# block 1

**Block 1: sequential cells grouped by signal name**

The bar under the picture is 100 um long. Other sequential cells in the stronger grey, the rest of the logic in the fainter grey.
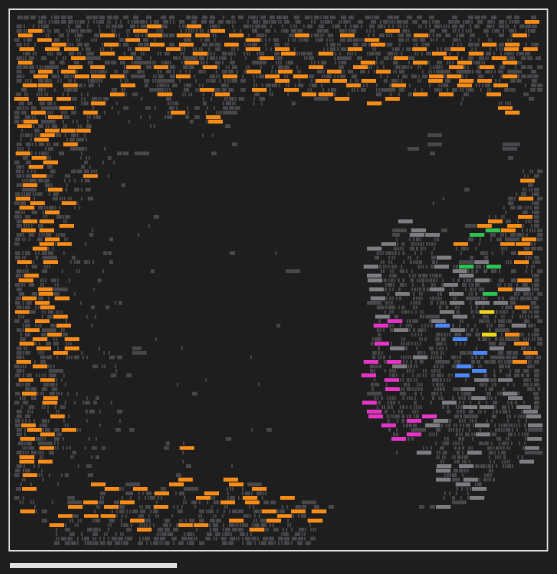
**Block 1: cell sizes after repair**

The bar under the picture is 100 um long.
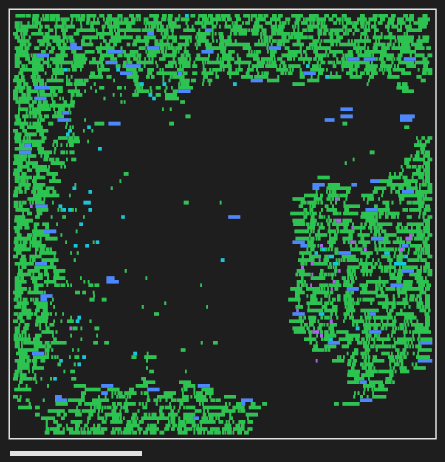
File: src/rtl/hbm_wt_pkg.sv
// Shared types and geometry helpers for the HBM weight/scale splitter.
package hbm_wt_pkg;

    typedef enum logic [1:0] {
        IDLE  = 2'd0,
        WT    = 2'd1,
        SCALE = 2'd2,
        FIN   = 2'd3
    } state_t;

    // Beats per full group: GROUP_CH weights of WT_DW bits packed into HBM_DW-bit beats.
    function automatic int unsigned calc_bpg(input int unsigned group_ch,
                                             input int unsigned wt_dw,
                                             input int unsigned hbm_dw);
        return (group_ch * wt_dw) / hbm_dw;
    endfunction

    // Quant scales carried by the scale word of a full group.
    function automatic int unsigned calc_spg(input int unsigned group_ch,
                                             input int unsigned qblock);
        return group_ch / qblock;
    endfunction

    // Width of the scale_cnt field (must be able to hold calc_spg itself).
    function automatic int unsigned scale_cnt_w(input int unsigned group_ch,
                                                input int unsigned qblock);
        return $clog2(group_ch / qblock) + 1;
    endfunction

endpackage

File: src/rtl/wt_scale_cnt_gen.sv
// Config latch and beat/group/row counters for the weight/scale splitter.
// Produces the per-beat limit flag, last-group/last-row flags and the scale
// count of the group currently being parsed.
module wt_scale_cnt_gen
    import hbm_wt_pkg::*;
#(
    parameter int unsigned HBM_DW   = 256,
    parameter int unsigned WT_DW    = 4,
    parameter int unsigned GROUP_CH = 2048,
    parameter int unsigned QBLOCK   = 128,
    parameter int unsigned CFG_W    = 16
)(
    input  logic                                     clk,
    input  logic                                     rst,
    input  logic                                     i_load,
    input  logic [CFG_W-1:0]                         i_cfg_chin,
    input  logic [CFG_W-1:0]                         i_cfg_rows,
    input  logic                                     i_beat_inc,
    input  logic                                     i_group_inc,
    output logic                                     o_cfg_empty,
    output logic                                     o_at_limit,
    output logic                                     o_last_group,
    output logic                                     o_last_row,
    output logic [scale_cnt_w(GROUP_CH, QBLOCK)-1:0] o_scale_cnt
);

    localparam int unsigned BPG = calc_bpg(GROUP_CH, WT_DW, HBM_DW);
    localparam int unsigned SPG = calc_spg(GROUP_CH, QBLOCK);
    localparam int unsigned SCW = scale_cnt_w(GROUP_CH, QBLOCK);

    logic [CFG_W-1:0] w_n_full;
    logic [CFG_W-1:0] w_last_ch;
    logic [CFG_W-1:0] w_last_beats;
    logic [SCW-1:0]   w_part_scl;
    logic             w_has_part;

    logic [CFG_W-1:0] r_n_full;
    logic [CFG_W-1:0] r_n_groups;
    logic [CFG_W-1:0] r_last_beats;
    logic [SCW-1:0]   r_part_scl;
    logic             r_has_part;
    logic [CFG_W-1:0] r_rows;
    logic [CFG_W-1:0] r_beat_cnt;
    logic [CFG_W-1:0] r_grp_cnt;
    logic [CFG_W-1:0] r_row_cnt;

    logic             w_partial;
    logic [CFG_W-1:0] w_limit;

    // Derive group geometry from the raw config so it can be latched at start.
    always_comb begin
        w_n_full     = CFG_W'(32'(i_cfg_chin) / GROUP_CH);
        w_last_ch    = CFG_W'(32'(i_cfg_chin) % GROUP_CH);
        w_last_beats = CFG_W'((32'(w_last_ch) * WT_DW) / HBM_DW);
        w_part_scl   = SCW'((32'(w_last_ch) + QBLOCK - 1) / QBLOCK);
        w_has_part   = (w_last_ch != '0);
    end

    assign o_cfg_empty = (i_cfg_chin == '0) || (i_cfg_rows == '0);

    // Per-group limit and boundary flags from the latched geometry.
    always_comb begin
        w_partial    = r_has_part && (r_grp_cnt == r_n_full);
        w_limit      = w_partial ? r_last_beats : CFG_W'(BPG);
        o_at_limit   = ((r_beat_cnt + CFG_W'(1)) == w_limit);
        o_last_group = (r_grp_cnt == (r_n_groups - CFG_W'(1)));
        o_last_row   = (r_row_cnt == (r_rows - CFG_W'(1)));
        o_scale_cnt  = w_partial ? r_part_scl : SCW'(SPG);
    end

    // Latch config on load; step beat/group/row counters on accepted beats.
    always_ff @(posedge clk or posedge rst) begin
        if (rst) begin
            r_n_full     <= '0;
            r_n_groups   <= '0;
            r_last_beats <= '0;
            r_part_scl   <= '0;
            r_has_part   <= 1'b0;
            r_rows       <= '0;
            r_beat_cnt   <= '0;
            r_grp_cnt    <= '0;
            r_row_cnt    <= '0;
        end else if (i_load) begin
            r_n_full     <= w_n_full;
            r_n_groups   <= w_n_full + {{(CFG_W-1){1'b0}}, w_has_part};
            r_last_beats <= w_last_beats;
            r_part_scl   <= w_part_scl;
            r_has_part   <= w_has_part;
            r_rows       <= i_cfg_rows;
            r_beat_cnt   <= '0;
            r_grp_cnt    <= '0;
            r_row_cnt    <= '0;
        end else begin
            if (i_beat_inc) begin
                r_beat_cnt <= o_at_limit ? '0 : r_beat_cnt + CFG_W'(1);
            end
            if (i_group_inc) begin
                if (o_last_group) begin
                    r_grp_cnt <= '0;
                    r_row_cnt <= r_row_cnt + CFG_W'(1);
                end else begin
                    r_grp_cnt <= r_grp_cnt + CFG_W'(1);
                end
            end
        end
    end

endmodule

File: src/rtl/hbm_wt_scale_splitter.sv
// Splits an HBM read-data stream of [weights x BPG, scale] groups into a
// zero-latency weight channel and a registered scale channel.
// Optional: define WT_STALL_PERF_EN to add the perf_stall input-stall counter.
module hbm_wt_scale_splitter
    import hbm_wt_pkg::*;
#(
    parameter int unsigned HBM_DW   = 256,
    parameter int unsigned WT_DW    = 4,
    parameter int unsigned GROUP_CH = 2048,
    parameter int unsigned QBLOCK   = 128,
    parameter int unsigned SCALE_DW = 16,
    parameter int unsigned CFG_W    = 16
)(
    input  logic                                     clk,
    input  logic                                     rst,
    input  logic                                     start,
    input  logic [CFG_W-1:0]                         cfg_chin,
    input  logic [CFG_W-1:0]                         cfg_rows,
    output logic                                     busy,
    output logic                                     done,
    input  logic [HBM_DW-1:0]                        in_data,
    input  logic                                     in_valid,
    output logic                                     in_ready,
    output logic [HBM_DW-1:0]                        wt_data,
    output logic                                     wt_valid,
    input  logic                                     wt_ready,
    output logic                                     wt_group_last,
    output logic                                     wt_row_last,
    output logic [HBM_DW-1:0]                        scale_data,
    output logic [scale_cnt_w(GROUP_CH, QBLOCK)-1:0] scale_cnt,
    output logic                                     scale_valid,
`ifdef WT_STALL_PERF_EN
    output logic [31:0]                              perf_stall,
`endif
    input  logic                                     scale_ready
);

    localparam int unsigned SCW = scale_cnt_w(GROUP_CH, QBLOCK);

    // A group's scales must fit in one beat.
    if (calc_spg(GROUP_CH, QBLOCK) * SCALE_DW > HBM_DW) begin : g_cfg_check
        $error("scale words of one group do not fit in one HBM beat");
    end

    state_t            r_state;
    logic              r_busy;
    logic              r_done;
    logic [HBM_DW-1:0] r_scale_data;
    logic [SCW-1:0]    r_scale_cnt;
    logic              r_scale_valid;

    logic              w_load;
    logic              w_cfg_empty;
    logic              w_at_limit;
    logic              w_last_group;
    logic              w_last_row;
    logic [SCW-1:0]    w_grp_scale_cnt;
    logic              w_scale_free;
    logic              w_in_fire;
    logic              w_wt_fire;
    logic              w_scl_fire;

    assign w_load       = start && (r_state == IDLE);
    assign w_scale_free = !r_scale_valid || scale_ready;
    assign w_in_fire    = in_valid && in_ready;
    assign w_wt_fire    = w_in_fire && (r_state == WT);
    assign w_scl_fire   = w_in_fire && (r_state == SCALE);

    wt_scale_cnt_gen #(
        .HBM_DW   (HBM_DW),
        .WT_DW    (WT_DW),
        .GROUP_CH (GROUP_CH),
        .QBLOCK   (QBLOCK),
        .CFG_W    (CFG_W)
    ) u_cnt (
        .clk          (clk),
        .rst          (rst),
        .i_load       (w_load),
        .i_cfg_chin   (cfg_chin),
        .i_cfg_rows   (cfg_rows),
        .i_beat_inc   (w_wt_fire),
        .i_group_inc  (w_scl_fire),
        .o_cfg_empty  (w_cfg_empty),
        .o_at_limit   (w_at_limit),
        .o_last_group (w_last_group),
        .o_last_row   (w_last_row),
        .o_scale_cnt  (w_grp_scale_cnt)
    );

    // Route the input handshake to the weight channel or the scale register by state.
    always_comb begin
        in_ready      = 1'b0;
        wt_data       = '0;
        wt_valid      = 1'b0;
        wt_group_last = 1'b0;
        wt_row_last   = 1'b0;
        case (r_state)
            WT: begin
                wt_data       = in_data;
                wt_valid      = in_valid;
                in_ready      = wt_ready;
                wt_group_last = w_at_limit;
                wt_row_last   = w_at_limit && w_last_group;
            end
            SCALE: in_ready = w_scale_free;
            default: ;
        endcase
    end

    // Control FSM; FIN completes on the cycle the last scale drains, so done
    // and the final scale_valid drop land on the same edge.
    always_ff @(posedge clk or posedge rst) begin
        if (rst) begin
            r_state <= IDLE;
            r_busy  <= 1'b0;
            r_done  <= 1'b0;
        end else begin
            r_done <= 1'b0;
            case (r_state)
                IDLE: begin
                    if (start) begin
                        r_busy  <= 1'b1;
                        r_state <= w_cfg_empty ? FIN : WT;
                    end
                end
                WT: begin
                    if (w_wt_fire && w_at_limit) begin
                        r_state <= SCALE;
                    end
                end
                SCALE: begin
                    if (w_scl_fire) begin
                        r_state <= (w_last_group && w_last_row) ? FIN : WT;
                    end
                end
                default: begin
                    if (w_scale_free) begin
                        r_done  <= 1'b1;
                        r_busy  <= 1'b0;
                        r_state <= IDLE;
                    end
                end
            endcase
        end
    end

    // Scale word register; holds until taken, may be refilled on the draining cycle.
    always_ff @(posedge clk or posedge rst) begin
        if (rst) begin
            r_scale_data  <= '0;
            r_scale_cnt   <= '0;
            r_scale_valid <= 1'b0;
        end else if (w_scl_fire) begin
            r_scale_data  <= in_data;
            r_scale_cnt   <= w_grp_scale_cnt;
            r_scale_valid <= 1'b1;
        end else if (r_scale_valid && scale_ready) begin
            r_scale_valid <= 1'b0;
        end
    end

    assign busy        = r_busy;
    assign done        = r_done;
    assign scale_data  = r_scale_data;
    assign scale_cnt   = r_scale_cnt;
    assign scale_valid = r_scale_valid;

`ifdef WT_STALL_PERF_EN
    logic [31:0] r_perf_stall;

    // Saturating count of busy cycles where offered input was not accepted.
    always_ff @(posedge clk or posedge rst) begin
        if (rst) begin
            r_perf_stall <= '0;
        end else if (w_load) begin
            r_perf_stall <= '0;
        end else if (r_busy && in_valid && !in_ready && (r_perf_stall != '1)) begin
            r_perf_stall <= r_perf_stall + 32'd1;
        end
    end

    assign perf_stall = r_perf_stall;
`endif

endmodule

File: config.mk
export PLATFORM = sky130hd
export DESIGN_NAME = hbm_wt_scale_splitter
export DESIGN_NICKNAME = d
export VERILOG_FILES = /design/src/rtl/hbm_wt_pkg.sv /design/src/rtl/wt_scale_cnt_gen.sv /design/src/rtl/hbm_wt_scale_splitter.sv
export SDC_FILE = /design/constraint.sdc
export NUM_CORES = 1
export LEC_CHECK = 0
export ABC_AREA = 1
export CORE_AREA = 2 2 320 322
export DETAILED_ROUTE_END_ITERATION = 16
export DIE_AREA = 0 0 322 324
export SLEW_MARGIN = 20
export SYNTH_ARGS = -nofsm -noshare
export SYNTH_HDL_FRONTEND = slang
export SYNTH_SLANG_ARGS = --single-unit
File: constraint.sdc
create_clock -name clk -period 32.3 [get_ports clk]
set_input_delay 6.46 -clock clk [delete_from_list [all_inputs] [get_ports clk]]
set_output_delay 6.46 -clock clk [all_outputs]
set_load 0.1 [all_outputs]
==> impl_metrics.ini <==
; implementation run metrics
[setup_path]
critical_path.top_delay_family = buffers and inverters
worst_setup_path_startpoint = in_data[233]
ff_to_ff_setup_slack_ns = 28.18
critical_path.startpoint_type = input pin
crit_path_end = wt_data[233]
critical_path.slowest_cell = clkdlybuf4s50_1

[synthesis]
post_synth_and_or_nand_nor_area_fraction_pct = 33.8
yosysSeqAreaShare_pct = 49.1
synthTopLogicFamily = simple AND/OR/NAND/NOR gates
synthTopCellsByCount = 1293 x nand2_1, 371 x inv_1, 352 x dfrtp_1, 104 x nor2_1, 77 x nand3_1
leading_cell_type_by_number_of_instances_after_synthesis = nand2_1
ys_sh_aoi_pct = 3.23
synth_stat.cells = 2545
synthArstFlopShare_pct = 100
yosys.area_share.adder_pct = 0.907
postSynthRegisterBits = 352

[die]
init_core_util_pct = 17.8
floorplan.core_area_um2 = 101000
die_height_um = 324
num_io_pins = 818
rows = 117

[routing]
met2RoutedLength_um = 41500
top_layer_in_use = met5
met1Wirelength_um = 39600
final_antenna_net_count = 0

[layout]
lay_top_cells = 1293 x nand2_1, 787 x clkdlybuf4s50_1, 370 x inv_1
n_clock_buffer = 69
final_common_cell = nand2_1
logic_gates = 1706
sequential_cell_area_um2 = 8810
mi_logic_area_um2 = 7250
post-route-util_pct = 28.6
n_antenna_cell = 5
finish.cell_count_without_fillers = 4662

[clocking]
clock_network_latency_to_the_later_pin_of_the_worst_skew_pair_ns = 0.61
cts_tree = built
clock_tree.htree_level_count = 2

[timing]
totalNegativeSetupSlack_ns = 0
post-route-min-period_ns = 15.17
final-max-slew-violation-count = 0
layout_worst_path_cycle_share_pct = 47.0

[worst_hold_path]
worst_hold_path_type = register to register
hold_depth = 2

[placed_design]
placed_cells_incl_taps = 4577
routabilityCongestion = 0.908
pre_cts_ws_ns = 17.05

[grt]
via_count_of_the_first_global_routing_pass = 17700
globalRouteMet2Util_pct = 25.6
gr-usage-all-layers_pct = 16.6

[outcome]
run_status = complete, no violations
## Picture notes: 'sequential cells grouped by signal name' of block 1
Key: yellow = r_state [flops 2]; blue = u_cnt.r_n_groups [flops 6]; green = scale_cnt [flops 5, where middle right]; magenta = u_cnt.r_grp_cnt [flops 16]; orange = scale_data [flops 256, where widely spread]
Another 67 sequential cells are not coloured.

## Picture notes: 'cell sizes after repair' of block 1
Key: green = drive 1 or less [cells 3207, share 96%, most used nand2_1]; cyan = drive 3 to 4 [cells 45, share 1.3%, most used buf_4]; purple = drive 2 [cells 25, share 0.75%, most used inv_2]; blue = drive 6 and up [cells 71, share 2.1%, most used clkbuf_16]
smallest setup slack after layout: 17.13 ns
post-synthesis to final-layout area growth: 61.4%
final instance area: 28900 um^2

registers in the layout, indices dropped and copies added, names as in the netlist:
register and count:
u_cnt.r_beat_cnt 16, scale_valid 1, done 1, u_cnt.r_n_groups 6, u_cnt.r_rows 16, scale_data 256, scale_cnt 5, u_cnt.r_row_cnt 16
u_cnt.r_last_beats 5, u_cnt.r_n_full 5, u_cnt.r_has_part 1, busy 1, r_state 2, u_cnt.r_part_scl 5, u_cnt.r_grp_cnt 16

# block 2

**Block 2: placed standard cells**

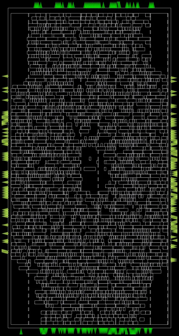
**Block 2: sequential cells grouped by signal name**

The bar under the picture is 50 um long. Other sequential cells in the stronger grey, the rest of the logic in the fainter grey.
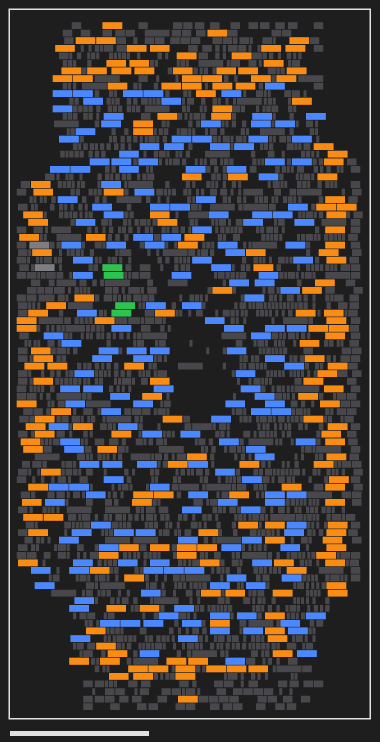
**Block 2: routed clock nets over the placement**

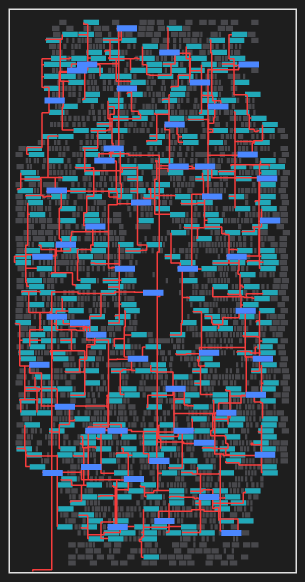
--- config.mk ---
export PLATFORM = sky130hd
export DESIGN_NAME = eth_hdr_parser
export DESIGN_NICKNAME = d
export VERILOG_FILES = /design/src/rtl/eth_hdr_pkg.sv /design/src/rtl/eth_hdr_parser.sv
export SDC_FILE = /design/constraint.sdc
export NUM_CORES = 1
export LEC_CHECK = 0
export ABC_AREA = 1
export CORE_ASPECT_RATIO = 2
export CORE_MARGIN = 2
export CORE_UTILIZATION = 50
export CTS_CLUSTER_DIAMETER = 40
export CTS_CLUSTER_SIZE = 8
export DETAILED_ROUTE_END_ITERATION = 16
export PLACE_DENSITY = 0.74
export SLEW_MARGIN = 20
export SYNTH_ARGS = -nofsm -noshare
export SYNTH_HDL_FRONTEND = slang
export SYNTH_SLANG_ARGS = --single-unit
--- constraint.sdc ---
create_clock -name clk -period 3.65 [get_ports clk]
set_clock_uncertainty 0.2 [all_clocks]
set_input_delay 0.73 -clock clk [delete_from_list [all_inputs] [get_ports clk]]
set_output_delay 0.73 -clock clk [all_outputs]
set_load 0.02 [all_outputs]
--- src/rtl/eth_hdr_pkg.sv ---
// Shared types and constants for the Ethernet/IPv4 header parser.
// Holds the descriptor layout, header word indices and classification defaults.
package eth_hdr_pkg;

  localparam int HDR_WORDS = 9;

  // Index of the 32-bit frame word that carries each header field
  localparam int W_DST_HI  = 0;
  localparam int W_MAC_MIX = 1;
  localparam int W_SRC_LO  = 2;
  localparam int W_ETYPE   = 3;
  localparam int W_PROTO   = 5;
  localparam int W_SIP_HI  = 6;
  localparam int W_IP_MIX  = 7;
  localparam int W_DIP_LO  = 8;

  localparam logic [15:0] ETYPE_IPV4 = 16'h0800;
  localparam logic [7:0]  PROTO_TCP  = 8'h06;

  typedef struct packed {
    logic [47:0] dst_mac;
    logic [47:0] src_mac;
    logic [15:0] etype;
    logic [7:0]  proto;
    logic [31:0] src_ip;
    logic [31:0] dst_ip;
    logic        is_ipv4_tcp;
    logic        runt;
  } hdr_t;

  // Stamp the runt flag and the IPv4/TCP classification onto captured fields
  function automatic hdr_t hdr_finalize(input hdr_t h, input logic runt,
                                        input logic [15:0] etype_match,
                                        input logic [7:0] proto_match);
    hdr_t r;
    r             = h;
    r.runt        = runt;
    r.is_ipv4_tcp = (h.etype == etype_match) & (h.proto == proto_match) & ~runt;
    return r;
  endfunction

endpackage

--- src/rtl/eth_hdr_parser.sv ---
// Extracts MAC/EtherType/IPv4 fields from the first nine words of each frame.
// Optional saturating frame statistics are enabled by defining HDR_PARSER_STATS_EN.
module eth_hdr_parser
  import eth_hdr_pkg::*;
#(
  parameter logic [15:0] IPV4_ETYPE = ETYPE_IPV4,
  parameter logic [7:0]  TCP_PROTO  = PROTO_TCP
) (
  input  logic        clk,
  input  logic        rst,
  input  logic [31:0] i_rxd_tdata,
  input  logic        i_rxd_tvalid,
  input  logic        i_rxd_tlast,
  output logic        i_rxd_tready,
  output hdr_t        o_hdr,
  output logic        o_hdr_valid,
  input  logic        i_hdr_ready
`ifdef HDR_PARSER_STATS_EN
  ,
  output logic [15:0] o_cnt_frames,
  output logic [15:0] o_cnt_ipv4_tcp,
  output logic [15:0] o_cnt_runt
`endif
);

  localparam logic [0:0] ST_HDR     = 1'b0;
  localparam logic [0:0] ST_PAYLOAD = 1'b1;
  localparam logic [3:0] LAST_IDX   = 4'(HDR_WORDS - 1);

  logic [0:0] r_state;
  logic [3:0] r_cnt;
  hdr_t       r_cap;
  hdr_t       r_hdr;
  logic       r_hdr_valid;

  logic w_tready;
  logic w_hdr_beat;
  logic w_last_hdr;
  logic w_publish;
  hdr_t w_cap_base;
  hdr_t w_cap_next;
  hdr_t w_pub_hdr;

  // Header beats stall only while an unaccepted descriptor is held
  assign w_tready   = (r_state == ST_PAYLOAD) | ~(r_hdr_valid & ~i_hdr_ready);
  assign w_hdr_beat = i_rxd_tvalid & w_tready & (r_state == ST_HDR);
  assign w_last_hdr = (r_cnt == LAST_IDX);
  assign w_publish  = w_hdr_beat & (i_rxd_tlast | w_last_hdr);

  // Beat 0 starts from a clean slate so a runt reports unreceived fields as zero
  assign w_cap_base = (r_cnt == 4'd0) ? '0 : r_cap;

  always_comb begin
    w_cap_next = w_cap_base;
    case (r_cnt)
      4'(W_DST_HI): w_cap_next.dst_mac[47:16] = i_rxd_tdata;
      4'(W_MAC_MIX): begin
        w_cap_next.dst_mac[15:0]  = i_rxd_tdata[31:16];
        w_cap_next.src_mac[47:32] = i_rxd_tdata[15:0];
      end
      4'(W_SRC_LO): w_cap_next.src_mac[31:0] = i_rxd_tdata;
      4'(W_ETYPE):  w_cap_next.etype         = i_rxd_tdata[31:16];
      4'(W_PROTO):  w_cap_next.proto         = i_rxd_tdata[7:0];
      4'(W_SIP_HI): w_cap_next.src_ip[31:16] = i_rxd_tdata[15:0];
      4'(W_IP_MIX): begin
        w_cap_next.src_ip[15:0]  = i_rxd_tdata[31:16];
        w_cap_next.dst_ip[31:16] = i_rxd_tdata[15:0];
      end
      4'(W_DIP_LO): w_cap_next.dst_ip[15:0] = i_rxd_tdata[31:16];
      default: ;
    endcase
  end

  assign w_pub_hdr = hdr_finalize(w_cap_next, ~w_last_hdr, IPV4_ETYPE, TCP_PROTO);

  always_ff @(posedge clk) begin
    if (rst) begin
      r_state     <= ST_HDR;
      r_cnt       <= 4'd0;
      r_cap       <= '0;
      r_hdr       <= '0;
      r_hdr_valid <= 1'b0;
    end else begin
      if (w_hdr_beat) begin
        r_cap <= w_cap_next;
        if (w_publish) begin
          r_cnt   <= 4'd0;
          r_state <= i_rxd_tlast ? ST_HDR : ST_PAYLOAD;
        end else begin
          r_cnt <= r_cnt + 4'd1;
        end
      end else if ((r_state == ST_PAYLOAD) & i_rxd_tvalid & i_rxd_tlast) begin
        r_state <= ST_HDR;
      end

      // A publish in the same cycle as an accept keeps valid high with new contents
      if (w_publish) begin
        r_hdr       <= w_pub_hdr;
        r_hdr_valid <= 1'b1;
      end else if (r_hdr_valid & i_hdr_ready) begin
        r_hdr_valid <= 1'b0;
      end
    end
  end

  assign i_rxd_tready = w_tready;
  assign o_hdr        = r_hdr;
  assign o_hdr_valid  = r_hdr_valid;

`ifdef HDR_PARSER_STATS_EN
  logic [15:0] r_cnt_frames;
  logic [15:0] r_cnt_ipv4_tcp;
  logic [15:0] r_cnt_runt;

  always_ff @(posedge clk) begin
    if (rst) begin
      r_cnt_frames   <= 16'd0;
      r_cnt_ipv4_tcp <= 16'd0;
      r_cnt_runt     <= 16'd0;
    end else if (w_publish) begin
      if (r_cnt_frames != 16'hFFFF) r_cnt_frames <= r_cnt_frames + 16'd1;
      if (w_pub_hdr.is_ipv4_tcp && (r_cnt_ipv4_tcp != 16'hFFFF))
        r_cnt_ipv4_tcp <= r_cnt_ipv4_tcp + 16'd1;
      if (w_pub_hdr.runt && (r_cnt_runt != 16'hFFFF)) r_cnt_runt <= r_cnt_runt + 16'd1;
    end
  end

  assign o_cnt_frames   = r_cnt_frames;
  assign o_cnt_ipv4_tcp = r_cnt_ipv4_tcp;
  assign o_cnt_runt     = r_cnt_runt;
`endif

endmodule
==> impl_metrics.ini <==
; implementation run metrics
[power]
pg_comb_w = 0.00119
maxPowerGroup = registers
power.sequential.fraction_pct = 45.5
total_power_w = 0.00980
netSwitchingPower_w = 0.00256

[setup_path]
cell_count_along_the_critical_path = 11
worst_ep_required_time_ns = 3.88
cp_common_cell = inv_2
crit_path_end = o_hdr[130]$_SDFFE_PP0P_
worst_setup_path_startpoint = r_cnt[1]$_SDFFE_PP0P_
critical_path.startpoint_type = register

[grt]
grt_remaining_overflow = 0
grt_antenna_before_repair = 0
gr-usage-all-layers_pct = 27.9
via_count_of_the_first_global_routing_pass = 13200
grt_pass1_wl_um = 71400

[timing]
final-max-slew-violation-count = 0
final-hold-violation-count = 0
postLayoutSetupSlackWorst_ns = 0.660
layout_worst_path_cycle_share_pct = 81.9
worst_slew_pin_tran_ns = 1.08
post-route-min-period_ns = 2.99

[layout]
final_layout_size_suffix_gt1_share_pct = 5.40
layout.nets = 2282
mi_logic_area_um2 = 6060
post-route-util_pct = 62.4
filler_cells_inserted = 2629
n_antenna_cell = 0

[synthesis]
synthTopCellsByCount = 416 x nand2_1, 376 x dfxtp_1, 342 x inv_1, 244 x o21ai_0, 154 x o211ai_1
ys_warnings = 0
ys_sh_xor_pct = 0.0558
post_synth_and_or_nand_nor_area_fraction_pct = 17.2
synth_stat.cells = 2094
netlist_top_cells_area = dfxtp_1 48%, nand2_1 10%, inv_1 8.2%
mean_area_per_synthesized_cell_um2 = 7.49
leading_cell_type_by_number_of_instances_after_synthesis = nand2_1
ys_sh_aoi_pct = 20.9
synth_top_flop_cell = dfxtp_1
mux_share_pct = 0
yosysSeqAreaShare_pct = 48.0

[clocking]
path_clk_slew_ns = 0.05
postCtsHoldBufs = 0
cts_tree = built
root_buffer = clkbuf_16

[die]
die_w_um = 129
die_area_um2 = 32900
num_io_pins = 225

[routing]
final_antenna_net_count = 0

[outcome]
run_status = complete, no violations

[worst_hold_path]
worst_hold_path_type = register to register
hp-start = o_hdr[149]$_SDFFE_PP0P_

[flow_run]
max_cap_viol_count = 0

[placed_design]
pre_cts_ws_ns = 0.595
Notes on 'placed standard cells' of block 2 above:
Core Region: 30900 um^2
Final Non-Filler Cells: 2658
row count: 91
sequential cell count: 376

Notes on 'sequential cells grouped by signal name' of block 2 above:
Key: green = r_cnt [flops 4]; orange = o_hdr [flops 186, where widely spread]; blue = r_cap [flops 184]
Another 2 sequential cells are not coloured.

Notes on 'routed clock nets over the placement' of block 2 above:
Key: red = clock wires [length 4720 um]; cyan = flip-flops [count 376]; blue = cells driving clock nets [count 52]
There are 53 routed clock nets. Position of the flops: widely spread.
clock network latency to the later pin of the worst-skew pair: 0.55 ns
clock network power consumption: 0.00415 W

## layout make-up
type	instances	share of cell area (%)
Tap cell	418	2.71
Timing Repair Buffer	244	12.9
Multi-Input combinational cell	1216	31.5
Clock buffer	53	6.88
Inverter	351	6.93
Sequential cell	376	39.1
## tightest hold or removal path: stages, from the launching register on
cell,delay [ns]
dfxtp_1,0.31
nand2_1,0.06
nand2_1,0.04
## layer usage
metal | share of wire (%) | global-route usage (%) | up-vias
li1 | - | - | 7009
met3 | 6.3 | 4.62 | 116
met2 | 50 | 48.6 | 529
met4 | 5.3 | 15.0 | 0
met5 | 0 | 0 | -
met1 | 38 | 32.3 | 6630

# block 3

**Block 3: routed clock nets over the placement**

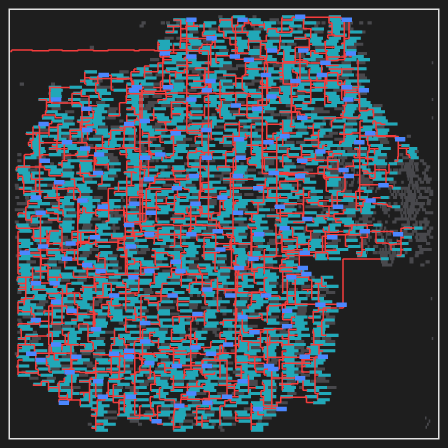
**Block 3: wire density map**

38 x 38 tiles, from dark blue (low) to red (high), scaled to the fullest tile. Values are wire area over tile area, all layers added.
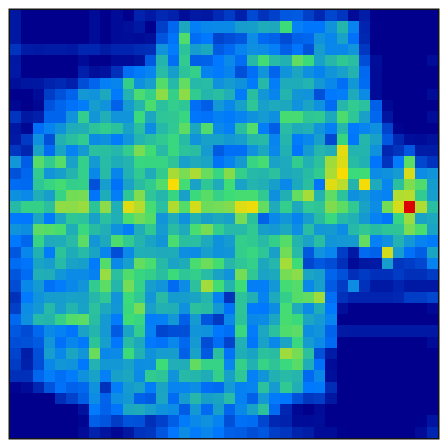
[src/rtl/decoder_sample_buffer_if.sv]
// -----------------------------------------------------------------------------
// decoder_sample_buffer_if
// Groups the two handshakes of the decoder sample buffer:
//   input side : valid_i, samples_i (packed group), ready_o
//   output side: coeff_o, coeff_valid_o, coeff_ready_i, coeff_last_o
// Modports:
//   master : the agent driving groups in and consuming coefficients
//   slave  : the buffer itself
// -----------------------------------------------------------------------------
interface decoder_sample_buffer_if #(
   parameter int OUTPUT_W = 4,
   parameter int COEFF_W  = 23,
   parameter int OUT_W    = 32
);
   logic                         valid_i;
   logic [OUTPUT_W*COEFF_W-1:0]  samples_i;
   logic                         ready_o;
   logic [OUT_W-1:0]             coeff_o;
   logic                         coeff_valid_o;
   logic                         coeff_ready_i;
   logic                         coeff_last_o;

   modport master (
      output valid_i, samples_i, coeff_ready_i,
      input  ready_o, coeff_o, coeff_valid_o, coeff_last_o
   );

   modport slave (
      input  valid_i, samples_i, coeff_ready_i,
      output ready_o, coeff_o, coeff_valid_o, coeff_last_o
   );
endinterface

[src/rtl/decoder_sample_buffer.sv]
// -----------------------------------------------------------------------------
// decoder_sample_buffer
// Output-side buffer for the decoder core. Packed coefficient groups are
// accepted over a valid/ready handshake into a DEPTH-entry FIFO, then an
// unpacker returns them one coefficient per beat, zero-extended to OUT_W.
// Emitted coefficients are counted (saturating) and a sticky done flag is
// raised when the count reaches a nonzero host-programmed target.
// Ports:
//   clk            : clock, rising edge
//   resetn         : synchronous active-low reset
//   clear_i        : synchronous flush (FIFO, unpacker, counter, done)
//   bus            : slave modport, group input and coefficient output
//   expected_cnt_i : coefficient target for done_o (0 = none)
//   fifo_count_o   : groups stored in the FIFO (not counting the unpacker)
//   coeff_cnt_o    : coefficients emitted, saturating at 0xFFFF
//   done_o         : sticky target-reached flag
// -----------------------------------------------------------------------------
module decoder_sample_buffer #(
   parameter int OUTPUT_W = 4,
   parameter int COEFF_W  = 23,
   parameter int DEPTH    = 16,
   parameter int OUT_W    = 32
) (
   input  logic                     clk,
   input  logic                     resetn,
   input  logic                     clear_i,
   decoder_sample_buffer_if.slave   bus,
   input  logic [15:0]              expected_cnt_i,
   output logic [$clog2(DEPTH):0]   fifo_count_o,
   output logic [15:0]              coeff_cnt_o,
   output logic                     done_o
);
   localparam int GROUP_W = OUTPUT_W * COEFF_W;
   localparam int AW      = $clog2(DEPTH);
   localparam int CW      = AW + 1;
   localparam int LW      = (OUTPUT_W > 1) ? $clog2(OUTPUT_W) : 1;
   localparam logic [LW-1:0] LAST_LANE = LW'(OUTPUT_W - 1);

   typedef enum logic {
      ST_EMPTY,
      ST_HOLD
   } state_t;

   // Flush from either source; overrides any handshake in the same cycle.
   logic flush;
   assign flush = !resetn || clear_i;

   // ---------------------------------------------------------------- FIFO
   logic [GROUP_W-1:0] mem_q [DEPTH];
   logic [AW-1:0]      wr_ptr_q;
   logic [AW-1:0]      rd_ptr_q;
   logic [CW-1:0]      count_q;
   logic [CW-1:0]      count_d;
   logic               fifo_empty;
   logic               push;
   logic               load;

   assign fifo_empty  = (count_q == '0);
   // Full check uses the registered count only, so a same-cycle pop never
   // opens the input.
   assign bus.ready_o = (count_q != CW'(DEPTH));
   assign push        = bus.valid_i && bus.ready_o;

   always_comb begin
      count_d = count_q;
      case ({push, load})
         2'b10:   count_d = count_q + CW'(1);
         2'b01:   count_d = count_q - CW'(1);
         default: count_d = count_q;
      endcase
   end

   // Power-of-two depth: pointers wrap by natural overflow.
   always_ff @(posedge clk) begin
      if (flush) begin
         wr_ptr_q <= '0;
         rd_ptr_q <= '0;
         count_q  <= '0;
      end else begin
         if (push) wr_ptr_q <= wr_ptr_q + AW'(1);
         if (load) rd_ptr_q <= rd_ptr_q + AW'(1);
         count_q <= count_d;
      end
   end

   // Storage has no reset so it maps onto block RAM.
   always_ff @(posedge clk) begin
      if (push && !flush) mem_q[wr_ptr_q] <= bus.samples_i;
   end

   // ------------------------------------------------------------ Unpacker
   state_t             state_q;
   state_t             state_d;
   logic [LW-1:0]      lane_q;
   logic [LW-1:0]      lane_d;
   logic [GROUP_W-1:0] hold_q;

   always_comb begin
      state_d = state_q;
      lane_d  = lane_q;
      load    = 1'b0;
      case (state_q)
         ST_EMPTY: begin
            if (!fifo_empty) begin
               load    = 1'b1;
               state_d = ST_HOLD;
               lane_d  = '0;
            end
         end
         ST_HOLD: begin
            if (bus.coeff_ready_i) begin
               if (lane_q == LAST_LANE) begin
                  lane_d = '0;
                  // Reload directly from the last lane so a full FIFO drains
                  // without a bubble between groups.
                  if (!fifo_empty) load = 1'b1;
                  else             state_d = ST_EMPTY;
               end else begin
                  lane_d = lane_q + LW'(1);
               end
            end
         end
         default: begin
            state_d = ST_EMPTY;
            lane_d  = '0;
         end
      endcase
   end

   always_ff @(posedge clk) begin
      if (flush) begin
         state_q <= ST_EMPTY;
         lane_q  <= '0;
      end else begin
         state_q <= state_d;
         lane_q  <= lane_d;
      end
   end

   // Registered read of the head entry straight into the hold register.
   always_ff @(posedge clk) begin
      if (load && !flush) hold_q <= mem_q[rd_ptr_q];
   end

   logic [COEFF_W-1:0] lanes [OUTPUT_W];
   generate
      for (genvar gi = 0; gi < OUTPUT_W; gi++) begin : g_lane
         assign lanes[gi] = hold_q[gi*COEFF_W +: COEFF_W];
      end
   endgenerate

   assign bus.coeff_valid_o = (state_q == ST_HOLD);
   assign bus.coeff_last_o  = bus.coeff_valid_o && (lane_q == LAST_LANE);
   // Gated so the output reads zero while empty, without resetting hold_q.
   assign bus.coeff_o       = bus.coeff_valid_o ? OUT_W'(lanes[lane_q]) : '0;

   // ------------------------------------------------------ Count and done
   logic        fire;
   logic [15:0] coeff_cnt_q;
   logic [15:0] coeff_cnt_d;
   logic        done_q;

   assign fire        = bus.coeff_valid_o && bus.coeff_ready_i;
   assign coeff_cnt_d = (&coeff_cnt_q) ? coeff_cnt_q : coeff_cnt_q + 16'd1;

   always_ff @(posedge clk) begin
      if (flush) begin
         coeff_cnt_q <= '0;
         done_q      <= 1'b0;
      end else if (fire) begin
         coeff_cnt_q <= coeff_cnt_d;
         if ((expected_cnt_i != 16'd0) && (coeff_cnt_d == expected_cnt_i))
            done_q <= 1'b1;
      end
   end

   assign fifo_count_o = count_q;
   assign coeff_cnt_o  = coeff_cnt_q;
   assign done_o       = done_q;
endmodule

[src/flat_wrapper.sv]
// flat-port wrapper written by rule: the top's interface ports become plain ports
module decoder_sample_buffer_flat 
#(
   parameter int OUTPUT_W = 4,
   parameter int COEFF_W  = 23,
   parameter int DEPTH    = 16,
   parameter int OUT_W    = 32
)
  (clk, resetn, clear_i, expected_cnt_i, fifo_count_o, coeff_cnt_o, done_o, bus_valid_i, bus_samples_i, bus_coeff_ready_i, bus_ready_o, bus_coeff_o, bus_coeff_valid_o, bus_coeff_last_o);
  decoder_sample_buffer_if #(.OUTPUT_W(OUTPUT_W), .COEFF_W(COEFF_W), .OUT_W(OUT_W)) bus_i ();
  input  logic clk;
  input  logic resetn;
  input  logic clear_i;
  input  logic [15:0] expected_cnt_i;
  output logic [$clog2(DEPTH):0] fifo_count_o;
  output logic [15:0] coeff_cnt_o;
  output logic done_o;
  input wire logic [$bits(bus_i.valid_i)-1:0] bus_valid_i;
  input wire logic [$bits(bus_i.samples_i)-1:0] bus_samples_i;
  input wire logic [$bits(bus_i.coeff_ready_i)-1:0] bus_coeff_ready_i;
  output wire logic [$bits(bus_i.ready_o)-1:0] bus_ready_o;
  output wire logic [$bits(bus_i.coeff_o)-1:0] bus_coeff_o;
  output wire logic [$bits(bus_i.coeff_valid_o)-1:0] bus_coeff_valid_o;
  output wire logic [$bits(bus_i.coeff_last_o)-1:0] bus_coeff_last_o;
  assign bus_i.valid_i = bus_valid_i;
  assign bus_i.samples_i = bus_samples_i;
  assign bus_i.coeff_ready_i = bus_coeff_ready_i;
  assign bus_ready_o = bus_i.ready_o;
  assign bus_coeff_o = bus_i.coeff_o;
  assign bus_coeff_valid_o = bus_i.coeff_valid_o;
  assign bus_coeff_last_o = bus_i.coeff_last_o;
  decoder_sample_buffer #(.OUTPUT_W(OUTPUT_W), .COEFF_W(COEFF_W), .DEPTH(DEPTH), .OUT_W(OUT_W)) u_core (.clk(clk), .resetn(resetn), .clear_i(clear_i), .bus(bus_i), .expected_cnt_i(expected_cnt_i), .fifo_count_o(fifo_count_o), .coeff_cnt_o(coeff_cnt_o), .done_o(done_o));
endmodule
[config.mk]
export PLATFORM = sky130hd
export DESIGN_NAME = decoder_sample_buffer_flat
export DESIGN_NICKNAME = d
export VERILOG_FILES = /design/src/rtl/decoder_sample_buffer_if.sv /design/src/rtl/decoder_sample_buffer.sv /design/src/flat_wrapper.sv
export SDC_FILE = /design/constraint.sdc
export NUM_CORES = 2
export LEC_CHECK = 0
export CORE_MARGIN = 4
export CORE_UTILIZATION = 44
export DETAILED_ROUTE_END_ITERATION = 12
export PLACE_DENSITY = 0.62
export SYNTH_ARGS = -nofsm -noshare
export SYNTH_HDL_FRONTEND = slang
export SYNTH_SLANG_ARGS = --single-unit
[constraint.sdc]
create_clock -name clk -period 25.8 [get_ports clk]
set_input_delay 3.87 -clock clk [delete_from_list [all_inputs] [get_ports clk]]
set_output_delay 3.87 -clock clk [all_outputs]
set_load 0.05 [all_outputs]
==> impl_metrics.ini <==
; implementation run metrics
[outcome]
run_status = complete, no violations

[clocking]
clkSinkCount = 1597
path_clk_slew_ns = 0.06
root_buffer = clkbuf_16
post_cts_sizing_count = 0

[layout]
syn_to_final_growth_pct = 14.0
final_layout_size_suffix_gt1_share_pct = 26.3
post-route-util_pct = 50.5

[synthesis]
netlist_top_cells_area = edfxtp_1 77%, mux4_2 18%, dfxtp_1 1.1%
leading_cell_type_by_number_of_instances_after_synthesis = edfxtp_1
synthArstFlopShare_pct = 0
synth.cell_area_um2 = 60900
synthTopCellsByCount = 1564 x edfxtp_1, 483 x mux4_2, 91 x clkbuf_1, 48 x nor2_1, 37 x nand2_1
synthTopLogicFamily = multiplexers
post_synth_and_or_nand_nor_area_fraction_pct = 1.49

[setup_path]
timing.rr.end = u_core.hold_q[72]$_DFFE_PP_

[power]
clkPwrFrac_pct = 39.1
total_power_w = 0.00544
p_int_w = 0.00428

[placed_design]
post_place_instance_area_um2 = 64700

[die]
die_area_um2 = 144000
die_height_um = 380

[worst_hold_path]
hold-path-endpoint = u_core.done_o$_SDFFE_PP0P_

[timing]
postLayoutSetupSlackWorst_ns = 18.34
## Picture notes: 'routed clock nets over the placement' of block 3
Key: cyan = flip-flops [count 1597]; blue = cells driving clock nets [count 158]; red = clock wires [length 17600 um]
Position of the flops: widely spread. There are 159 routed clock nets.
clock network power consumption: 0.00213 W
clock skew after layout: 0.0282 ns

## Picture notes: 'wire density map' of block 3
15% of the tiles are nearly empty. The emptiest ninth of the die: lower right. The densest ninth of the die: centre.
vias: 27.6k
Total Routing Usage GR: 19.9%
DR WL/cell: 30.7 um

[area by class of cell]
cell class	count	area, um^2
multi-input combinational	771	12800
clock buffer	210	4270
sequential	1597	47600
inverter	10	37.5
tap	1794	2240
timing repair buffer	209	1990
fill	10600	68100
antenna	4	10.0
clock inverter	57	447
[critical path: cells and delay by family]
kind	cells	cell delay (ns)
buf+inv	4	2.09
simple gates	4	1.77
[per-layer routing]
layer  GRT usage, %  wire length [um]  vias up
met5              0               100        -
met1           28.6             60200    15100
li1               -                 -    11200
met3           4.15              9900      187
met2           31.8             70300     1033
met4           4.24              2390       16

# block 4

## src/rtl/path_reconstruct_if.sv

```systemverilog
// Route reconstruction bus: predecessor/distance table read port plus the
// forward-order route stream. master = reconstruction engine, slave = the
// table owner / route consumer side.
interface path_reconstruct_if #(
  parameter int ID_WIDTH   = 9,
  parameter int DIST_WIDTH = 14
) ();
  logic [ID_WIDTH-1:0]   tbl_addr;
  logic [ID_WIDTH-1:0]   tbl_pred;
  logic [DIST_WIDTH-1:0] tbl_dist;
  logic [ID_WIDTH-1:0]   path_id;
  logic                  path_valid;
  logic                  path_ready;
  logic                  path_last;

  modport master (
    output tbl_addr,
    input  tbl_pred, tbl_dist,
    output path_id, path_valid, path_last,
    input  path_ready
  );

  modport slave (
    input  tbl_addr,
    output tbl_pred, tbl_dist,
    input  path_id, path_valid, path_last,
    output path_ready
  );
endinterface

```

## src/rtl/path_reconstruct.sv

```systemverilog
// Walks the Dijkstra predecessor table from dest back to start, buffers the
// node IDs in a LIFO and streams them out start-first over valid/ready.
//
// state | meaning
// IDLE  | waiting for start
// CHECK | range-check latched start/dest IDs
// ISSUE | table address presented for cur
// WAIT  | table data valid; push cur, decide next hop
// EMIT  | stream LIFO top until empty
// DONE  | one-cycle completion pulse
module path_reconstruct #(
  parameter int                    MAX_NODES  = 10,
  parameter int                    ID_WIDTH   = 9,
  parameter int                    DIST_WIDTH = 14,
  parameter logic [DIST_WIDTH-1:0] INF_DIST   = 14'h3FFF
) (
  input  logic                clk,
  input  logic                reset,
  input  logic                start,
  input  logic [ID_WIDTH-1:0] start_id,
  input  logic [ID_WIDTH-1:0] dest_id,
  path_reconstruct_if.master  bus,
  output logic [ID_WIDTH:0]   path_length,
  output logic                busy,
  output logic                done,
  output logic [1:0]          error
);

  localparam int CNT_W = $clog2(MAX_NODES + 1);
  localparam int IDX_W = (MAX_NODES > 1) ? $clog2(MAX_NODES) : 1;
  localparam int PL_W  = ID_WIDTH + 1;

  localparam logic [ID_WIDTH-1:0] MAX_ID  = ID_WIDTH'(MAX_NODES);
  localparam logic [CNT_W-1:0]    MAX_CNT = CNT_W'(MAX_NODES);
  localparam logic [CNT_W-1:0]    CNT_ONE = CNT_W'(1);
  localparam logic [PL_W-1:0]     PL_ONE  = PL_W'(1);

  localparam logic [2:0] IDLE  = 3'd0;
  localparam logic [2:0] CHECK = 3'd1;
  localparam logic [2:0] ISSUE = 3'd2;
  localparam logic [2:0] WAIT  = 3'd3;
  localparam logic [2:0] EMIT  = 3'd4;
  localparam logic [2:0] DONE  = 3'd5;

  logic [2:0]          state;
  logic [ID_WIDTH-1:0] s_id;
  logic [ID_WIDTH-1:0] d_id;
  logic [ID_WIDTH-1:0] cur;
  logic [ID_WIDTH-1:0] tbl_addr;
  logic [CNT_W-1:0]    count;
  logic                first_hop;
  logic [ID_WIDTH-1:0] lifo [MAX_NODES];

  logic                unreachable;
  logic                push;
  logic [CNT_W-1:0]    top;

  // The distance word only matters for the destination itself: later hops
  // are on a path Dijkstra already resolved.
  assign unreachable = first_hop && (bus.tbl_dist == INF_DIST);
  assign push        = (state == WAIT) && !unreachable;
  assign top         = count - CNT_ONE;

  // Main sequencer: walk, loop/range/unreachable detection, stream pops.
  always_ff @(posedge clk) begin
    if (reset) begin
      state       <= IDLE;
      s_id        <= '0;
      d_id        <= '0;
      cur         <= '0;
      tbl_addr    <= '0;
      count       <= '0;
      first_hop   <= 1'b0;
      path_length <= '0;
      error       <= 2'd0;
    end else begin
      case (state)
        IDLE: begin
          if (start) begin
            s_id        <= start_id;
            d_id        <= dest_id;
            cur         <= dest_id;
            count       <= '0;
            first_hop   <= 1'b1;
            path_length <= '0;
            error       <= 2'd0;
            state       <= CHECK;
          end
        end
        CHECK: begin
          if ((s_id >= MAX_ID) || (d_id >= MAX_ID)) begin
            error <= 2'd1;
            state <= DONE;
          end else begin
            // Address goes out on entry to ISSUE so data lands in WAIT.
            tbl_addr <= cur;
            state    <= ISSUE;
          end
        end
        ISSUE: state <= WAIT;
        WAIT: begin
          first_hop <= 1'b0;
          if (unreachable) begin
            error <= 2'd2;
            state <= DONE;
          end else begin
            count <= count + CNT_ONE;
            if (cur == s_id) begin
              path_length <= PL_W'(count) + PL_ONE;
              state       <= EMIT;
            end else if ((count + CNT_ONE) == MAX_CNT) begin
              // A full LIFO without reaching start can only be a cycle.
              error <= 2'd3;
              state <= DONE;
            end else begin
              cur      <= bus.tbl_pred;
              tbl_addr <= bus.tbl_pred;
              state    <= ISSUE;
            end
          end
        end
        EMIT: begin
          if (bus.path_ready) begin
            count <= count - CNT_ONE;
            if (count == CNT_ONE) state <= DONE;
          end
        end
        DONE:    state <= IDLE;
        default: state <= IDLE;
      endcase
    end
  end

  // LIFO storage; contents are meaningless outside count, so no reset.
  always_ff @(posedge clk) begin
    if (push) lifo[count[IDX_W-1:0]] <= cur;
  end

  assign bus.tbl_addr   = tbl_addr;
  assign bus.path_valid = (state == EMIT);
  assign bus.path_id    = (state == EMIT) ? lifo[top[IDX_W-1:0]] : '0;
  assign bus.path_last  = (state == EMIT) && (count == CNT_ONE);
  assign busy           = (state != IDLE);
  assign done           = (state == DONE);

endmodule

```

## src/flat_wrapper.sv

```systemverilog
// flat-port wrapper written by rule: the top's interface ports become plain ports
module path_reconstruct_flat 
#(
  parameter int                    MAX_NODES  = 10,
  parameter int                    ID_WIDTH   = 9,
  parameter int                    DIST_WIDTH = 14,
  parameter logic [DIST_WIDTH-1:0] INF_DIST   = 14'h3FFF
)
  (clk, reset, start, start_id, dest_id, path_length, busy, done, error, bus_tbl_addr, bus_tbl_pred, bus_tbl_dist, bus_path_id, bus_path_valid, bus_path_last, bus_path_ready);
  path_reconstruct_if #(.ID_WIDTH(ID_WIDTH), .DIST_WIDTH(DIST_WIDTH)) bus_i ();
  input  logic clk;
  input  logic reset;
  input  logic start;
  input  logic [ID_WIDTH-1:0] start_id;
  input  logic [ID_WIDTH-1:0] dest_id;
  output logic [ID_WIDTH:0] path_length;
  output logic busy;
  output logic done;
  output logic [1:0] error;
  output wire logic [$bits(bus_i.tbl_addr)-1:0] bus_tbl_addr;
  input wire logic [$bits(bus_i.tbl_pred)-1:0] bus_tbl_pred;
  input wire logic [$bits(bus_i.tbl_dist)-1:0] bus_tbl_dist;
  output wire logic [$bits(bus_i.path_id)-1:0] bus_path_id;
  output wire logic [$bits(bus_i.path_valid)-1:0] bus_path_valid;
  output wire logic [$bits(bus_i.path_last)-1:0] bus_path_last;
  input wire logic [$bits(bus_i.path_ready)-1:0] bus_path_ready;
  assign bus_tbl_addr = bus_i.tbl_addr;
  assign bus_i.tbl_pred = bus_tbl_pred;
  assign bus_i.tbl_dist = bus_tbl_dist;
  assign bus_path_id = bus_i.path_id;
  assign bus_path_valid = bus_i.path_valid;
  assign bus_path_last = bus_i.path_last;
  assign bus_i.path_ready = bus_path_ready;
  path_reconstruct #(.MAX_NODES(MAX_NODES), .ID_WIDTH(ID_WIDTH), .DIST_WIDTH(DIST_WIDTH), .INF_DIST(INF_DIST)) u_core (.clk(clk), .reset(reset), .start(start), .start_id(start_id), .dest_id(dest_id), .bus(bus_i), .path_length(path_length), .busy(busy), .done(done), .error(error));
endmodule
```

## config.mk

```make
export PLATFORM = sky130hd
export DESIGN_NAME = path_reconstruct_flat
export DESIGN_NICKNAME = d
export VERILOG_FILES = /design/src/rtl/path_reconstruct_if.sv /design/src/rtl/path_reconstruct.sv /design/src/flat_wrapper.sv
export SDC_FILE = /design/constraint.sdc
export NUM_CORES = 1
export LEC_CHECK = 0
export CORE_ASPECT_RATIO = 0.9
export CORE_UTILIZATION = 60
export CTS_CLUSTER_DIAMETER = 200
export DETAILED_ROUTE_END_ITERATION = 6
export GPL_TIMING_DRIVEN = 0
export PLACE_DENSITY_LB_ADDON = 0.1
export SYNTH_ARGS = -nofsm -noshare
export SYNTH_HDL_FRONTEND = slang
export SYNTH_SLANG_ARGS = --single-unit
```

## constraint.sdc

```tcl
create_clock -name clk -period 8.9 [get_ports clk]
set_clock_uncertainty 0.2 [all_clocks]
set_input_delay 1.78 -clock clk [delete_from_list [all_inputs] [get_ports clk]]
set_output_delay 1.78 -clock clk [all_outputs]
set_load 0.05 [all_outputs]
```

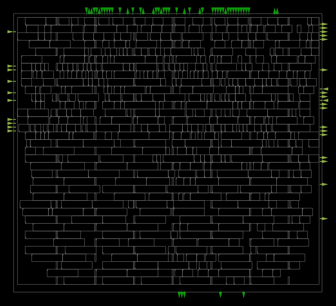
**Above:** block 4 (placed standard cells).
Filler Cells Inserted: 657
sequential cell count: 140
flop share of the area: 47.3%
utilization after layout: 76.5%
row count: 35

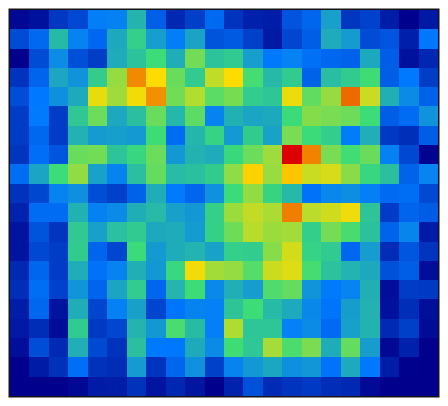
**Above:** block 4 (wire density map).
22 x 20 tiles, from dark blue (low) to red (high), scaled to the fullest tile. Values are wire area over tile area, all layers added.
The emptiest ninth of the die: lower left. The densest ninth of the die: centre. The fullest tile reaches 0.69. The mean over all tiles is 0.22. 3.9% of the tiles are nearly empty. 19% of the tiles are over half the peak.

==> impl_metrics.ini <==
; implementation run metrics
[layout]
final_common_cell = edfxtp_1
syn_to_final_growth_pct = 24.2
lay_top_cells = 90 x edfxtp_1, 73 x clkdlybuf4s50_1, 50 x dfxtp_1
n_clock_buffer = 18
mi_logic_area_um2 = 2400
nNonClkBuffers = 107
layout.nets = 645
sequential_cell_area_um2 = 3700

[synthesis]
netlist.top_cell.by_area = edfxtp_1
ys_sh_aoi_pct = 8.91
leading_cell_type_by_number_of_instances_after_synthesis = edfxtp_1
synthTopCellsByCount = 90 x edfxtp_1, 50 x dfxtp_1, 45 x nand2_1, 43 x a21oi_1, 32 x nor2_1
ys_sh_xor_pct = 1.92
netlist.area_leader.share_pct = 42.8
ys_warnings = 0
synthCells = 500

[routing]
route.final.wire_length_um = 14900
pre_antenna_drt_iters = 7
detail_route.wl_per_cell_um = 20.2
final_antenna_net_count = 0
first_iter_violations = 289
detail_route.drc_violations = 0

[timing]
final-max-slew-violation-count = 0
max_freq_mhz = 154

[power]
pg_comb_w = 0.000684
clkPwrFrac_pct = 32.7
power_density_nw_per_um2 = 289
leakagePower_nw = 2.80
p_sw_share_pct = 33.8
power.clock.total_w = 0.000740
power.ir.vdd_worst_v = 0.000187

[setup_path]
slowest_delay_ns = 0.88
critical_path.startpoint_type = register
end_kind = output port
worst_ep_required_time_ns = 6.92
cp_max_fo = 10

[die]
num_io_pins = 79

[grt]
grt.met3_usage_pct = 7.54
grt_max_degree = 17
groute.layer.met1.usage_pct = 40.4
via_count_of_the_first_global_routing_pass = 4395
grt_remaining_overflow = 0

[clocking]
cts_buffer_depth = 2
cts-buffers-inserted = 17
root_buffer = clkbuf_16
cts_tree = built
clock_tree.htree_level_count = 4
path_clk_slew_ns = 0.06

[placed_design]
routabilityCongestion = 0.920
placed_cells_incl_taps = 706

[outcome]
run_status = complete, no violations

[worst_hold_path]
worst_hold_path_type = register to register

[flow_run]
max_cap_viol_count = 0
==> final timing paths <==
| check | slack (ns) | end | start | cells past startpoint |
|---|---|---|---|---|
| max | 2.41 | bus_path_id[8] | u_core.count[0]$_SDFFE_PP0P_ | 10 |
| min reg2reg | 0.26 | u_core.path_length[2]$_SDFFE_PP0P_ | u_core.path_length[2]$_SDFFE_PP0P_ | 2 |
| max reg2reg | 5.52 | u_core.count[2]$_SDFFE_PP0P_ | u_core.count[0]$_SDFFE_PP0P_ | 10 |
| min | 0.26 | u_core.path_length[2]$_SDFFE_PP0P_ | u_core.path_length[2]$_SDFFE_PP0P_ | 2 |

# block 5

**Block 5: cell sizes after repair**

The bar under the picture is 20 um long.
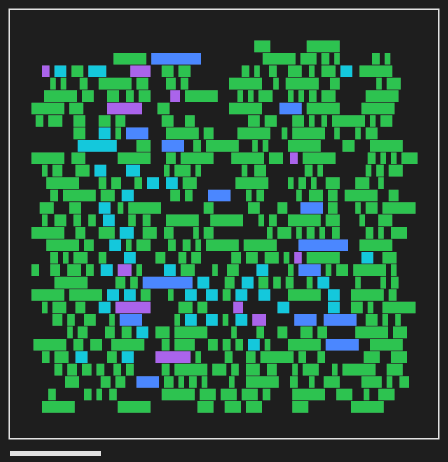
--- src/rtl/combo_lock_pkg.sv ---
// Shared types and default parameters for the combination lock controller.
package combo_lock_pkg;

  typedef enum logic [1:0] {
    LOCKED   = 2'd0,
    OPEN     = 2'd1,
    NEW_CODE = 2'd2,
    ALARM    = 2'd3
  } lock_state_e;

  localparam int               DEF_CODE_LEN  = 4;
  localparam int               DEF_MAX_TRIES = 3;
  localparam logic [15:0]      DEF_CODE      = 16'h1234;

  // Only decimal digits may be committed; anything above 9 is switch noise.
  function automatic logic is_bcd(input logic [3:0] d);
    return (d <= 4'd9);
  endfunction

endpackage

--- src/rtl/relock_timer.sv ---
// Down-counter that keeps the lock open for a fixed number of cycles.
module relock_timer #(
  parameter int CYCLES = 8,
  localparam int W = (CYCLES > 1) ? $clog2(CYCLES) : 1
)(
  input  logic clk,
  input  logic reset,
  input  logic load,
  input  logic en,
  output logic done
);

  logic [W-1:0] count_r;

  // Load has priority over counting; the count parks at zero.
  always_ff @(posedge clk) begin
    if (reset) begin
      count_r <= {W{1'b0}};
    end else if (load) begin
      count_r <= W'(CYCLES - 1);
    end else if (en && (count_r != {W{1'b0}})) begin
      count_r <= count_r - {{(W-1){1'b0}}, 1'b1};
    end else begin
      count_r <= count_r;
    end
  end

  assign done = (count_r == {W{1'b0}});

endmodule

--- src/rtl/combo_lock_ctrl.sv ---
// Combination lock controller: BCD code entry, timed auto-relock, code change
// and a latched alarm after repeated wrong codes.
module combo_lock_ctrl
  import combo_lock_pkg::*;
#(
  parameter int                    CODE_LEN     = DEF_CODE_LEN,
  parameter int                    MAX_TRIES    = DEF_MAX_TRIES,
  parameter int                    OPEN_CYCLES  = 250_000_000,
  parameter logic [CODE_LEN*4-1:0] DEFAULT_CODE = DEF_CODE
)(
  input  logic       clk,
  input  logic       reset,
  input  logic [3:0] digit,
  input  logic       enter,
  input  logic       set_new,
  output logic       open,
  output logic       alarm,
  output logic       new_mode,
  output logic [2:0] digit_cnt,
  output logic [1:0] tries
);

  localparam int         CW         = CODE_LEN * 4;
  localparam logic [2:0] CNT_LAST   = 3'(CODE_LEN - 1);
  localparam logic [1:0] TRIES_LAST = 2'(MAX_TRIES - 1);

  lock_state_e    state_r;
  logic [CW-1:0]  entry_r;
  logic [CW-1:0]  code_r;
  logic [CW-1:0]  full_s;
  logic           valid_s;
  logic           last_s;
  logic           match_s;
  logic           timer_load_s;
  logic           timer_en_s;
  logic           timer_done_s;

  // The completing digit is compared without first landing in the buffer.
  assign full_s       = {entry_r[CW-5:0], digit};
  assign valid_s      = enter && is_bcd(digit);
  assign last_s       = (digit_cnt == CNT_LAST);
  assign match_s      = (full_s == code_r);
  assign timer_load_s = (state_r == LOCKED) && valid_s && last_s && match_s;
  assign timer_en_s   = (state_r == OPEN);

  relock_timer #(.CYCLES(OPEN_CYCLES)) u_relock_timer (
    .clk   (clk),
    .reset (reset),
    .load  (timer_load_s),
    .en    (timer_en_s),
    .done  (timer_done_s)
  );

  // Lock FSM with registered status outputs, entry buffer and stored code.
  always_ff @(posedge clk) begin
    if (reset) begin
      state_r   <= LOCKED;
      open      <= 1'b0;
      alarm     <= 1'b0;
      new_mode  <= 1'b0;
      digit_cnt <= 3'd0;
      tries     <= 2'd0;
      entry_r   <= {CW{1'b0}};
      code_r    <= DEFAULT_CODE;
    end else begin
      case (state_r)
        LOCKED: begin
          if (valid_s && last_s) begin
            digit_cnt <= 3'd0;
            entry_r   <= {CW{1'b0}};
            if (match_s) begin
              state_r <= OPEN;
              open    <= 1'b1;
              tries   <= 2'd0;
            end else if (tries == TRIES_LAST) begin
              state_r <= ALARM;
              alarm   <= 1'b1;
              tries   <= 2'd0;
            end else begin
              tries   <= tries + 2'd1;
            end
          end else if (valid_s) begin
            entry_r   <= full_s;
            digit_cnt <= digit_cnt + 3'd1;
          end else begin
            state_r <= LOCKED;
          end
        end
        OPEN: begin
          if (set_new) begin
            state_r  <= NEW_CODE;
            open     <= 1'b0;
            new_mode <= 1'b1;
          end else if (valid_s || timer_done_s) begin
            state_r <= LOCKED;
            open    <= 1'b0;
          end else begin
            state_r <= OPEN;
          end
        end
        NEW_CODE: begin
          if (valid_s && last_s) begin
            code_r    <= full_s;
            state_r   <= LOCKED;
            new_mode  <= 1'b0;
            digit_cnt <= 3'd0;
            entry_r   <= {CW{1'b0}};
          end else if (valid_s) begin
            entry_r   <= full_s;
            digit_cnt <= digit_cnt + 3'd1;
          end else begin
            state_r <= NEW_CODE;
          end
        end
        ALARM: begin
          state_r <= ALARM;
        end
        default: begin
          state_r   <= LOCKED;
          open      <= 1'b0;
          alarm     <= 1'b0;
          new_mode  <= 1'b0;
          digit_cnt <= 3'd0;
          entry_r   <= {CW{1'b0}};
        end
      endcase
    end
  end

endmodule
--- config.mk ---
export PLATFORM = sky130hd
export DESIGN_NAME = combo_lock_ctrl
export DESIGN_NICKNAME = d
export VERILOG_FILES = /design/src/rtl/combo_lock_pkg.sv /design/src/rtl/relock_timer.sv /design/src/rtl/combo_lock_ctrl.sv
export SDC_FILE = /design/constraint.sdc
export NUM_CORES = 1
export LEC_CHECK = 0
export CAP_MARGIN = 10
export CELL_PAD_IN_SITES_DETAIL_PLACEMENT = 1
export CELL_PAD_IN_SITES_GLOBAL_PLACEMENT = 1
export CORE_MARGIN = 4
export CORE_UTILIZATION = 41
export DETAILED_ROUTE_END_ITERATION = 8
export PLACE_DENSITY_LB_ADDON = 0.1
export REMOVE_ABC_BUFFERS = 1
export SKIP_LAST_GASP = 1
export SLEW_MARGIN = 40
export SYNTH_ARGS = -nofsm -noshare
export SYNTH_HDL_FRONTEND = slang
export SYNTH_SLANG_ARGS = --single-unit
--- constraint.sdc ---
create_clock -name clk -period 2.15 [get_ports clk]
set_input_delay 0.215 -clock clk [delete_from_list [all_inputs] [get_ports clk]]
set_output_delay 0.215 -clock clk [all_outputs]
set_load 0.05 [all_outputs]
==> impl_metrics.ini <==
; implementation run metrics
[outcome]
run_status = complete, no violations

[synthesis]
netlist.top_cell.by_area = dfxtp_1
ys_chip_area_um2 = 3010
netlist.area_leader.share_pct = 43.9
ys_types = 48
yosys.area_share.adder_pct = 0.832
ys_sh_xor_pct = 7.57
leading_cell_type_by_number_of_instances_after_synthesis = dfxtp_1
netlist_top_cells_area = dfxtp_1 44%, xor2_1 5.8%, nand2_1 5.6%
post_synth_and_or_nand_nor_area_fraction_pct = 24.3
postSynthRegisterBits = 66
yosysSeqAreaShare_pct = 43.9
synthTopLogicFamily = simple AND/OR/NAND/NOR gates
synth.cell_area_um2 = 3010

[power]
p_sw_share_pct = 22.4
maxPowerGroup = the clock network
p_int_w = 0.00205
leakagePower_nw = 1.39
power_density_nw_per_um2 = 709
power.ir.vdd_worst_v = 0.000262
pg_comb_w = 0.000119

[layout]
filler_cells_inserted = 826
seq_area_share_pct = 35.6
layout.non_clock_inverters = 6
layout.nets = 404
mi_logic_area_um2 = 1560
logic_gates = 259
sequential_cell_area_um2 = 1330
layout.area.top_class = logic gates
non_clock_buffer_area_share_pct = 12.0
flops = 66
area.share.combinational_pct = 42.0

[grt]
grt_antenna_before_repair = 0
globalRouteMet2Util_pct = 34.8
grt_pass1_wl_um = 13600
via_count_of_the_first_global_routing_pass = 2845

[worst_hold_path]
hp-start = reset
worst_hold_path_type = input pin to register

[setup_path]
cp_max_fo = 10
critical_path.slowest_cell = or4b_1
timing.rr.end = u_relock_timer.count_r[10]$_SDFFE_PP0P_
ff_to_ff_setup_slack_ns = 0.08
worst_ep_required_time_ns = 2.42
timing.critical_path.cells = inv_1, ha_1, nor2b_1, and4_1, and3_1, buf_4, or4b_1, a21oi_1
end_kind = register
worst_setup_path_startpoint = u_relock_timer.count_r[0]$_SDFFE_PP0P_

[die]
init_core_util_pct = 43.3
die_w_um = 93.6
nWellTaps = 96
die_area_um2 = 8770

[routing]
detail_route.wl_per_cell_um = 16.1
vias = 2749
met3_routed_length_um = 132
top_layer_in_use = met4
drt-vias-per-instance = 5.55
route.final.wire_length_um = 7990
met2RoutedLength_um = 4150
first_iter_violations = 110

[clocking]
root_buffer = clkbuf_8

[placed_design]
io_buffer_count = 15
post_place_instance_area_um2 = 3450
detailed_place_hpwl_um = 5420
pre_cts_ws_ns = -0.128

[timing]
fin_worst_hold_slack_ns = 0.353
setup_violations = 0
max_freq_mhz = 482

[flow_run]
tool_warnings = 26
About 'cell sizes after repair' of block 5:
Key: blue = drive 6 and up [cells 14, share 3.5%, most used clkbuf_8]; cyan = drive 3 to 4 [cells 39, share 9.8%, most used buf_4]; green = drive 1 or less [cells 335, share 84%, most used dfxtp_1]; purple = drive 2 [cells 11, share 2.8%, most used dfxtp_2]
final instance area: 3720 um^2
post-synthesis to final-layout area growth: 23.8%

-- sequential cells by signal, indices dropped and copies added, names as in the netlist --
| name | cells |
|---|---|
| u_relock_timer.count_r | 28 |
| code_r | 16 |
| entry_r | 12 |
| digit_cnt | 3 |
| state_r | 2 |
| tries | 2 |
| alarm | 1 |
| new_mode | 1 |
| open | 1 |
-- timing repair --
action / in CTS / in global routing
hold endpoints to repair: 0 / 0
endpoints found under the setup margin: 0 / 13
gates resized: 0 / 4
buffers inserted: 0 / 3

# block 6

### src/rtl/pipeline_hazard_controller.sv
// pipeline_hazard_controller
//   Central stall/flush sequencer for the 5-stage RV32 pipeline.
//   - Load-use hazard between Decode and ID/EX: one-cycle stall of PC and IF/ID
//     plus a bubble into ID/EX.
//   - Taken branch/jump resolved in Execute: squash IF/ID and ID/EX.
//   - Data-memory hold-off of a MEM access: freeze PC..EX/MEM and bubble MEM/WB,
//     bounded by MEM_TIMEOUT wait cycles before entering a sticky ERROR state.
//   Optional feature macro: HAZARD_PERF_CNT_EN (saturating performance counters).
//   When it is undefined, LoadUseCount/FlushCount/MemWaitCount read as 0.
module pipeline_hazard_controller #(
    parameter int MEM_TIMEOUT = 255,
    parameter int WAIT_W      = 8
) (
    input  logic        clk,
    input  logic        reset,
    input  logic [4:0]  Rs1D,
    input  logic [4:0]  Rs2D,
    input  logic        UsesRs1D,
    input  logic        UsesRs2D,
    input  logic [4:0]  WriteAddressD2E,
    input  logic        MemReadD2E,
    input  logic        PCSelectE,
    input  logic        MemReqM,
    input  logic        MemReadyM,
    output logic        StallF,
    output logic        StallD,
    output logic        StallE,
    output logic        StallM,
    output logic        FlushD,
    output logic        FlushE,
    output logic        FlushW,
    output logic        MemTimeout,
    output logic [1:0]  StateOut,
    output logic [31:0] LoadUseCount,
    output logic [31:0] FlushCount,
    output logic [31:0] MemWaitCount
);

    localparam logic [1:0] S_RUN  = 2'b00;
    localparam logic [1:0] S_WAIT = 2'b01;
    localparam logic [1:0] S_ERR  = 2'b10;

    localparam logic [WAIT_W-1:0] WAIT_LIMIT = WAIT_W'(MEM_TIMEOUT);
    localparam logic [WAIT_W-1:0] WAIT_ONE   = WAIT_W'(1);

    logic [1:0]        state_q, state_d;
    logic [WAIT_W-1:0] wait_q, wait_d;
    logic              timeout_q, timeout_d;

    logic load_use;
    logic mem_hold;
    logic rs1_hit;
    logic rs2_hit;

    // Hazard detection: x0 is never a real producer, so it cannot create a hazard.
    assign rs1_hit  = UsesRs1D && (Rs1D == WriteAddressD2E);
    assign rs2_hit  = UsesRs2D && (Rs2D == WriteAddressD2E);
    assign load_use = MemReadD2E && (WriteAddressD2E != 5'd0) && (rs1_hit || rs2_hit);
    assign mem_hold = MemReqM && !MemReadyM;

    // State register: FSM state, wait counter and sticky timeout flag.
    always_ff @(posedge clk) begin
        if (reset) begin
            state_q   <= S_RUN;
            wait_q    <= '0;
            timeout_q <= 1'b0;
        end else begin
            state_q   <= state_d;
            wait_q    <= wait_d;
            timeout_q <= timeout_d;
        end
    end

    // Next-state logic: enter MEM_WAIT on a held-off access, leave on ready,
    // give up into ERROR once the wait counter has reached MEM_TIMEOUT.
    always_comb begin
        state_d   = state_q;
        wait_d    = wait_q;
        timeout_d = timeout_q;
        case (state_q)
            S_RUN: begin
                if (mem_hold) begin
                    state_d = S_WAIT;
                    wait_d  = WAIT_ONE;
                end
            end
            S_WAIT: begin
                if (MemReadyM) begin
                    state_d = S_RUN;
                    wait_d  = '0;
                end else if (wait_q == WAIT_LIMIT) begin
                    // Counter holds at the limit rather than wrapping.
                    state_d   = S_ERR;
                    timeout_d = 1'b1;
                end else begin
                    wait_d = wait_q + WAIT_ONE;
                end
            end
            S_ERR: begin
                timeout_d = 1'b1;
            end
            default: begin
                state_d = S_RUN;
                wait_d  = '0;
            end
        endcase
    end

    // Output logic (Mealy): freeze while memory holds off, otherwise branch
    // squash outranks load-use because the Decode instruction is discarded anyway.
    always_comb begin
        StallF = 1'b0;
        StallD = 1'b0;
        StallE = 1'b0;
        StallM = 1'b0;
        FlushD = 1'b0;
        FlushE = 1'b0;
        FlushW = 1'b0;
        if (!reset) begin
            case (state_q)
                S_RUN, S_WAIT: begin
                    // In MEM_WAIT the access is still outstanding even if
                    // MemReqM has dropped, so only MemReadyM releases the freeze.
                    if ((state_q == S_RUN) ? mem_hold : !MemReadyM) begin
                        StallF = 1'b1;
                        StallD = 1'b1;
                        StallE = 1'b1;
                        StallM = 1'b1;
                        FlushW = 1'b1;
                    end else if (PCSelectE) begin
                        FlushD = 1'b1;
                        FlushE = 1'b1;
                    end else if (load_use) begin
                        StallF = 1'b1;
                        StallD = 1'b1;
                        FlushE = 1'b1;
                    end
                end
                S_ERR: begin
                    StallF = 1'b1;
                    StallD = 1'b1;
                    StallE = 1'b1;
                    StallM = 1'b1;
                    FlushW = 1'b1;
                end
                default: ;
            endcase
        end
    end

    assign StateOut   = reset ? S_RUN : state_q;
    assign MemTimeout = timeout_q;

`ifdef HAZARD_PERF_CNT_EN
    logic [31:0] lu_cnt_q, fl_cnt_q, mw_cnt_q;
    logic        lu_evt, fl_evt, mw_evt;

    // Only load-use raises StallF without StallE; only a branch raises FlushD.
    assign lu_evt = StallF && !StallE;
    assign fl_evt = FlushD;
    assign mw_evt = FlushW;

    // Saturating performance counters, cleared by reset.
    always_ff @(posedge clk) begin
        if (reset) begin
            lu_cnt_q <= '0;
            fl_cnt_q <= '0;
            mw_cnt_q <= '0;
        end else begin
            if (lu_evt && (lu_cnt_q != 32'hFFFF_FFFF)) lu_cnt_q <= lu_cnt_q + 32'd1;
            if (fl_evt && (fl_cnt_q != 32'hFFFF_FFFF)) fl_cnt_q <= fl_cnt_q + 32'd1;
            if (mw_evt && (mw_cnt_q != 32'hFFFF_FFFF)) mw_cnt_q <= mw_cnt_q + 32'd1;
        end
    end

    assign LoadUseCount = lu_cnt_q;
    assign FlushCount   = fl_cnt_q;
    assign MemWaitCount = mw_cnt_q;
`else
    assign LoadUseCount = 32'd0;
    assign FlushCount   = 32'd0;
    assign MemWaitCount = 32'd0;
`endif

endmodule

### config.mk
export PLATFORM = sky130hd
export DESIGN_NAME = pipeline_hazard_controller
export DESIGN_NICKNAME = d
export VERILOG_FILES = /design/src/rtl/pipeline_hazard_controller.sv
export SDC_FILE = /design/constraint.sdc
export NUM_CORES = 1
export LEC_CHECK = 0
export ABC_AREA = 1
export CAP_MARGIN = 0
export CORE_UTILIZATION = 31
export CTS_BUF_LIST = sky130_fd_sc_hd__clkbuf_4
export DETAILED_ROUTE_END_ITERATION = 16
export GPL_TIMING_DRIVEN = 0
export HOLD_SLACK_MARGIN = 0.06
export PLACE_DENSITY = 0.79
export SLEW_MARGIN = 20
export SYNTH_ARGS = -nofsm -noshare
export SYNTH_HDL_FRONTEND = slang
export SYNTH_SLANG_ARGS = --single-unit
### constraint.sdc
create_clock -name clk -period 1.27 [get_ports clk]
set_input_delay 0.254 -clock clk [delete_from_list [all_inputs] [get_ports clk]]
set_output_delay 0.254 -clock clk [all_outputs]
set_load 0.03 [all_outputs]
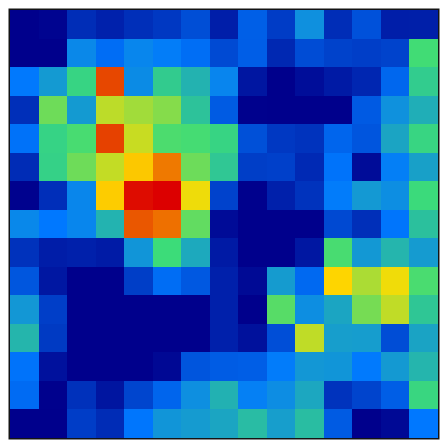
**Above:** block 6 (wire density map).
15 x 15 tiles, from dark blue (low) to red (high), scaled to the fullest tile. Values are wire area over tile area, all layers added.
The fullest tile reaches 0.42. The emptiest ninth of the die: lower left. 17% of the tiles are nearly empty. The mean over all tiles is 0.11. 14% of the tiles are over half the peak.
DR WL/cell: 7.66 um
total length of routed wires: 3620 um
Total Routing Usage GR: 12.5%

==> impl_metrics.ini <==
; implementation run metrics
[layout]
largest_register_ffs = 8
layout.non_clock_inverters = 32
seq_area_share_pct = 8.22
filler_cells_inserted = 485
flops = 11
n_antenna_cell = 0
post-route-util_pct = 54.8
nNonClkBuffers = 149
largest_register = wait_q
lay_top_cells = 112 x buf_4, 96 x conb_1, 38 x nand2_1
mi_logic_area_um2 = 1130
clk_share_pct = 1.07
n_clock_buffer = 4

[flow_run]
max_cap_viol_count = 0

[synthesis]
synthArstFlopShare_pct = 0
netlist.area_leader.share_pct = 45.2
netlist_top_cells_area = buf_4 45%, dfxtp_1 13%, nand2_1 11%
postSynthRegisterBits = 11
synth_top_flop_cell = dfxtp_1
leading_cell_type_by_number_of_instances_after_synthesis = buf_4
synthCells = 254
post_synth_tally_of_flip_flops_with_integrated_enable = 0
yosysSeqAreaShare_pct = 13.4

[grt]
grt_pass1_wl_um = 5410
via_count_of_the_first_global_routing_pass = 1339

[setup_path]
worst_r2r_path_depth = 9
timing.critical_path.cells = inv_6, nand2_4, o21ai_4, o21ai_4, o21bai_4, buf_6, buf_6
slowest_delay_ns = 0.38
ff_to_ff_setup_slack_ns = -0.10
critPathArrivalTime_ns = 1.43
timing.rr.start = state_q[1]$_SDFFE_PP0P_
critical_path.startpoint_type = register
critical_path.top_delay_family = AND-OR/OR-AND gates

[worst_hold_path]
hold-path-endpoint = MemTimeout$_SDFFE_PP0P_
hold_depth = 2
worst_hold_path_type = input pin to register

[outcome]
violations = negative setup slack
run_status = finished, violations left

[timing]
final-hold-violation-count = 0
totalNegativeSetupSlack_ns = -2.95
postLayoutSetupSlackWorst_ns = -0.416
setup_violations = 15

[placed_design]
post_place_instance_area_um2 = 2470
pre_cts_ws_ns = -1.25
detailed_place_hpwl_um = 2890
io_buffer_count = 31

[power]
total_power_w = 0.00196
power_density_nw_per_um2 = 700

[clocking]
clkSinkCount = 11
path_clk_slew_ns = 0.07
postCtsHoldBufs = 0
post_cts_buffers = 15

[routing]
final_antenna_net_count = 0
vias = 1623

[die]
nWellTaps = 70
-- layer usage --
metal	share of wire, %	GRT usage, %	vias to the layer above
met5	0	0	-
met4	1.1	3.14	0
met3	8.4	2.81	6
met2	54	26.1	74
met1	37	12.1	668
li1	-	-	875
-- report_power, final --
part           internal, W  switching [W]  total (W)
registers         0.000367      0.0000276   0.000394
clock network     0.000143       0.000120   0.000263
logic             0.000525       0.000778    0.00130
-- cell families after synthesis --
group           synth area share (%)
compound gates                  6.77
xor+xnor                        1.06
fa+ha+maj                      0.760
buf+inv                         52.8
flops                           13.4
other cells                    0.228
simple gates                    25.0

# block 7

<file path="src/rtl/fp_div_sqrt_lane_ctrl.sv">
// Per-lane ownership/handshake controller for the FP32 div/sqrt cores: one op owns a lane from acquire to release.
// Latency: req->core_start 1 cycle, core_done->finished 1 cycle, release->free 1 cycle; no backpressure, the issue queue waits on free.
module fp_div_sqrt_lane_ctrl #(
    parameter int LANES        = 1,
    parameter int DATA_WIDTH   = 32,
    parameter int FFLAGS_WIDTH = 5,
    parameter int RM_WIDTH     = 3
) (
    input  logic                            clk,
    input  logic                            rst,
    input  logic [LANES-1:0]                acquire,
    output logic [LANES-1:0]                free,
    output logic [LANES-1:0]                reserved,
    input  logic [LANES-1:0]                req,
    input  logic [LANES*DATA_WIDTH-1:0]     data_a_in,
    input  logic [LANES*DATA_WIDTH-1:0]     data_b_in,
    input  logic [LANES-1:0]                is_divide,
    input  logic [LANES*RM_WIDTH-1:0]       rm_in,
    output logic [LANES-1:0]                finished,
    output logic [LANES*DATA_WIDTH-1:0]     data_out,
    output logic [LANES*FFLAGS_WIDTH-1:0]   fflags_out,
    input  logic [LANES-1:0]                release_req,
    input  logic [LANES-1:0]                flush,
    output logic [LANES-1:0]                core_start,
    output logic [LANES*DATA_WIDTH-1:0]     core_a,
    output logic [LANES*DATA_WIDTH-1:0]     core_b,
    output logic [LANES-1:0]                core_is_divide,
    output logic [LANES*RM_WIDTH-1:0]       core_rm,
    output logic [LANES-1:0]                core_kill,
    input  logic [LANES-1:0]                core_done,
    input  logic [LANES*DATA_WIDTH-1:0]     core_result,
    input  logic [LANES*FFLAGS_WIDTH-1:0]   core_fflags
);

    typedef enum logic [2:0] {
        S_FREE,
        S_RESERVED,
        S_START,
        S_BUSY,
        S_DONE
    } state_t;

    state_t           state_q [LANES];
    state_t           state_d [LANES];
    logic [LANES-1:0] latch_ops;
    logic [LANES-1:0] latch_res;
    logic [LANES-1:0] kill_d;

    always_ff @(posedge clk) begin
        for (int i = 0; i < LANES; i++) begin
            if (rst) state_q[i] <= S_FREE;
            else     state_q[i] <= state_d[i];
        end
    end

    // Flush outranks every other event in all owned states.
    always_comb begin
        for (int i = 0; i < LANES; i++) begin
            state_d[i]   = state_q[i];
            latch_ops[i] = 1'b0;
            latch_res[i] = 1'b0;
            kill_d[i]    = 1'b0;
            free[i]      = (state_q[i] == S_FREE);
            reserved[i]  = (state_q[i] != S_FREE);
            finished[i]  = (state_q[i] == S_DONE);
            core_start[i] = (state_q[i] == S_START);
            case (state_q[i])
                S_FREE: begin
                    if (acquire[i]) state_d[i] = S_RESERVED;
                end
                S_RESERVED: begin
                    if (flush[i]) begin
                        state_d[i] = S_FREE;
                    end else if (req[i]) begin
                        state_d[i]   = S_START;
                        latch_ops[i] = 1'b1;
                    end
                end
                S_START: begin
                    if (flush[i]) begin
                        state_d[i] = S_FREE;
                        kill_d[i]  = 1'b1;
                    end else if (core_done[i]) begin
                        state_d[i]   = S_DONE;
                        latch_res[i] = 1'b1;
                    end else begin
                        state_d[i] = S_BUSY;
                    end
                end
                S_BUSY: begin
                    // A flush racing core_done needs no kill: the core is already idle.
                    if (flush[i]) begin
                        state_d[i] = S_FREE;
                        kill_d[i]  = !core_done[i];
                    end else if (core_done[i]) begin
                        state_d[i]   = S_DONE;
                        latch_res[i] = 1'b1;
                    end
                end
                S_DONE: begin
                    if (flush[i] || release_req[i]) state_d[i] = S_FREE;
                end
                default: state_d[i] = S_FREE;
            endcase
        end
    end

    always_ff @(posedge clk) begin
        if (rst) begin
            core_a         <= '0;
            core_b         <= '0;
            core_is_divide <= '0;
            core_rm        <= '0;
            core_kill      <= '0;
            data_out       <= '0;
            fflags_out     <= '0;
        end else begin
            core_kill <= kill_d;
            for (int i = 0; i < LANES; i++) begin
                if (latch_ops[i]) begin
                    core_a[i*DATA_WIDTH +: DATA_WIDTH] <= data_a_in[i*DATA_WIDTH +: DATA_WIDTH];
                    core_b[i*DATA_WIDTH +: DATA_WIDTH] <= data_b_in[i*DATA_WIDTH +: DATA_WIDTH];
                    core_is_divide[i]                  <= is_divide[i];
                    core_rm[i*RM_WIDTH +: RM_WIDTH]    <= rm_in[i*RM_WIDTH +: RM_WIDTH];
                end
                if (latch_res[i]) begin
                    data_out[i*DATA_WIDTH +: DATA_WIDTH]       <= core_result[i*DATA_WIDTH +: DATA_WIDTH];
                    fflags_out[i*FFLAGS_WIDTH +: FFLAGS_WIDTH] <= core_fflags[i*FFLAGS_WIDTH +: FFLAGS_WIDTH];
                end
            end
        end
    end

    for (genvar g = 0; g < LANES; g++) begin : g_proto
        a_acquire: assert property (@(posedge clk) disable iff (rst)
            acquire[g] |-> state_q[g] == S_FREE);
        a_req: assert property (@(posedge clk) disable iff (rst)
            req[g] |-> state_q[g] == S_RESERVED);
        a_release: assert property (@(posedge clk) disable iff (rst)
            release_req[g] |-> state_q[g] == S_DONE);
        // A killed core may still emit one late done while the lane sits idle.
        a_done: assert property (@(posedge clk) disable iff (rst)
            core_done[g] |-> state_q[g] inside {S_START, S_BUSY, S_FREE});
    end

endmodule
</file>
<file path="config.mk">
export PLATFORM = sky130hd
export DESIGN_NAME = fp_div_sqrt_lane_ctrl
export DESIGN_NICKNAME = d
export VERILOG_FILES = /design/src/rtl/fp_div_sqrt_lane_ctrl.sv
export SDC_FILE = /design/constraint.sdc
export NUM_CORES = 1
export LEC_CHECK = 0
export CAP_MARGIN = 20
export CORE_MARGIN = 4
export CORE_UTILIZATION = 67
export CTS_CLUSTER_DIAMETER = 100
export DETAILED_ROUTE_END_ITERATION = 12
export DONT_BUFFER_PORTS = 1
export PLACE_DENSITY = 0.83
export SYNTH_ARGS = -nofsm -noshare
export SYNTH_HDL_FRONTEND = slang
export SYNTH_SLANG_ARGS = --single-unit
</file>
<file path="constraint.sdc">
create_clock -name clk -period 3.2 [get_ports clk]
set_input_delay 0.48 -clock clk [delete_from_list [all_inputs] [get_ports clk]]
set_output_delay 0.48 -clock clk [all_outputs]
set_load 0.05 [all_outputs]
</file>
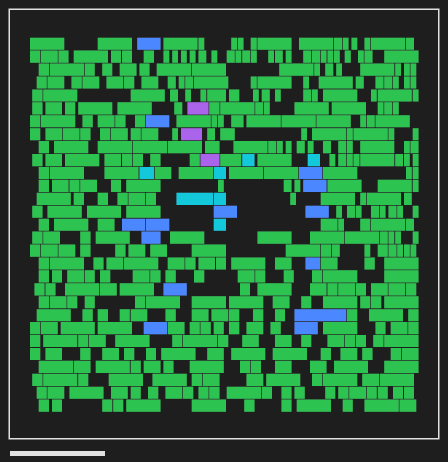
**Above:** block 7 (cell sizes after repair).
The bar under the picture is 20 um long.
Key: cyan = drive 3 to 4 [cells 7, share 1.5%, most used buf_4]; purple = drive 2 [cells 3, share 0.65%, most used nor3b_2]; green = drive 1 or less [cells 440, share 95%, most used nand2b_1]; blue = drive 6 and up [cells 14, share 3.0%, most used clkbuf_8]
post-synthesis to final-layout area growth: 3.69%
bufs w/o clock: 4
final instance area: 4680 um^2

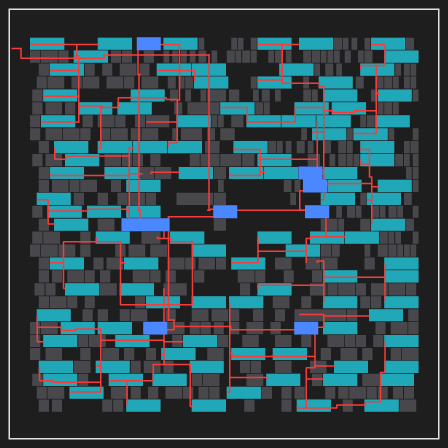
**Above:** block 7 (routed clock nets over the placement).
Key: blue = cells driving clock nets [count 9]; cyan = flip-flops [count 109]; red = clock wires [length 1080 um]
Position of the flops: widely spread. There are 10 routed clock nets.
clock skew after layout: 0.00908 ns
clock network power consumption: 0.000866 W
Clock Power Share: 35.4%

==> impl_metrics.ini <==
; implementation run metrics
[layout]
non_clock_buffer_area_share_pct = 0.642
n_antenna_cell = 0
post-route-util_pct = 72.4
sequential_cell_area_um2 = 2180
layout.nets = 571
area.share.combinational_pct = 45.9
layout.non_clock_inverters = 1
clk_share_pct = 4.65
final_common_cell = nand2b_1
lay_top_cells = 136 x nand2b_1, 109 x dfxtp_1, 76 x nand2_1

[placed_design]
io_buffer_count = 0
placed_cells_incl_taps = 525
routabilityCongestion = 0.792

[routing]
drt-vias-per-instance = 5.63
detail_route.drc_violations = 0
met2RoutedLength_um = 4700
detail_route.wl_per_cell_um = 17.6
top_layer_in_use = met4
met1Wirelength_um = 3510

[die]
num_io_pins = 222
init_core_util_pct = 69.9
nWellTaps = 77
die_area_um2 = 8110

[synthesis]
netlist.area_leader.share_pct = 48.4
netlist_top_cells_area = dfxtp_1 48%, nand2b_1 19%, mux2i_1 15%
synthArstFlopShare_pct = 0
synthTopLogicFamily = simple AND/OR/NAND/NOR gates
synth_stat.cells = 481
ys_warnings = 0
post_synth_tally_of_flip_flops_with_integrated_enable = 0
mux_share_pct = 15.3
yosys.area_share.adder_pct = 0
yosysSeqAreaShare_pct = 48.4
synthCells = 481
fp_nets = 593

[setup_path]
timing.rr.end = core_b[0]$_SDFFE_PP0P_
crit_path_end = free
worst_setup_path_startpoint = state_q[0][2]$_SDFFE_PP0P_
critical_path.slowest_cell = or3_1
critical_path.startpoint_type = register
timing.critical_path.cells = or3_1, inv_1
critical_path.n_buffers_inverters = 1
worst_ep_required_time_ns = 2.72
cp_max_fo = 9
ff_to_ff_setup_slack_ns = 1.41

[grt]
gr-usage-all-layers_pct = 22.7
grt.met3_usage_pct = 11.9
via_count_of_the_first_global_routing_pass = 2916
grt-busiest-layer = met2
grt_pass1_wl_um = 14900
groute.layer.met1.usage_pct = 24.8

[timing]
max_freq_mhz = 430
final-hold-violation-count = 0
final-max-slew-violation-count = 0

[power]
netSwitchingPower_w = 0.000592
power.ir.vdd_worst_v = 0.000421
p_int_w = 0.00185

[worst_hold_path]
hp-start = flush
worst_hold_path_type = input pin to register
hold-path-endpoint = state_q[0][1]$_SDFFE_PP0P_

[clocking]
root_buffer = clkbuf_8
postCtsHoldBufs = 0
clock_tree.htree_level_count = 3
post_cts_buffers = 0
post_cts_sizing_count = 0
cts_tree = built

[outcome]
run_status = complete, no violations
==> power groups by stage <==
stage               combinational, W  clock [W]  sequential, W
global route                0.000118   0.000952        0.00148
global placement            0.000105          0        0.00150
CTS                         0.000109   0.000889        0.00147
finish                      0.000107   0.000866        0.00147
detailed placement          0.000109          0        0.00151
floorplan                   0.000124          0        0.00150
==> synthesized netlist by cell type, types with 2 or more instances <==
library cell,count
a21oi_1,38
buf_2,9
buf_4,4
buf_6,3
clkbuf_1,20
dfxtp_1,109
mux2i_1,68
nand2_1,76
nand2b_1,136
nor2_1,3
nor3b_1,2

# block 8

**Block 8: placed standard cells**

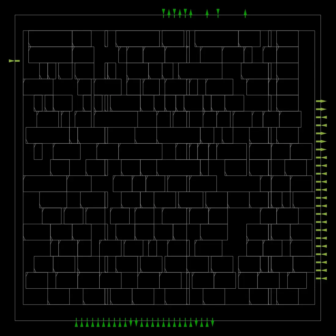
### config.mk
export PLATFORM = sky130hd
export DESIGN_NAME = riscv_hazard_ctrl_flat
export DESIGN_NICKNAME = d
export VERILOG_FILES = /design/src/rtl/riscv_hazard_ctrl_if.sv /design/src/rtl/riscv_hazard_ctrl.sv /design/src/flat_wrapper.sv
export SDC_FILE = /design/constraint.sdc
export NUM_CORES = 1
export LEC_CHECK = 0
export CAP_MARGIN = 10
export CORE_UTILIZATION = 42
export CTS_BUF_LIST = sky130_fd_sc_hd__clkbuf_8
export CTS_CLUSTER_SIZE = 25
export DETAILED_ROUTE_END_ITERATION = 7
export GPL_TIMING_DRIVEN = 0
export PLACE_DENSITY = 0.85
export SYNTH_ARGS = -nofsm -noshare
export SYNTH_HDL_FRONTEND = slang
export SYNTH_SLANG_ARGS = --single-unit
### constraint.sdc
create_clock -name clk -period 4.05 [get_ports clk]
set_input_delay 0.405 -clock clk [delete_from_list [all_inputs] [get_ports clk]]
set_output_delay 0.405 -clock clk [all_outputs]
set_load 0.01 [all_outputs]
### src/rtl/riscv_hazard_ctrl_if.sv
// Hazard-unit signal bundle: pipeline register indices and status flags in,
// stall/flush/forward controls out. The pipeline side uses master, the hazard
// unit uses slave.
interface riscv_hazard_ctrl_if #(
    parameter int REG_W = 5
);
    logic [REG_W-1:0] Rs1D;
    logic [REG_W-1:0] Rs2D;
    logic [REG_W-1:0] Rs1E;
    logic [REG_W-1:0] Rs2E;
    logic [REG_W-1:0] RdE;
    logic             PCSrcE;
    logic             ResultSrcE_zero;
    logic             MulDivE;
    logic [REG_W-1:0] RdM;
    logic             RegWriteM;
    logic [REG_W-1:0] RdW;
    logic             RegWriteW;
    logic             IMemReadyF;
    logic             DMemReqM;
    logic             DMemReadyM;
    logic             StallF;
    logic             StallD;
    logic             StallE;
    logic             StallM;
    logic             FlushD;
    logic             FlushE;
    logic             FlushM;
    logic             FlushW;
    logic [1:0]       ForwardAE;
    logic [1:0]       ForwardBE;
    logic             MulDivBusy;
    logic             MemErr;

    modport master (
        output Rs1D, Rs2D, Rs1E, Rs2E, RdE, PCSrcE, ResultSrcE_zero, MulDivE,
               RdM, RegWriteM, RdW, RegWriteW, IMemReadyF, DMemReqM, DMemReadyM,
        input  StallF, StallD, StallE, StallM, FlushD, FlushE, FlushM, FlushW,
               ForwardAE, ForwardBE, MulDivBusy, MemErr
    );

    modport slave (
        input  Rs1D, Rs2D, Rs1E, Rs2E, RdE, PCSrcE, ResultSrcE_zero, MulDivE,
               RdM, RegWriteM, RdW, RegWriteW, IMemReadyF, DMemReqM, DMemReadyM,
        output StallF, StallD, StallE, StallM, FlushD, FlushE, FlushM, FlushW,
               ForwardAE, ForwardBE, MulDivBusy, MemErr
    );
endinterface

### src/rtl/riscv_hazard_ctrl.sv
// Hazard control for a 5-stage RISC-V pipeline: operand forwarding, load-use
// stalls, branch flushes, multi-cycle execute occupancy and data-memory wait
// freezing with a sticky timeout error.
module riscv_hazard_ctrl #(
    parameter int REG_W        = 5,
    parameter int MULDIV_LAT   = 4,
    parameter int DMEM_TIMEOUT = 16
) (
    input  logic                  clk,
    input  logic                  clr,
    riscv_hazard_ctrl_if.slave    hz
);
    localparam int CNT_W  = (MULDIV_LAT > 2) ? $clog2(MULDIV_LAT) : 1;
    localparam int WCNT_W = (DMEM_TIMEOUT > 0) ? $clog2(DMEM_TIMEOUT + 1) : 1;
    localparam logic [CNT_W-1:0]  CNT_LOAD  = CNT_W'(MULDIV_LAT - 2);
    localparam logic [WCNT_W-1:0] WCNT_MAX  = WCNT_W'(DMEM_TIMEOUT);
    localparam logic [WCNT_W-1:0] WCNT_LAST = WCNT_W'((DMEM_TIMEOUT > 0) ? DMEM_TIMEOUT - 1 : 0);
    localparam logic [REG_W-1:0]  X0        = '0;
    localparam bit                TO_EN     = (DMEM_TIMEOUT != 0);

    typedef enum logic [1:0] {S_RUN, S_MD_BUSY, S_ERR} state_t;

    state_t            r_state;
    state_t            w_state_nxt;
    logic [CNT_W-1:0]  r_cnt;
    logic [CNT_W-1:0]  w_cnt_nxt;
    logic [WCNT_W-1:0] r_wcnt;
    logic [WCNT_W-1:0] w_wcnt_nxt;
    logic              r_mdbusy;
    logic              r_memerr;

    logic w_wait;
    logic w_freeze;
    logic w_md;
    logic w_lw;
    logic w_timeout;

    // Forward from the youngest in-flight writer; x0 is never forwarded.
    function automatic logic [1:0] fwd_sel(
        input logic [REG_W-1:0] rs,
        input logic [REG_W-1:0] rdm,
        input logic             wm,
        input logic [REG_W-1:0] rdw,
        input logic             ww
    );
        if (wm && rdm == rs && rs != X0)      return 2'b10;
        else if (ww && rdw == rs && rs != X0) return 2'b01;
        else                                  return 2'b00;
    endfunction

    // Hazard terms: a memory wait or error freezes everything; the multi-cycle
    // op and the load-use bubble only apply when the pipe is not frozen.
    always_comb begin
        w_wait    = hz.DMemReqM & ~hz.DMemReadyM;
        w_freeze  = (r_state == S_ERR) | w_wait;
        w_md      = ~w_freeze & (((r_state == S_RUN) & hz.MulDivE) |
                                 ((r_state == S_MD_BUSY) & (r_cnt != '0)));
        w_lw      = ~w_freeze & ~w_md & hz.ResultSrcE_zero & (hz.RdE != X0) &
                    ((hz.RdE == hz.Rs1D) | (hz.RdE == hz.Rs2D));
        w_timeout = TO_EN & w_wait & (r_wcnt == WCNT_LAST) & (r_state != S_ERR);
    end

    // Next state: freeze holds the multi-cycle sequence; a timeout overrides all.
    always_comb begin
        w_state_nxt = r_state;
        w_cnt_nxt   = r_cnt;
        if (!w_freeze) begin
            case (r_state)
                S_RUN: begin
                    if (hz.MulDivE) begin
                        w_state_nxt = S_MD_BUSY;
                        w_cnt_nxt   = CNT_LOAD;
                    end
                end
                S_MD_BUSY: begin
                    if (r_cnt != '0) w_cnt_nxt = r_cnt - CNT_W'(1);
                    else             w_state_nxt = S_RUN;
                end
                default: ;
            endcase
        end
        if (w_timeout) w_state_nxt = S_ERR;

        w_wcnt_nxt = r_wcnt;
        if (!w_wait)                                       w_wcnt_nxt = '0;
        else if (r_state != S_ERR && r_wcnt != WCNT_MAX)   w_wcnt_nxt = r_wcnt + WCNT_W'(1);
    end

    // State, counters and registered status flags; clr overrides everything.
    always_ff @(posedge clk) begin
        if (clr) begin
            r_state  <= S_RUN;
            r_cnt    <= '0;
            r_wcnt   <= '0;
            r_mdbusy <= 1'b0;
            r_memerr <= 1'b0;
        end else begin
            r_state  <= w_state_nxt;
            r_cnt    <= w_cnt_nxt;
            r_wcnt   <= w_wcnt_nxt;
            r_mdbusy <= (w_state_nxt == S_MD_BUSY);
            r_memerr <= (w_state_nxt == S_ERR);
        end
    end

    // Stage controls: a load-use stall keeps D held even on a fetch miss.
    always_comb begin
        hz.StallF     = w_freeze | w_md | w_lw | ~hz.IMemReadyF;
        hz.StallD     = w_freeze | w_md | w_lw;
        hz.StallE     = w_freeze | w_md;
        hz.StallM     = w_freeze;
        hz.FlushW     = w_freeze;
        hz.FlushM     = w_md;
        hz.FlushE     = ~w_freeze & ~w_md & (w_lw | hz.PCSrcE);
        hz.FlushD     = ~w_freeze & ~w_md & (hz.PCSrcE | (~w_lw & ~hz.IMemReadyF));
        hz.MulDivBusy = r_mdbusy;
        hz.MemErr     = r_memerr;
    end

    // Operand forwarding is purely a function of register indices.
    always_comb begin
        hz.ForwardAE = fwd_sel(hz.Rs1E, hz.RdM, hz.RegWriteM, hz.RdW, hz.RegWriteW);
        hz.ForwardBE = fwd_sel(hz.Rs2E, hz.RdM, hz.RegWriteM, hz.RdW, hz.RegWriteW);
    end
endmodule

### src/flat_wrapper.sv
// flat-port wrapper written by rule: the top's interface ports become plain ports
module riscv_hazard_ctrl_flat 
#(
    parameter int REG_W        = 5,
    parameter int MULDIV_LAT   = 4,
    parameter int DMEM_TIMEOUT = 16
)
  (clk, clr, hz_Rs1D, hz_Rs2D, hz_Rs1E, hz_Rs2E, hz_RdE, hz_PCSrcE, hz_ResultSrcE_zero, hz_MulDivE, hz_RdM, hz_RegWriteM, hz_RdW, hz_RegWriteW, hz_IMemReadyF, hz_DMemReqM, hz_DMemReadyM, hz_StallF, hz_StallD, hz_StallE, hz_StallM, hz_FlushD, hz_FlushE, hz_FlushM, hz_FlushW, hz_ForwardAE, hz_ForwardBE, hz_MulDivBusy, hz_MemErr);
  riscv_hazard_ctrl_if #(.REG_W(REG_W)) hz_i ();
  input  logic clk;
  input  logic clr;
  input wire logic [$bits(hz_i.Rs1D)-1:0] hz_Rs1D;
  input wire logic [$bits(hz_i.Rs2D)-1:0] hz_Rs2D;
  input wire logic [$bits(hz_i.Rs1E)-1:0] hz_Rs1E;
  input wire logic [$bits(hz_i.Rs2E)-1:0] hz_Rs2E;
  input wire logic [$bits(hz_i.RdE)-1:0] hz_RdE;
  input wire logic [$bits(hz_i.PCSrcE)-1:0] hz_PCSrcE;
  input wire logic [$bits(hz_i.ResultSrcE_zero)-1:0] hz_ResultSrcE_zero;
  input wire logic [$bits(hz_i.MulDivE)-1:0] hz_MulDivE;
  input wire logic [$bits(hz_i.RdM)-1:0] hz_RdM;
  input wire logic [$bits(hz_i.RegWriteM)-1:0] hz_RegWriteM;
  input wire logic [$bits(hz_i.RdW)-1:0] hz_RdW;
  input wire logic [$bits(hz_i.RegWriteW)-1:0] hz_RegWriteW;
  input wire logic [$bits(hz_i.IMemReadyF)-1:0] hz_IMemReadyF;
  input wire logic [$bits(hz_i.DMemReqM)-1:0] hz_DMemReqM;
  input wire logic [$bits(hz_i.DMemReadyM)-1:0] hz_DMemReadyM;
  output wire logic [$bits(hz_i.StallF)-1:0] hz_StallF;
  output wire logic [$bits(hz_i.StallD)-1:0] hz_StallD;
  output wire logic [$bits(hz_i.StallE)-1:0] hz_StallE;
  output wire logic [$bits(hz_i.StallM)-1:0] hz_StallM;
  output wire logic [$bits(hz_i.FlushD)-1:0] hz_FlushD;
  output wire logic [$bits(hz_i.FlushE)-1:0] hz_FlushE;
  output wire logic [$bits(hz_i.FlushM)-1:0] hz_FlushM;
  output wire logic [$bits(hz_i.FlushW)-1:0] hz_FlushW;
  output wire logic [$bits(hz_i.ForwardAE)-1:0] hz_ForwardAE;
  output wire logic [$bits(hz_i.ForwardBE)-1:0] hz_ForwardBE;
  output wire logic [$bits(hz_i.MulDivBusy)-1:0] hz_MulDivBusy;
  output wire logic [$bits(hz_i.MemErr)-1:0] hz_MemErr;
  assign hz_i.Rs1D = hz_Rs1D;
  assign hz_i.Rs2D = hz_Rs2D;
  assign hz_i.Rs1E = hz_Rs1E;
  assign hz_i.Rs2E = hz_Rs2E;
  assign hz_i.RdE = hz_RdE;
  assign hz_i.PCSrcE = hz_PCSrcE;
  assign hz_i.ResultSrcE_zero = hz_ResultSrcE_zero;
  assign hz_i.MulDivE = hz_MulDivE;
  assign hz_i.RdM = hz_RdM;
  assign hz_i.RegWriteM = hz_RegWriteM;
  assign hz_i.RdW = hz_RdW;
  assign hz_i.RegWriteW = hz_RegWriteW;
  assign hz_i.IMemReadyF = hz_IMemReadyF;
  assign hz_i.DMemReqM = hz_DMemReqM;
  assign hz_i.DMemReadyM = hz_DMemReadyM;
  assign hz_StallF = hz_i.StallF;
  assign hz_StallD = hz_i.StallD;
  assign hz_StallE = hz_i.StallE;
  assign hz_StallM = hz_i.StallM;
  assign hz_FlushD = hz_i.FlushD;
  assign hz_FlushE = hz_i.FlushE;
  assign hz_FlushM = hz_i.FlushM;
  assign hz_FlushW = hz_i.FlushW;
  assign hz_ForwardAE = hz_i.ForwardAE;
  assign hz_ForwardBE = hz_i.ForwardBE;
  assign hz_MulDivBusy = hz_i.MulDivBusy;
  assign hz_MemErr = hz_i.MemErr;
  riscv_hazard_ctrl #(.REG_W(REG_W), .MULDIV_LAT(MULDIV_LAT), .DMEM_TIMEOUT(DMEM_TIMEOUT)) u_core (.clk(clk), .clr(clr), .hz(hz_i));
endmodule
==> impl_metrics.ini <==
; implementation run metrics
[outcome]
run_status = complete, no violations

[layout]
lay_top_cells = 58 x clkdlybuf4s50_1, 18 x xnor2_1, 15 x xor2_1
syn_to_final_growth_pct = 63.9
non_clock_buffer_area_share_pct = 34.7
post-route-util_pct = 74.4
logic_gates = 101

[setup_path]
critical_path.n_buffers_inverters = 2
critical_path.slowest_cell = or4_4

[power]
pg_comb_w = 0.000138

[grt]
grt_max_degree = 10
grt.met3_usage_pct = 7.31

[placed_design]
detailed_place_hpwl_um = 2490
pre_cts_ws_ns = 1.15
placed_cells_incl_taps = 206

[clocking]
cts_buffer_depth = 2

[synthesis]
synth_stat.cells = 120
yosys.area_share.adder_pct = 4.84
post_synth_tally_of_flip_flops_with_integrated_enable = 0
synth.cell_area_um2 = 1030
post_synth_and_or_nand_nor_area_fraction_pct = 28.5

[timing]
setup_violations = 0
worst_slew_pin_tran_ns = 0.393
## Picture notes: 'placed standard cells' of block 8
flop share of the area: 13.0%
sequential cell count: 11
Final Non-Filler Cells: 210
row count: 17

[path summary, 6_finish.rpt]
check / startpoint / end / slack [ns] / cells after the start
max reg2reg: u_core.r_wcnt[0]$_SDFFE_PP0P_ / u_core.hz.MulDivBusy$_SDFF_PP0_ / 2.45 / 7
min reg2reg: u_core.r_cnt[0]$_SDFFE_PP0P_ / u_core.r_cnt[0]$_SDFFE_PP0P_ / 0.48 / 2
min: u_core.r_cnt[0]$_SDFFE_PP0P_ / u_core.r_cnt[0]$_SDFFE_PP0P_ / 0.48 / 2
max: hz_Rs1E[3] / hz_ForwardAE[0] / 1.17 / 6

# block 9

**Block 9: routed clock nets over the placement**

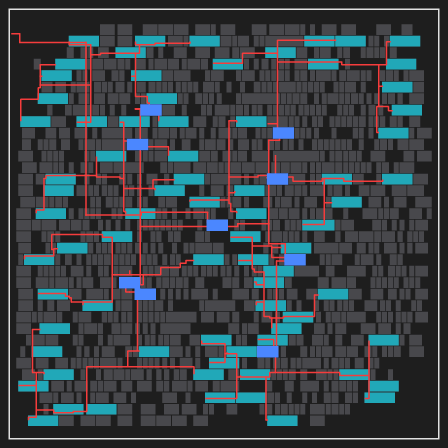
**Block 9: cell sizes after repair**

The bar under the picture is 20 um long.
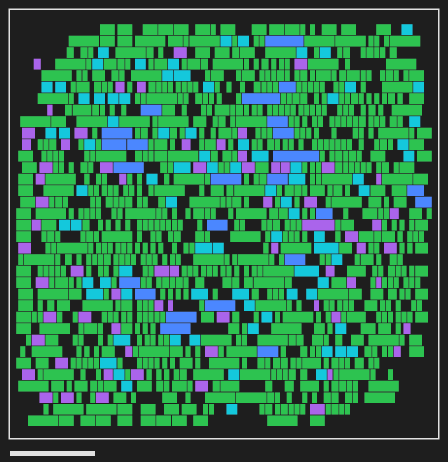
**Block 9: sequential cells grouped by signal name**

The bar under the picture is 20 um long. Other sequential cells in the stronger grey, the rest of the logic in the fainter grey.
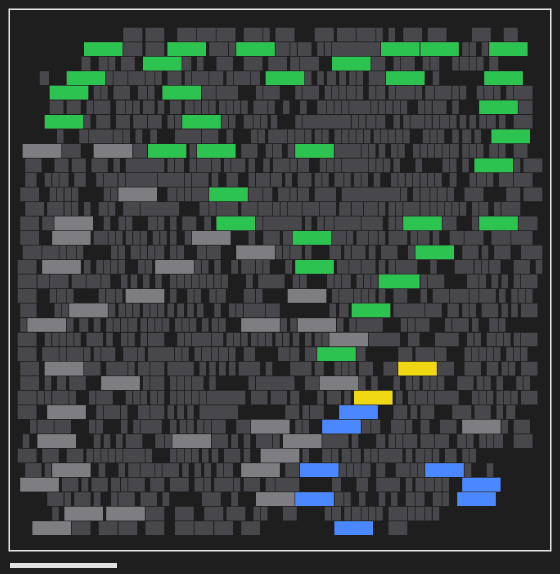
File: config.mk
export PLATFORM = sky130hd
export DESIGN_NAME = pipeline_hazard_ctrl
export DESIGN_NICKNAME = d
export VERILOG_FILES = /design/src/rtl/hazard_pkg.sv /design/src/rtl/pipeline_hazard_ctrl_load_use_detect.sv /design/src/rtl/pipeline_hazard_ctrl.sv
export SDC_FILE = /design/constraint.sdc
export NUM_CORES = 1
export LEC_CHECK = 0
export ABC_AREA = 1
export CORE_UTILIZATION = 53
export CTS_CLUSTER_SIZE = 14
export DETAILED_ROUTE_END_ITERATION = 10
export PLACE_DENSITY = 0.8
export REMOVE_ABC_BUFFERS = 1
export SYNTH_ARGS = -nofsm -noshare
export SYNTH_HDL_FRONTEND = slang
export SYNTH_HIERARCHICAL = 1
export SYNTH_SLANG_ARGS = --single-unit
File: constraint.sdc
create_clock -name CLK -period 1.85 [get_ports CLK]
set_input_delay 0.2775 -clock CLK [delete_from_list [all_inputs] [get_ports CLK]]
set_output_delay 0.2775 -clock CLK [all_outputs]
set_load 0.01 [all_outputs]
File: src/rtl/hazard_pkg.sv
`default_nettype none
// +----------------------------------------------------------------------+
// | hazard_pkg: state encoding and default parameters for the pipeline    |
// | hazard controller.                                   Revision: 1.0   |
// +----------------------------------------------------------------------+
package hazard_pkg;

  typedef enum logic [1:0] {
    ST_RUN      = 2'd0,
    ST_MEM_WAIT = 2'd1,
    ST_ERROR    = 2'd2
  } hazard_state_t;

  localparam int DEF_TIMEOUT_CYCLES = 255;
  localparam int DEF_CNT_W          = 32;
  localparam int DEF_REG_AW         = 5;

endpackage : hazard_pkg
`default_nettype wire

File: src/rtl/pipeline_hazard_ctrl_load_use_detect.sv
`default_nettype none
// +----------------------------------------------------------------------+
// | load_use_detect: flags an ID instruction that needs the result of a   |
// | load still in EX (x0 never creates a dependency).    Revision: 1.0   |
// +----------------------------------------------------------------------+
module load_use_detect
  import hazard_pkg::*;
#(
  parameter int REG_AW = DEF_REG_AW
) (
  input  logic              i_mem_read_e,
  input  logic [REG_AW-1:0] i_rd_e,
  input  logic [REG_AW-1:0] i_rs1_d,
  input  logic [REG_AW-1:0] i_rs2_d,
  input  logic              i_rs1_used_d,
  input  logic              i_rs2_used_d,
  output logic              o_load_use
);

  logic w_rs1_hit;
  logic w_rs2_hit;

  assign w_rs1_hit  = i_rs1_used_d && (i_rs1_d == i_rd_e);
  assign w_rs2_hit  = i_rs2_used_d && (i_rs2_d == i_rd_e);
  assign o_load_use = i_mem_read_e && (i_rd_e != '0) && (w_rs1_hit || w_rs2_hit);

endmodule : load_use_detect
`default_nettype wire

File: src/rtl/pipeline_hazard_ctrl.sv
`default_nettype none
// +----------------------------------------------------------------------+
// | pipeline_hazard_ctrl: stall/flush sequencer with data-memory wait     |
// | watchdog and saturating stall/flush counters.        Revision: 1.0   |
// +----------------------------------------------------------------------+
module pipeline_hazard_ctrl
  import hazard_pkg::*;
#(
  parameter int TIMEOUT_CYCLES = DEF_TIMEOUT_CYCLES,
  parameter int CNT_W          = DEF_CNT_W,
  parameter int REG_AW         = DEF_REG_AW
) (
  input  logic              CLK,
  input  logic              RESET,
  input  logic              MemReadE,
  input  logic [REG_AW-1:0] RdE,
  input  logic [REG_AW-1:0] Rs1D,
  input  logic [REG_AW-1:0] Rs2D,
  input  logic              Rs1UsedD,
  input  logic              Rs2UsedD,
  input  logic              PCSelectE,
  input  logic              JtypeE,
  input  logic              IMemBusy,
  input  logic              DMemBusy,
  output logic              StallF,
  output logic              StallD,
  output logic              StallE,
  output logic              StallM,
  output logic              FlushD,
  output logic              FlushE,
  output logic              FlushW,
  output logic              MemTimeout,
  output logic [CNT_W-1:0]  StallCount,
  output logic [CNT_W-1:0]  FlushCount
);

  // Wide enough to hold TIMEOUT_CYCLES-1, the last count before tripping.
  localparam int c_WAIT_W = (TIMEOUT_CYCLES > 2) ? $clog2(TIMEOUT_CYCLES) : 1;
  localparam logic [c_WAIT_W-1:0] c_WAIT_LAST = c_WAIT_W'(TIMEOUT_CYCLES - 1);

  hazard_state_t       r_state;
  hazard_state_t       w_state_nxt;
  logic [c_WAIT_W-1:0] r_wait_cnt;
  logic [c_WAIT_W-1:0] w_wait_nxt;
  logic                r_timeout;
  logic                w_timeout_nxt;
  logic [CNT_W-1:0]    r_stall_cnt;
  logic [CNT_W-1:0]    r_flush_cnt;
  logic                w_load_use;
  logic                w_redirect;
  logic                w_redirect_fire;

  load_use_detect #(
    .REG_AW(REG_AW)
  ) u_load_use_detect (
    .i_mem_read_e(MemReadE),
    .i_rd_e      (RdE),
    .i_rs1_d     (Rs1D),
    .i_rs2_d     (Rs2D),
    .i_rs1_used_d(Rs1UsedD),
    .i_rs2_used_d(Rs2UsedD),
    .o_load_use  (w_load_use)
  );

  assign w_redirect = PCSelectE || JtypeE;

  always_ff @(posedge CLK) begin
    if (RESET) begin
      r_state    <= ST_RUN;
      r_wait_cnt <= '0;
      r_timeout  <= 1'b0;
    end else begin
      r_state    <= w_state_nxt;
      r_wait_cnt <= w_wait_nxt;
      r_timeout  <= w_timeout_nxt;
    end
  end

  always_comb begin
    w_state_nxt     = r_state;
    w_wait_nxt      = r_wait_cnt;
    w_timeout_nxt   = r_timeout;
    StallF          = 1'b0;
    StallD          = 1'b0;
    StallE          = 1'b0;
    StallM          = 1'b0;
    FlushD          = 1'b0;
    FlushE          = 1'b0;
    FlushW          = 1'b0;
    w_redirect_fire = 1'b0;

    case (r_state)
      ST_RUN: begin
        if (DMemBusy) begin
          w_state_nxt = ST_MEM_WAIT;
          w_wait_nxt  = c_WAIT_W'(1);
        end
      end
      ST_MEM_WAIT: begin
        if (DMemBusy) begin
          if (r_wait_cnt == c_WAIT_LAST) begin
            w_state_nxt   = ST_ERROR;
            w_timeout_nxt = 1'b1;
          end else begin
            w_wait_nxt = r_wait_cnt + c_WAIT_W'(1);
          end
        end else begin
          w_state_nxt = ST_RUN;
          w_wait_nxt  = '0;
        end
      end
      ST_ERROR: begin
        w_state_nxt = ST_ERROR;
      end
      default: begin
        w_state_nxt = ST_RUN;
        w_wait_nxt  = '0;
      end
    endcase

    // A frozen pipe still pushes a bubble into WB so the stalled MEM op is not retired twice.
    if (RESET) begin
      FlushD = 1'b1;
      FlushE = 1'b1;
      FlushW = 1'b1;
    end else if ((r_state == ST_ERROR) || DMemBusy) begin
      StallF = 1'b1;
      StallD = 1'b1;
      StallE = 1'b1;
      StallM = 1'b1;
      FlushW = 1'b1;
    end else if (w_redirect) begin
      FlushD          = 1'b1;
      FlushE          = 1'b1;
      w_redirect_fire = 1'b1;
    end else if (w_load_use || IMemBusy) begin
      StallF = 1'b1;
      StallD = 1'b1;
      FlushE = 1'b1;
    end
  end

  always_ff @(posedge CLK) begin
    if (RESET) begin
      r_stall_cnt <= '0;
      r_flush_cnt <= '0;
    end else begin
      if (StallF && (r_stall_cnt != '1)) r_stall_cnt <= r_stall_cnt + CNT_W'(1);
      if (w_redirect_fire && (r_flush_cnt != '1)) r_flush_cnt <= r_flush_cnt + CNT_W'(1);
    end
  end

  assign MemTimeout = r_timeout;
  assign StallCount = r_stall_cnt;
  assign FlushCount = r_flush_cnt;

endmodule : pipeline_hazard_ctrl
`default_nettype wire
==> impl_metrics.ini <==
; implementation run metrics
[timing]
totalNegativeSetupSlack_ns = 0
max_freq_mhz = 560
worst_relative_slew_slack_pct = 63.1
post-route-min-period_ns = 1.79
final-max-slew-violation-count = 0
layout_worst_path_cycle_share_pct = 96.5
grt_setup_unrepaired = true
postLayoutSetupSlackWorst_ns = 0.0650

[die]
floorplan.core_area_um2 = 9370
rows = 35
init_core_util_pct = 55.6
die_height_um = 101

[power]
total_power_w = 0.00333
power.ir.vdd_worst_v = 0.000309
p_int_w = 0.00245
power.sequential.fraction_pct = 49.1
leakagePower_nw = 2.78
netSwitchingPower_w = 0.000875

[synthesis]
ys_warnings = 6
synthTopCellsByCount = 334 x nand2_1, 140 x nor2_1, 82 x inv_1, 75 x dfxtp_1, 46 x nand3_1
yosysSeqAreaShare_pct = 28.8
mux_share_pct = 0
ys_sh_xor_pct = 4.87
netlist_top_cells_area = dfxtp_1 29%, nand2_1 24%, nor2_1 10%
synthCells = 865
post_synth_and_or_nand_nor_area_fraction_pct = 46.9
leading_cell_type_by_number_of_instances_after_synthesis = nand2_1
ys_sh_aoi_pct = 9.22
postSynthRegisterBits = 75

[routing]
met1Wirelength_um = 6990
detail_route.wl_per_cell_um = 13.0
met3_routed_length_um = 1170
route.final.wire_length_um = 15100
met2RoutedLength_um = 6490
detail_route.drc_violations = 0

[setup_path]
timing.rr.end = StallCount[10]$_SDFFE_PP0P_
ff_to_ff_setup_slack_ns = 0.10
critical_path.startpoint_type = input pin
critical_path.n_buffers_inverters = 5
cell_count_along_the_critical_path = 7
worst_r2r_path_depth = 11
worst_ep_required_time_ns = 1.57
worst-setup-path-type = input pin to output port
slowest_delay_ns = 0.50

[clocking]
postCtsHoldBufs = 0
clkSinkCount = 75
cts_buffer_depth = 2
cts-buffers-inserted = 9
root_buffer = clkbuf_8
path_clk_slew_ns = 0.07

[placed_design]
post_place_instance_area_um2 = 6730
placed_cells_incl_taps = 1141
pre_cts_ws_ns = -0.673

[layout]
sequential_cell_area_um2 = 1500
final_common_cell = nand2_1
non_clock_buffer_area_share_pct = 22.5
n_antenna_cell = 0
finish.cell_count_without_fillers = 1162
layout.area.top_class = logic gates

[grt]
grt_antenna_before_repair = 0
via_count_of_the_first_global_routing_pass = 5344
grt_pass1_wl_um = 24100

[worst_hold_path]
hp-start = RESET
hold_depth = 4

[outcome]
run_status = complete, no violations

[flow_run]
tool_warnings = 27
Notes on 'routed clock nets over the placement' of block 9 above:
Key: cyan = flip-flops [count 75]; blue = cells driving clock nets [count 9]; red = clock wires [length 1040 um]
Position of the flops: widely spread. There are 10 routed clock nets.

Notes on 'cell sizes after repair' of block 9 above:
Key: cyan = drive 3 to 4 [cells 81, share 7.8%, most used buf_4]; green = drive 1 or less [cells 861, share 83%, most used nand2_1]; blue = drive 6 and up [cells 24, share 2.3%, most used clkbuf_8]; purple = drive 2 [cells 67, share 6.5%, most used a21oi_2]
bufs w/o clock: 171
post-synthesis to final-layout area growth: 35.2%
final instance area: 7050 um^2

Notes on 'sequential cells grouped by signal name' of block 9 above:
Key: yellow = r_state [flops 2]; blue = r_wait_cnt [flops 8]; green = StallCount [flops 32]
Another 33 sequential cells are not coloured.
sequential-cell power consumption: 0.00163 W
utilization after layout: 75.2%

## routing by layer
layer  vias to the layer above  global-route usage [%]
met2                       246                    47.5
met4                         0                    12.5
met1                      2707                    39.3
met5                         -                       0
li1                       3011                       -
met3                        47                    5.04
## cells by family (layout without fill, tap and decap cells)
family                   count (synthesis)  in the layout
AND-OR/OR-AND                           76             76
XOR/XNOR                                29             29
adder cells (fa/ha/maj)                  4              4
buffers and inverters                  106            274
flip-flops                              75             75
AND/OR/NAND/NOR                        575            575
## timing repair
action,in CTS,in global routing
setup buffers,0,3
gates resized,38,21
setup endpoints to repair,35,35
cloned,0,3
pin swaps,9,10

# block 10

**Block 10: routed clock nets over the placement**

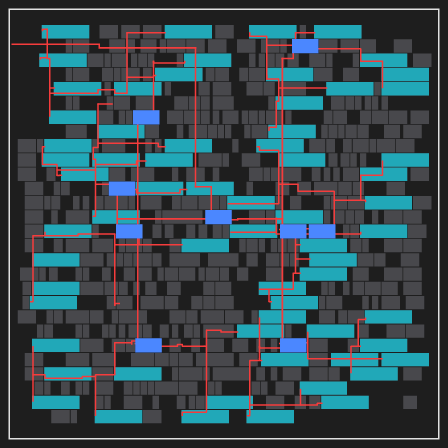
**Block 10: placed standard cells**

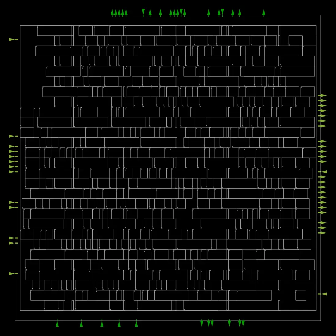
[config.mk]
export PLATFORM = sky130hd
export DESIGN_NAME = ssc_dsd_decode_ctrl_flat
export DESIGN_NICKNAME = d
export VERILOG_FILES = /design/src/rtl/ssc_dsd_decode_ctrl_if.sv /design/src/rtl/ssc_dsd_decode_ctrl.sv /design/src/flat_wrapper.sv
export SDC_FILE = /design/constraint.sdc
export NUM_CORES = 1
export LEC_CHECK = 0
export CAP_MARGIN = 25
export CORE_UTILIZATION = 56
export CTS_CLUSTER_DIAMETER = 100
export DETAILED_ROUTE_END_ITERATION = 8
export GPL_TIMING_DRIVEN = 0
export PLACE_DENSITY = 0.85
export SLEW_MARGIN = 0
export SYNTH_ARGS = -nofsm -noshare
export SYNTH_HDL_FRONTEND = slang
export SYNTH_SLANG_ARGS = --single-unit
[constraint.sdc]
create_clock -name clk -period 4.68 [get_ports clk]
set_clock_uncertainty 0.15 [all_clocks]
set_input_delay 0.936 -clock clk [delete_from_list [all_inputs] [get_ports clk]]
set_output_delay 0.936 -clock clk [all_outputs]
set_load 0.02 [all_outputs]
[src/rtl/ssc_dsd_decode_ctrl_if.sv]
// Handshake bundle between the syndrome generator, the error-location
// controller and the symbol corrector.
interface ssc_dsd_decode_ctrl_if;
    logic       in_valid;
    logic       in_ready;
    logic [7:0] syn0_log;
    logic [7:0] syn1_log;
    logic       syn0_zero;
    logic       syn1_zero;
    logic       out_valid;
    logic       out_ready;
    logic [7:0] err_loc;
    logic       is_ne;
    logic       is_ce;
    logic       is_due;

    // Upstream producer and downstream consumer side.
    modport master (
        output in_valid, syn0_log, syn1_log, syn0_zero, syn1_zero, out_ready,
        input  in_ready, out_valid, err_loc, is_ne, is_ce, is_due
    );

    // Controller side.
    modport slave (
        input  in_valid, syn0_log, syn1_log, syn0_zero, syn1_zero, out_ready,
        output in_ready, out_valid, err_loc, is_ne, is_ce, is_due
    );
endinterface

[src/rtl/ssc_dsd_decode_ctrl.sv]
// SSC/DSD error-location controller: takes one log-domain syndrome pair,
// derives the symbol location as |s1 - s0| and classifies the codeword as
// NE / CE / DUE. Keeps saturating CE and DUE event counters.
//
// state | meaning
// IDLE  | ready for a syndrome pair, captures it on in_valid
// CALC  | classify the captured pair
// RESP  | result presented, held until out_ready
module ssc_dsd_decode_ctrl #(
    parameter int NUM_SYM = 8,
    parameter int CNT_W   = 16
) (
    input  logic                     clk,
    input  logic                     rst_n,
    ssc_dsd_decode_ctrl_if.slave     bus,
    input  logic                     cnt_clr,
    output logic [CNT_W-1:0]         ce_cnt,
    output logic [CNT_W-1:0]         due_cnt
);

    typedef enum logic [1:0] {
        IDLE = 2'd0,
        CALC = 2'd1,
        RESP = 2'd2
    } state_t;

    localparam logic [8:0] NUM_SYM_L = 9'(NUM_SYM);

    state_t     state;
    logic [7:0] s0_q;
    logic [7:0] s1_q;
    logic       z0_q;
    logic       z1_q;
    logic [7:0] diff;
    logic       in_range;
    logic       handshake;

    // Location candidate from the captured pair; subtraction order avoids wrap.
    always_comb begin
        diff     = (s1_q > s0_q) ? (s1_q - s0_q) : (s0_q - s1_q);
        in_range = ({1'b0, diff} < NUM_SYM_L);
    end

    assign handshake = bus.out_valid && bus.out_ready;

    // Sequencing FSM with registered handshake and result outputs.
    // in_ready comes up one clock after reset release, never during reset.
    always_ff @(posedge clk or negedge rst_n) begin
        if (!rst_n) begin
            state         <= IDLE;
            bus.in_ready  <= 1'b0;
            bus.out_valid <= 1'b0;
            bus.err_loc   <= 8'd0;
            bus.is_ne     <= 1'b0;
            bus.is_ce     <= 1'b0;
            bus.is_due    <= 1'b0;
            s0_q          <= 8'd0;
            s1_q          <= 8'd0;
            z0_q          <= 1'b0;
            z1_q          <= 1'b0;
        end else begin
            case (state)
                IDLE: begin
                    bus.in_ready <= 1'b1;
                    if (bus.in_valid && bus.in_ready) begin
                        s0_q         <= bus.syn0_log;
                        s1_q         <= bus.syn1_log;
                        z0_q         <= bus.syn0_zero;
                        z1_q         <= bus.syn1_zero;
                        bus.in_ready <= 1'b0;
                        state        <= CALC;
                    end
                end
                CALC: begin
                    bus.out_valid <= 1'b1;
                    bus.err_loc   <= 8'd0;
                    bus.is_ne     <= 1'b0;
                    bus.is_ce     <= 1'b0;
                    bus.is_due    <= 1'b0;
                    if (z0_q && z1_q) begin
                        bus.is_ne <= 1'b1;
                    end else if (z0_q || z1_q) begin
                        bus.is_due <= 1'b1;
                    end else if (in_range) begin
                        bus.is_ce   <= 1'b1;
                        bus.err_loc <= diff;
                    end else begin
                        bus.is_due <= 1'b1;
                    end
                    state <= RESP;
                end
                RESP: begin
                    if (bus.out_ready) begin
                        bus.out_valid <= 1'b0;
                        bus.err_loc   <= 8'd0;
                        bus.is_ne     <= 1'b0;
                        bus.is_ce     <= 1'b0;
                        bus.is_due    <= 1'b0;
                        bus.in_ready  <= 1'b1;
                        state         <= IDLE;
                    end
                end
                default: begin
                    bus.in_ready  <= 1'b0;
                    bus.out_valid <= 1'b0;
                    state         <= IDLE;
                end
            endcase
        end
    end

    // Saturating event counters; a clear beats a coincident increment.
    always_ff @(posedge clk or negedge rst_n) begin
        if (!rst_n) begin
            ce_cnt  <= '0;
            due_cnt <= '0;
        end else if (cnt_clr) begin
            ce_cnt  <= '0;
            due_cnt <= '0;
        end else if (handshake) begin
            if (bus.is_ce && (ce_cnt != {CNT_W{1'b1}})) begin
                ce_cnt <= ce_cnt + CNT_W'(1);
            end
            if (bus.is_due && (due_cnt != {CNT_W{1'b1}})) begin
                due_cnt <= due_cnt + CNT_W'(1);
            end
        end
    end

endmodule

[src/flat_wrapper.sv]
// flat-port wrapper written by rule: the top's interface ports become plain ports
module ssc_dsd_decode_ctrl_flat 
#(
    parameter int NUM_SYM = 8,
    parameter int CNT_W   = 16
)
  (clk, rst_n, cnt_clr, ce_cnt, due_cnt, bus_in_valid, bus_syn0_log, bus_syn1_log, bus_syn0_zero, bus_syn1_zero, bus_out_ready, bus_in_ready, bus_out_valid, bus_err_loc, bus_is_ne, bus_is_ce, bus_is_due);
  ssc_dsd_decode_ctrl_if bus_i ();
  input  logic clk;
  input  logic rst_n;
  input  logic cnt_clr;
  output logic [CNT_W-1:0] ce_cnt;
  output logic [CNT_W-1:0] due_cnt;
  input wire logic [$bits(bus_i.in_valid)-1:0] bus_in_valid;
  input wire logic [$bits(bus_i.syn0_log)-1:0] bus_syn0_log;
  input wire logic [$bits(bus_i.syn1_log)-1:0] bus_syn1_log;
  input wire logic [$bits(bus_i.syn0_zero)-1:0] bus_syn0_zero;
  input wire logic [$bits(bus_i.syn1_zero)-1:0] bus_syn1_zero;
  input wire logic [$bits(bus_i.out_ready)-1:0] bus_out_ready;
  output wire logic [$bits(bus_i.in_ready)-1:0] bus_in_ready;
  output wire logic [$bits(bus_i.out_valid)-1:0] bus_out_valid;
  output wire logic [$bits(bus_i.err_loc)-1:0] bus_err_loc;
  output wire logic [$bits(bus_i.is_ne)-1:0] bus_is_ne;
  output wire logic [$bits(bus_i.is_ce)-1:0] bus_is_ce;
  output wire logic [$bits(bus_i.is_due)-1:0] bus_is_due;
  assign bus_i.in_valid = bus_in_valid;
  assign bus_i.syn0_log = bus_syn0_log;
  assign bus_i.syn1_log = bus_syn1_log;
  assign bus_i.syn0_zero = bus_syn0_zero;
  assign bus_i.syn1_zero = bus_syn1_zero;
  assign bus_i.out_ready = bus_out_ready;
  assign bus_in_ready = bus_i.in_ready;
  assign bus_out_valid = bus_i.out_valid;
  assign bus_err_loc = bus_i.err_loc;
  assign bus_is_ne = bus_i.is_ne;
  assign bus_is_ce = bus_i.is_ce;
  assign bus_is_due = bus_i.is_due;
  ssc_dsd_decode_ctrl #(.NUM_SYM(NUM_SYM), .CNT_W(CNT_W)) u_core (.clk(clk), .rst_n(rst_n), .bus(bus_i), .cnt_clr(cnt_clr), .ce_cnt(ce_cnt), .due_cnt(due_cnt));
endmodule
==> impl_metrics.ini <==
; implementation run metrics
[synthesis]
yosysSeqAreaShare_pct = 45.7
synthArstFlopShare_pct = 100
netlist_top_cells_area = dfrtp_1 46%, ha_1 6.0%, nor2_1 4.5%
synthCells = 372
leading_cell_type_by_number_of_instances_after_synthesis = dfrtp_1
postSynthRegisterBits = 65
ys_warnings = 0
synth_stat.cells = 372
mux_share_pct = 2.64

[power]
power.sequential.fraction_pct = 30.1
netSwitchingPower_w = 0.00105
pg_comb_w = 0.00133
p_seq_w = 0.000755

[routing]
detail_route.wl_per_cell_um = 14.8
met1Wirelength_um = 3560
met3_routed_length_um = 314
top_layer_in_use = met4

[grt]
grt_pass1_wl_um = 13200
grt_max_degree = 66

[die]
init_core_util_pct = 59.0

[worst_hold_path]
hold-path-endpoint = u_core.bus.err_loc[7]$_DFFE_PN0P_
hold_depth = 1

[flow_run]
tool_warnings = 33

[clocking]
cts-buffers-inserted = 9

[layout]
layout.area.top_class = logic gates

[setup_path]
crit_path_end = u_core.bus.is_due$_DFFE_PN0P_

[placed_design]
detailed_place_hpwl_um = 5700

[outcome]
run_status = complete, no violations
Notes on 'routed clock nets over the placement' of block 10 above:
Key: red = clock wires [length 803 um]; blue = cells driving clock nets [count 9]; cyan = flip-flops [count 65]
Position of the flops: widely spread. There are 10 routed clock nets.
clock network power consumption: 0.000420 W
Clock Power Share: 16.7%
clock network latency to the later pin of the worst-skew pair: 0.34 ns

Notes on 'placed standard cells' of block 10 above:
Final Non-Filler Cells: 529
number of tap cells added at floorplan: 75
sequential cell count: 65
flop share of the area: 36.3%

[critical path: stages, from the launching register on]
cell	delay (ns)
dfrtp_1	0.39
inv_1	0.09
ha_1	0.16
inv_1	0.05
fa_1	0.37
nand3_1	0.14
a21oi_1	0.12
o31ai_4	0.45
mux2i_1	0.34
xnor2_2	0.15
nand4_1	0.11
a22o_1	0.24
[flip-flops by register name, indices dropped and copies added, names as in the netlist, 2 cells and up]
| register | flops |
|---|---|
| u_core.ce_cnt | 16 |
| u_core.state | 2 |
| u_core.due_cnt | 16 |
| u_core.s0_q | 8 |
| u_core.bus.err_loc | 8 |
| u_core.s1_q | 8 |

# block 11

File: src/rtl/musa_fetch_pkg.sv
// Shared types and defaults for the MUSA instruction fetch stage.
package musa_fetch_pkg;

  typedef enum logic [0:0] {
    REQ  = 1'b0,
    DROP = 1'b1
  } fetch_state_t;

  localparam int unsigned DEF_ADDR_W = 32;
  localparam int unsigned DEF_DATA_W = 32;
  localparam logic [DEF_ADDR_W-1:0] DEF_RESET_ADDR = '0;

  typedef struct packed {
    logic [DEF_ADDR_W-1:0] pc;
    logic [DEF_DATA_W-1:0] instr;
  } fetch_entry_t;

  function automatic int unsigned clog2_min1(input int unsigned n);
    return (n <= 1) ? 1 : $clog2(n);
  endfunction

endpackage

File: src/rtl/fetch_fifo.sv
// Small synchronous instruction buffer; flush wins over a same-cycle push,
// and a push into a full buffer is accepted only alongside a pop.
module fetch_fifo
  import musa_fetch_pkg::*;
#(
  parameter int unsigned WIDTH = 64,
  parameter int unsigned DEPTH = 2
) (
  input  logic             clk,
  input  logic             reset,
  input  logic             flush,
  input  logic             push,
  input  logic [WIDTH-1:0] push_data,
  input  logic             pop,
  output logic [WIDTH-1:0] head_data,
  output logic             empty,
  output logic             full
);

  localparam int unsigned PTR_W = clog2_min1(DEPTH);
  localparam int unsigned CNT_W = $clog2(DEPTH + 1);

  logic [WIDTH-1:0] mem_reg [DEPTH];
  logic [PTR_W-1:0] wr_ptr_reg, rd_ptr_reg;
  logic [CNT_W-1:0] count_reg;
  logic             do_push, do_pop;

  function automatic logic [PTR_W-1:0] ptr_inc(input logic [PTR_W-1:0] p);
    return (p == PTR_W'(DEPTH - 1)) ? '0 : p + PTR_W'(1);
  endfunction

  assign empty     = (count_reg == '0);
  assign full      = (count_reg == CNT_W'(DEPTH));
  assign do_pop    = pop && !empty && !flush;
  assign do_push   = push && !flush && (!full || do_pop);
  assign head_data = mem_reg[rd_ptr_reg];

  always_ff @(posedge clk) begin
    if (reset || flush) begin
      wr_ptr_reg <= '0;
      rd_ptr_reg <= '0;
      count_reg  <= '0;
    end else begin
      if (do_push) wr_ptr_reg <= ptr_inc(wr_ptr_reg);
      if (do_pop)  rd_ptr_reg <= ptr_inc(rd_ptr_reg);
      if (do_push && !do_pop)      count_reg <= count_reg + CNT_W'(1);
      else if (!do_push && do_pop) count_reg <= count_reg - CNT_W'(1);
    end
  end

  always_ff @(posedge clk) begin
    if (do_push) mem_reg[wr_ptr_reg] <= push_data;
  end

endmodule

File: src/rtl/instr_fetch_unit.sv
// MUSA IF stage: PC register, single-outstanding imem request FSM and
// the instruction buffer feeding ID.
module instr_fetch_unit
  import musa_fetch_pkg::*;
#(
  parameter int unsigned       ADDR_W     = DEF_ADDR_W,
  parameter int unsigned       DATA_W     = DEF_DATA_W,
  parameter int unsigned       DEPTH      = 2,
  parameter logic [ADDR_W-1:0] RESET_ADDR = ADDR_W'(DEF_RESET_ADDR)
) (
  input  logic              clk,
  input  logic              reset,
  input  logic              redirect_valid,
  input  logic [ADDR_W-1:0] redirect_addr,
  output logic              imem_req,
  output logic [ADDR_W-1:0] imem_addr,
  input  logic              imem_ack,
  input  logic [DATA_W-1:0] imem_rdata,
  output logic              if_valid,
  output logic [DATA_W-1:0] if_instr,
  output logic [ADDR_W-1:0] if_pc,
  input  logic              id_ready
);

  localparam int unsigned ENT_W = ADDR_W + DATA_W;

  fetch_state_t      state_reg, state_next;
  logic [ADDR_W-1:0] pc_reg, pc_next;
  logic [ADDR_W-1:0] addr_reg, addr_next;
  logic              out_reg, out_next;
  logic              req, push, flush, pop, head_valid;
  logic [ADDR_W-1:0] fetch_addr;
  logic [ENT_W-1:0]  head_data;
  logic              fifo_empty, fifo_full;

  // An outstanding request keeps its latched address even after a redirect moves pc.
  assign fetch_addr = out_reg ? addr_reg : pc_reg;

  assign head_valid = !reset && !fifo_empty;
  assign pop        = head_valid && id_ready;
  assign if_valid   = head_valid;
  assign if_pc      = head_valid ? head_data[ENT_W-1:DATA_W] : '0;
  assign if_instr   = head_valid ? head_data[DATA_W-1:0] : '0;
  assign imem_req   = req;
  assign imem_addr  = reset ? '0 : fetch_addr;

  always_ff @(posedge clk) begin
    if (reset) begin
      state_reg <= REQ;
      pc_reg    <= RESET_ADDR;
      addr_reg  <= '0;
      out_reg   <= 1'b0;
    end else begin
      state_reg <= state_next;
      pc_reg    <= pc_next;
      addr_reg  <= addr_next;
      out_reg   <= out_next;
    end
  end

  always_comb begin
    state_next = state_reg;
    pc_next    = pc_reg;
    addr_next  = addr_reg;
    out_next   = out_reg;
    req        = 1'b0;
    push       = 1'b0;
    flush      = 1'b0;

    // A new request needs a free slot now or one freed by this cycle's pop.
    if (!reset) begin
      if (state_reg == DROP || out_reg) req = 1'b1;
      else                              req = !fifo_full || pop;
    end

    case (state_reg)
      REQ: begin
        if (req && imem_ack) begin
          push     = 1'b1;
          pc_next  = pc_reg + ADDR_W'(1);
          out_next = 1'b0;
        end else if (req) begin
          out_next  = 1'b1;
          addr_next = fetch_addr;
        end
      end
      DROP: begin
        if (imem_ack) begin
          state_next = REQ;
          out_next   = 1'b0;
        end
      end
      default: state_next = REQ;
    endcase

    if (redirect_valid) begin
      flush   = 1'b1;
      push    = 1'b0;
      pc_next = redirect_addr;
      if (state_reg == REQ && req && !imem_ack) state_next = DROP;
    end
  end

  fetch_fifo #(
    .WIDTH (ENT_W),
    .DEPTH (DEPTH)
  ) u_fifo (
    .clk       (clk),
    .reset     (reset),
    .flush     (flush),
    .push      (push),
    .push_data ({fetch_addr, imem_rdata}),
    .pop       (pop),
    .head_data (head_data),
    .empty     (fifo_empty),
    .full      (fifo_full)
  );

endmodule

File: config.mk
export PLATFORM = sky130hd
export DESIGN_NAME = instr_fetch_unit
export DESIGN_NICKNAME = d
export VERILOG_FILES = /design/src/rtl/musa_fetch_pkg.sv /design/src/rtl/fetch_fifo.sv /design/src/rtl/instr_fetch_unit.sv
export SDC_FILE = /design/constraint.sdc
export NUM_CORES = 1
export LEC_CHECK = 0
export CAP_MARGIN = 20
export CORE_MARGIN = 4
export CORE_UTILIZATION = 35
export CTS_BUF_LIST = sky130_fd_sc_hd__clkbuf_4 sky130_fd_sc_hd__clkbuf_8
export CTS_CLUSTER_SIZE = 14
export DETAILED_ROUTE_END_ITERATION = 6
export SYNTH_ARGS = -nofsm -noshare
export SYNTH_HDL_FRONTEND = slang
export SYNTH_HIERARCHICAL = 1
export SYNTH_SLANG_ARGS = --single-unit
File: constraint.sdc
create_clock -name clk -period 6.7 [get_ports clk]
set_clock_uncertainty 0.05 [all_clocks]
set_input_delay 1.675 -clock clk [delete_from_list [all_inputs] [get_ports clk]]
set_output_delay 1.675 -clock clk [all_outputs]
set_load 0.02 [all_outputs]
==> impl_metrics.ini <==
; implementation run metrics
[synthesis]
ys_types = 56
fp_nets = 831
yosysSeqAreaShare_pct = 58.6
post_synth_and_or_nand_nor_area_fraction_pct = 16.1
netlist_top_cells_area = edfxtp_1 43%, dfxtp_1 16%, mux2_2 8.4%
yosys.area_share.adder_pct = 0.279
mux_share_pct = 12.2
postSynthRegisterBits = 199
synth_top_flop_cell = edfxtp_1

[timing]
worst_slew_pin_tran_ns = 1.09
fin_worst_hold_slack_ns = 0.455
layout_worst_path_cycle_share_pct = 79.1
post-route-min-period_ns = 5.30
worst_relative_slew_slack_pct = 27.6
totalNegativeSetupSlack_ns = 0
final-hold-violation-count = 0

[layout]
layout.non_clock_inverters = 38
final_layout_size_suffix_gt1_share_pct = 14.1
layout.area.top_class = flip-flops and latches
mi_logic_area_um2 = 3400
clk_share_pct = 3.55
seq_area_share_pct = 46.3
largest_register_ffs = 128
post-route-util_pct = 45.2
layout.nets = 983
area.share.combinational_pct = 29.9
non_clock_buffer_area_share_pct = 15.4
lay_top_cells = 165 x clkdlybuf4s50_1, 128 x edfxtp_1, 105 x nor2_1
syn_to_final_growth_pct = 26.9
logic_gates = 479

[grt]
grt_antenna_before_repair = 0
groute.layer.met1.usage_pct = 21.0
grt_pass1_wl_um = 32300
via_count_of_the_first_global_routing_pass = 5868

[power]
maxPowerGroup = registers
power.ir.vdd_worst_v = 0.0000949
p_sw_share_pct = 24.6
leakagePower_nw = 3.96
clkPwrFrac_pct = 32.4
netSwitchingPower_w = 0.000584

[worst_hold_path]
hp-start = addr_reg[11]$_SDFFE_PP0P_
hold-path-endpoint = addr_reg[11]$_SDFFE_PP0P_

[placed_design]
post_place_instance_area_um2 = 11000
placed_cells_incl_taps = 1222
detailed_place_hpwl_um = 14400

[clocking]
clock_network_latency_to_the_later_pin_of_the_worst_skew_pair_ns = 0.46
cts_buffer_depth = 2
post_cts_sizing_count = 0
cts_tree = built
clkSinkCount = 199
postCtsHoldBufs = 0
path_clk_slew_ns = 0.09
cts-buffers-inserted = 17

[setup_path]
worst-setup-path-type = input pin to output port
slowest_delay_ns = 0.61
timing.critical_path.cells = buf_4, nor2_4, buf_4, and2_1, clkdlybuf4s50_1
critPathArrivalTime_ns = 3.57
cell_count_along_the_critical_path = 5
crit_path_end = if_instr[24]

[die]
floorplan.core_area_um2 = 25200
die_height_um = 168
die_w_um = 168
nWellTaps = 330
num_io_pins = 167
init_core_util_pct = 35.7

[routing]
met1Wirelength_um = 10200
met2RoutedLength_um = 9180

[outcome]
run_status = complete, no violations

[flow_run]
max_cap_viol_count = 0
-- cell usage after synthesis, types with 3 or more instances --
master and number:
nand2_1 21, o21ai_0 7, xnor2_1 7, buf_4 6, nor3_1 9, a21oi_1 7, nor2_1 106, buf_1 7
nand2b_1 4, edfxtp_1 128, a211oi_1 49, and3_1 3, nor2b_1 8, o211ai_1 3, and2_1 69, dfxtp_1 71
inv_1 37, nand3_1 10, mux2i_1 34, or3_1 9, clkbuf_1 28, buf_2 3, nand4_1 13, mux2_2 67
xor2_1 15, a311oi_1 3
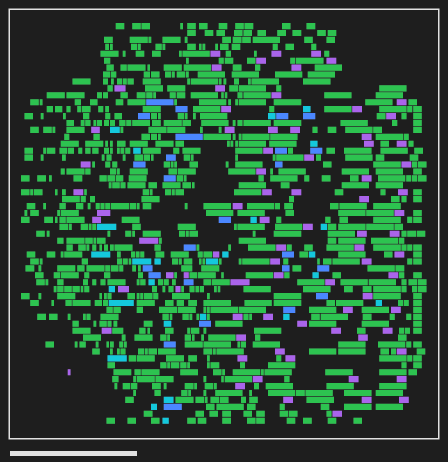
**Above:** block 11 (cell sizes after repair).
The bar under the picture is 50 um long.
Key: cyan = drive 3 to 4 [cells 26, share 2.8%, most used buf_4]; blue = drive 6 and up [cells 25, share 2.7%, most used clkbuf_8]; purple = drive 2 [cells 79, share 8.5%, most used mux2_2]; green = drive 1 or less [cells 795, share 86%, most used clkdlybuf4s50_1]


# block 12

**Block 12: wire density map**

24 x 24 tiles, from dark blue (low) to red (high), scaled to the fullest tile. Values are wire area over tile area, all layers added.
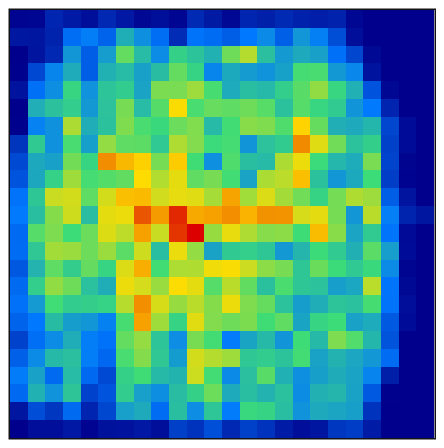
**Block 12: cell sizes after repair**

The bar under the picture is 50 um long.
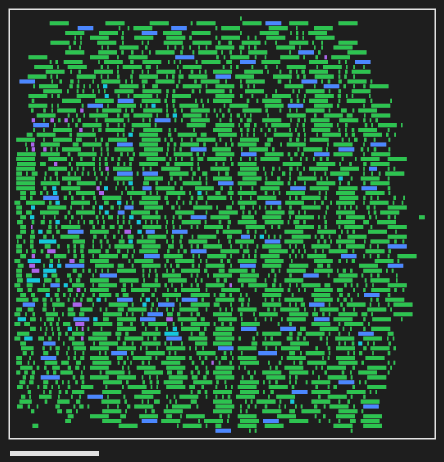
**Block 12: sequential cells grouped by signal name**

The bar under the picture is 50 um long. Other sequential cells in the stronger grey, the rest of the logic in the fainter grey.
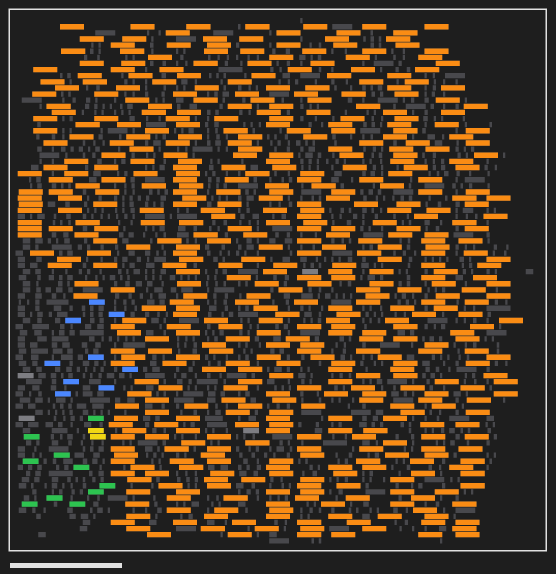
$ cat src/rtl/ternary_data_memory.sv
// ternary_data_memory: DEPTH x DATA_W signed buffer for ternary activations
// and weights. One write port, one registered read port, plus an internal
// controller for auto-incrementing burst reads and a full clear sweep.
//
// Ports:
//   clk, rst                 rising-edge clock, synchronous active-high reset
//   we, wraddr, wrdata       write port (dropped when wraddr >= DEPTH)
//   rd, rdaddr               single-word read, data one cycle later
//   burst_start/base/len     burst read request (IDLE only)
//   clr_start                clear sweep request (IDLE only, beats burst)
//   rddata, rdvalid          registered read data, 0 when not valid
//   busy, done               controller active / one-cycle completion pulse

module ternary_data_memory #(
   parameter int DATA_W = 2,
   parameter int DEPTH  = 256,
   parameter int ADDR_W = 9
) (
   input  logic                     clk,
   input  logic                     rst,
   input  logic                     we,
   input  logic [ADDR_W-1:0]        wraddr,
   input  logic signed [DATA_W-1:0] wrdata,
   input  logic                     rd,
   input  logic [ADDR_W-1:0]        rdaddr,
   input  logic                     burst_start,
   input  logic [ADDR_W-1:0]        burst_base,
   input  logic [ADDR_W:0]          burst_len,
   input  logic                     clr_start,
   output logic signed [DATA_W-1:0] rddata,
   output logic                     rdvalid,
   output logic                     busy,
   output logic                     done
);

   localparam int IDX_W = (DEPTH > 1) ? $clog2(DEPTH) : 1;
   localparam logic [ADDR_W:0]   LP_DEPTH = (ADDR_W+1)'(DEPTH);
   localparam logic [ADDR_W-1:0] LP_LAST  = ADDR_W'(DEPTH - 1);

   typedef enum logic [1:0] {
      S_IDLE,
      S_BURST,
      S_CLEAR
   } state_t;

   state_t                     r_state;
   state_t                     w_state_nx;
   logic [ADDR_W-1:0]          r_ptr;
   logic [ADDR_W-1:0]          w_ptr_nx;
   logic [ADDR_W-1:0]          w_ptr_inc;
   logic [ADDR_W:0]            r_cnt;
   logic [ADDR_W:0]            w_cnt_nx;
   logic                       r_done;
   logic                       w_done_nx;

   logic                       w_rd_en;
   logic [ADDR_W-1:0]          w_rd_addr;
   logic                       w_rd_ok;
   logic                       w_wr_en;
   logic [ADDR_W-1:0]          w_wr_addr;
   logic signed [DATA_W-1:0]   w_wr_data;
   logic                       w_wr_ok;

   logic signed [DATA_W-1:0]   r_mem [DEPTH];
   logic signed [DATA_W-1:0]   r_rddata;
   logic                       r_rdvalid;

   // Pointer walks modulo DEPTH, which need not be a power of two.
   assign w_ptr_inc = (r_ptr == LP_LAST) ? '0 : r_ptr + ADDR_W'(1);

   assign w_rd_ok = ({1'b0, w_rd_addr} < LP_DEPTH);
   assign w_wr_ok = ({1'b0, w_wr_addr} < LP_DEPTH);

   always_ff @(posedge clk) begin
      if (rst) begin
         r_state <= S_IDLE;
         r_ptr   <= '0;
         r_cnt   <= '0;
         r_done  <= 1'b0;
      end else begin
         r_state <= w_state_nx;
         r_ptr   <= w_ptr_nx;
         r_cnt   <= w_cnt_nx;
         r_done  <= w_done_nx;
      end
   end

   always_comb begin
      w_state_nx = r_state;
      w_ptr_nx   = r_ptr;
      w_cnt_nx   = r_cnt;
      w_done_nx  = 1'b0;
      w_rd_en    = 1'b0;
      w_rd_addr  = rdaddr;
      w_wr_en    = 1'b0;
      w_wr_addr  = wraddr;
      w_wr_data  = wrdata;
      case (r_state)
         S_IDLE: begin
            w_rd_en = rd;
            w_wr_en = we;
            if (clr_start) begin
               w_state_nx = S_CLEAR;
               w_ptr_nx   = '0;
            end else if (burst_start) begin
               if (burst_len != '0) begin
                  w_state_nx = S_BURST;
                  w_ptr_nx   = ADDR_W'({1'b0, burst_base} % LP_DEPTH);
                  w_cnt_nx   = burst_len;
               end else begin
                  // Empty burst: completes immediately, no beats.
                  w_done_nx = 1'b1;
               end
            end
         end
         S_BURST: begin
            w_rd_en   = 1'b1;
            w_rd_addr = r_ptr;
            w_wr_en   = we;
            w_ptr_nx  = w_ptr_inc;
            w_cnt_nx  = r_cnt - (ADDR_W+1)'(1);
            // done lines up with the last beat leaving the read register.
            if (r_cnt == (ADDR_W+1)'(1)) begin
               w_state_nx = S_IDLE;
               w_done_nx  = 1'b1;
            end
         end
         S_CLEAR: begin
            w_wr_en   = 1'b1;
            w_wr_addr = r_ptr;
            w_wr_data = '0;
            w_ptr_nx  = w_ptr_inc;
            if (r_ptr == LP_LAST) begin
               w_state_nx = S_IDLE;
               w_done_nx  = 1'b1;
               w_ptr_nx   = '0;
            end
         end
         default: begin
            w_state_nx = S_IDLE;
         end
      endcase
   end

   // Contents are never reset; a reset cycle also blocks the write so an
   // interrupted sweep leaves remaining entries untouched.
   always_ff @(posedge clk) begin
      if (!rst && w_wr_en && w_wr_ok) begin
         r_mem[w_wr_addr[IDX_W-1:0]] <= w_wr_data;
      end
   end

   // Read-before-write: same-cycle write is seen by the next read.
   always_ff @(posedge clk) begin
      if (rst) begin
         r_rdvalid <= 1'b0;
         r_rddata  <= '0;
      end else begin
         r_rdvalid <= w_rd_en;
         r_rddata  <= (w_rd_en && w_rd_ok) ? r_mem[w_rd_addr[IDX_W-1:0]] : '0;
      end
   end

   assign rddata  = r_rddata;
   assign rdvalid = r_rdvalid;
   assign busy    = (r_state != S_IDLE);
   assign done    = r_done;

endmodule

$ cat config.mk
export PLATFORM = sky130hd
export DESIGN_NAME = ternary_data_memory
export DESIGN_NICKNAME = d
export VERILOG_FILES = /design/src/rtl/ternary_data_memory.sv
export SDC_FILE = /design/constraint.sdc
export NUM_CORES = 1
export LEC_CHECK = 0
export CAP_MARGIN = 25
export CELL_PAD_IN_SITES_DETAIL_PLACEMENT = 2
export CELL_PAD_IN_SITES_GLOBAL_PLACEMENT = 2
export CORE_AREA = 2 2 236 238
export CTS_CLUSTER_DIAMETER = 100
export DETAILED_ROUTE_END_ITERATION = 8
export DIE_AREA = 0 0 238 240
export PLACE_DENSITY = 0.85
export SLEW_MARGIN = 20
export SYNTH_ARGS = -nofsm -noshare
export SYNTH_HDL_FRONTEND = slang
export SYNTH_SLANG_ARGS = --single-unit
$ cat constraint.sdc
create_clock -name clk -period 11.3 [get_ports clk]
set_input_delay 1.695 -clock clk [delete_from_list [all_inputs] [get_ports clk]]
set_output_delay 1.695 -clock clk [all_outputs]
set_load 0.005 [all_outputs]
==> impl_metrics.ini <==
; implementation run metrics
[power]
p_sw_share_pct = 28.0
maxPowerGroup = registers
power.clock.total_w = 0.00190
power.sequential.fraction_pct = 46.0
total_power_w = 0.00492
power.ir.vdd_worst_v = 0.000117
netSwitchingPower_w = 0.00138

[synthesis]
ys_warnings = 0
post_synth_tally_of_flip_flops_with_integrated_enable = 512
yosys.area_share.adder_pct = 0.378
synthTopLogicFamily = simple AND/OR/NAND/NOR gates
ys_chip_area_um2 = 23200
synth_top_flop_cell = edfxtp_1
postSynthRegisterBits = 537
ys_sh_aoi_pct = 9.37
fp_nets = 2077
yosysSeqAreaShare_pct = 68.4
ys_sh_xor_pct = 0.0378
mux_share_pct = 2.89
synth_stat.cells = 2025

[setup_path]
worst-setup-path-type = input pin to register
slowest_delay_ns = 0.79
critical_path.startpoint_type = input pin
crit_path_end = rddata[0]$_SDFF_PP0_
critical_path.top_delay_family = buffers and inverters
ff_to_ff_setup_slack_ns = 6.60
critical_path.n_buffers_inverters = 3
timing.rr.end = rddata[1]$_SDFF_PP0_
timing.rr.start = r_state[1]$_SDFFE_PP0P_

[timing]
totalNegativeSetupSlack_ns = 0
final-hold-violation-count = 0
fin_worst_hold_slack_ns = 0.546
worst_relative_slew_slack_pct = 19.8

[layout]
flops = 537
n_antenna_cell = 0
final_common_cell = edfxtp_1
mi_logic_area_um2 = 6630
sequential_cell_area_um2 = 15900
finish.cell_count_without_fillers = 2798
largest_register_ffs = 512

[grt]
via_count_of_the_first_global_routing_pass = 18700
grt_max_degree = 257
grt_remaining_overflow = 0

[die]
num_io_pins = 50
init_core_util_pct = 42.4
die_height_um = 240
rows = 86
die_w_um = 238

[outcome]
run_status = complete, no violations

[worst_hold_path]
hold-path-endpoint = r_cnt[3]$_SDFFE_PP0P_
hold_depth = 2
hp-start = r_cnt[3]$_SDFFE_PP0P_

[clocking]
path_clk_slew_ns = 0.06
clkSinkCount = 537
root_buffer = clkbuf_16
post_cts_buffers = 0
postCtsHoldBufs = 0
cts-buffers-inserted = 58

[placed_design]
detailed_place_hpwl_um = 46100
io_buffer_count = 48

[routing]
final_antenna_net_count = 0
About 'wire density map' of block 12:
33% of the tiles are over half the peak. The fullest tile reaches 0.59. 11% of the tiles are nearly empty. The mean over all tiles is 0.23. The densest ninth of the die: centre.
DR WL/cell: 28.4 um
Total Routing Usage GR: 27.9%

About 'cell sizes after repair' of block 12:
Key: purple = drive 2 [cells 28, share 1.3%, most used or2_2]; green = drive 1 or less [cells 1945, share 93%, most used edfxtp_1]; blue = drive 6 and up [cells 77, share 3.7%, most used clkbuf_16]; cyan = drive 3 to 4 [cells 44, share 2.1%, most used buf_4]
smallest setup slack after layout: 5.89 ns
bufs w/o clock: 93
post-synthesis to final-layout area growth: 12.9%
final instance area: 26200 um^2

About 'sequential cells grouped by signal name' of block 12:
Key: yellow = r_state [flops 2]; green = r_cnt [flops 10, where lower left]; orange = r_mem [flops 512, where widely spread]; blue = r_ptr [flops 9]
Another 4 sequential cells are not coloured.

==> per-layer routing <==
metal | share of wire, % | global-route usage (%) | vias to the layer above
met4 | 4.4 | 13.0 | 2
li1 | - | - | 7299
met1 | 40 | 34.8 | 8686
met5 | 0.016 | 0.260 | -
met2 | 50 | 47.9 | 614
met3 | 5.8 | 4.60 | 191
==> cell families (layout without fill, tap and decap cells) <==
family                     Yosys count  after routing
buffers and inverters              147            216
DFF                                537            537
AOI/OAI and AO/OA                  377            377
xor gates and xnor gates             1              1
adders and majority gates            7              7
and+or+nand+nor                    891            891
muxes                               65             65

# block 13

<file path="src/rtl/serial_sub32_pkg.sv">
// rtl/serial_sub32_pkg.sv - shared types and sizing for the serial subtractor
package serial_sub32_pkg;
  localparam int DEF_WIDTH = 32;
  localparam int DEF_SLICE = 4;
  localparam int NSLICE    = DEF_WIDTH / DEF_SLICE;
  localparam int CNT_W     = $clog2(NSLICE);

  typedef enum logic [1:0] {
    IDLE = 2'd0,
    BUSY = 2'd1,
    DONE = 2'd2
  } state_t;
endpackage

</file>
<file path="src/rtl/serial_sub32_sub_slice.sv">
// rtl/serial_sub32_sub_slice.sv - combinational SLICE-bit full subtractor
module sub_slice #(
  parameter int SLICE = 4
) (
  input  logic [SLICE-1:0] a,
  input  logic [SLICE-1:0] b,
  input  logic             b_in,
  output logic [SLICE-1:0] d,
  output logic             b_out
);
  // One extra bit catches the borrow as the wrapped MSB.
  assign {b_out, d} = {1'b0, a} - {1'b0, b} - {{SLICE{1'b0}}, b_in};
endmodule

</file>
<file path="src/rtl/serial_sub32.sv">
// rtl/serial_sub32.sv - multi-cycle A - B - Bin, one slice per clock
module serial_sub32
  import serial_sub32_pkg::*;
#(
  parameter int WIDTH = DEF_WIDTH,
  parameter int SLICE = DEF_SLICE
) (
  input  logic             clk,
  input  logic             rstn,
  input  logic             start,
  input  logic [WIDTH-1:0] A,
  input  logic [WIDTH-1:0] B,
  input  logic             Bin,
  output logic             busy,
  output logic             done,
  output logic [WIDTH-1:0] D,
  output logic             Bout,
  output logic             V
);
  localparam int NS = WIDTH / SLICE;
  localparam int CW = (NS > 1) ? $clog2(NS) : 1;

  state_t           state_q, state_d;
  logic [CW-1:0]    cnt_q, cnt_d;
  logic [WIDTH-1:0] a_q, a_d, b_q, b_d, d_q, d_d;
  logic             brw_q, brw_d, bout_q, bout_d, v_q, v_d;

  logic [SLICE-1:0] sl_a, sl_b, sl_d;
  logic             sl_bout;

  assign sl_a = a_q[cnt_q*SLICE +: SLICE];
  assign sl_b = b_q[cnt_q*SLICE +: SLICE];

  sub_slice #(.SLICE(SLICE)) u_slice (
    .a     (sl_a),
    .b     (sl_b),
    .b_in  (brw_q),
    .d     (sl_d),
    .b_out (sl_bout)
  );

  always_comb begin
    state_d = state_q;
    cnt_d   = cnt_q;
    a_d     = a_q;
    b_d     = b_q;
    brw_d   = brw_q;
    d_d     = d_q;
    bout_d  = bout_q;
    v_d     = v_q;
    case (state_q)
      IDLE, DONE: begin
        state_d = IDLE;
        if (start) begin
          a_d     = A;
          b_d     = B;
          brw_d   = Bin;
          cnt_d   = '0;
          state_d = BUSY;
        end
      end
      BUSY: begin
        d_d[cnt_q*SLICE +: SLICE] = sl_d;
        brw_d = sl_bout;
        cnt_d = cnt_q + CW'(1);
        if (cnt_q == CW'(NS - 1)) begin
          // Flags settle with the last slice so they are valid alongside done.
          bout_d  = sl_bout;
          v_d     = (a_q[WIDTH-1] ^ b_q[WIDTH-1]) & (sl_d[SLICE-1] ^ a_q[WIDTH-1]);
          state_d = DONE;
        end
      end
      default: state_d = IDLE;
    endcase
  end

  always_ff @(posedge clk or negedge rstn) begin
    if (!rstn) begin
      state_q <= IDLE;
      cnt_q   <= '0;
      a_q     <= '0;
      b_q     <= '0;
      brw_q   <= 1'b0;
      d_q     <= '0;
      bout_q  <= 1'b0;
      v_q     <= 1'b0;
    end else begin
      state_q <= state_d;
      cnt_q   <= cnt_d;
      a_q     <= a_d;
      b_q     <= b_d;
      brw_q   <= brw_d;
      d_q     <= d_d;
      bout_q  <= bout_d;
      v_q     <= v_d;
    end
  end

  assign busy = (state_q == BUSY);
  assign done = (state_q == DONE);
  assign D    = d_q;
  assign Bout = bout_q;
  assign V    = v_q;
endmodule
</file>
<file path="config.mk">
export PLATFORM = sky130hd
export DESIGN_NAME = serial_sub32
export DESIGN_NICKNAME = d
export VERILOG_FILES = /design/src/rtl/serial_sub32_pkg.sv /design/src/rtl/serial_sub32_sub_slice.sv /design/src/rtl/serial_sub32.sv
export SDC_FILE = /design/constraint.sdc
export NUM_CORES = 1
export LEC_CHECK = 0
export CAP_MARGIN = 20
export CORE_MARGIN = 5
export CORE_UTILIZATION = 45
export DETAILED_ROUTE_END_ITERATION = 10
export PLACE_DENSITY = 0.83
export REMOVE_ABC_BUFFERS = 1
export SETUP_SLACK_MARGIN = 0.05
export SLEW_MARGIN = 20
export SYNTH_ARGS = -nofsm -noshare
export SYNTH_HDL_FRONTEND = slang
export SYNTH_SLANG_ARGS = --single-unit
</file>
<file path="constraint.sdc">
create_clock -name clk -period 3.2 [get_ports clk]
set_clock_uncertainty 0.15 [all_clocks]
set_input_delay 0.48 -clock clk [delete_from_list [all_inputs] [get_ports clk]]
set_output_delay 0.48 -clock clk [all_outputs]
set_load 0.01 [all_outputs]
</file>
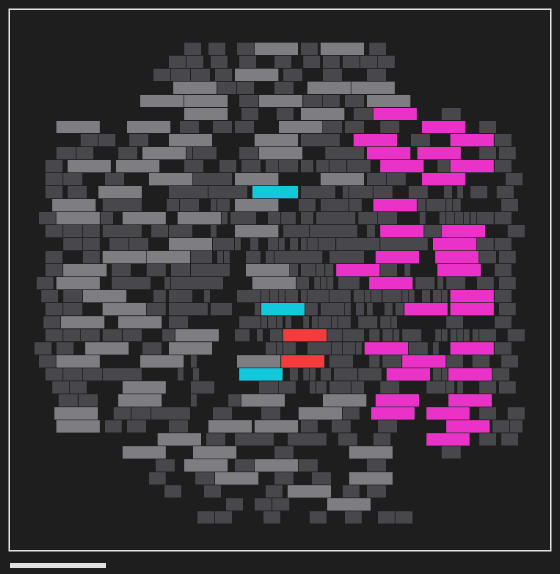
**Above:** block 13 (sequential cells grouped by signal name).
The bar under the picture is 20 um long. Other sequential cells in the stronger grey, the rest of the logic in the fainter grey.
Key: cyan = cnt_q [flops 3]; magenta = D [flops 32]; red = state_q [flops 2]
Another 67 sequential cells are not coloured.
utilization after layout: 61.1%
Sequential Area: 2600 um^2
sequential-cell power consumption: 0.00234 W
flop share of the area: 41.3%

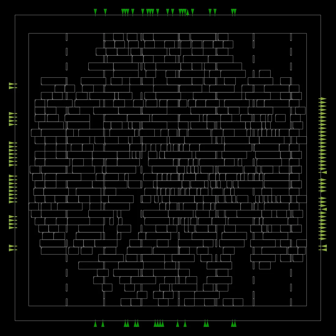
**Above:** block 13 (placed standard cells).
row count: 37
number of tap cells added at floorplan: 136
Final Non-Filler Cells: 604

what timing repair did:
action / CTS / global route
setup buffers: 0 / 6
endpoints found under the setup margin: 0 / 18
hold endpoints to repair: 0 / 0
gates resized: 0 / 8
hold buffers: 0 / 0
metrics by stage:
stage / power, W / utilization (%) / std cells
after floorplan: 0.00504 / - / 330
after global placement: 0.00620 / 57.8 / 580
after detailed placement: 0.00642 / 57.8 / 580
after CTS: 0.00724 / 59.8 / 596
after global routing: 0.00861 / 61.1 / 604
final: 0.00805 / 61.1 / 604
==> impl_metrics.ini <==
; implementation run metrics
[routing]
final_antenna_net_count = 0
drt-vias-per-instance = 5.33
met2RoutedLength_um = 5360
top_layer_in_use = met4
met1Wirelength_um = 4440
detail_route.drc_violations = 0
met3_routed_length_um = 760

[synthesis]
postSynthRegisterBits = 104
synthCells = 347
mean_area_per_synthesized_cell_um2 = 13.7
post_synth_and_or_nand_nor_area_fraction_pct = 7.39
ys_types = 39
netlist.area_leader.share_pct = 54.7
synth.cell_area_um2 = 4760
netlist_top_cells_area = dfrtp_1 55%, mux2_2 20%, mux4_2 6.6%
leading_cell_type_by_number_of_instances_after_synthesis = dfrtp_1

[grt]
groute.layer.met1.usage_pct = 22.0
grt.met3_usage_pct = 4.49
gr-usage-all-layers_pct = 16.9
globalRouteMet2Util_pct = 28.2

[layout]
mi_logic_area_um2 = 2100
logic_gates = 215
n_antenna_cell = 0
layout.area.top_class = flip-flops and latches
layout.nets = 541
final_cell_area_um2 = 6310
clk_share_pct = 3.15

[setup_path]
crit_path_end = V$_DFFE_PN0P_
end_kind = register
slowest_delay_ns = 0.49
timing.rr.start = cnt_q[0]$_DFFE_PN0P_
worst-setup-path-type = register to register

[power]
netSwitchingPower_w = 0.00319
power.ir.vdd_worst_v = 0.000935
clkPwrFrac_pct = 10.2
maxPowerGroup = combinational logic
power_density_nw_per_um2 = 1280

[clocking]
clkSinkCount = 104
cts_tree = built
clock_tree.htree_level_count = 3
cts-buffers-inserted = 9

[timing]
max_freq_mhz = 320
postLayoutSetupSlackWorst_ns = 0.0789
final-max-slew-violation-count = 0
post-route-min-period_ns = 3.12
setup_violations = 0

[placed_design]
pre_cts_ws_ns = 0.0862
detailed_place_hpwl_um = 7830
post_place_instance_area_um2 = 5970

[outcome]
run_status = complete, no violations

[die]
die_area_um2 = 12700
die_w_um = 113

[flow_run]
max_cap_viol_count = 0

# block 14

**Block 14: routed clock nets over the placement**

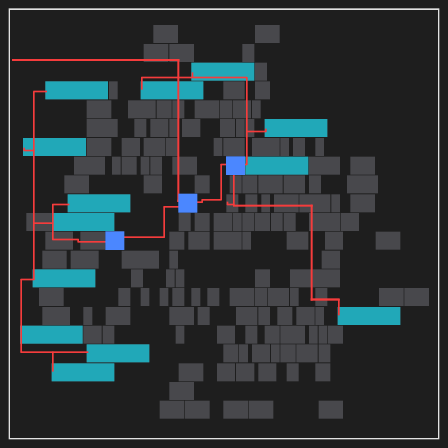
**Block 14: placed standard cells**

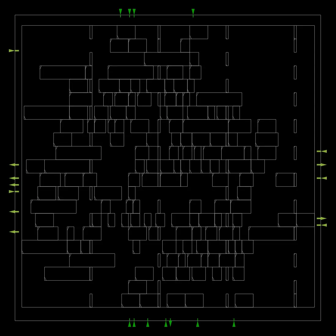
<file path="config.mk">
export PLATFORM = sky130hd
export DESIGN_NAME = mux4_scan_ctrl
export DESIGN_NICKNAME = d
export VERILOG_FILES = /design/src/rtl/mux4_scan_ctrl_pkg.sv /design/src/rtl/mux4_scan_ctrl_next_ch4.sv /design/src/rtl/mux4_scan_ctrl.sv
export SDC_FILE = /design/constraint.sdc
export NUM_CORES = 1
export LEC_CHECK = 0
export ABC_AREA = 0
export ABC_CLOCK_PERIOD_IN_PS = 3000
export CAP_MARGIN = 20
export CORE_UTILIZATION = 32
export CTS_CLUSTER_SIZE = 14
export DETAILED_ROUTE_END_ITERATION = 8
export PLACE_DENSITY = 0.53
export SYNTH_ARGS = -nofsm -noshare
export SYNTH_HDL_FRONTEND = slang
export SYNTH_SLANG_ARGS = --single-unit
</file>
<file path="constraint.sdc">
create_clock -name CLK -period 3 [get_ports CLK]
set_input_delay 0.6 -clock CLK [delete_from_list [all_inputs] [get_ports CLK]]
set_output_delay 0.6 -clock CLK [all_outputs]
set_load 0.01 [all_outputs]
</file>
<file path="src/rtl/mux4_scan_ctrl_pkg.sv">
// Shared definitions for the 4:1 mux scan controller: FSM state encodings,
// channel-index-to-select mapping and the lowest-enabled-channel helper.
package mux4_scan_ctrl_pkg;

  typedef enum logic [1:0] {
    ST_IDLE   = 2'd0,
    ST_DWELL  = 2'd1,
    ST_MANUAL = 2'd2
  } state_e;

  // Channel index is {S0,S1}: S0 is the select MSB.
  localparam logic [1:0] CH_X0 = 2'b00;
  localparam logic [1:0] CH_X1 = 2'b01;
  localparam logic [1:0] CH_X2 = 2'b10;
  localparam logic [1:0] CH_X3 = 2'b11;

  localparam int NUM_CH = 4;

  function automatic logic [1:0] first_en(input logic [3:0] mask);
    logic [1:0] idx;
    idx = CH_X0;
    if (mask[0])      idx = CH_X0;
    else if (mask[1]) idx = CH_X1;
    else if (mask[2]) idx = CH_X2;
    else if (mask[3]) idx = CH_X3;
    return idx;
  endfunction

endpackage

</file>
<file path="src/rtl/mux4_scan_ctrl_next_ch4.sv">
// Combinational round-robin picker: next enabled channel strictly above the
// current one, wrapping to the lowest enabled channel when none is above.
module next_ch4
  import mux4_scan_ctrl_pkg::*;
(
  input  logic [1:0] cur_i,
  input  logic [3:0] mask_i,
  output logic [1:0] next_o,
  output logic       wrap_o,
  output logic       none_o
);

  logic found;

  always_comb begin
    found  = 1'b0;
    next_o = first_en(mask_i);
    none_o = (mask_i == 4'b0000);
    // Descending scan so the last hit is the lowest enabled index above cur_i.
    for (int i = NUM_CH - 1; i >= 0; i--) begin
      if (mask_i[i] && (i > int'(cur_i))) begin
        next_o = 2'(i);
        found  = 1'b1;
      end
    end
    wrap_o = !found && !none_o;
  end

endmodule

</file>
<file path="src/rtl/mux4_scan_ctrl.sv">
// Select generator for a 4:1 mux: scans enabled channels with a programmable
// dwell (or follows SEL_IN in manual mode) and captures Y per channel.
module mux4_scan_ctrl
  import mux4_scan_ctrl_pkg::*;
#(
  parameter int DWELL_W = 4
) (
  input  logic               CLK,
  input  logic               RST_N,
  input  logic               EN,
  input  logic               MODE,
  input  logic [1:0]         SEL_IN,
  input  logic [3:0]         MASK,
  input  logic [DWELL_W-1:0] DWELL,
  input  logic               Y,
  output logic               S0,
  output logic               S1,
  output logic [3:0]         SAMPLE,
  output logic               SWEEP_DONE,
  output logic               BUSY
);

  state_e             state_q, state_d;
  logic [1:0]         sel_q, sel_d;
  logic [DWELL_W-1:0] cnt_q, cnt_d;
  logic [3:0]         sample_q, sample_d;
  logic               sweep_q, sweep_d;

  logic [DWELL_W-1:0] dwell_eff;
  logic [1:0]         nxt_ch;
  logic               nxt_wrap;
  logic               nxt_none;

  assign dwell_eff = (DWELL == '0) ? DWELL_W'(1) : DWELL;

  next_ch4 u_next_ch4 (
    .cur_i  (sel_q),
    .mask_i (MASK),
    .next_o (nxt_ch),
    .wrap_o (nxt_wrap),
    .none_o (nxt_none)
  );

  always_comb begin
    state_d  = state_q;
    sel_d    = sel_q;
    cnt_d    = cnt_q;
    sample_d = sample_q;
    sweep_d  = 1'b0;

    case (state_q)
      ST_IDLE: begin
        if (EN) begin
          if (MODE) begin
            state_d = ST_MANUAL;
          end else if (MASK != 4'b0000) begin
            state_d = ST_DWELL;
            sel_d   = first_en(MASK);
            cnt_d   = dwell_eff;
          end
        end
      end

      ST_DWELL: begin
        if (!EN) begin
          state_d = ST_IDLE;
          cnt_d   = '0;
        end else if (MODE) begin
          state_d = ST_MANUAL;
          cnt_d   = '0;
        end else if (cnt_q > DWELL_W'(1)) begin
          cnt_d = cnt_q - DWELL_W'(1);
        end else begin
          // Last cycle of the dwell: capture, then advance or stop.
          sample_d[sel_q] = Y;
          if (nxt_none) begin
            state_d = ST_IDLE;
            cnt_d   = '0;
          end else begin
            sel_d   = nxt_ch;
            cnt_d   = dwell_eff;
            sweep_d = nxt_wrap;
          end
        end
      end

      ST_MANUAL: begin
        if (!EN) begin
          state_d = ST_IDLE;
        end else if (!MODE) begin
          if (MASK != 4'b0000) begin
            state_d = ST_DWELL;
            sel_d   = first_en(MASK);
            cnt_d   = dwell_eff;
          end else begin
            state_d = ST_IDLE;
          end
        end else begin
          sel_d           = SEL_IN;
          sample_d[sel_q] = Y;
        end
      end

      default: begin
        state_d = ST_IDLE;
      end
    endcase
  end

  always_ff @(posedge CLK or negedge RST_N) begin
    if (!RST_N) begin
      state_q  <= ST_IDLE;
      sel_q    <= CH_X0;
      cnt_q    <= '0;
      sample_q <= 4'b0000;
      sweep_q  <= 1'b0;
    end else begin
      state_q  <= state_d;
      sel_q    <= sel_d;
      cnt_q    <= cnt_d;
      sample_q <= sample_d;
      sweep_q  <= sweep_d;
    end
  end

  assign S0         = sel_q[1];
  assign S1         = sel_q[0];
  assign SAMPLE     = sample_q;
  assign SWEEP_DONE = sweep_q;
  assign BUSY       = (state_q == ST_DWELL);

endmodule

</file>
==> impl_metrics.ini <==
; implementation run metrics
[synthesis]
post_synth_and_or_nand_nor_area_fraction_pct = 25.2
ys_types = 46
synthCells = 139
yosysSeqAreaShare_pct = 28.3
leading_cell_type_by_number_of_instances_after_synthesis = a21oi_1
postSynthRegisterBits = 13
ys_sh_xor_pct = 0.761
mux_share_pct = 8.37

[setup_path]
critical_path.slowest_cell = clkdlybuf4s50_1
critPathArrivalTime_ns = 1.87
end_kind = output port
worst-setup-path-type = register to output port
crit_path_end = BUSY

[placed_design]
detailed_place_hpwl_um = 2170
post_place_instance_area_um2 = 1410

[timing]
setup_violations = 0
fin_worst_hold_slack_ns = 0.518
worst_relative_slew_slack_pct = 59.1
final-max-slew-violation-count = 0
layout_worst_path_cycle_share_pct = 82.3
totalNegativeSetupSlack_ns = 0

[grt]
grt.met3_usage_pct = 4.97
via_count_of_the_first_global_routing_pass = 975
grt_antenna_before_repair = 0
globalRouteMet2Util_pct = 23.6

[worst_hold_path]
hp-start = SAMPLE[2]$_DFFE_PN0P_
hold_depth = 1

[routing]
route.final.wire_length_um = 2770
pre_antenna_drt_iters = 4
vias = 1120
first_iter_violations = 34
detail_route.drc_violations = 0

[clocking]
post_cts_sizing_count = 0
path_clk_slew_ns = 0.09
root_buffer = clkbuf_4
post_cts_buffers = 0

[layout]
lay_top_cells = 22 x clkdlybuf4s50_1, 15 x a21oi_1, 13 x dfrtp_1

[die]
die_height_um = 62.0

[power]
total_power_w = 0.00120

[flow_run]
tool_warnings = 30

[outcome]
run_status = complete, no violations
About 'routed clock nets over the placement' of block 14:
Key: red = clock wires [length 218 um]; blue = cells driving clock nets [count 3]; cyan = flip-flops [count 13]
There are 4 routed clock nets.

About 'placed standard cells' of block 14:
utilization after layout: 42.4%
number of tap cells added at floorplan: 46
flop share of the area: 22.6%
sequential cell count: 13
Final Non-Filler Cells: 205

## sequential cells by signal, summed over array words and instances, names as in the netlist
signal      flops
sel_q           2
cnt_q           4
SWEEP_DONE      1
state_q         2
SAMPLE          4
## power by group
part           internal, W  total (W)  switching (W)  leakage (nW)
registers         0.000247   0.000336      0.0000887         0.167
clock network    0.0000494   0.000114      0.0000645        0.0177
logic             0.000363   0.000748       0.000384         0.403
## area by class of cell
class	instances	area, um^2
clock buffers	3	22.5
multi-input cells	107	743
repair buffers	26	250
clock inverters	1	5.00
flip-flops and latches	13	325
well taps	46	57.6
inverters	9	33.8
fillers	348	1950

# block 15

<file path="config.mk">
export PLATFORM = sky130hd
export DESIGN_NAME = iterative_shift_unit
export DESIGN_NICKNAME = d
export VERILOG_FILES = /design/src/rtl/iterative_shift_unit.sv
export SDC_FILE = /design/constraint.sdc
export NUM_CORES = 1
export LEC_CHECK = 0
export CELL_PAD_IN_SITES_DETAIL_PLACEMENT = 1
export CELL_PAD_IN_SITES_GLOBAL_PLACEMENT = 2
export CORE_MARGIN = 2
export CORE_UTILIZATION = 34
export DETAILED_ROUTE_END_ITERATION = 8
export HOLD_SLACK_MARGIN = 0.08
export PLACE_DENSITY = 0.95
export SYNTH_ARGS = -nofsm -noshare
export SYNTH_HDL_FRONTEND = slang
export SYNTH_SLANG_ARGS = --single-unit
</file>
<file path="constraint.sdc">
create_clock -name clk -period 7.2 [get_ports clk]
set_clock_uncertainty 0.2 [all_clocks]
set_input_delay 0.72 -clock clk [delete_from_list [all_inputs] [get_ports clk]]
set_output_delay 0.72 -clock clk [all_outputs]
set_load 0.02 [all_outputs]
</file>
<file path="src/rtl/iterative_shift_unit.sv">
// Multi-cycle SLL/SRL/SRA shifter, one bit position per clock, start/done handshake.
// Optional macro SHIFT_ROTATE_EN turns op 2'b11 into ROR; otherwise op 2'b11 is pass-through.
module iterative_shift_unit #(
  parameter int WIDTH   = 32,
  parameter int SHAMT_W = $clog2(WIDTH)
) (
  input  logic               clk,
  input  logic               reset,
  input  logic               start,
  input  logic [1:0]         op,
  input  logic [SHAMT_W-1:0] shamt,
  input  logic [WIDTH-1:0]   data_in,
  output logic               busy,
  output logic               done,
  output logic [WIDTH-1:0]   data_out,
  output logic [1:0]         dbg_state
);

  // Handshake: start is a request accepted on any rising edge where the unit is
  // not busy (IDLE or DONE); done pulses for one cycle with data_out valid and the
  // result stays on data_out until the next accepted request completes.
  typedef enum logic [1:0] {
    S_IDLE  = 2'd0,
    S_SHIFT = 2'd1,
    S_DONE  = 2'd2
  } state_t;

  localparam logic [1:0] OP_SLL = 2'b00;
  localparam logic [1:0] OP_SRL = 2'b01;
  localparam logic [1:0] OP_SRA = 2'b10;
  localparam logic [1:0] OP_ROR = 2'b11;

  state_t             r_state;
  logic [WIDTH-1:0]   r_work;
  logic [SHAMT_W-1:0] r_count;
  logic [1:0]         r_op;
  logic [WIDTH-1:0]   r_data_out;

  state_t             w_state_nxt;
  logic [WIDTH-1:0]   w_work_nxt;
  logic [SHAMT_W-1:0] w_count_nxt;
  logic [1:0]         w_op_nxt;
  logic [WIDTH-1:0]   w_data_out_nxt;
  logic [WIDTH-1:0]   w_step;
  logic               w_passthru;

`ifdef SHIFT_ROTATE_EN
  assign w_passthru = 1'b0;
`else
  assign w_passthru = (op == OP_ROR);
`endif

  // One-bit step of the captured operation applied to the work register.
  always_comb begin
    w_step = r_work;
    case (r_op)
      OP_SLL:  w_step = {r_work[WIDTH-2:0], 1'b0};
      OP_SRL:  w_step = {1'b0, r_work[WIDTH-1:1]};
      OP_SRA:  w_step = {r_work[WIDTH-1], r_work[WIDTH-1:1]};
`ifdef SHIFT_ROTATE_EN
      OP_ROR:  w_step = {r_work[0], r_work[WIDTH-1:1]};
`endif
      default: w_step = r_work;
    endcase
  end

  always_comb begin
    w_state_nxt    = r_state;
    w_work_nxt     = r_work;
    w_count_nxt    = r_count;
    w_op_nxt       = r_op;
    w_data_out_nxt = r_data_out;
    case (r_state)
      S_IDLE, S_DONE: begin
        if (start) begin
          w_work_nxt  = data_in;
          w_op_nxt    = op;
          w_count_nxt = shamt;
          if ((shamt == '0) || w_passthru) begin
            w_state_nxt    = S_DONE;
            w_data_out_nxt = data_in;
          end else begin
            w_state_nxt = S_SHIFT;
          end
        end else begin
          w_state_nxt = S_IDLE;
        end
      end
      S_SHIFT: begin
        w_work_nxt  = w_step;
        w_count_nxt = r_count - SHAMT_W'(1);
        // Counter hits zero on this step: the stepped value is the final result.
        if (r_count <= SHAMT_W'(1)) begin
          w_state_nxt    = S_DONE;
          w_data_out_nxt = w_step;
        end
      end
      default: w_state_nxt = S_IDLE;
    endcase
  end

  always_ff @(posedge clk or posedge reset) begin
    if (reset) begin
      r_state    <= S_IDLE;
      r_work     <= '0;
      r_count    <= '0;
      r_op       <= OP_SLL;
      r_data_out <= '0;
    end else begin
      r_state    <= w_state_nxt;
      r_work     <= w_work_nxt;
      r_count    <= w_count_nxt;
      r_op       <= w_op_nxt;
      r_data_out <= w_data_out_nxt;
    end
  end

  assign busy      = (r_state == S_SHIFT);
  assign done      = (r_state == S_DONE);
  assign data_out  = r_data_out;
  assign dbg_state = r_state;

endmodule

</file>
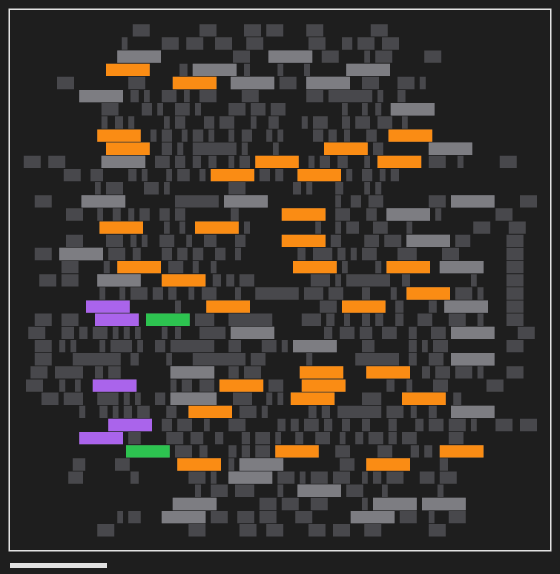
**Above:** block 15 (sequential cells grouped by signal name).
The bar under the picture is 20 um long. Other sequential cells in the stronger grey, the rest of the logic in the fainter grey.
Key: purple = r_count [flops 5]; green = dbg_state [flops 2]; orange = r_work [flops 32]
Another 34 sequential cells are not coloured.
Sequential Area: 1830 um^2
utilization after layout: 44.5%
sequential-cell power consumption: 0.000842 W

==> impl_metrics.ini <==
; implementation run metrics
[outcome]
run_status = complete, no violations

[routing]
route.final.wire_length_um = 10500
detail_route.drc_violations = 0
first_iter_violations = 154
met3_routed_length_um = 384
detail_route.wl_per_cell_um = 16.7
vias = 3375

[die]
init_core_util_pct = 34.7
die_w_um = 112
num_io_pins = 78

[power]
total_power_w = 0.00268
p_int_w = 0.00150
maxPowerGroup = combinational logic
leakagePower_nw = 2.08
power.ir.vdd_worst_v = 0.000209
p_sw_share_pct = 43.9

[timing]
layout_worst_path_cycle_share_pct = 40.4
final-hold-violation-count = 0
worst_relative_slew_slack_pct = 21.4
final-max-slew-violation-count = 0
fin_worst_hold_slack_ns = 0.315
post-route-min-period_ns = 2.91
grt_setup_unrepaired = false
postLayoutSetupSlackWorst_ns = 4.29

[setup_path]
worst_r2r_path_depth = 5
ff_to_ff_setup_slack_ns = 4.38
timing.rr.end = r_work[19]$_DFFE_PP0P_
critical_path.slowest_cell = nor2b_1
timing.critical_path.cells = clkdlybuf4s50_1, nor2b_1, o2bb2ai_4, buf_4, mux2_2
crit_path_end = data_out[18]$_DFFE_PP0P_

[synthesis]
synthCells = 420
mux_share_pct = 10.0
post_synth_tally_of_flip_flops_with_integrated_enable = 0
ys_warnings = 0
leading_cell_type_by_number_of_instances_after_synthesis = dfrtp_1
synth.cell_area_um2 = 3940
postSynthRegisterBits = 73
synth_stat.cells = 420
mean_area_per_synthesized_cell_um2 = 9.38
ys_chip_area_um2 = 3940
synthTopCellsByCount = 73 x dfrtp_1, 46 x nand2_1, 41 x a21oi_1, 36 x nor2_1, 35 x inv_1
synthTopLogicFamily = simple AND/OR/NAND/NOR gates
netlist.area_leader.share_pct = 46.4

[clocking]
post_cts_sizing_count = 0
cts_tree = built
cts-buffers-inserted = 9
clock_tree.htree_level_count = 3
cts_buffer_depth = 2

[grt]
grt.met3_usage_pct = 3.16
groute.layer.met1.usage_pct = 23.1
via_count_of_the_first_global_routing_pass = 3510

[layout]
layout.nets = 524
finish.cell_count_without_fillers = 628
final_cell_area_um2 = 5050
syn_to_final_growth_pct = 28.3
lay_top_cells = 77 x clkdlybuf4s50_1, 72 x dfrtp_1, 45 x nand2_1

[placed_design]
detailed_place_hpwl_um = 6980
routabilityCongestion = 0.800
pre_cts_ws_ns = 3.96

[worst_hold_path]
worst_hold_path_type = register to register
layout make-up:
class,count,area [um^2]
Tap cell,143,179
Fill cell,1301,6310
Timing Repair Buffer,82,808
Multi-Input combinational cell,279,1810
Clock inverter,7,71.3
Sequential cell,73,1830
Inverter,35,131
Clock buffer,9,225
registers in the layout, summed over array words and instances (netlist names):
signal	cells
dbg_state	2
data_out	32
r_count	5
r_work	32
r_op	2
critical path, delay by kind of cell:
kind | cells | cell delay, ns
buffers and inverters | 2 | 0.98
AOI/OAI and AO/OA | 1 | 0.17
muxes | 1 | 0.41
and+or+nand+nor | 1 | 0.62

# block 16

**Block 16: placed standard cells**

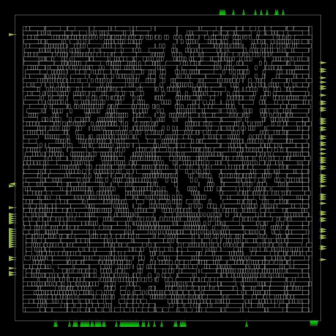
**Block 16: sequential cells grouped by signal name**

The bar under the picture is 50 um long. Other sequential cells in the stronger grey, the rest of the logic in the fainter grey.
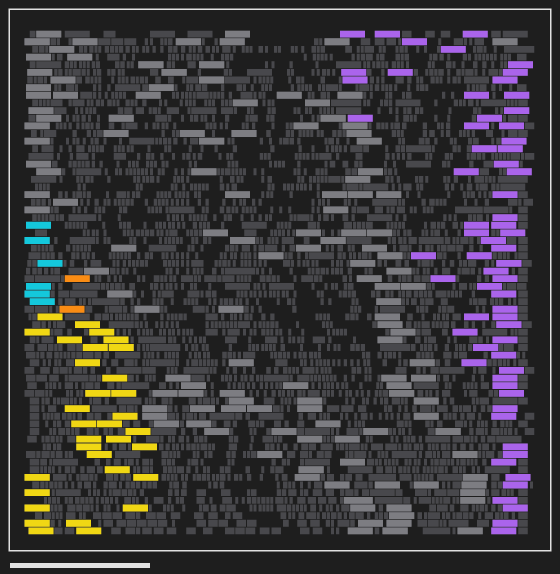
### config.mk
export PLATFORM = sky130hd
export DESIGN_NAME = mult_seq_flat
export DESIGN_NICKNAME = d
export VERILOG_FILES = /design/src/rtl/mult_seq_if.sv /design/src/rtl/mult_seq.sv /design/src/flat_wrapper.sv
export SDC_FILE = /design/constraint.sdc
export NUM_CORES = 1
export LEC_CHECK = 0
export ABC_AREA = 1
export CORE_MARGIN = 5
export CORE_UTILIZATION = 55
export CTS_CLUSTER_DIAMETER = 30
export DETAILED_ROUTE_END_ITERATION = 6
export GPL_TIMING_DRIVEN = 0
export PLACE_DENSITY = 0.83
export REMOVE_ABC_BUFFERS = 1
export SLEW_MARGIN = 30
export SYNTH_ARGS = -nofsm -noshare
export SYNTH_HDL_FRONTEND = slang
export SYNTH_SLANG_ARGS = --single-unit
### constraint.sdc
create_clock -name clk -period 12.6 [get_ports clk]
set_input_delay 1.89 -clock clk [delete_from_list [all_inputs] [get_ports clk]]
set_output_delay 1.89 -clock clk [all_outputs]
set_load 0.05 [all_outputs]
### src/rtl/mult_seq_if.sv
// Request/response bundle for the sequential multiplier.
// The master issues start plus operands; the slave reports busy/done/product.
interface mult_seq_if #(
  parameter int WIDTH = 32
);
  logic               start;
  logic               is_signed;
  logic [WIDTH-1:0]   multiplicand;
  logic [WIDTH-1:0]   multiplier;
  logic               busy;
  logic               done;
  logic [2*WIDTH-1:0] product;

  modport master (
    output start, is_signed, multiplicand, multiplier,
    input  busy, done, product
  );

  modport slave (
    input  start, is_signed, multiplicand, multiplier,
    output busy, done, product
  );
endinterface

### src/rtl/mult_seq.sv
// Iterative shift-add multiplier, WIDTH x WIDTH -> 2*WIDTH, signed or unsigned.
// Signed operands are converted to magnitudes at accept; the shared adder
// accumulates magnitudes and the sign is applied once in FIX.
module mult_seq #(
  parameter int WIDTH      = 32,
  parameter bit EARLY_EXIT = 1'b1
) (
  input  logic      clk,
  input  logic      rst,
  mult_seq_if.slave bus
);
  localparam int CW = $clog2(WIDTH + 1);

  typedef enum logic [1:0] {IDLE, RUN, FIX} state_t;

  state_t             state, state_nxt;
  logic [2*WIDTH-1:0] acc;
  logic [2*WIDTH-1:0] mcand;
  logic [WIDTH-1:0]   mag_b;
  logic [CW-1:0]      cnt;
  logic               neg;
  logic               done_q;
  logic [2*WIDTH-1:0] product_q;

  // Operand magnitudes; -(most negative) wraps to 2^(WIDTH-1), which is the
  // exact magnitude when read as unsigned.
  logic [WIDTH-1:0]   mag_a_in, mag_b_in;
  logic               neg_in;
  assign mag_a_in = (bus.is_signed && bus.multiplicand[WIDTH-1]) ? -bus.multiplicand
                                                                  : bus.multiplicand;
  assign mag_b_in = (bus.is_signed && bus.multiplier[WIDTH-1])   ? -bus.multiplier
                                                                  : bus.multiplier;
  assign neg_in   = bus.is_signed && (bus.multiplicand[WIDTH-1] ^ bus.multiplier[WIDTH-1]);

  // One iteration's worth of datapath, shared by the RUN state.
  logic [2*WIDTH-1:0] acc_sum;
  logic [WIDTH-1:0]   mag_b_shr;
  logic               last_iter;
  assign acc_sum   = mag_b[0] ? acc + mcand : acc;
  assign mag_b_shr = mag_b >> 1;
  assign last_iter = (cnt == CW'(1)) || (EARLY_EXIT && (mag_b_shr == '0));

  // State register.
  always_ff @(posedge clk or posedge rst) begin
    if (rst) state <= IDLE;
    else     state <= state_nxt;
  end

  // Next-state logic.
  always_comb begin
    state_nxt = state;
    case (state)
      IDLE:    if (bus.start) state_nxt = RUN;
      RUN:     if (last_iter) state_nxt = FIX;
      FIX:     state_nxt = IDLE;
      default: state_nxt = IDLE;
    endcase
  end

  // Datapath: load on accept, shift-add in RUN, sign-correct and publish in FIX.
  always_ff @(posedge clk or posedge rst) begin
    if (rst) begin
      acc       <= '0;
      mcand     <= '0;
      mag_b     <= '0;
      cnt       <= '0;
      neg       <= 1'b0;
      done_q    <= 1'b0;
      product_q <= '0;
    end else begin
      done_q <= 1'b0;
      case (state)
        IDLE: if (bus.start) begin
          acc   <= '0;
          mcand <= {{WIDTH{1'b0}}, mag_a_in};
          mag_b <= mag_b_in;
          neg   <= neg_in;
          cnt   <= CW'(WIDTH);
        end
        RUN: begin
          acc   <= acc_sum;
          mcand <= mcand << 1;
          mag_b <= mag_b_shr;
          cnt   <= cnt - CW'(1);
        end
        FIX: begin
          // -0 is 0 in two's complement, so a zero result never reads negative.
          product_q <= neg ? -acc : acc;
          done_q    <= 1'b1;
        end
        default: ;
      endcase
    end
  end

  assign bus.busy    = (state != IDLE);
  assign bus.done    = done_q;
  assign bus.product = product_q;
endmodule

### src/flat_wrapper.sv
// flat-port wrapper written by rule: the top's interface ports become plain ports
module mult_seq_flat 
#(
  parameter int WIDTH      = 32,
  parameter bit EARLY_EXIT = 1'b1
)
  (clk, rst, bus_start, bus_is_signed, bus_multiplicand, bus_multiplier, bus_busy, bus_done, bus_product);
  mult_seq_if #(.WIDTH(WIDTH)) bus_i ();
  input  logic clk;
  input  logic rst;
  input wire logic [$bits(bus_i.start)-1:0] bus_start;
  input wire logic [$bits(bus_i.is_signed)-1:0] bus_is_signed;
  input wire logic [$bits(bus_i.multiplicand)-1:0] bus_multiplicand;
  input wire logic [$bits(bus_i.multiplier)-1:0] bus_multiplier;
  output wire logic [$bits(bus_i.busy)-1:0] bus_busy;
  output wire logic [$bits(bus_i.done)-1:0] bus_done;
  output wire logic [$bits(bus_i.product)-1:0] bus_product;
  assign bus_i.start = bus_start;
  assign bus_i.is_signed = bus_is_signed;
  assign bus_i.multiplicand = bus_multiplicand;
  assign bus_i.multiplier = bus_multiplier;
  assign bus_busy = bus_i.busy;
  assign bus_done = bus_i.done;
  assign bus_product = bus_i.product;
  mult_seq #(.WIDTH(WIDTH), .EARLY_EXIT(EARLY_EXIT)) u_core (.clk(clk), .rst(rst), .bus(bus_i));
endmodule
==> impl_metrics.ini <==
; implementation run metrics
[outcome]
run_status = complete, no violations

[die]
die_height_um = 192

[clocking]
clock_tree.htree_level_count = 2

[routing]
detail_route.wl_per_cell_um = 17.4
vias = 19500
pre_antenna_drt_iters = 6

[synthesis]
synthArstFlopShare_pct = 100
synth.cell_area_um2 = 18300
mean_area_per_synthesized_cell_um2 = 6.24
synth_top_flop_cell = dfrtp_1
ys_sh_aoi_pct = 11.8
synthTopLogicFamily = simple AND/OR/NAND/NOR gates
ys_types = 47
yosys.area_share.adder_pct = 4.77
post_synth_tally_of_flip_flops_with_integrated_enable = 0
ys_chip_area_um2 = 18300

[placed_design]
detailed_place_hpwl_um = 47600
io_buffer_count = 133

[flow_run]
tool_warnings = 26

[grt]
via_count_of_the_first_global_routing_pass = 18900
grt_remaining_overflow = 0
gr-usage-all-layers_pct = 33.7
grt_antenna_before_repair = 1
grt_max_degree = 96

[power]
p_int_w = 0.00305
power.combinational.fraction_pct = 48.7
power.ir.vdd_worst_v = 0.000189
maxPowerGroup = combinational logic

[setup_path]
worst_setup_path_startpoint = u_core.state[0]$_DFFE_PP0P_
timing.critical_path.cells = nor2_1, inv_1, clkdlybuf4s50_1
timing.rr.end = u_core.acc[23]$_DFFE_PP0P_
worst-setup-path-type = register to output port
critPathArrivalTime_ns = 2.01
critical_path.startpoint_type = register
worst_r2r_path_depth = 10
critical_path.slowest_cell = clkdlybuf4s50_1

[worst_hold_path]
hold_depth = 2
hp-start = u_core.bus.product[57]$_DFFE_PP0P_
worst_hold_path_type = register to register

[layout]
layout.nets = 3204
clk_share_pct = 9.71
syn_to_final_growth_pct = 22.6
nNonClkBuffers = 146
layout.non_clock_inverters = 493

[timing]
post-route-min-period_ns = 3.90
worst_relative_slew_slack_pct = 34.2
final-max-slew-violation-count = 0
Notes on 'placed standard cells' of block 16 above:
Core Region: 32600 um^2
flop share of the area: 26.2%

Notes on 'sequential cells grouped by signal name' of block 16 above:
Key: cyan = u_core.cnt [flops 6, where middle left]; orange = u_core.state [flops 2]; purple = u_core.bus.product [flops 64, where a vertical strip on the right]; yellow = u_core.mag_b [flops 32, where lower left]
Another 130 sequential cells are not coloured.
Sequential Area: 5860 um^2
sequential-cell power consumption: 0.00135 W

==> registers in the layout (all words and copies together), names as in the netlist <==
name	cells
u_core.mag_b	32
u_core.bus.done	1
u_core.neg	1
u_core.mcand	64
u_core.cnt	6
u_core.bus.product	64
u_core.acc	64
u_core.state	2
==> layer usage <==
layer	track usage, %	up-vias	share of wire (%)
li1	-	9549	-
met2	53.6	820	45
met4	10.9	0	2.7
met1	46.8	9031	44
met5	0	-	0
met3	5.83	130	8.7
==> worst max-delay path: cells and delay by family (launching register included) <==
kind                   cells  cell delay (ns)
buffers and inverters      2             0.77
and+or+nand+nor            1             0.24
DFF                        1             0.41

# block 17

`config.mk`:
```
export PLATFORM = sky130hd
export DESIGN_NAME = ov7725_cfg_sequencer
export DESIGN_NICKNAME = d
export VERILOG_FILES = /design/src/rtl/ov7725_cfg_pkg.sv /design/src/rtl/cfg_wait_timer.sv /design/src/rtl/ov7725_cfg_sequencer.sv
export SDC_FILE = /design/constraint.sdc
export NUM_CORES = 1
export LEC_CHECK = 0
export ABC_AREA = 1
export ABC_CLOCK_PERIOD_IN_PS = 3900
export CAP_MARGIN = 10
export CORE_AREA = 3 3 74 111
export DETAILED_ROUTE_END_ITERATION = 7
export DIE_AREA = 0 0 77 114
export PLACE_DENSITY = 0.9
export SLEW_MARGIN = 20
export SYNTH_ARGS = -nofsm -noshare
export SYNTH_HDL_FRONTEND = slang
export SYNTH_SLANG_ARGS = --single-unit
```
`constraint.sdc`:
```
create_clock -name clk -period 3.9 [get_ports clk]
set_clock_uncertainty 0.1 [all_clocks]
set_input_delay 0.78 -clock clk [delete_from_list [all_inputs] [get_ports clk]]
set_output_delay 0.78 -clock clk [all_outputs]
set_load 0.02 [all_outputs]
```
`src/rtl/ov7725_cfg_pkg.sv`:
```
// ---------------------------------------------------------------------------
// ov7725_cfg_pkg
// Shared types and constants for the OV7725 configuration sequencer:
//   - cfg_state_t       : sequencer FSM states
//   - SCCB_SOFT_RST_REG : COM7 register, bit7 triggers a sensor soft reset
//   - DEF_*             : default parameter values for the sequencer
//   - is_soft_reset()   : true when a {reg, value} write resets the sensor
// ---------------------------------------------------------------------------
package ov7725_cfg_pkg;

   typedef enum logic [2:0] {
      ST_PWRUP,
      ST_FETCH,
      ST_ISSUE,
      ST_WAIT,
      ST_DELAY,
      ST_DONE,
      ST_FAIL
   } cfg_state_t;

   localparam logic [7:0] SCCB_SOFT_RST_REG = 8'h12;

   localparam logic [7:0] DEF_DEV_ADDR     = 8'h42;
   localparam int         DEF_READ_CNT     = 2;
   localparam int         DEF_POWERUP_WAIT = 1_000_000;
   localparam int         DEF_RESET_WAIT   = 50_000;
   localparam int         DEF_GAP_WAIT     = 1_000;
   localparam int         DEF_MAX_RETRY    = 3;

   // A write of COM7 with bit7 set restarts the sensor, which then needs the
   // long settle time before it accepts further SCCB traffic.
   function automatic logic is_soft_reset(input logic [7:0] reg_addr,
                                          input logic [7:0] value);
      return (reg_addr == SCCB_SOFT_RST_REG) && value[7];
   endfunction

endpackage

```
`src/rtl/cfg_wait_timer.sv`:
```
// ---------------------------------------------------------------------------
// cfg_wait_timer
// Loadable 32-bit down-counter used for the power-up wait and the gaps
// between SCCB transactions.
// Ports:
//   clk, rst    : clock, synchronous active-high reset
//   load        : load load_value this cycle
//   load_value  : cycles to wait
//   value       : current count
//   expired     : count is zero and no load is pending
// A load of 0 therefore reports expired on the cycle after the load.
// ---------------------------------------------------------------------------
module cfg_wait_timer (
   input  logic        clk,
   input  logic        rst,
   input  logic        load,
   input  logic [31:0] load_value,
   output logic [31:0] value,
   output logic        expired
);

   // Count down to zero and park there until the next load.
   always_ff @(posedge clk) begin
      if (rst) begin
         value <= '0;
      end else if (load) begin
         value <= load_value;
      end else if (value != 32'd0) begin
         value <= value - 32'd1;
      end
   end

   // Masking with load keeps a stale zero from ending a freshly loaded wait.
   assign expired = !load && (value == 32'd0);

endmodule

```
`src/rtl/ov7725_cfg_sequencer.sv`:
```
// ---------------------------------------------------------------------------
// ov7725_cfg_sequencer
// Walks the OV7725 configuration LUT and issues one SCCB transaction per
// entry through the byte-level I2C master, with power-up delay, soft-reset
// settle time, ID read-back checking and NACK retry.
// Ports:
//   clk, rst        : clock, synchronous active-high reset
//   cfg_start       : re-run request, honoured only in DONE or FAIL
//   lut_index       : LUT address (registered)
//   lut_data        : {reg, value} for lut_index
//   lut_size        : number of LUT entries
//   i2c_req         : transaction request, held until i2c_done
//   i2c_rw          : 1 = read, 0 = write
//   i2c_dev_addr    : SCCB write address (master ORs in the read bit)
//   i2c_reg_addr    : latched register address
//   i2c_wdata       : latched write data / expected read data
//   i2c_done        : completion pulse from the master
//   i2c_ack_err     : NACK seen, valid with i2c_done
//   i2c_rdata       : read byte, valid with i2c_done
//   cfg_busy        : sequence in progress
//   cfg_done        : sticky, all entries completed
//   cfg_err         : sticky, retries exhausted
//   id_err          : sticky, ID read-back mismatch
// Build option:
//   OV7725_ID_CHECK_EN : when defined, entries 0..READ_CNT-1 are read back
//                        and compared; otherwise they are skipped entirely.
// ---------------------------------------------------------------------------
module ov7725_cfg_sequencer
   import ov7725_cfg_pkg::*;
#(
   parameter logic [7:0] DEV_ADDR     = DEF_DEV_ADDR,
   parameter int         READ_CNT     = DEF_READ_CNT,
   parameter int         POWERUP_WAIT = DEF_POWERUP_WAIT,
   parameter int         RESET_WAIT   = DEF_RESET_WAIT,
   parameter int         GAP_WAIT     = DEF_GAP_WAIT,
   parameter int         MAX_RETRY    = DEF_MAX_RETRY
) (
   input  logic        clk,
   input  logic        rst,
   input  logic        cfg_start,
   output logic [7:0]  lut_index,
   input  logic [15:0] lut_data,
   input  logic [7:0]  lut_size,
   output logic        i2c_req,
   output logic        i2c_rw,
   output logic [7:0]  i2c_dev_addr,
   output logic [7:0]  i2c_reg_addr,
   output logic [7:0]  i2c_wdata,
   input  logic        i2c_done,
   input  logic        i2c_ack_err,
   input  logic [7:0]  i2c_rdata,
   output logic        cfg_busy,
   output logic        cfg_done,
   output logic        cfg_err,
   output logic        id_err
);

   localparam int                 RETRY_W     = $clog2(MAX_RETRY + 1);
   localparam logic [RETRY_W-1:0] RETRY_LIMIT = RETRY_W'(MAX_RETRY);

`ifdef OV7725_ID_CHECK_EN
   localparam logic [7:0] START_INDEX = 8'd0;
`else
   localparam logic [7:0] START_INDEX = 8'(READ_CNT);
`endif

   cfg_state_t         state;
   logic [RETRY_W-1:0] retry_cnt;
   logic [RETRY_W-1:0] retry_next;
   logic               retry_pending;
   logic               is_read;
   logic               tmr_load;
   logic [31:0]        tmr_value;
   logic [31:0]        tmr_count_unused;
   logic               tmr_expired;

   assign i2c_dev_addr = DEV_ADDR;
   assign retry_next   = retry_cnt + 1'b1;

`ifdef OV7725_ID_CHECK_EN
   logic id_err_q;
   assign is_read = (lut_index < 8'(READ_CNT));
   assign id_err  = id_err_q;
`else
   logic rdata_unused;
   assign is_read      = 1'b0;
   assign id_err       = 1'b0;
   assign rdata_unused = ^i2c_rdata;
`endif

   cfg_wait_timer u_timer (
      .clk        (clk),
      .rst        (rst),
      .load       (tmr_load),
      .load_value (tmr_value),
      .value      (tmr_count_unused),
      .expired    (tmr_expired)
   );

   // Sequencer FSM. The timer load is a registered one-cycle pulse; its reset
   // value arms the power-up wait so PWRUP needs no separate entry action.
   // retry_pending remembers whether DELAY should re-issue the latched entry
   // or fetch the next one.
   always_ff @(posedge clk) begin
      if (rst) begin
         state         <= ST_PWRUP;
         lut_index     <= START_INDEX;
         i2c_req       <= 1'b0;
         i2c_rw        <= 1'b0;
         i2c_reg_addr  <= 8'd0;
         i2c_wdata     <= 8'd0;
         cfg_busy      <= 1'b1;
         cfg_done      <= 1'b0;
         cfg_err       <= 1'b0;
`ifdef OV7725_ID_CHECK_EN
         id_err_q      <= 1'b0;
`endif
         retry_cnt     <= '0;
         retry_pending <= 1'b0;
         tmr_load      <= 1'b1;
         tmr_value     <= 32'(POWERUP_WAIT);
      end else begin
         tmr_load <= 1'b0;
         case (state)
            ST_PWRUP: begin
               if (tmr_expired) state <= ST_FETCH;
            end

            ST_FETCH: begin
               if (lut_index >= lut_size) begin
                  state    <= ST_DONE;
                  cfg_done <= 1'b1;
                  cfg_busy <= 1'b0;
               end else begin
                  i2c_reg_addr <= lut_data[15:8];
                  i2c_wdata    <= lut_data[7:0];
                  i2c_rw       <= is_read;
                  retry_cnt    <= '0;
                  state        <= ST_ISSUE;
               end
            end

            ST_ISSUE: begin
               i2c_req <= 1'b1;
               state   <= ST_WAIT;
            end

            ST_WAIT: begin
               if (i2c_done) begin
                  i2c_req <= 1'b0;
                  if (i2c_ack_err) begin
                     retry_cnt <= retry_next;
                     if (retry_next == RETRY_LIMIT) begin
                        state    <= ST_FAIL;
                        cfg_err  <= 1'b1;
                        cfg_busy <= 1'b0;
                     end else begin
                        tmr_load      <= 1'b1;
                        tmr_value     <= 32'(GAP_WAIT);
                        retry_pending <= 1'b1;
                        state         <= ST_DELAY;
                     end
                  end else begin
`ifdef OV7725_ID_CHECK_EN
                     if (i2c_rw && (i2c_rdata != i2c_wdata)) id_err_q <= 1'b1;
`endif
                     tmr_load <= 1'b1;
                     if (!i2c_rw && is_soft_reset(i2c_reg_addr, i2c_wdata)) begin
                        tmr_value <= 32'(RESET_WAIT);
                     end else begin
                        tmr_value <= 32'(GAP_WAIT);
                     end
                     lut_index     <= lut_index + 8'd1;
                     retry_pending <= 1'b0;
                     state         <= ST_DELAY;
                  end
               end
            end

            ST_DELAY: begin
               if (tmr_expired) state <= retry_pending ? ST_ISSUE : ST_FETCH;
            end

            ST_DONE, ST_FAIL: begin
               if (cfg_start) begin
                  state     <= ST_FETCH;
                  lut_index <= START_INDEX;
                  cfg_done  <= 1'b0;
                  cfg_err   <= 1'b0;
                  cfg_busy  <= 1'b1;
`ifdef OV7725_ID_CHECK_EN
                  id_err_q  <= 1'b0;
`endif
               end
            end

            default: state <= ST_PWRUP;
         endcase
      end
   end

endmodule
```
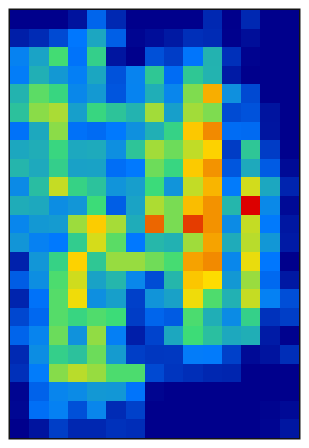
**Above:** block 17 (wire density map).
15 x 23 tiles, from dark blue (low) to red (high), scaled to the fullest tile. Values are wire area over tile area, all layers added.
16% of the tiles are nearly empty. The fullest tile reaches 0.63. The mean over all tiles is 0.19. The emptiest ninth of the die: lower right. The densest ninth of the die: centre.

==> impl_metrics.ini <==
; implementation run metrics
[outcome]
run_status = complete, no violations

[setup_path]
end_kind = register
critPathArrivalTime_ns = 2.62

[die]
rows = 38

[layout]
area.share.combinational_pct = 44.3
nNonClkBuffers = 59

[synthesis]
leading_cell_type_by_number_of_instances_after_synthesis = nand2_1
netlist_top_cells_area = dfxtp_1 36%, nand2_1 12%, inv_1 7.9%
synthCells = 600
ys_sh_aoi_pct = 13.5
mean_area_per_synthesized_cell_um2 = 6.68

[worst_hold_path]
hp-start = u_timer.value[0]$_SDFFE_PP0N_
worst_hold_path_type = register to register

[power]
power_density_nw_per_um2 = 352
leakagePower_nw = 2.12
power.combinational.fraction_pct = 18.5

[grt]
grt_pass1_wl_um = 17100

[flow_run]
max_cap_viol_count = 0

[timing]
layout_worst_path_cycle_share_pct = 62.2
max_freq_mhz = 412
worst_relative_slew_slack_pct = 59.8
totalNegativeSetupSlack_ns = 0
final-hold-violation-count = 0

[placed_design]
placed_cells_incl_taps = 745
post_place_instance_area_um2 = 4610
io_buffer_count = 56

[routing]
detail_route.drc_violations = 0

[clocking]
clock_network_latency_to_the_later_pin_of_the_worst_skew_pair_ns = 0.36
-- worst max-delay path, cell delays in order --
cell and delay [ns]:
clkdlybuf4s50_1 0.46, inv_1 0.04, ha_1 0.28, nand2_1 0.07, nor2_1 0.10, nor2_1 0.04, nand2_1 0.08, nand2_1 0.07
nand3_1 0.08, buf_4 0.30, o21ai_0 0.15, a21oi_1 0.17
-- layer usage --
layer	part of all wire [%]	vias up	track usage [%]
li1	-	2007	-
met1	38	1791	24.9
met2	52	127	44.4
met3	5.3	33	5.92
met4	4.7	0	14.4
met5	0	-	0

# block 18

**Block 18: placed standard cells**

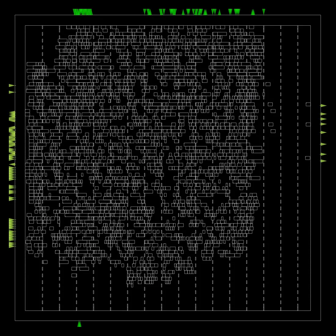
File: config.mk
export PLATFORM = sky130hd
export DESIGN_NAME = ex_mdu_seq
export DESIGN_NICKNAME = d
export VERILOG_FILES = /design/src/rtl/ex_mdu_seq.sv
export SDC_FILE = /design/constraint.sdc
export NUM_CORES = 1
export LEC_CHECK = 0
export CAP_MARGIN = 20
export CORE_MARGIN = 8
export CORE_UTILIZATION = 30
export CTS_CLUSTER_DIAMETER = 40
export DETAILED_ROUTE_END_ITERATION = 10
export MAX_ROUTING_LAYER = met4
export SYNTH_ARGS = -nofsm -noshare
export SYNTH_HDL_FRONTEND = slang
export SYNTH_SLANG_ARGS = --single-unit
File: constraint.sdc
create_clock -name i_clk -period 17.3 [get_ports i_clk]
set_input_delay 3.46 -clock i_clk [delete_from_list [all_inputs] [get_ports i_clk]]
set_output_delay 3.46 -clock i_clk [all_outputs]
set_load 0.02 [all_outputs]
File: src/rtl/ex_mdu_seq.sv
// Sequential RV32M multiply/divide unit for the EX stage.
// Shift-add multiply and restoring divide, one bit per cycle, on operand
// magnitudes. Sign correction is applied when the final result is formed.
module ex_mdu_seq (
   input  logic        i_clk,
   input  logic        i_rst,
   input  logic        i_vld,
   input  logic        i_mdu,
   input  logic [2:0]  i_funct3,
   input  logic [31:0] i_op1,
   input  logic [31:0] i_op2,
   input  logic [4:0]  i_rd_waddr,
   input  logic        i_flush,
   output logic        o_stall,
   output logic        o_busy,
   output logic        o_vld,
   output logic [31:0] o_res,
   output logic [4:0]  o_rd_waddr,
   output logic        o_rd_wen
);

   localparam int unsigned XLEN = 32;
   localparam int unsigned CW   = 5;

   typedef enum logic [1:0] {S_IDLE, S_MUL, S_DIV, S_DONE} state_t;

   state_t              state;
   logic [CW-1:0]       cnt;
   logic [2*XLEN-1:0]   acc;     // MUL: product; DIV: {remainder, quotient}
   logic [XLEN-1:0]     opb;     // multiplicand / divisor magnitude
   logic [2:0]          f3;
   logic                neg_q;   // product or quotient sign
   logic                neg_r;   // remainder sign

   logic                accept;
   logic                s1, s2;
   logic [XLEN-1:0]     mag1, mag2;
   logic                special;
   logic [XLEN-1:0]     special_res;

   logic [XLEN:0]       mul_sum;
   logic [2*XLEN-1:0]   mul_nx;
   logic [2*XLEN-1:0]   mul_p;
   logic [XLEN-1:0]     mul_res;
   logic [XLEN:0]       rem_sh;
   logic [XLEN:0]       div_diff;
   logic [2*XLEN-1:0]   div_nx;
   logic [XLEN-1:0]     div_quo;
   logic [XLEN-1:0]     div_rem;
   logic [XLEN-1:0]     div_res;

   assign accept = (state == S_IDLE) & i_vld & i_mdu & ~i_flush;

   // Operand sign decode, magnitudes and divide special cases at accept.
   always_comb begin
      logic op1_signed;
      logic op2_signed;
      logic div_zero;
      logic div_ovf;
      op1_signed  = 1'b0;
      op2_signed  = 1'b0;
      div_zero    = 1'b0;
      div_ovf     = 1'b0;
      s1          = 1'b0;
      s2          = 1'b0;
      mag1        = i_op1;
      mag2        = i_op2;
      special     = 1'b0;
      special_res = '0;
      if (i_funct3[2]) begin
         op1_signed = ~i_funct3[0];
         op2_signed = ~i_funct3[0];
      end else begin
         op1_signed = (i_funct3[1:0] == 2'b01) | (i_funct3[1:0] == 2'b10);
         op2_signed = (i_funct3[1:0] == 2'b01);
      end
      s1   = op1_signed & i_op1[XLEN-1];
      s2   = op2_signed & i_op2[XLEN-1];
      mag1 = s1 ? XLEN'(-i_op1) : i_op1;
      mag2 = s2 ? XLEN'(-i_op2) : i_op2;
      div_zero = i_funct3[2] & (i_op2 == '0);
      div_ovf  = i_funct3[2] & ~i_funct3[0] &
                 (i_op1 == 32'h8000_0000) & (i_op2 == 32'hFFFF_FFFF);
      special  = div_zero | div_ovf;
      if (div_zero)
         special_res = i_funct3[1] ? i_op1 : 32'hFFFF_FFFF;
      else
         special_res = i_funct3[1] ? 32'h0000_0000 : 32'h8000_0000;
   end

   // One iteration of multiply and divide plus final sign-corrected result.
   always_comb begin
      mul_sum  = {1'b0, acc[2*XLEN-1:XLEN]} + (acc[0] ? {1'b0, opb} : '0);
      mul_nx   = {mul_sum, acc[XLEN-1:1]};
      mul_p    = neg_q ? (2*XLEN)'(-mul_nx) : mul_nx;
      mul_res  = (f3[1:0] == 2'b00) ? mul_p[XLEN-1:0] : mul_p[2*XLEN-1:XLEN];
      rem_sh   = {acc[2*XLEN-1:XLEN], acc[XLEN-1]};
      div_diff = rem_sh - {1'b0, opb};
      if (div_diff[XLEN])
         div_nx = {rem_sh[XLEN-1:0], acc[XLEN-2:0], 1'b0};
      else
         div_nx = {div_diff[XLEN-1:0], acc[XLEN-2:0], 1'b1};
      div_quo  = div_nx[XLEN-1:0];
      div_rem  = div_nx[2*XLEN-1:XLEN];
      if (f3[1])
         div_res = neg_r ? XLEN'(-div_rem) : div_rem;
      else
         div_res = neg_q ? XLEN'(-div_quo) : div_quo;
   end

   // Control FSM and datapath registers.
   always_ff @(posedge i_clk) begin
      if (i_rst) begin
         state      <= S_IDLE;
         cnt        <= '0;
         acc        <= '0;
         opb        <= '0;
         f3         <= '0;
         neg_q      <= 1'b0;
         neg_r      <= 1'b0;
         o_res      <= '0;
         o_rd_waddr <= '0;
      end else if (i_flush) begin
         state <= S_IDLE;
         cnt   <= '0;
      end else begin
         case (state)
            S_IDLE: begin
               if (accept) begin
                  f3         <= i_funct3;
                  o_rd_waddr <= i_rd_waddr;
                  neg_q      <= s1 ^ s2;
                  neg_r      <= s1;
                  opb        <= mag2;
                  acc        <= {{XLEN{1'b0}}, mag1};
                  cnt        <= '0;
                  if (special) begin
                     o_res <= special_res;
                     state <= S_DONE;
                  end else begin
                     state <= i_funct3[2] ? S_DIV : S_MUL;
                  end
               end
            end
            S_MUL: begin
               acc <= mul_nx;
               cnt <= cnt + CW'(1);
               if (cnt == CW'(XLEN - 1)) begin
                  o_res <= mul_res;
                  state <= S_DONE;
               end
            end
            S_DIV: begin
               acc <= div_nx;
               cnt <= cnt + CW'(1);
               if (cnt == CW'(XLEN - 1)) begin
                  o_res <= div_res;
                  state <= S_DONE;
               end
            end
            default: state <= S_IDLE;
         endcase
      end
   end

   // Handshake outputs; flush suppresses the result pulse.
   assign o_busy   = (state != S_IDLE);
   assign o_stall  = accept | (state == S_MUL) | (state == S_DIV);
   assign o_vld    = (state == S_DONE) & ~i_flush;
   assign o_rd_wen = o_vld;

endmodule

==> impl_metrics.ini <==
; implementation run metrics
[outcome]
run_status = complete, no violations

[routing]
detail_route.drc_violations = 0
first_iter_violations = 2139
pre_antenna_drt_iters = 8
drt-vias-per-instance = 6.05

[timing]
clock-skew-final_ns = 0.0158
final-max-slew-violation-count = 0
worst_relative_slew_slack_pct = 22.1
final-hold-violation-count = 0

[synthesis]
yosysSeqAreaShare_pct = 17.9
netlist_top_cells_area = dfxtp_1 18%, nand2_1 6.9%, o21ai_0 6.1%
leading_cell_type_by_number_of_instances_after_synthesis = nand2_1
post_synth_tally_of_flip_flops_with_integrated_enable = 0
ys_sh_xor_pct = 11.0
post_synth_and_or_nand_nor_area_fraction_pct = 23.8
netlist.top_cell.by_area = dfxtp_1
synth_top_flop_cell = dfxtp_1
postSynthRegisterBits = 144
ys_sh_aoi_pct = 33.2
ys_types = 85
synth_stat.cells = 2332
synthArstFlopShare_pct = 0

[placed_design]
post_place_instance_area_um2 = 17800
detailed_place_hpwl_um = 54000

[worst_hold_path]
worst_hold_path_type = register to register
hold-path-endpoint = o_res[9]$_SDFFE_PP0P_

[clocking]
postCtsHoldBufs = 0
cts-buffers-inserted = 17
clock_tree.htree_level_count = 4
post_cts_buffers = 0
cts_buffer_depth = 2
path_clk_slew_ns = 0.07
root_buffer = clkbuf_16

[flow_run]
max_cap_viol_count = 0

[die]
init_core_util_pct = 30.2
die_area_um2 = 61500

[layout]
syn_to_final_growth_pct = 13.7
non_clock_buffer_area_share_pct = 7.64
lay_top_cells = 298 x nand2_1, 242 x nor2_1, 196 x o21ai_0
sequential_cell_area_um2 = 2880
nNonClkBuffers = 147

[power]
power_density_nw_per_um2 = 59.4
p_int_w = 0.000668
p_seq_w = 0.000352

[setup_path]
critical_path.n_buffers_inverters = 2
slowest_delay_ns = 0.62
Notes on 'placed standard cells' of block 18 above:
Core Region: 53500 um^2
sequential cell count: 144
utilization after layout: 34.3%
Filler Cells Inserted: 5758
flop share of the area: 15.7%

==> metal layers <==
| layer | wire, um | vias to the layer above | global-route usage [%] |
|---|---|---|---|
| li1 | - | 8604 | - |
| met1 | 30700 | 8761 | 29.5 |
| met2 | 31400 | 844 | 35.2 |
| met3 | 5060 | 124 | 3.50 |
| met4 | 2600 | 0 | 8.27 |
| met5 | 0 | - | - |
==> sequential cells by signal, indices dropped and copies added (netlist names) <==
name	cells
o_rd_waddr	5
acc	64
f3	2
cnt	5
neg_q	1
o_res	32
state	2
neg_r	1
opb	32

# block 19

**Block 19: sequential cells grouped by signal name**

The bar under the picture is 20 um long. Other sequential cells in the stronger grey, the rest of the logic in the fainter grey.
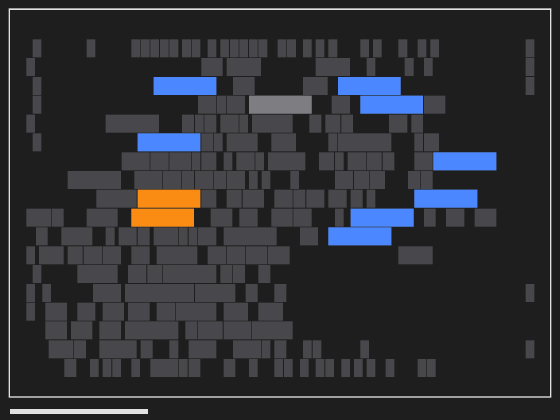
**Block 19: wire density map**

16 x 11 tiles, from dark blue (low) to red (high), scaled to the fullest tile. Values are wire area over tile area, all layers added.
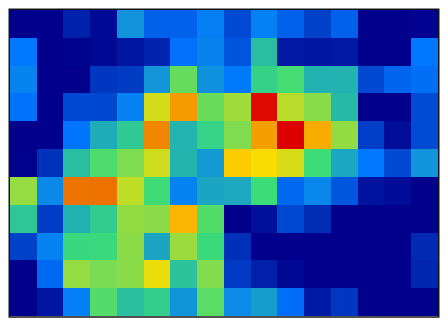
==> src/rtl/pipeline_stall_ctrl_pkg.sv <==
// riscie_pipe_pkg: shared types for the pipeline sequencer.
//   pipe_state_e  - sequencer FSM states
//   REG_X0        - architectural zero register index (never a hazard source)
//   pipe_ctrl_t   - the seven stage-register control outputs
//   DEFAULT_CTRL  - free-running pipeline (all enables on, no flush/bubble)
//   FREEZE_CTRL   - data-memory wait: hold PC..EX/MEM, bubble into MEM/WB
package riscie_pipe_pkg;

    typedef enum logic [1:0] {
        RUN      = 2'd0,
        MEM_WAIT = 2'd1,
        REDIRECT = 2'd2
    } pipe_state_e;

    localparam logic [4:0] REG_X0 = 5'd0;

    typedef struct packed {
        logic pc_write;
        logic ifid_write;
        logic ifid_flush;
        logic idex_write;
        logic idex_bubble;
        logic exmem_write;
        logic memwb_bubble;
    } pipe_ctrl_t;

    localparam pipe_ctrl_t DEFAULT_CTRL = '{
        pc_write:    1'b1,
        ifid_write:  1'b1,
        ifid_flush:  1'b0,
        idex_write:  1'b1,
        idex_bubble: 1'b0,
        exmem_write: 1'b1,
        memwb_bubble: 1'b0
    };

    localparam pipe_ctrl_t FREEZE_CTRL = '{
        pc_write:    1'b0,
        ifid_write:  1'b0,
        ifid_flush:  1'b0,
        idex_write:  1'b0,
        idex_bubble: 1'b0,
        exmem_write: 1'b0,
        memwb_bubble: 1'b1
    };

endpackage

==> src/rtl/pipeline_stall_ctrl_if.sv <==
// pipeline_stall_ctrl_if: hazard inputs and pipe-control outputs of the
// pipeline sequencer.
//   slave  - the sequencer (consumes hazard info, drives controls)
//   master - the datapath side (drives hazard info, consumes controls)
interface pipeline_stall_ctrl_if;
    logic        idex_mem_read;
    logic [4:0]  idex_rd;
    logic [4:0]  ifid_rs1;
    logic [4:0]  ifid_rs2;
    logic        ifid_use_rs1;
    logic        ifid_use_rs2;
    logic        ex_branch_taken;
    logic        mem_req;
    logic        dmem_ready;
    logic        imem_ready;

    logic        pc_write;
    logic        ifid_write;
    logic        ifid_flush;
    logic        idex_write;
    logic        idex_bubble;
    logic        exmem_write;
    logic        memwb_bubble;
    logic        mem_err;
    logic [31:0] perf_stall_cnt;
    logic [31:0] perf_flush_cnt;

    modport slave (
        input  idex_mem_read, idex_rd, ifid_rs1, ifid_rs2, ifid_use_rs1,
               ifid_use_rs2, ex_branch_taken, mem_req, dmem_ready, imem_ready,
        output pc_write, ifid_write, ifid_flush, idex_write, idex_bubble,
               exmem_write, memwb_bubble, mem_err, perf_stall_cnt, perf_flush_cnt
    );

    modport master (
        output idex_mem_read, idex_rd, ifid_rs1, ifid_rs2, ifid_use_rs1,
               ifid_use_rs2, ex_branch_taken, mem_req, dmem_ready, imem_ready,
        input  pc_write, ifid_write, ifid_flush, idex_write, idex_bubble,
               exmem_write, memwb_bubble, mem_err, perf_stall_cnt, perf_flush_cnt
    );
endinterface

==> src/rtl/pipeline_stall_ctrl_load_use_detect.sv <==
// load_use_detect: flags a load in EX whose destination is read by the
// instruction in ID. x0 never hazards.
//   idex_mem_read_i, idex_rd_i            - EX instruction info
//   ifid_rs1_i/rs2_i, ifid_use_rs1_i/rs2_i - ID source operands and usage
//   luse_o                                 - load-use hazard
module load_use_detect
    import riscie_pipe_pkg::*;
(
    input  logic       idex_mem_read_i,
    input  logic [4:0] idex_rd_i,
    input  logic [4:0] ifid_rs1_i,
    input  logic [4:0] ifid_rs2_i,
    input  logic       ifid_use_rs1_i,
    input  logic       ifid_use_rs2_i,
    output logic       luse_o
);
    assign luse_o = idex_mem_read_i && (idex_rd_i != REG_X0) &&
                    ((ifid_use_rs1_i && (idex_rd_i == ifid_rs1_i)) ||
                     (ifid_use_rs2_i && (idex_rd_i == ifid_rs2_i)));
endmodule

==> src/rtl/pipeline_stall_ctrl.sv <==
// pipeline_stall_ctrl: central stall/flush sequencer for the 5-stage core.
// Merges load-use, taken-branch and memory-wait hazards into stage-register
// enables; controls are Mealy so a stall acts in the cycle it is seen.
//   clk, rst_n - core clock, async active-low reset
//   pif        - hazard inputs / pipe controls, mem_err, perf counters
// Optional: PIPE_PERF_CNT_EN builds the stall/flush performance counters;
// otherwise both counter outputs are tied to zero.
//
// state    | meaning
// ---------+---------------------------------------------------------------
// RUN      | normal issue; hazards resolved by priority mem > branch > luse > fetch
// MEM_WAIT | dmem busy, pipeline frozen, timeout counter running
// REDIRECT | branch target fetch outstanding, PC holds target, IF/ID flushed
module pipeline_stall_ctrl
    import riscie_pipe_pkg::*;
#(
    parameter int TIMEOUT_W   = 8,
    parameter int MEM_TIMEOUT = 200
) (
    input  logic                clk,
    input  logic                rst_n,
    pipeline_stall_ctrl_if.slave pif
);
    localparam logic [TIMEOUT_W-1:0] TIMEOUT_VAL = TIMEOUT_W'(MEM_TIMEOUT);
    localparam logic [TIMEOUT_W-1:0] CNT_MAX     = {TIMEOUT_W{1'b1}};
    localparam logic [TIMEOUT_W-1:0] CNT_ONE     = TIMEOUT_W'(1);

    pipe_state_e          state_q, state_d;
    logic [TIMEOUT_W-1:0] cnt_q, cnt_d;
    logic                 mem_err_q, mem_err_d;
    pipe_ctrl_t           ctrl;
    logic                 luse;
    logic                 mem_stall;

    load_use_detect u_luse (
        .idex_mem_read_i (pif.idex_mem_read),
        .idex_rd_i       (pif.idex_rd),
        .ifid_rs1_i      (pif.ifid_rs1),
        .ifid_rs2_i      (pif.ifid_rs2),
        .ifid_use_rs1_i  (pif.ifid_use_rs1),
        .ifid_use_rs2_i  (pif.ifid_use_rs2),
        .luse_o          (luse)
    );

    assign mem_stall = pif.mem_req && !pif.dmem_ready;

    always_comb begin
        state_d = state_q;
        cnt_d   = cnt_q;
        ctrl    = DEFAULT_CTRL;
        unique case (state_q)
            RUN: begin
                if (mem_stall) begin
                    ctrl    = FREEZE_CTRL;
                    state_d = MEM_WAIT;
                    cnt_d   = CNT_ONE;
                end else if (pif.ex_branch_taken) begin
                    ctrl.ifid_flush  = 1'b1;
                    ctrl.idex_bubble = 1'b1;
                    if (!pif.imem_ready) state_d = REDIRECT;
                end else if (luse) begin
                    ctrl.pc_write    = 1'b0;
                    ctrl.ifid_write  = 1'b0;
                    ctrl.idex_bubble = 1'b1;
                end else if (!pif.imem_ready) begin
                    ctrl.pc_write   = 1'b0;
                    ctrl.ifid_flush = 1'b1;
                end
            end
            MEM_WAIT: begin
                // Branch/luse are not looked at: EX is frozen and they are
                // re-evaluated once the pipeline is back in RUN.
                if (pif.dmem_ready) begin
                    state_d = RUN;
                    cnt_d   = '0;
                end else begin
                    ctrl = FREEZE_CTRL;
                    if (cnt_q != CNT_MAX) cnt_d = cnt_q + CNT_ONE;
                end
            end
            REDIRECT: begin
                if (mem_stall) begin
                    ctrl    = FREEZE_CTRL;
                    state_d = MEM_WAIT;
                    cnt_d   = CNT_ONE;
                end else if (pif.imem_ready) begin
                    // Target fetch is valid now; let it enter IF/ID.
                    state_d = RUN;
                end else begin
                    ctrl.pc_write    = 1'b0;
                    ctrl.ifid_flush  = 1'b1;
                    ctrl.idex_bubble = 1'b1;
                end
            end
            default: state_d = RUN;
        endcase
        if (!rst_n) ctrl = DEFAULT_CTRL;
    end

    assign mem_err_d = mem_err_q || ((state_q == MEM_WAIT) && (cnt_q == TIMEOUT_VAL));

    always_ff @(posedge clk or negedge rst_n) begin
        if (!rst_n) begin
            state_q   <= RUN;
            cnt_q     <= '0;
            mem_err_q <= 1'b0;
        end else begin
            state_q   <= state_d;
            cnt_q     <= cnt_d;
            mem_err_q <= mem_err_d;
        end
    end

    assign pif.pc_write     = ctrl.pc_write;
    assign pif.ifid_write   = ctrl.ifid_write;
    assign pif.ifid_flush   = ctrl.ifid_flush;
    assign pif.idex_write   = ctrl.idex_write;
    assign pif.idex_bubble  = ctrl.idex_bubble;
    assign pif.exmem_write  = ctrl.exmem_write;
    assign pif.memwb_bubble = ctrl.memwb_bubble;
    assign pif.mem_err      = mem_err_q;

`ifdef PIPE_PERF_CNT_EN
    logic [31:0] stall_cnt_q, flush_cnt_q;
    logic        flush_evt;

    // A redirect is counted only when RUN actually acts on the branch.
    assign flush_evt = (state_q == RUN) && !mem_stall && pif.ex_branch_taken;

    always_ff @(posedge clk or negedge rst_n) begin
        if (!rst_n) begin
            stall_cnt_q <= '0;
            flush_cnt_q <= '0;
        end else begin
            if (!ctrl.pc_write) stall_cnt_q <= stall_cnt_q + 32'd1;
            if (flush_evt)      flush_cnt_q <= flush_cnt_q + 32'd1;
        end
    end

    assign pif.perf_stall_cnt = stall_cnt_q;
    assign pif.perf_flush_cnt = flush_cnt_q;
`else
    assign pif.perf_stall_cnt = 32'd0;
    assign pif.perf_flush_cnt = 32'd0;
`endif

endmodule

==> src/flat_wrapper.sv <==
// flat-port wrapper written by rule: the top's interface ports become plain ports
module pipeline_stall_ctrl_flat import riscie_pipe_pkg::*;
#(
    parameter int TIMEOUT_W   = 8,
    parameter int MEM_TIMEOUT = 200
)
  (clk, rst_n, pif_idex_mem_read, pif_idex_rd, pif_ifid_rs1, pif_ifid_rs2, pif_ifid_use_rs1, pif_ifid_use_rs2, pif_ex_branch_taken, pif_mem_req, pif_dmem_ready, pif_imem_ready, pif_pc_write, pif_ifid_write, pif_ifid_flush, pif_idex_write, pif_idex_bubble, pif_exmem_write, pif_memwb_bubble, pif_mem_err, pif_perf_stall_cnt, pif_perf_flush_cnt);
  pipeline_stall_ctrl_if pif_i ();
  input  logic clk;
  input  logic rst_n;
  input wire logic [$bits(pif_i.idex_mem_read)-1:0] pif_idex_mem_read;
  input wire logic [$bits(pif_i.idex_rd)-1:0] pif_idex_rd;
  input wire logic [$bits(pif_i.ifid_rs1)-1:0] pif_ifid_rs1;
  input wire logic [$bits(pif_i.ifid_rs2)-1:0] pif_ifid_rs2;
  input wire logic [$bits(pif_i.ifid_use_rs1)-1:0] pif_ifid_use_rs1;
  input wire logic [$bits(pif_i.ifid_use_rs2)-1:0] pif_ifid_use_rs2;
  input wire logic [$bits(pif_i.ex_branch_taken)-1:0] pif_ex_branch_taken;
  input wire logic [$bits(pif_i.mem_req)-1:0] pif_mem_req;
  input wire logic [$bits(pif_i.dmem_ready)-1:0] pif_dmem_ready;
  input wire logic [$bits(pif_i.imem_ready)-1:0] pif_imem_ready;
  output wire logic [$bits(pif_i.pc_write)-1:0] pif_pc_write;
  output wire logic [$bits(pif_i.ifid_write)-1:0] pif_ifid_write;
  output wire logic [$bits(pif_i.ifid_flush)-1:0] pif_ifid_flush;
  output wire logic [$bits(pif_i.idex_write)-1:0] pif_idex_write;
  output wire logic [$bits(pif_i.idex_bubble)-1:0] pif_idex_bubble;
  output wire logic [$bits(pif_i.exmem_write)-1:0] pif_exmem_write;
  output wire logic [$bits(pif_i.memwb_bubble)-1:0] pif_memwb_bubble;
  output wire logic [$bits(pif_i.mem_err)-1:0] pif_mem_err;
  output wire logic [$bits(pif_i.perf_stall_cnt)-1:0] pif_perf_stall_cnt;
  output wire logic [$bits(pif_i.perf_flush_cnt)-1:0] pif_perf_flush_cnt;
  assign pif_i.idex_mem_read = pif_idex_mem_read;
  assign pif_i.idex_rd = pif_idex_rd;
  assign pif_i.ifid_rs1 = pif_ifid_rs1;
  assign pif_i.ifid_rs2 = pif_ifid_rs2;
  assign pif_i.ifid_use_rs1 = pif_ifid_use_rs1;
  assign pif_i.ifid_use_rs2 = pif_ifid_use_rs2;
  assign pif_i.ex_branch_taken = pif_ex_branch_taken;
  assign pif_i.mem_req = pif_mem_req;
  assign pif_i.dmem_ready = pif_dmem_ready;
  assign pif_i.imem_ready = pif_imem_ready;
  assign pif_pc_write = pif_i.pc_write;
  assign pif_ifid_write = pif_i.ifid_write;
  assign pif_ifid_flush = pif_i.ifid_flush;
  assign pif_idex_write = pif_i.idex_write;
  assign pif_idex_bubble = pif_i.idex_bubble;
  assign pif_exmem_write = pif_i.exmem_write;
  assign pif_memwb_bubble = pif_i.memwb_bubble;
  assign pif_mem_err = pif_i.mem_err;
  assign pif_perf_stall_cnt = pif_i.perf_stall_cnt;
  assign pif_perf_flush_cnt = pif_i.perf_flush_cnt;
  pipeline_stall_ctrl #(.TIMEOUT_W(TIMEOUT_W), .MEM_TIMEOUT(MEM_TIMEOUT)) u_core (.clk(clk), .rst_n(rst_n), .pif(pif_i));
endmodule
==> config.mk <==
export PLATFORM = sky130hd
export DESIGN_NAME = pipeline_stall_ctrl_flat
export DESIGN_NICKNAME = d
export VERILOG_FILES = /design/src/rtl/pipeline_stall_ctrl_pkg.sv /design/src/rtl/pipeline_stall_ctrl_if.sv /design/src/rtl/pipeline_stall_ctrl_load_use_detect.sv /design/src/rtl/pipeline_stall_ctrl.sv /design/src/flat_wrapper.sv
export SDC_FILE = /design/constraint.sdc
export NUM_CORES = 1
export LEC_CHECK = 0
export CAP_MARGIN = 0
export CORE_ASPECT_RATIO = 0.7
export CORE_MARGIN = 2
export CORE_UTILIZATION = 35
export CTS_BUF_LIST = sky130_fd_sc_hd__clkbuf_4 sky130_fd_sc_hd__clkbuf_8 sky130_fd_sc_hd__clkbuf_16
export CTS_CLUSTER_DIAMETER = 30
export DETAILED_ROUTE_END_ITERATION = 6
export PLACE_DENSITY = 0.86
export SLEW_MARGIN = 10
export SYNTH_ARGS = -nofsm -noshare
export SYNTH_HDL_FRONTEND = slang
export SYNTH_SLANG_ARGS = --single-unit
==> constraint.sdc <==
create_clock -name clk -period 1.8 [get_ports clk]
set_input_delay 0.36 -clock clk [delete_from_list [all_inputs] [get_ports clk]]
set_output_delay 0.36 -clock clk [all_outputs]
set_load 0.01 [all_outputs]
==> impl_metrics.ini <==
; implementation run metrics
[outcome]
run_status = finished, violations left
violations = negative setup slack

[layout]
nNonClkBuffers = 52
area.share.combinational_pct = 53.8
syn_to_final_growth_pct = 32.0
mi_logic_area_um2 = 956
logic_gates = 146
final_layout_size_suffix_gt1_share_pct = 29.8
n_antenna_cell = 0
sequential_cell_area_um2 = 275
layout.nets = 245
filler_cells_inserted = 372

[grt]
globalRouteMet2Util_pct = 22.3
grt_max_degree = 12
grt_pass1_wl_um = 4790

[clocking]
clkSinkCount = 11
clock_tree.htree_level_count = 1
cts-buffers-inserted = 3
path_clk_slew_ns = 0.05
clock_network_latency_to_the_later_pin_of_the_worst_skew_pair_ns = 0.24

[placed_design]
pre_cts_ws_ns = -1.05

[synthesis]
ys_chip_area_um2 = 1350
post_synth_and_or_nand_nor_area_fraction_pct = 17.2
synthArstFlopShare_pct = 100
mux_share_pct = 0
synth.cell_area_um2 = 1350

[timing]
setup_violations = 4
postLayoutSetupSlackWorst_ns = -0.360
clock-skew-final_ns = 0.00265

[routing]
final_antenna_net_count = 0
vias = 1084
detail_route.drc_violations = 0
top_layer_in_use = met4

[setup_path]
critical_path.n_buffers_inverters = 3
critPathArrivalTime_ns = 1.80
ff_to_ff_setup_slack_ns = 0.21

[flow_run]
max_cap_viol_count = 0

[power]
power.ir.vdd_worst_v = 0.000250
clkPwrFrac_pct = 30.6
p_int_w = 0.000569
leakagePower_nw = 0.877
power_density_nw_per_um2 = 495

[die]
num_io_pins = 96
die_w_um = 78.1
floorplan.core_area_um2 = 3600

[worst_hold_path]
worst_hold_path_type = input pin to async pin
## Picture notes: 'sequential cells grouped by signal name' of block 19
Key: orange = u_core.state_q [flops 2]; blue = u_core.cnt_q [flops 8]
Another 1 sequential cells are not coloured.

## Picture notes: 'wire density map' of block 19
The fullest tile reaches 0.39. The densest ninth of the die: centre. The emptiest ninth of the die: lower right.

## placed cells by master, fill, tap and decap left out, types with 3 or more instances in the layout
master and instances:
inv_1 5, buf_2 10, and2_4 3, a21oi_1 4
xor2_2 5, nor2_1 4, nor4_4 4, clkbuf_8 3
nand2b_1 3, o21ai_0 8, dfrtp_1 11, buf_6 6
clkbuf_2 3, nand2_1 10, clkdlybuf4s50_1 6, conb_1 64
buf_4 19, xor2_1 3, dlygate4sd2_1 5
## state kept, by name (all words and copies together), names as in the netlist
name                count
u_core.pif.mem_err      1
u_core.state_q          2
u_core.cnt_q            8

# block 20

**Block 20: placed standard cells**

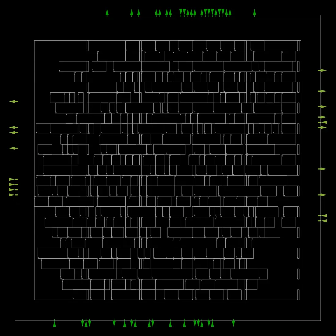
**Block 20: wire density map**

16 x 16 tiles, from dark blue (low) to red (high), scaled to the fullest tile. Values are wire area over tile area, all layers added.
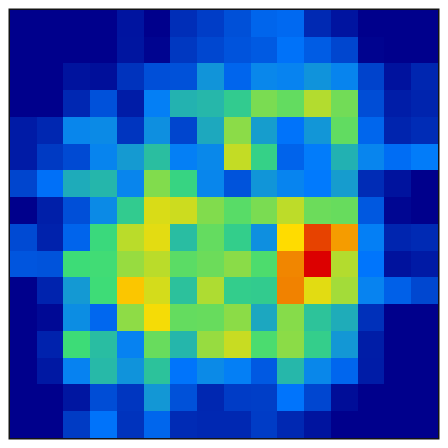
===== src/rtl/fetch_sequencer.sv =====
// Byte-stream instruction fetch sequencer: reads opcode (+ optional immediate) bytes from memory
// and presents them to the decoder, with redirect, halt/resume and read-discard handling.
module fetch_sequencer #(
  parameter logic [7:0] RESET_PC   = 8'h00,
  parameter logic [7:0] HLT_OPCODE = 8'hFF
) (
  input  logic       internal_clock,
  input  logic       reset,
  input  logic       enable,
  input  logic       resume,
  input  logic       jump_en,
  input  logic [7:0] jump_addr,
  output logic       mem_req,
  output logic [7:0] mem_addr,
  input  logic       mem_ack,
  input  logic [7:0] mem_data,
  output logic       instr_valid,
  input  logic       instr_ready,
  output logic [7:0] instr_opcode,
  output logic [7:0] instr_operand,
  output logic [7:0] instr_pc,
  output logic       halted
);

  typedef enum logic [2:0] {StIdle, StFetchOp, StFetchImm, StIssue, StHalt} state_e;

  state_e     state_q, state_d;
  logic [7:0] pc_q, pc_d;
  logic       discard_q, discard_d;
  logic       mem_req_q, mem_req_d;
  logic [7:0] mem_addr_q, mem_addr_d;
  logic       valid_q, valid_d;
  logic [7:0] opcode_q, opcode_d;
  logic [7:0] operand_q, operand_d;
  logic [7:0] ipc_q, ipc_d;
  logic       halted_q, halted_d;
  logic [7:0] redirect_pc;

  always_ff @(posedge internal_clock) begin
    if (reset) begin
      state_q    <= StIdle;
      pc_q       <= RESET_PC;
      discard_q  <= 1'b0;
      mem_req_q  <= 1'b0;
      mem_addr_q <= 8'h00;
      valid_q    <= 1'b0;
      opcode_q   <= 8'h00;
      operand_q  <= 8'h00;
      ipc_q      <= 8'h00;
      halted_q   <= 1'b0;
    end else begin
      state_q    <= state_d;
      pc_q       <= pc_d;
      discard_q  <= discard_d;
      mem_req_q  <= mem_req_d;
      mem_addr_q <= mem_addr_d;
      valid_q    <= valid_d;
      opcode_q   <= opcode_d;
      operand_q  <= operand_d;
      ipc_q      <= ipc_d;
      halted_q   <= halted_d;
    end
  end

  always_comb begin
    state_d     = state_q;
    pc_d        = pc_q;
    discard_d   = discard_q;
    mem_req_d   = mem_req_q;
    mem_addr_d  = mem_addr_q;
    valid_d     = valid_q;
    opcode_d    = opcode_q;
    operand_d   = operand_q;
    ipc_d       = ipc_q;
    halted_d    = halted_q;
    redirect_pc = jump_en ? jump_addr : pc_q;

    case (state_q)
      StIdle: begin
        pc_d = redirect_pc;
        if (enable) begin
          state_d    = StFetchOp;
          mem_req_d  = 1'b1;
          mem_addr_d = redirect_pc;
        end
      end

      StFetchOp, StFetchImm: begin
        if (mem_req_q) begin
          if (mem_ack) begin
            mem_req_d = 1'b0;
            if (discard_q || jump_en) begin
              // Redirected read: drop the byte and restart at the new pc after the gap cycle
              discard_d = 1'b0;
              pc_d      = redirect_pc;
              state_d   = StFetchOp;
            end else begin
              pc_d = pc_q + 8'd1;
              if (state_q == StFetchOp) begin
                opcode_d  = mem_data;
                ipc_d     = pc_q;
                operand_d = 8'h00;
                if (mem_data == HLT_OPCODE) begin
                  state_d  = StHalt;
                  halted_d = 1'b1;
                end else if (mem_data[7:6] == 2'b11) begin
                  state_d = StFetchImm;
                end else begin
                  state_d = StIssue;
                  valid_d = 1'b1;
                end
              end else begin
                operand_d = mem_data;
                state_d   = StIssue;
                valid_d   = 1'b1;
              end
            end
          end else if (jump_en) begin
            discard_d = 1'b1;
            pc_d      = jump_addr;
            state_d   = StFetchOp;
          end
        end else if (jump_en && !enable) begin
          pc_d    = jump_addr;
          state_d = StIdle;
        end else begin
          // Gap cycle after an ack: raise the next request
          pc_d       = redirect_pc;
          state_d    = jump_en ? StFetchOp : state_q;
          mem_req_d  = 1'b1;
          mem_addr_d = redirect_pc;
        end
      end

      StIssue: begin
        if (instr_ready || jump_en) begin
          valid_d = 1'b0;
          pc_d    = redirect_pc;
          if (enable) begin
            state_d    = StFetchOp;
            mem_req_d  = 1'b1;
            mem_addr_d = redirect_pc;
          end else begin
            state_d = StIdle;
          end
        end
      end

      StHalt: begin
        if (resume) begin
          halted_d   = 1'b0;
          state_d    = StFetchOp;
          mem_req_d  = 1'b1;
          mem_addr_d = pc_q;
        end
      end

      default: state_d = StIdle;
    endcase
  end

  assign mem_req       = mem_req_q;
  assign mem_addr      = mem_addr_q;
  assign instr_valid   = valid_q;
  assign instr_opcode  = opcode_q;
  assign instr_operand = operand_q;
  assign instr_pc      = ipc_q;
  assign halted        = halted_q;

endmodule


===== config.mk =====
export PLATFORM = sky130hd
export DESIGN_NAME = fetch_sequencer
export DESIGN_NICKNAME = d
export VERILOG_FILES = /design/src/rtl/fetch_sequencer.sv
export SDC_FILE = /design/constraint.sdc
export NUM_CORES = 1
export LEC_CHECK = 0
export CORE_MARGIN = 5
export CORE_UTILIZATION = 49
export CTS_CLUSTER_SIZE = 24
export DETAILED_ROUTE_END_ITERATION = 8
export HOLD_SLACK_MARGIN = 0.1
export PLACE_DENSITY = 0.84
export SLEW_MARGIN = 10
export SYNTH_ARGS = -nofsm -noshare
export SYNTH_HDL_FRONTEND = slang
export SYNTH_SLANG_ARGS = --single-unit

===== constraint.sdc =====
create_clock -name internal_clock -period 1.9 [get_ports internal_clock]
set_input_delay 0.38 -clock internal_clock [delete_from_list [all_inputs] [get_ports internal_clock]]
set_output_delay 0.38 -clock internal_clock [all_outputs]
set_load 0.01 [all_outputs]

==> impl_metrics.ini <==
; implementation run metrics
[setup_path]
crit_path_end = mem_addr[6]$_SDFFE_PP0P_
ff_to_ff_setup_slack_ns = 0.13
cell_count_along_the_critical_path = 6
timing.rr.start = state_q[2]$_SDFFE_PP0P_
worst_ep_required_time_ns = 2.12
slowest_delay_ns = 0.54

[layout]
layout.non_clock_inverters = 9
flops = 47
finish.cell_count_without_fillers = 424
syn_to_final_growth_pct = 38.7
sequential_cell_area_um2 = 943
final_common_cell = clkdlybuf4s50_1
filler_cells_inserted = 386

[routing]
pre_antenna_drt_iters = 4
vias = 2424
drt-vias-per-instance = 5.72
detail_route.drc_violations = 0

[worst_hold_path]
hold_depth = 2
worst_hold_path_type = register to register

[synthesis]
post_synth_tally_of_flip_flops_with_integrated_enable = 0
leading_cell_type_by_number_of_instances_after_synthesis = nand2_1
yosysSeqAreaShare_pct = 39.0
ys_warnings = 0
synth_top_flop_cell = dfxtp_1
synthTopLogicFamily = simple AND/OR/NAND/NOR gates

[power]
netSwitchingPower_w = 0.000558
p_sw_share_pct = 25.5
leakagePower_nw = 1.22
power.combinational.fraction_pct = 16.5
total_power_w = 0.00219
p_int_w = 0.00163

[clocking]
post_cts_buffers = 0

[timing]
max_freq_mhz = 542
clock-skew-final_ns = 0.00531
postLayoutSetupSlackWorst_ns = 0.0540
grt_setup_unrepaired = true
layout_worst_path_cycle_share_pct = 97.2
worst_relative_slew_slack_pct = 68.3

[die]
num_io_pins = 58
die_w_um = 80.1
floorplan.core_area_um2 = 4750

[placed_design]
routabilityCongestion = 0.888
detailed_place_hpwl_um = 4970
placed_cells_incl_taps = 416

[flow_run]
tool_warnings = 27

[outcome]
run_status = complete, no violations
Notes on 'placed standard cells' of block 20 above:
row count: 25
flop share of the area: 28.2%

Notes on 'wire density map' of block 20 above:
The mean over all tiles is 0.17. The fullest tile reaches 0.63. 18% of the tiles are nearly empty. 20% of the tiles are over half the peak. The densest ninth of the die: centre. The emptiest ninth of the die: upper left.
Total Routing Usage GR: 21.5%
total length of routed wires: 6750 um
DR WL/cell: 15.9 um

## routing by layer
| layer | track usage [%] | part of all wire [%] | up-vias |
|---|---|---|---|
| met1 | 27.0 | 42 | 1143 |
| met2 | 36.6 | 52 | 82 |
| met5 | 0 | 0 | - |
| li1 | - | - | 1191 |
| met4 | 9.46 | 1.3 | 0 |
| met3 | 2.80 | 5.4 | 8 |
## flip-flops by register name (all words and copies together) (netlist names)
name and cells:
discard_q 1, halted 1, instr_opcode 8, instr_operand 8
instr_pc 8, instr_valid 1, mem_addr 8, mem_req 1
pc_q 8, state_q 3

# block 21

### src/rtl/vga_timing_gen.sv
// Parametrised VGA raster timing generator with registered, mutually aligned outputs.
// Optional test-pattern source is built when VGA_TIMING_PATTERN_EN is defined.
module vga_timing_gen #(
    parameter int H_ACTIVE   = 640,
    parameter int H_FP       = 16,
    parameter int H_SYNC     = 96,
    parameter int H_BP       = 48,
    parameter int V_ACTIVE   = 480,
    parameter int V_FP       = 10,
    parameter int V_SYNC     = 2,
    parameter int V_BP       = 33,
    parameter bit H_SYNC_POL = 1'b0,
    parameter bit V_SYNC_POL = 1'b0,
    localparam int H_TOTAL   = H_ACTIVE + H_FP + H_SYNC + H_BP,
    localparam int V_TOTAL   = V_ACTIVE + V_FP + V_SYNC + V_BP,
    localparam int HW        = $clog2(H_TOTAL),
    localparam int VW        = $clog2(V_TOTAL)
) (
    input  logic          i_clk,
    input  logic          i_rst_n,
    input  logic          i_en,
`ifdef VGA_TIMING_PATTERN_EN
    input  logic [1:0]    i_mode,
    output logic [1:0]    o_red,
    output logic [1:0]    o_green,
    output logic [1:0]    o_blue,
`endif
    output logic          o_hsync,
    output logic          o_vsync,
    output logic          o_de,
    output logic [HW-1:0] o_hpos,
    output logic [VW-1:0] o_vpos,
    output logic          o_sol,
    output logic          o_sof
);

    localparam logic [HW-1:0] H_LAST = HW'(H_TOTAL - 1);
    localparam logic [HW-1:0] H_ACT  = HW'(H_ACTIVE);
    localparam logic [HW-1:0] HS_BEG = HW'(H_ACTIVE + H_FP);
    localparam logic [HW-1:0] HS_END = HW'(H_ACTIVE + H_FP + H_SYNC);
    localparam logic [VW-1:0] V_LAST = VW'(V_TOTAL - 1);
    localparam logic [VW-1:0] V_ACT  = VW'(V_ACTIVE);
    localparam logic [VW-1:0] VS_BEG = VW'(V_ACTIVE + V_FP);
    localparam logic [VW-1:0] VS_END = VW'(V_ACTIVE + V_FP + V_SYNC);

    if (H_ACTIVE < 1 || H_FP < 1 || H_SYNC < 1 || H_BP < 1 ||
        V_ACTIVE < 1 || V_FP < 1 || V_SYNC < 1 || V_BP < 1) begin : g_err_size
        $error("vga_timing_gen: active, porch and sync sizes must be >= 1");
    end

    if (H_ACTIVE % 8 != 0) begin : g_err_h8
        $error("vga_timing_gen: H_ACTIVE must be a multiple of 8");
    end

    logic [HW-1:0] h_cnt;
    logic [HW-1:0] h_nxt;
    logic [VW-1:0] v_cnt;
    logic [VW-1:0] v_nxt;
    logic          h_wrap;
    logic          v_wrap;
    logic          de_c;
    logic          hs_c;
    logic          vs_c;
    logic          sol_c;
    logic          sof_c;

    // Everything below is decoded from the pre-edge counters.
    always_comb begin
        h_wrap = (h_cnt == H_LAST);
        v_wrap = (v_cnt == V_LAST);
        h_nxt  = h_wrap ? '0 : h_cnt + 1'b1;
        v_nxt  = v_cnt;
        if (h_wrap) begin
            v_nxt = v_wrap ? '0 : v_cnt + 1'b1;
        end
        de_c  = (h_cnt < H_ACT) && (v_cnt < V_ACT);
        hs_c  = (h_cnt >= HS_BEG) && (h_cnt < HS_END);
        vs_c  = (v_cnt >= VS_BEG) && (v_cnt < VS_END);
        sol_c = (h_cnt == '0);
        sof_c = sol_c && (v_cnt == '0);
    end

    always_ff @(posedge i_clk or negedge i_rst_n) begin
        if (!i_rst_n) begin
            h_cnt   <= '0;
            v_cnt   <= '0;
            o_hsync <= ~H_SYNC_POL;
            o_vsync <= ~V_SYNC_POL;
            o_de    <= 1'b0;
            o_hpos  <= '0;
            o_vpos  <= '0;
            o_sol   <= 1'b0;
            o_sof   <= 1'b0;
        end else if (i_en) begin
            h_cnt   <= h_nxt;
            v_cnt   <= v_nxt;
            o_hsync <= hs_c ? H_SYNC_POL : ~H_SYNC_POL;
            o_vsync <= vs_c ? V_SYNC_POL : ~V_SYNC_POL;
            o_de    <= de_c;
            o_hpos  <= h_cnt;
            o_vpos  <= v_cnt;
            o_sol   <= sol_c;
            o_sof   <= sof_c;
        end
    end

`ifdef VGA_TIMING_PATTERN_EN
    localparam int BAR_W = H_ACTIVE / 8;
    localparam int SW    = (BAR_W > 1) ? $clog2(BAR_W) : 1;
    localparam logic [SW-1:0] SUB_LAST = SW'(BAR_W - 1);

    logic [1:0]    mode_q;
    logic [1:0]    mode_c;
    logic [SW-1:0] sub_cnt;
    logic [2:0]    bar_cnt;
    logic [2:0]    bar_c;
    logic          chk;
    logic [5:0]    rgb_c;

    // The pixel at (0,0) already uses the mode latched on its own edge.
    always_comb begin
        mode_c = sof_c ? i_mode : mode_q;
        bar_c  = ~bar_cnt;
        chk    = ((32'(h_cnt) ^ 32'(v_cnt)) & 32'd16) != 32'd0;
        rgb_c  = '0;
        if (de_c) begin
            unique case (mode_c)
                2'd0:    rgb_c = 6'h3F;
                2'd1:    rgb_c = {{2{bar_c[2]}}, {2{bar_c[1]}}, {2{bar_c[0]}}};
                2'd2:    rgb_c = chk ? 6'h00 : 6'h3F;
                default: rgb_c = 6'h00;
            endcase
        end
    end

    always_ff @(posedge i_clk or negedge i_rst_n) begin
        if (!i_rst_n) begin
            mode_q  <= '0;
            sub_cnt <= '0;
            bar_cnt <= '0;
            o_red   <= '0;
            o_green <= '0;
            o_blue  <= '0;
        end else if (i_en) begin
            mode_q <= mode_c;
            if (h_wrap) begin
                sub_cnt <= '0;
                bar_cnt <= '0;
            end else if (sub_cnt == SUB_LAST) begin
                sub_cnt <= '0;
                bar_cnt <= bar_cnt + 1'b1;
            end else begin
                sub_cnt <= sub_cnt + 1'b1;
            end
            {o_red, o_green, o_blue} <= rgb_c;
        end
    end
`endif

endmodule
### config.mk
export PLATFORM = sky130hd
export DESIGN_NAME = vga_timing_gen
export DESIGN_NICKNAME = d
export VERILOG_FILES = /design/src/rtl/vga_timing_gen.sv
export SDC_FILE = /design/constraint.sdc
export NUM_CORES = 1
export LEC_CHECK = 0
export CORE_MARGIN = 2
export CORE_UTILIZATION = 50
export DETAILED_ROUTE_END_ITERATION = 12
export PLACE_DENSITY = 0.7
export SLEW_MARGIN = 20
export SYNTH_ARGS = -nofsm -noshare
export SYNTH_HDL_FRONTEND = slang
export SYNTH_SLANG_ARGS = --single-unit
### constraint.sdc
create_clock -name i_clk -period 3.1 [get_ports i_clk]
set_input_delay 0.62 -clock i_clk [delete_from_list [all_inputs] [get_ports i_clk]]
set_output_delay 0.62 -clock i_clk [all_outputs]
set_load 0.01 [all_outputs]
==> impl_metrics.ini <==
; implementation run metrics
[outcome]
run_status = complete, no violations

[setup_path]
ff_to_ff_setup_slack_ns = 1.16
worst_ep_required_time_ns = 3.33
critical_path.slowest_cell = clkdlybuf4s50_1

[timing]
final-max-slew-violation-count = 0
setup_violations = 0

[worst_hold_path]
worst_hold_path_type = input pin to async pin

[routing]
pre_antenna_drt_iters = 4
first_iter_violations = 98
final_antenna_net_count = 0

[layout]
post-route-util_pct = 61.2
final_layout_size_suffix_gt1_share_pct = 16.6

[synthesis]
ys_chip_area_um2 = 2040

[placed_design]
routabilityCongestion = 0.946

[die]
floorplan.core_area_um2 = 3970
## cells by family after synthesis
kind of cell | share of synthesized area [%]
mux | 11.5
simple gates | 15.1
compound gates | 8.21
buf+inv | 4.10
flops | 55.2
xor+xnor | 3.43
fa+ha+maj | 2.45
## final cells by class
type                            instances  area (um^2)  area share, %
Timing Repair Buffer                   29          280           11.5
Sequential cell                        45         1130           46.4
Inverter                               10         37.5           1.54
Clock buffer                            8         90.1           3.71
Multi-Input combinational cell        119          831           34.2
Tap cell                               50         62.6           2.57
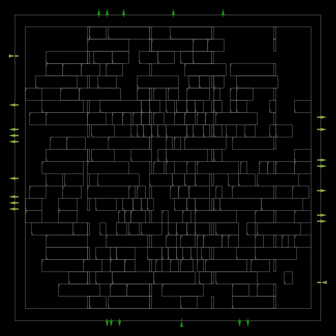
**Above:** block 21 (placed standard cells).
sequential cell count: 45
Final Non-Filler Cells: 261
row count: 23
number of tap cells added at floorplan: 50
flop share of the area: 46.4%

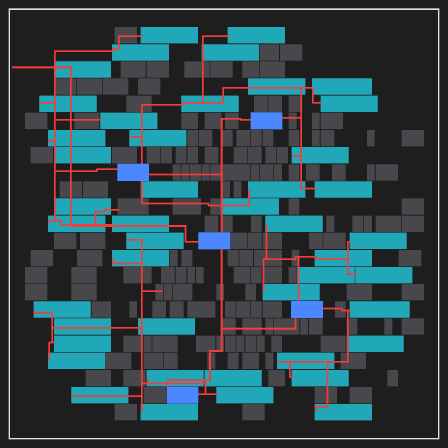
**Above:** block 21 (routed clock nets over the placement).
Key: cyan = flip-flops [count 45]; blue = cells driving clock nets [count 5]; red = clock wires [length 512 um]
Position of the flops: widely spread.
clock network latency to the later pin of the worst-skew pair: 0.30 ns
clock network power consumption: 0.000363 W
clock skew after layout: 0.00588 ns


# block 22

**Block 22: cell sizes after repair**

The bar under the picture is 20 um long.
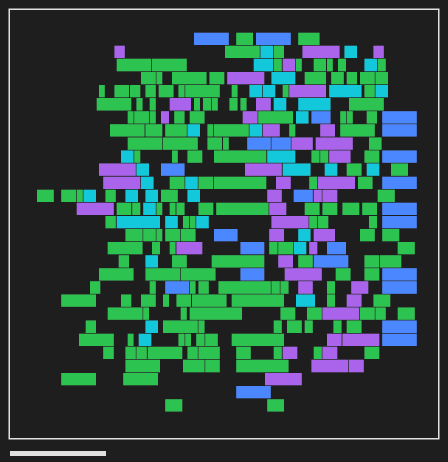
--- config.mk ---
export PLATFORM = sky130hd
export DESIGN_NAME = apple_placer
export DESIGN_NICKNAME = d
export VERILOG_FILES = /design/src/rtl/apple_placer_pkg.sv /design/src/rtl/apple_placer_lfsr16.sv /design/src/rtl/apple_placer.sv
export SDC_FILE = /design/constraint.sdc
export NUM_CORES = 1
export LEC_CHECK = 0
export CAP_MARGIN = 0
export CORE_MARGIN = 4
export CORE_UTILIZATION = 35
export CTS_CLUSTER_DIAMETER = 40
export CTS_CLUSTER_SIZE = 14
export DETAILED_ROUTE_END_ITERATION = 8
export GPL_ROUTABILITY_DRIVEN = 0
export PLACE_DENSITY = 0.6
export SYNTH_ARGS = -nofsm -noshare
export SYNTH_HDL_FRONTEND = slang
export SYNTH_SLANG_ARGS = --single-unit
--- constraint.sdc ---
create_clock -name clk -period 1.61 [get_ports clk]
set_input_delay 0.2415 -clock clk [delete_from_list [all_inputs] [get_ports clk]]
set_output_delay 0.2415 -clock clk [all_outputs]
set_load 0.1 [all_outputs]
--- src/rtl/apple_placer_pkg.sv ---
// Shared playfield geometry and placer state encoding for the snake game blocks.
package apple_placer_pkg;

   localparam int GAME_WIDTH  = 30;
   localparam int GAME_HEIGHT = 14;
   localparam int MAX_LENGTH  = 64;

   typedef enum logic [2:0] {
      IDLE,
      PICK,
      WAIT_FIRST,
      SCAN,
      FULL
   } state_t;

endpackage

--- src/rtl/apple_placer_lfsr16.sv ---
// 16-bit Galois LFSR (taps 16,14,13,11) with an entropy bit folded into bit 0.
module lfsr16 #(
   parameter logic [15:0] SEED = 16'hACE1
) (
   input  logic        clk,
   input  logic        rst_n,
   input  logic        stir,
   output logic [15:0] lfsr
);

   localparam logic [15:0] TAPS = 16'hB400;

   logic [15:0] lfsr_nxt;

   always_comb begin
      lfsr_nxt    = {1'b0, lfsr[15:1]} ^ (lfsr[0] ? TAPS : 16'h0000);
      lfsr_nxt[0] = lfsr_nxt[0] ^ stir;
   end

   always_ff @(posedge clk) begin
      if (!rst_n) lfsr <= SEED;
      else        lfsr <= lfsr_nxt;
   end

endmodule

--- src/rtl/apple_placer.sv ---
// Places the apple on a free cell by scanning the snake stream, and issues the eat pulse.
module apple_placer #(
   parameter int          GAME_WIDTH  = apple_placer_pkg::GAME_WIDTH,
   parameter int          GAME_HEIGHT = apple_placer_pkg::GAME_HEIGHT,
   parameter int          MAX_TRIES   = 255,
   parameter logic [15:0] LFSR_SEED   = 16'hACE1
) (
   input  logic       clk,
   input  logic       rst_n,
   input  logic [4:0] i_pos_x,
   input  logic [3:0] i_pos_y,
   input  logic       i_pos_first,
   input  logic       i_pos_last,
   input  logic       i_pos_valid,
   input  logic       i_stir,
   output logic [4:0] o_apple_x,
   output logic [3:0] o_apple_y,
   output logic       o_apple_valid,
   output logic       o_eat,
   output logic       o_busy,
   output logic       o_full
);

   import apple_placer_pkg::*;

   localparam logic [4:0] GW        = 5'(GAME_WIDTH);
   localparam logic [3:0] GH        = 4'(GAME_HEIGHT);
   localparam logic [7:0] TRIES_MAX = 8'(MAX_TRIES);

   state_t      state, state_nxt;
   logic [15:0] lfsr;
   logic        lfsr_unused;
   logic [4:0]  xr, cx, cand_x;
   logic [3:0]  yr, cy, cand_y;
   logic [7:0]  tries;
   logic        hit, hit_nxt, seg_hit, resolve, place, eat_nxt;

   lfsr16 #(.SEED(LFSR_SEED)) u_lfsr (
      .clk  (clk),
      .rst_n(rst_n),
      .stir (i_stir),
      .lfsr (lfsr)
   );

   assign lfsr_unused = ^{lfsr[15:12], lfsr[7:5]};

   // Limits on the playfield size keep one conditional subtract sufficient as a modulo.
   always_comb begin
      xr = lfsr[4:0];
      if (xr >= GW) xr = xr - GW;
      cx = xr + 5'd1;
      yr = lfsr[11:8];
      if (yr >= GH) yr = yr - GH;
      cy = yr + 4'd1;
   end

   assign seg_hit = (i_pos_x == cand_x) && (i_pos_y == cand_y);

   always_ff @(posedge clk) begin
      if (!rst_n) state <= PICK;
      else        state <= state_nxt;
   end

   always_comb begin
      state_nxt = state;
      hit_nxt   = hit;
      resolve   = 1'b0;
      place     = 1'b0;
      eat_nxt   = 1'b0;
      case (state)
         IDLE: begin
            if (i_pos_valid && i_pos_first && i_pos_x == o_apple_x && i_pos_y == o_apple_y) begin
               eat_nxt   = 1'b1;
               state_nxt = PICK;
            end
         end
         PICK: begin
            hit_nxt   = 1'b0;
            state_nxt = WAIT_FIRST;
         end
         WAIT_FIRST: begin
            if (i_pos_valid && i_pos_first) begin
               hit_nxt   = seg_hit;
               resolve   = i_pos_last;
               state_nxt = SCAN;
            end
         end
         SCAN: begin
            // A head sample mid-scan means the frame restarted; earlier hits are stale.
            if (i_pos_valid) begin
               hit_nxt = seg_hit | (hit & ~i_pos_first);
               resolve = i_pos_last;
            end
         end
         FULL: ;
         default: state_nxt = PICK;
      endcase
      if (resolve) begin
         if (!hit_nxt) begin
            place     = 1'b1;
            state_nxt = IDLE;
         end else if (tries < TRIES_MAX) begin
            state_nxt = PICK;
         end else begin
            state_nxt = FULL;
         end
      end
   end

   always_ff @(posedge clk) begin
      if (!rst_n) begin
         tries         <= 8'd0;
         hit           <= 1'b0;
         o_apple_x     <= 5'd0;
         o_apple_y     <= 4'd0;
         o_apple_valid <= 1'b0;
         o_eat         <= 1'b0;
         o_busy        <= 1'b0;
         o_full        <= 1'b0;
      end else begin
         hit    <= hit_nxt;
         o_eat  <= eat_nxt;
         o_busy <= (state_nxt == PICK) || (state_nxt == WAIT_FIRST) || (state_nxt == SCAN);
         if (state_nxt == FULL) o_full <= 1'b1;
         if (eat_nxt) o_apple_valid <= 1'b0;
         if (state == PICK) tries <= tries + 8'd1;
         if (place) begin
            o_apple_x     <= cand_x;
            o_apple_y     <= cand_y;
            o_apple_valid <= 1'b1;
            tries         <= 8'd0;
         end
      end
   end

   always_ff @(posedge clk) begin
      if (state == PICK) begin
         cand_x <= cx;
         cand_y <= cy;
      end
   end

endmodule
==> impl_metrics.ini <==
; implementation run metrics
[routing]
first_iter_violations = 59

[layout]
area.share.combinational_pct = 37.3
n_antenna_cell = 0
final_layout_size_suffix_gt1_share_pct = 36.3

[timing]
clock-skew-final_ns = 0.0115
postLayoutSetupSlackWorst_ns = -0.0939
final-hold-violation-count = 0
final-max-slew-violation-count = 0
setup_violations = 18

[setup_path]
critical_path.n_buffers_inverters = 2
cp_max_fo = 8

[outcome]
violations = negative setup slack
run_status = finished, violations left

[placed_design]
placed_cells_incl_taps = 345
post_place_instance_area_um2 = 2960

[worst_hold_path]
worst_hold_path_type = register to register

[die]
floorplan.core_area_um2 = 6350

[synthesis]
leading_cell_type_by_number_of_instances_after_synthesis = dfxtp_1
synthTopLogicFamily = simple AND/OR/NAND/NOR gates
ys_sh_aoi_pct = 13.2

[power]
total_power_w = 0.00263
Notes on 'cell sizes after repair' of block 22 above:
Key: cyan = drive 3 to 4 [cells 36, share 13%, most used buf_4]; purple = drive 2 [cells 43, share 15%, most used dfxtp_2]; blue = drive 6 and up [cells 24, share 8.5%, most used buf_12]; green = drive 1 or less [cells 181, share 64%, most used dfxtp_1]
final instance area: 3190 um^2
post-synthesis to final-layout area growth: 39.3%
bufs w/o clock: 62
smallest setup slack after layout: -0.0939 ns

## path summary, 6_finish.rpt
path                               from                         end  slack, ns  cells past startpoint
max reg2reg         cand_x[1]$_DFFE_PN_   o_apple_x[1]$_SDFFE_PN0P_      -0.09                      6
max                          i_pos_y[2]   o_apple_x[1]$_SDFFE_PN0P_      -0.09                      7
min reg2reg  u_lfsr.lfsr[12]$_SDFF_PN0_  u_lfsr.lfsr[11]$_SDFF_PN1_       0.41                      1
min          u_lfsr.lfsr[12]$_SDFF_PN0_  u_lfsr.lfsr[11]$_SDFF_PN1_       0.41                      1


==> screenshots <==
Placed standard cells.
(a)
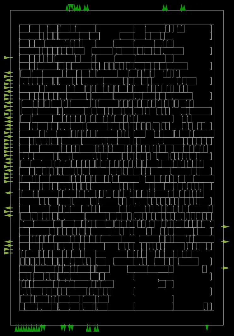
(b)
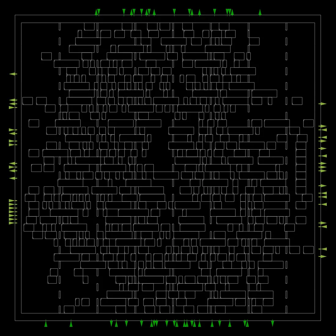
(c)
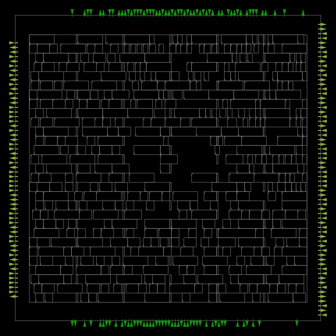
(d)
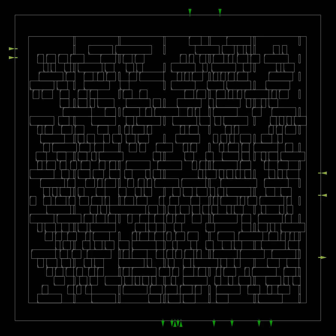
(e)
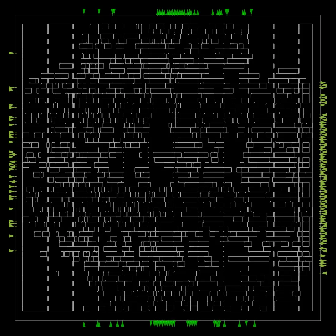
(f)
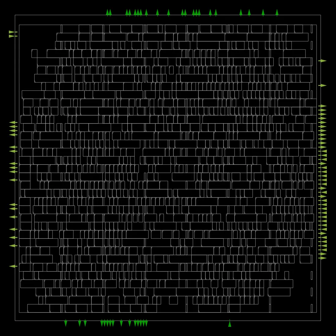
- (e) = block 11
- (c) = block 7
- (a) = block 17
- (f) = block 9
- (d) = block 5
- (b) = block 15
The one with the most sequential cells is (e).


==> gallery <==
Cell sizes after repair.
picture 1
The bar under the picture is 20 um long.
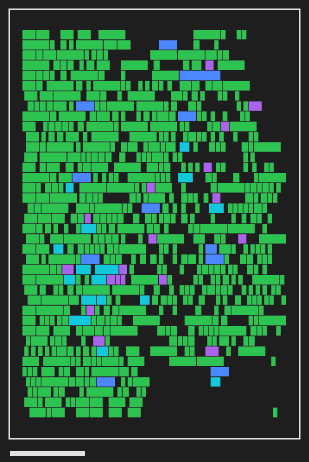
picture 2
The bar under the picture is 50 um long.
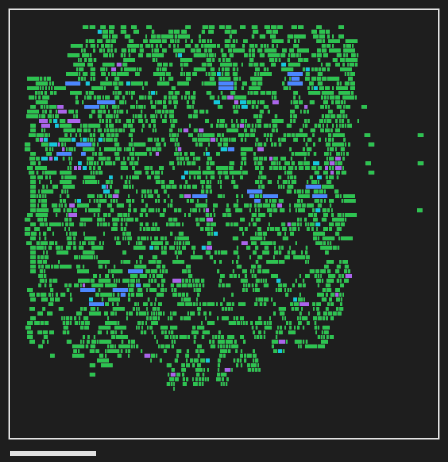
picture 3
The bar under the picture is 50 um long.
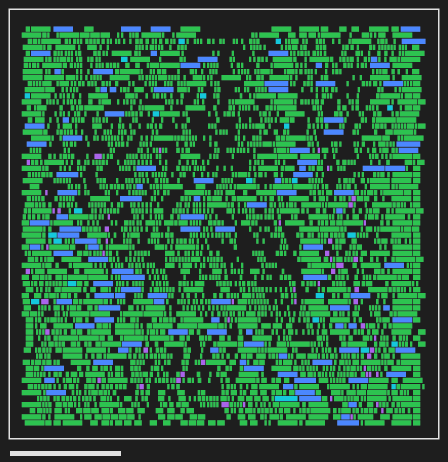
picture 4
The bar under the picture is 20 um long.
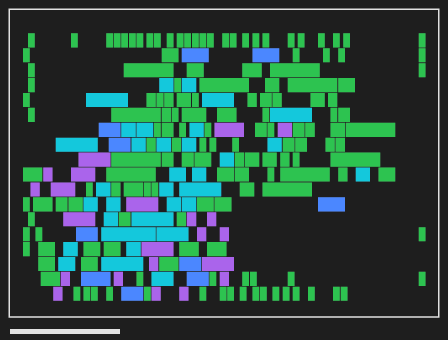
picture 5
The bar under the picture is 20 um long.
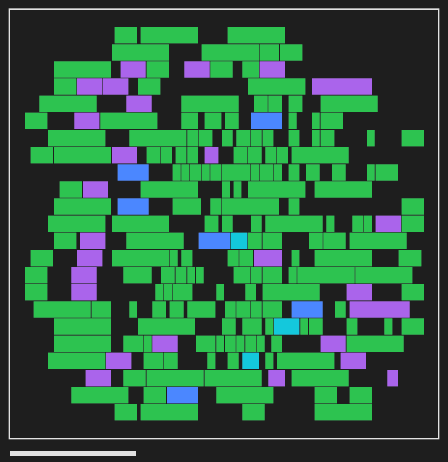
picture 6
The bar under the picture is 20 um long.
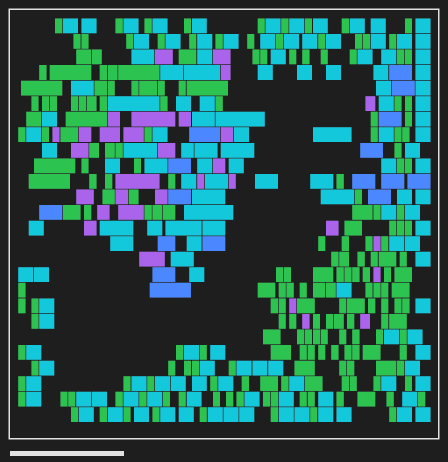
picture 1 -> block 17
picture 6 -> block 6
picture 2 -> block 18
picture 4 -> block 19
picture 5 -> block 21
picture 3 -> block 16

No activity file was given, so power comes from the tool's default toggle rates.
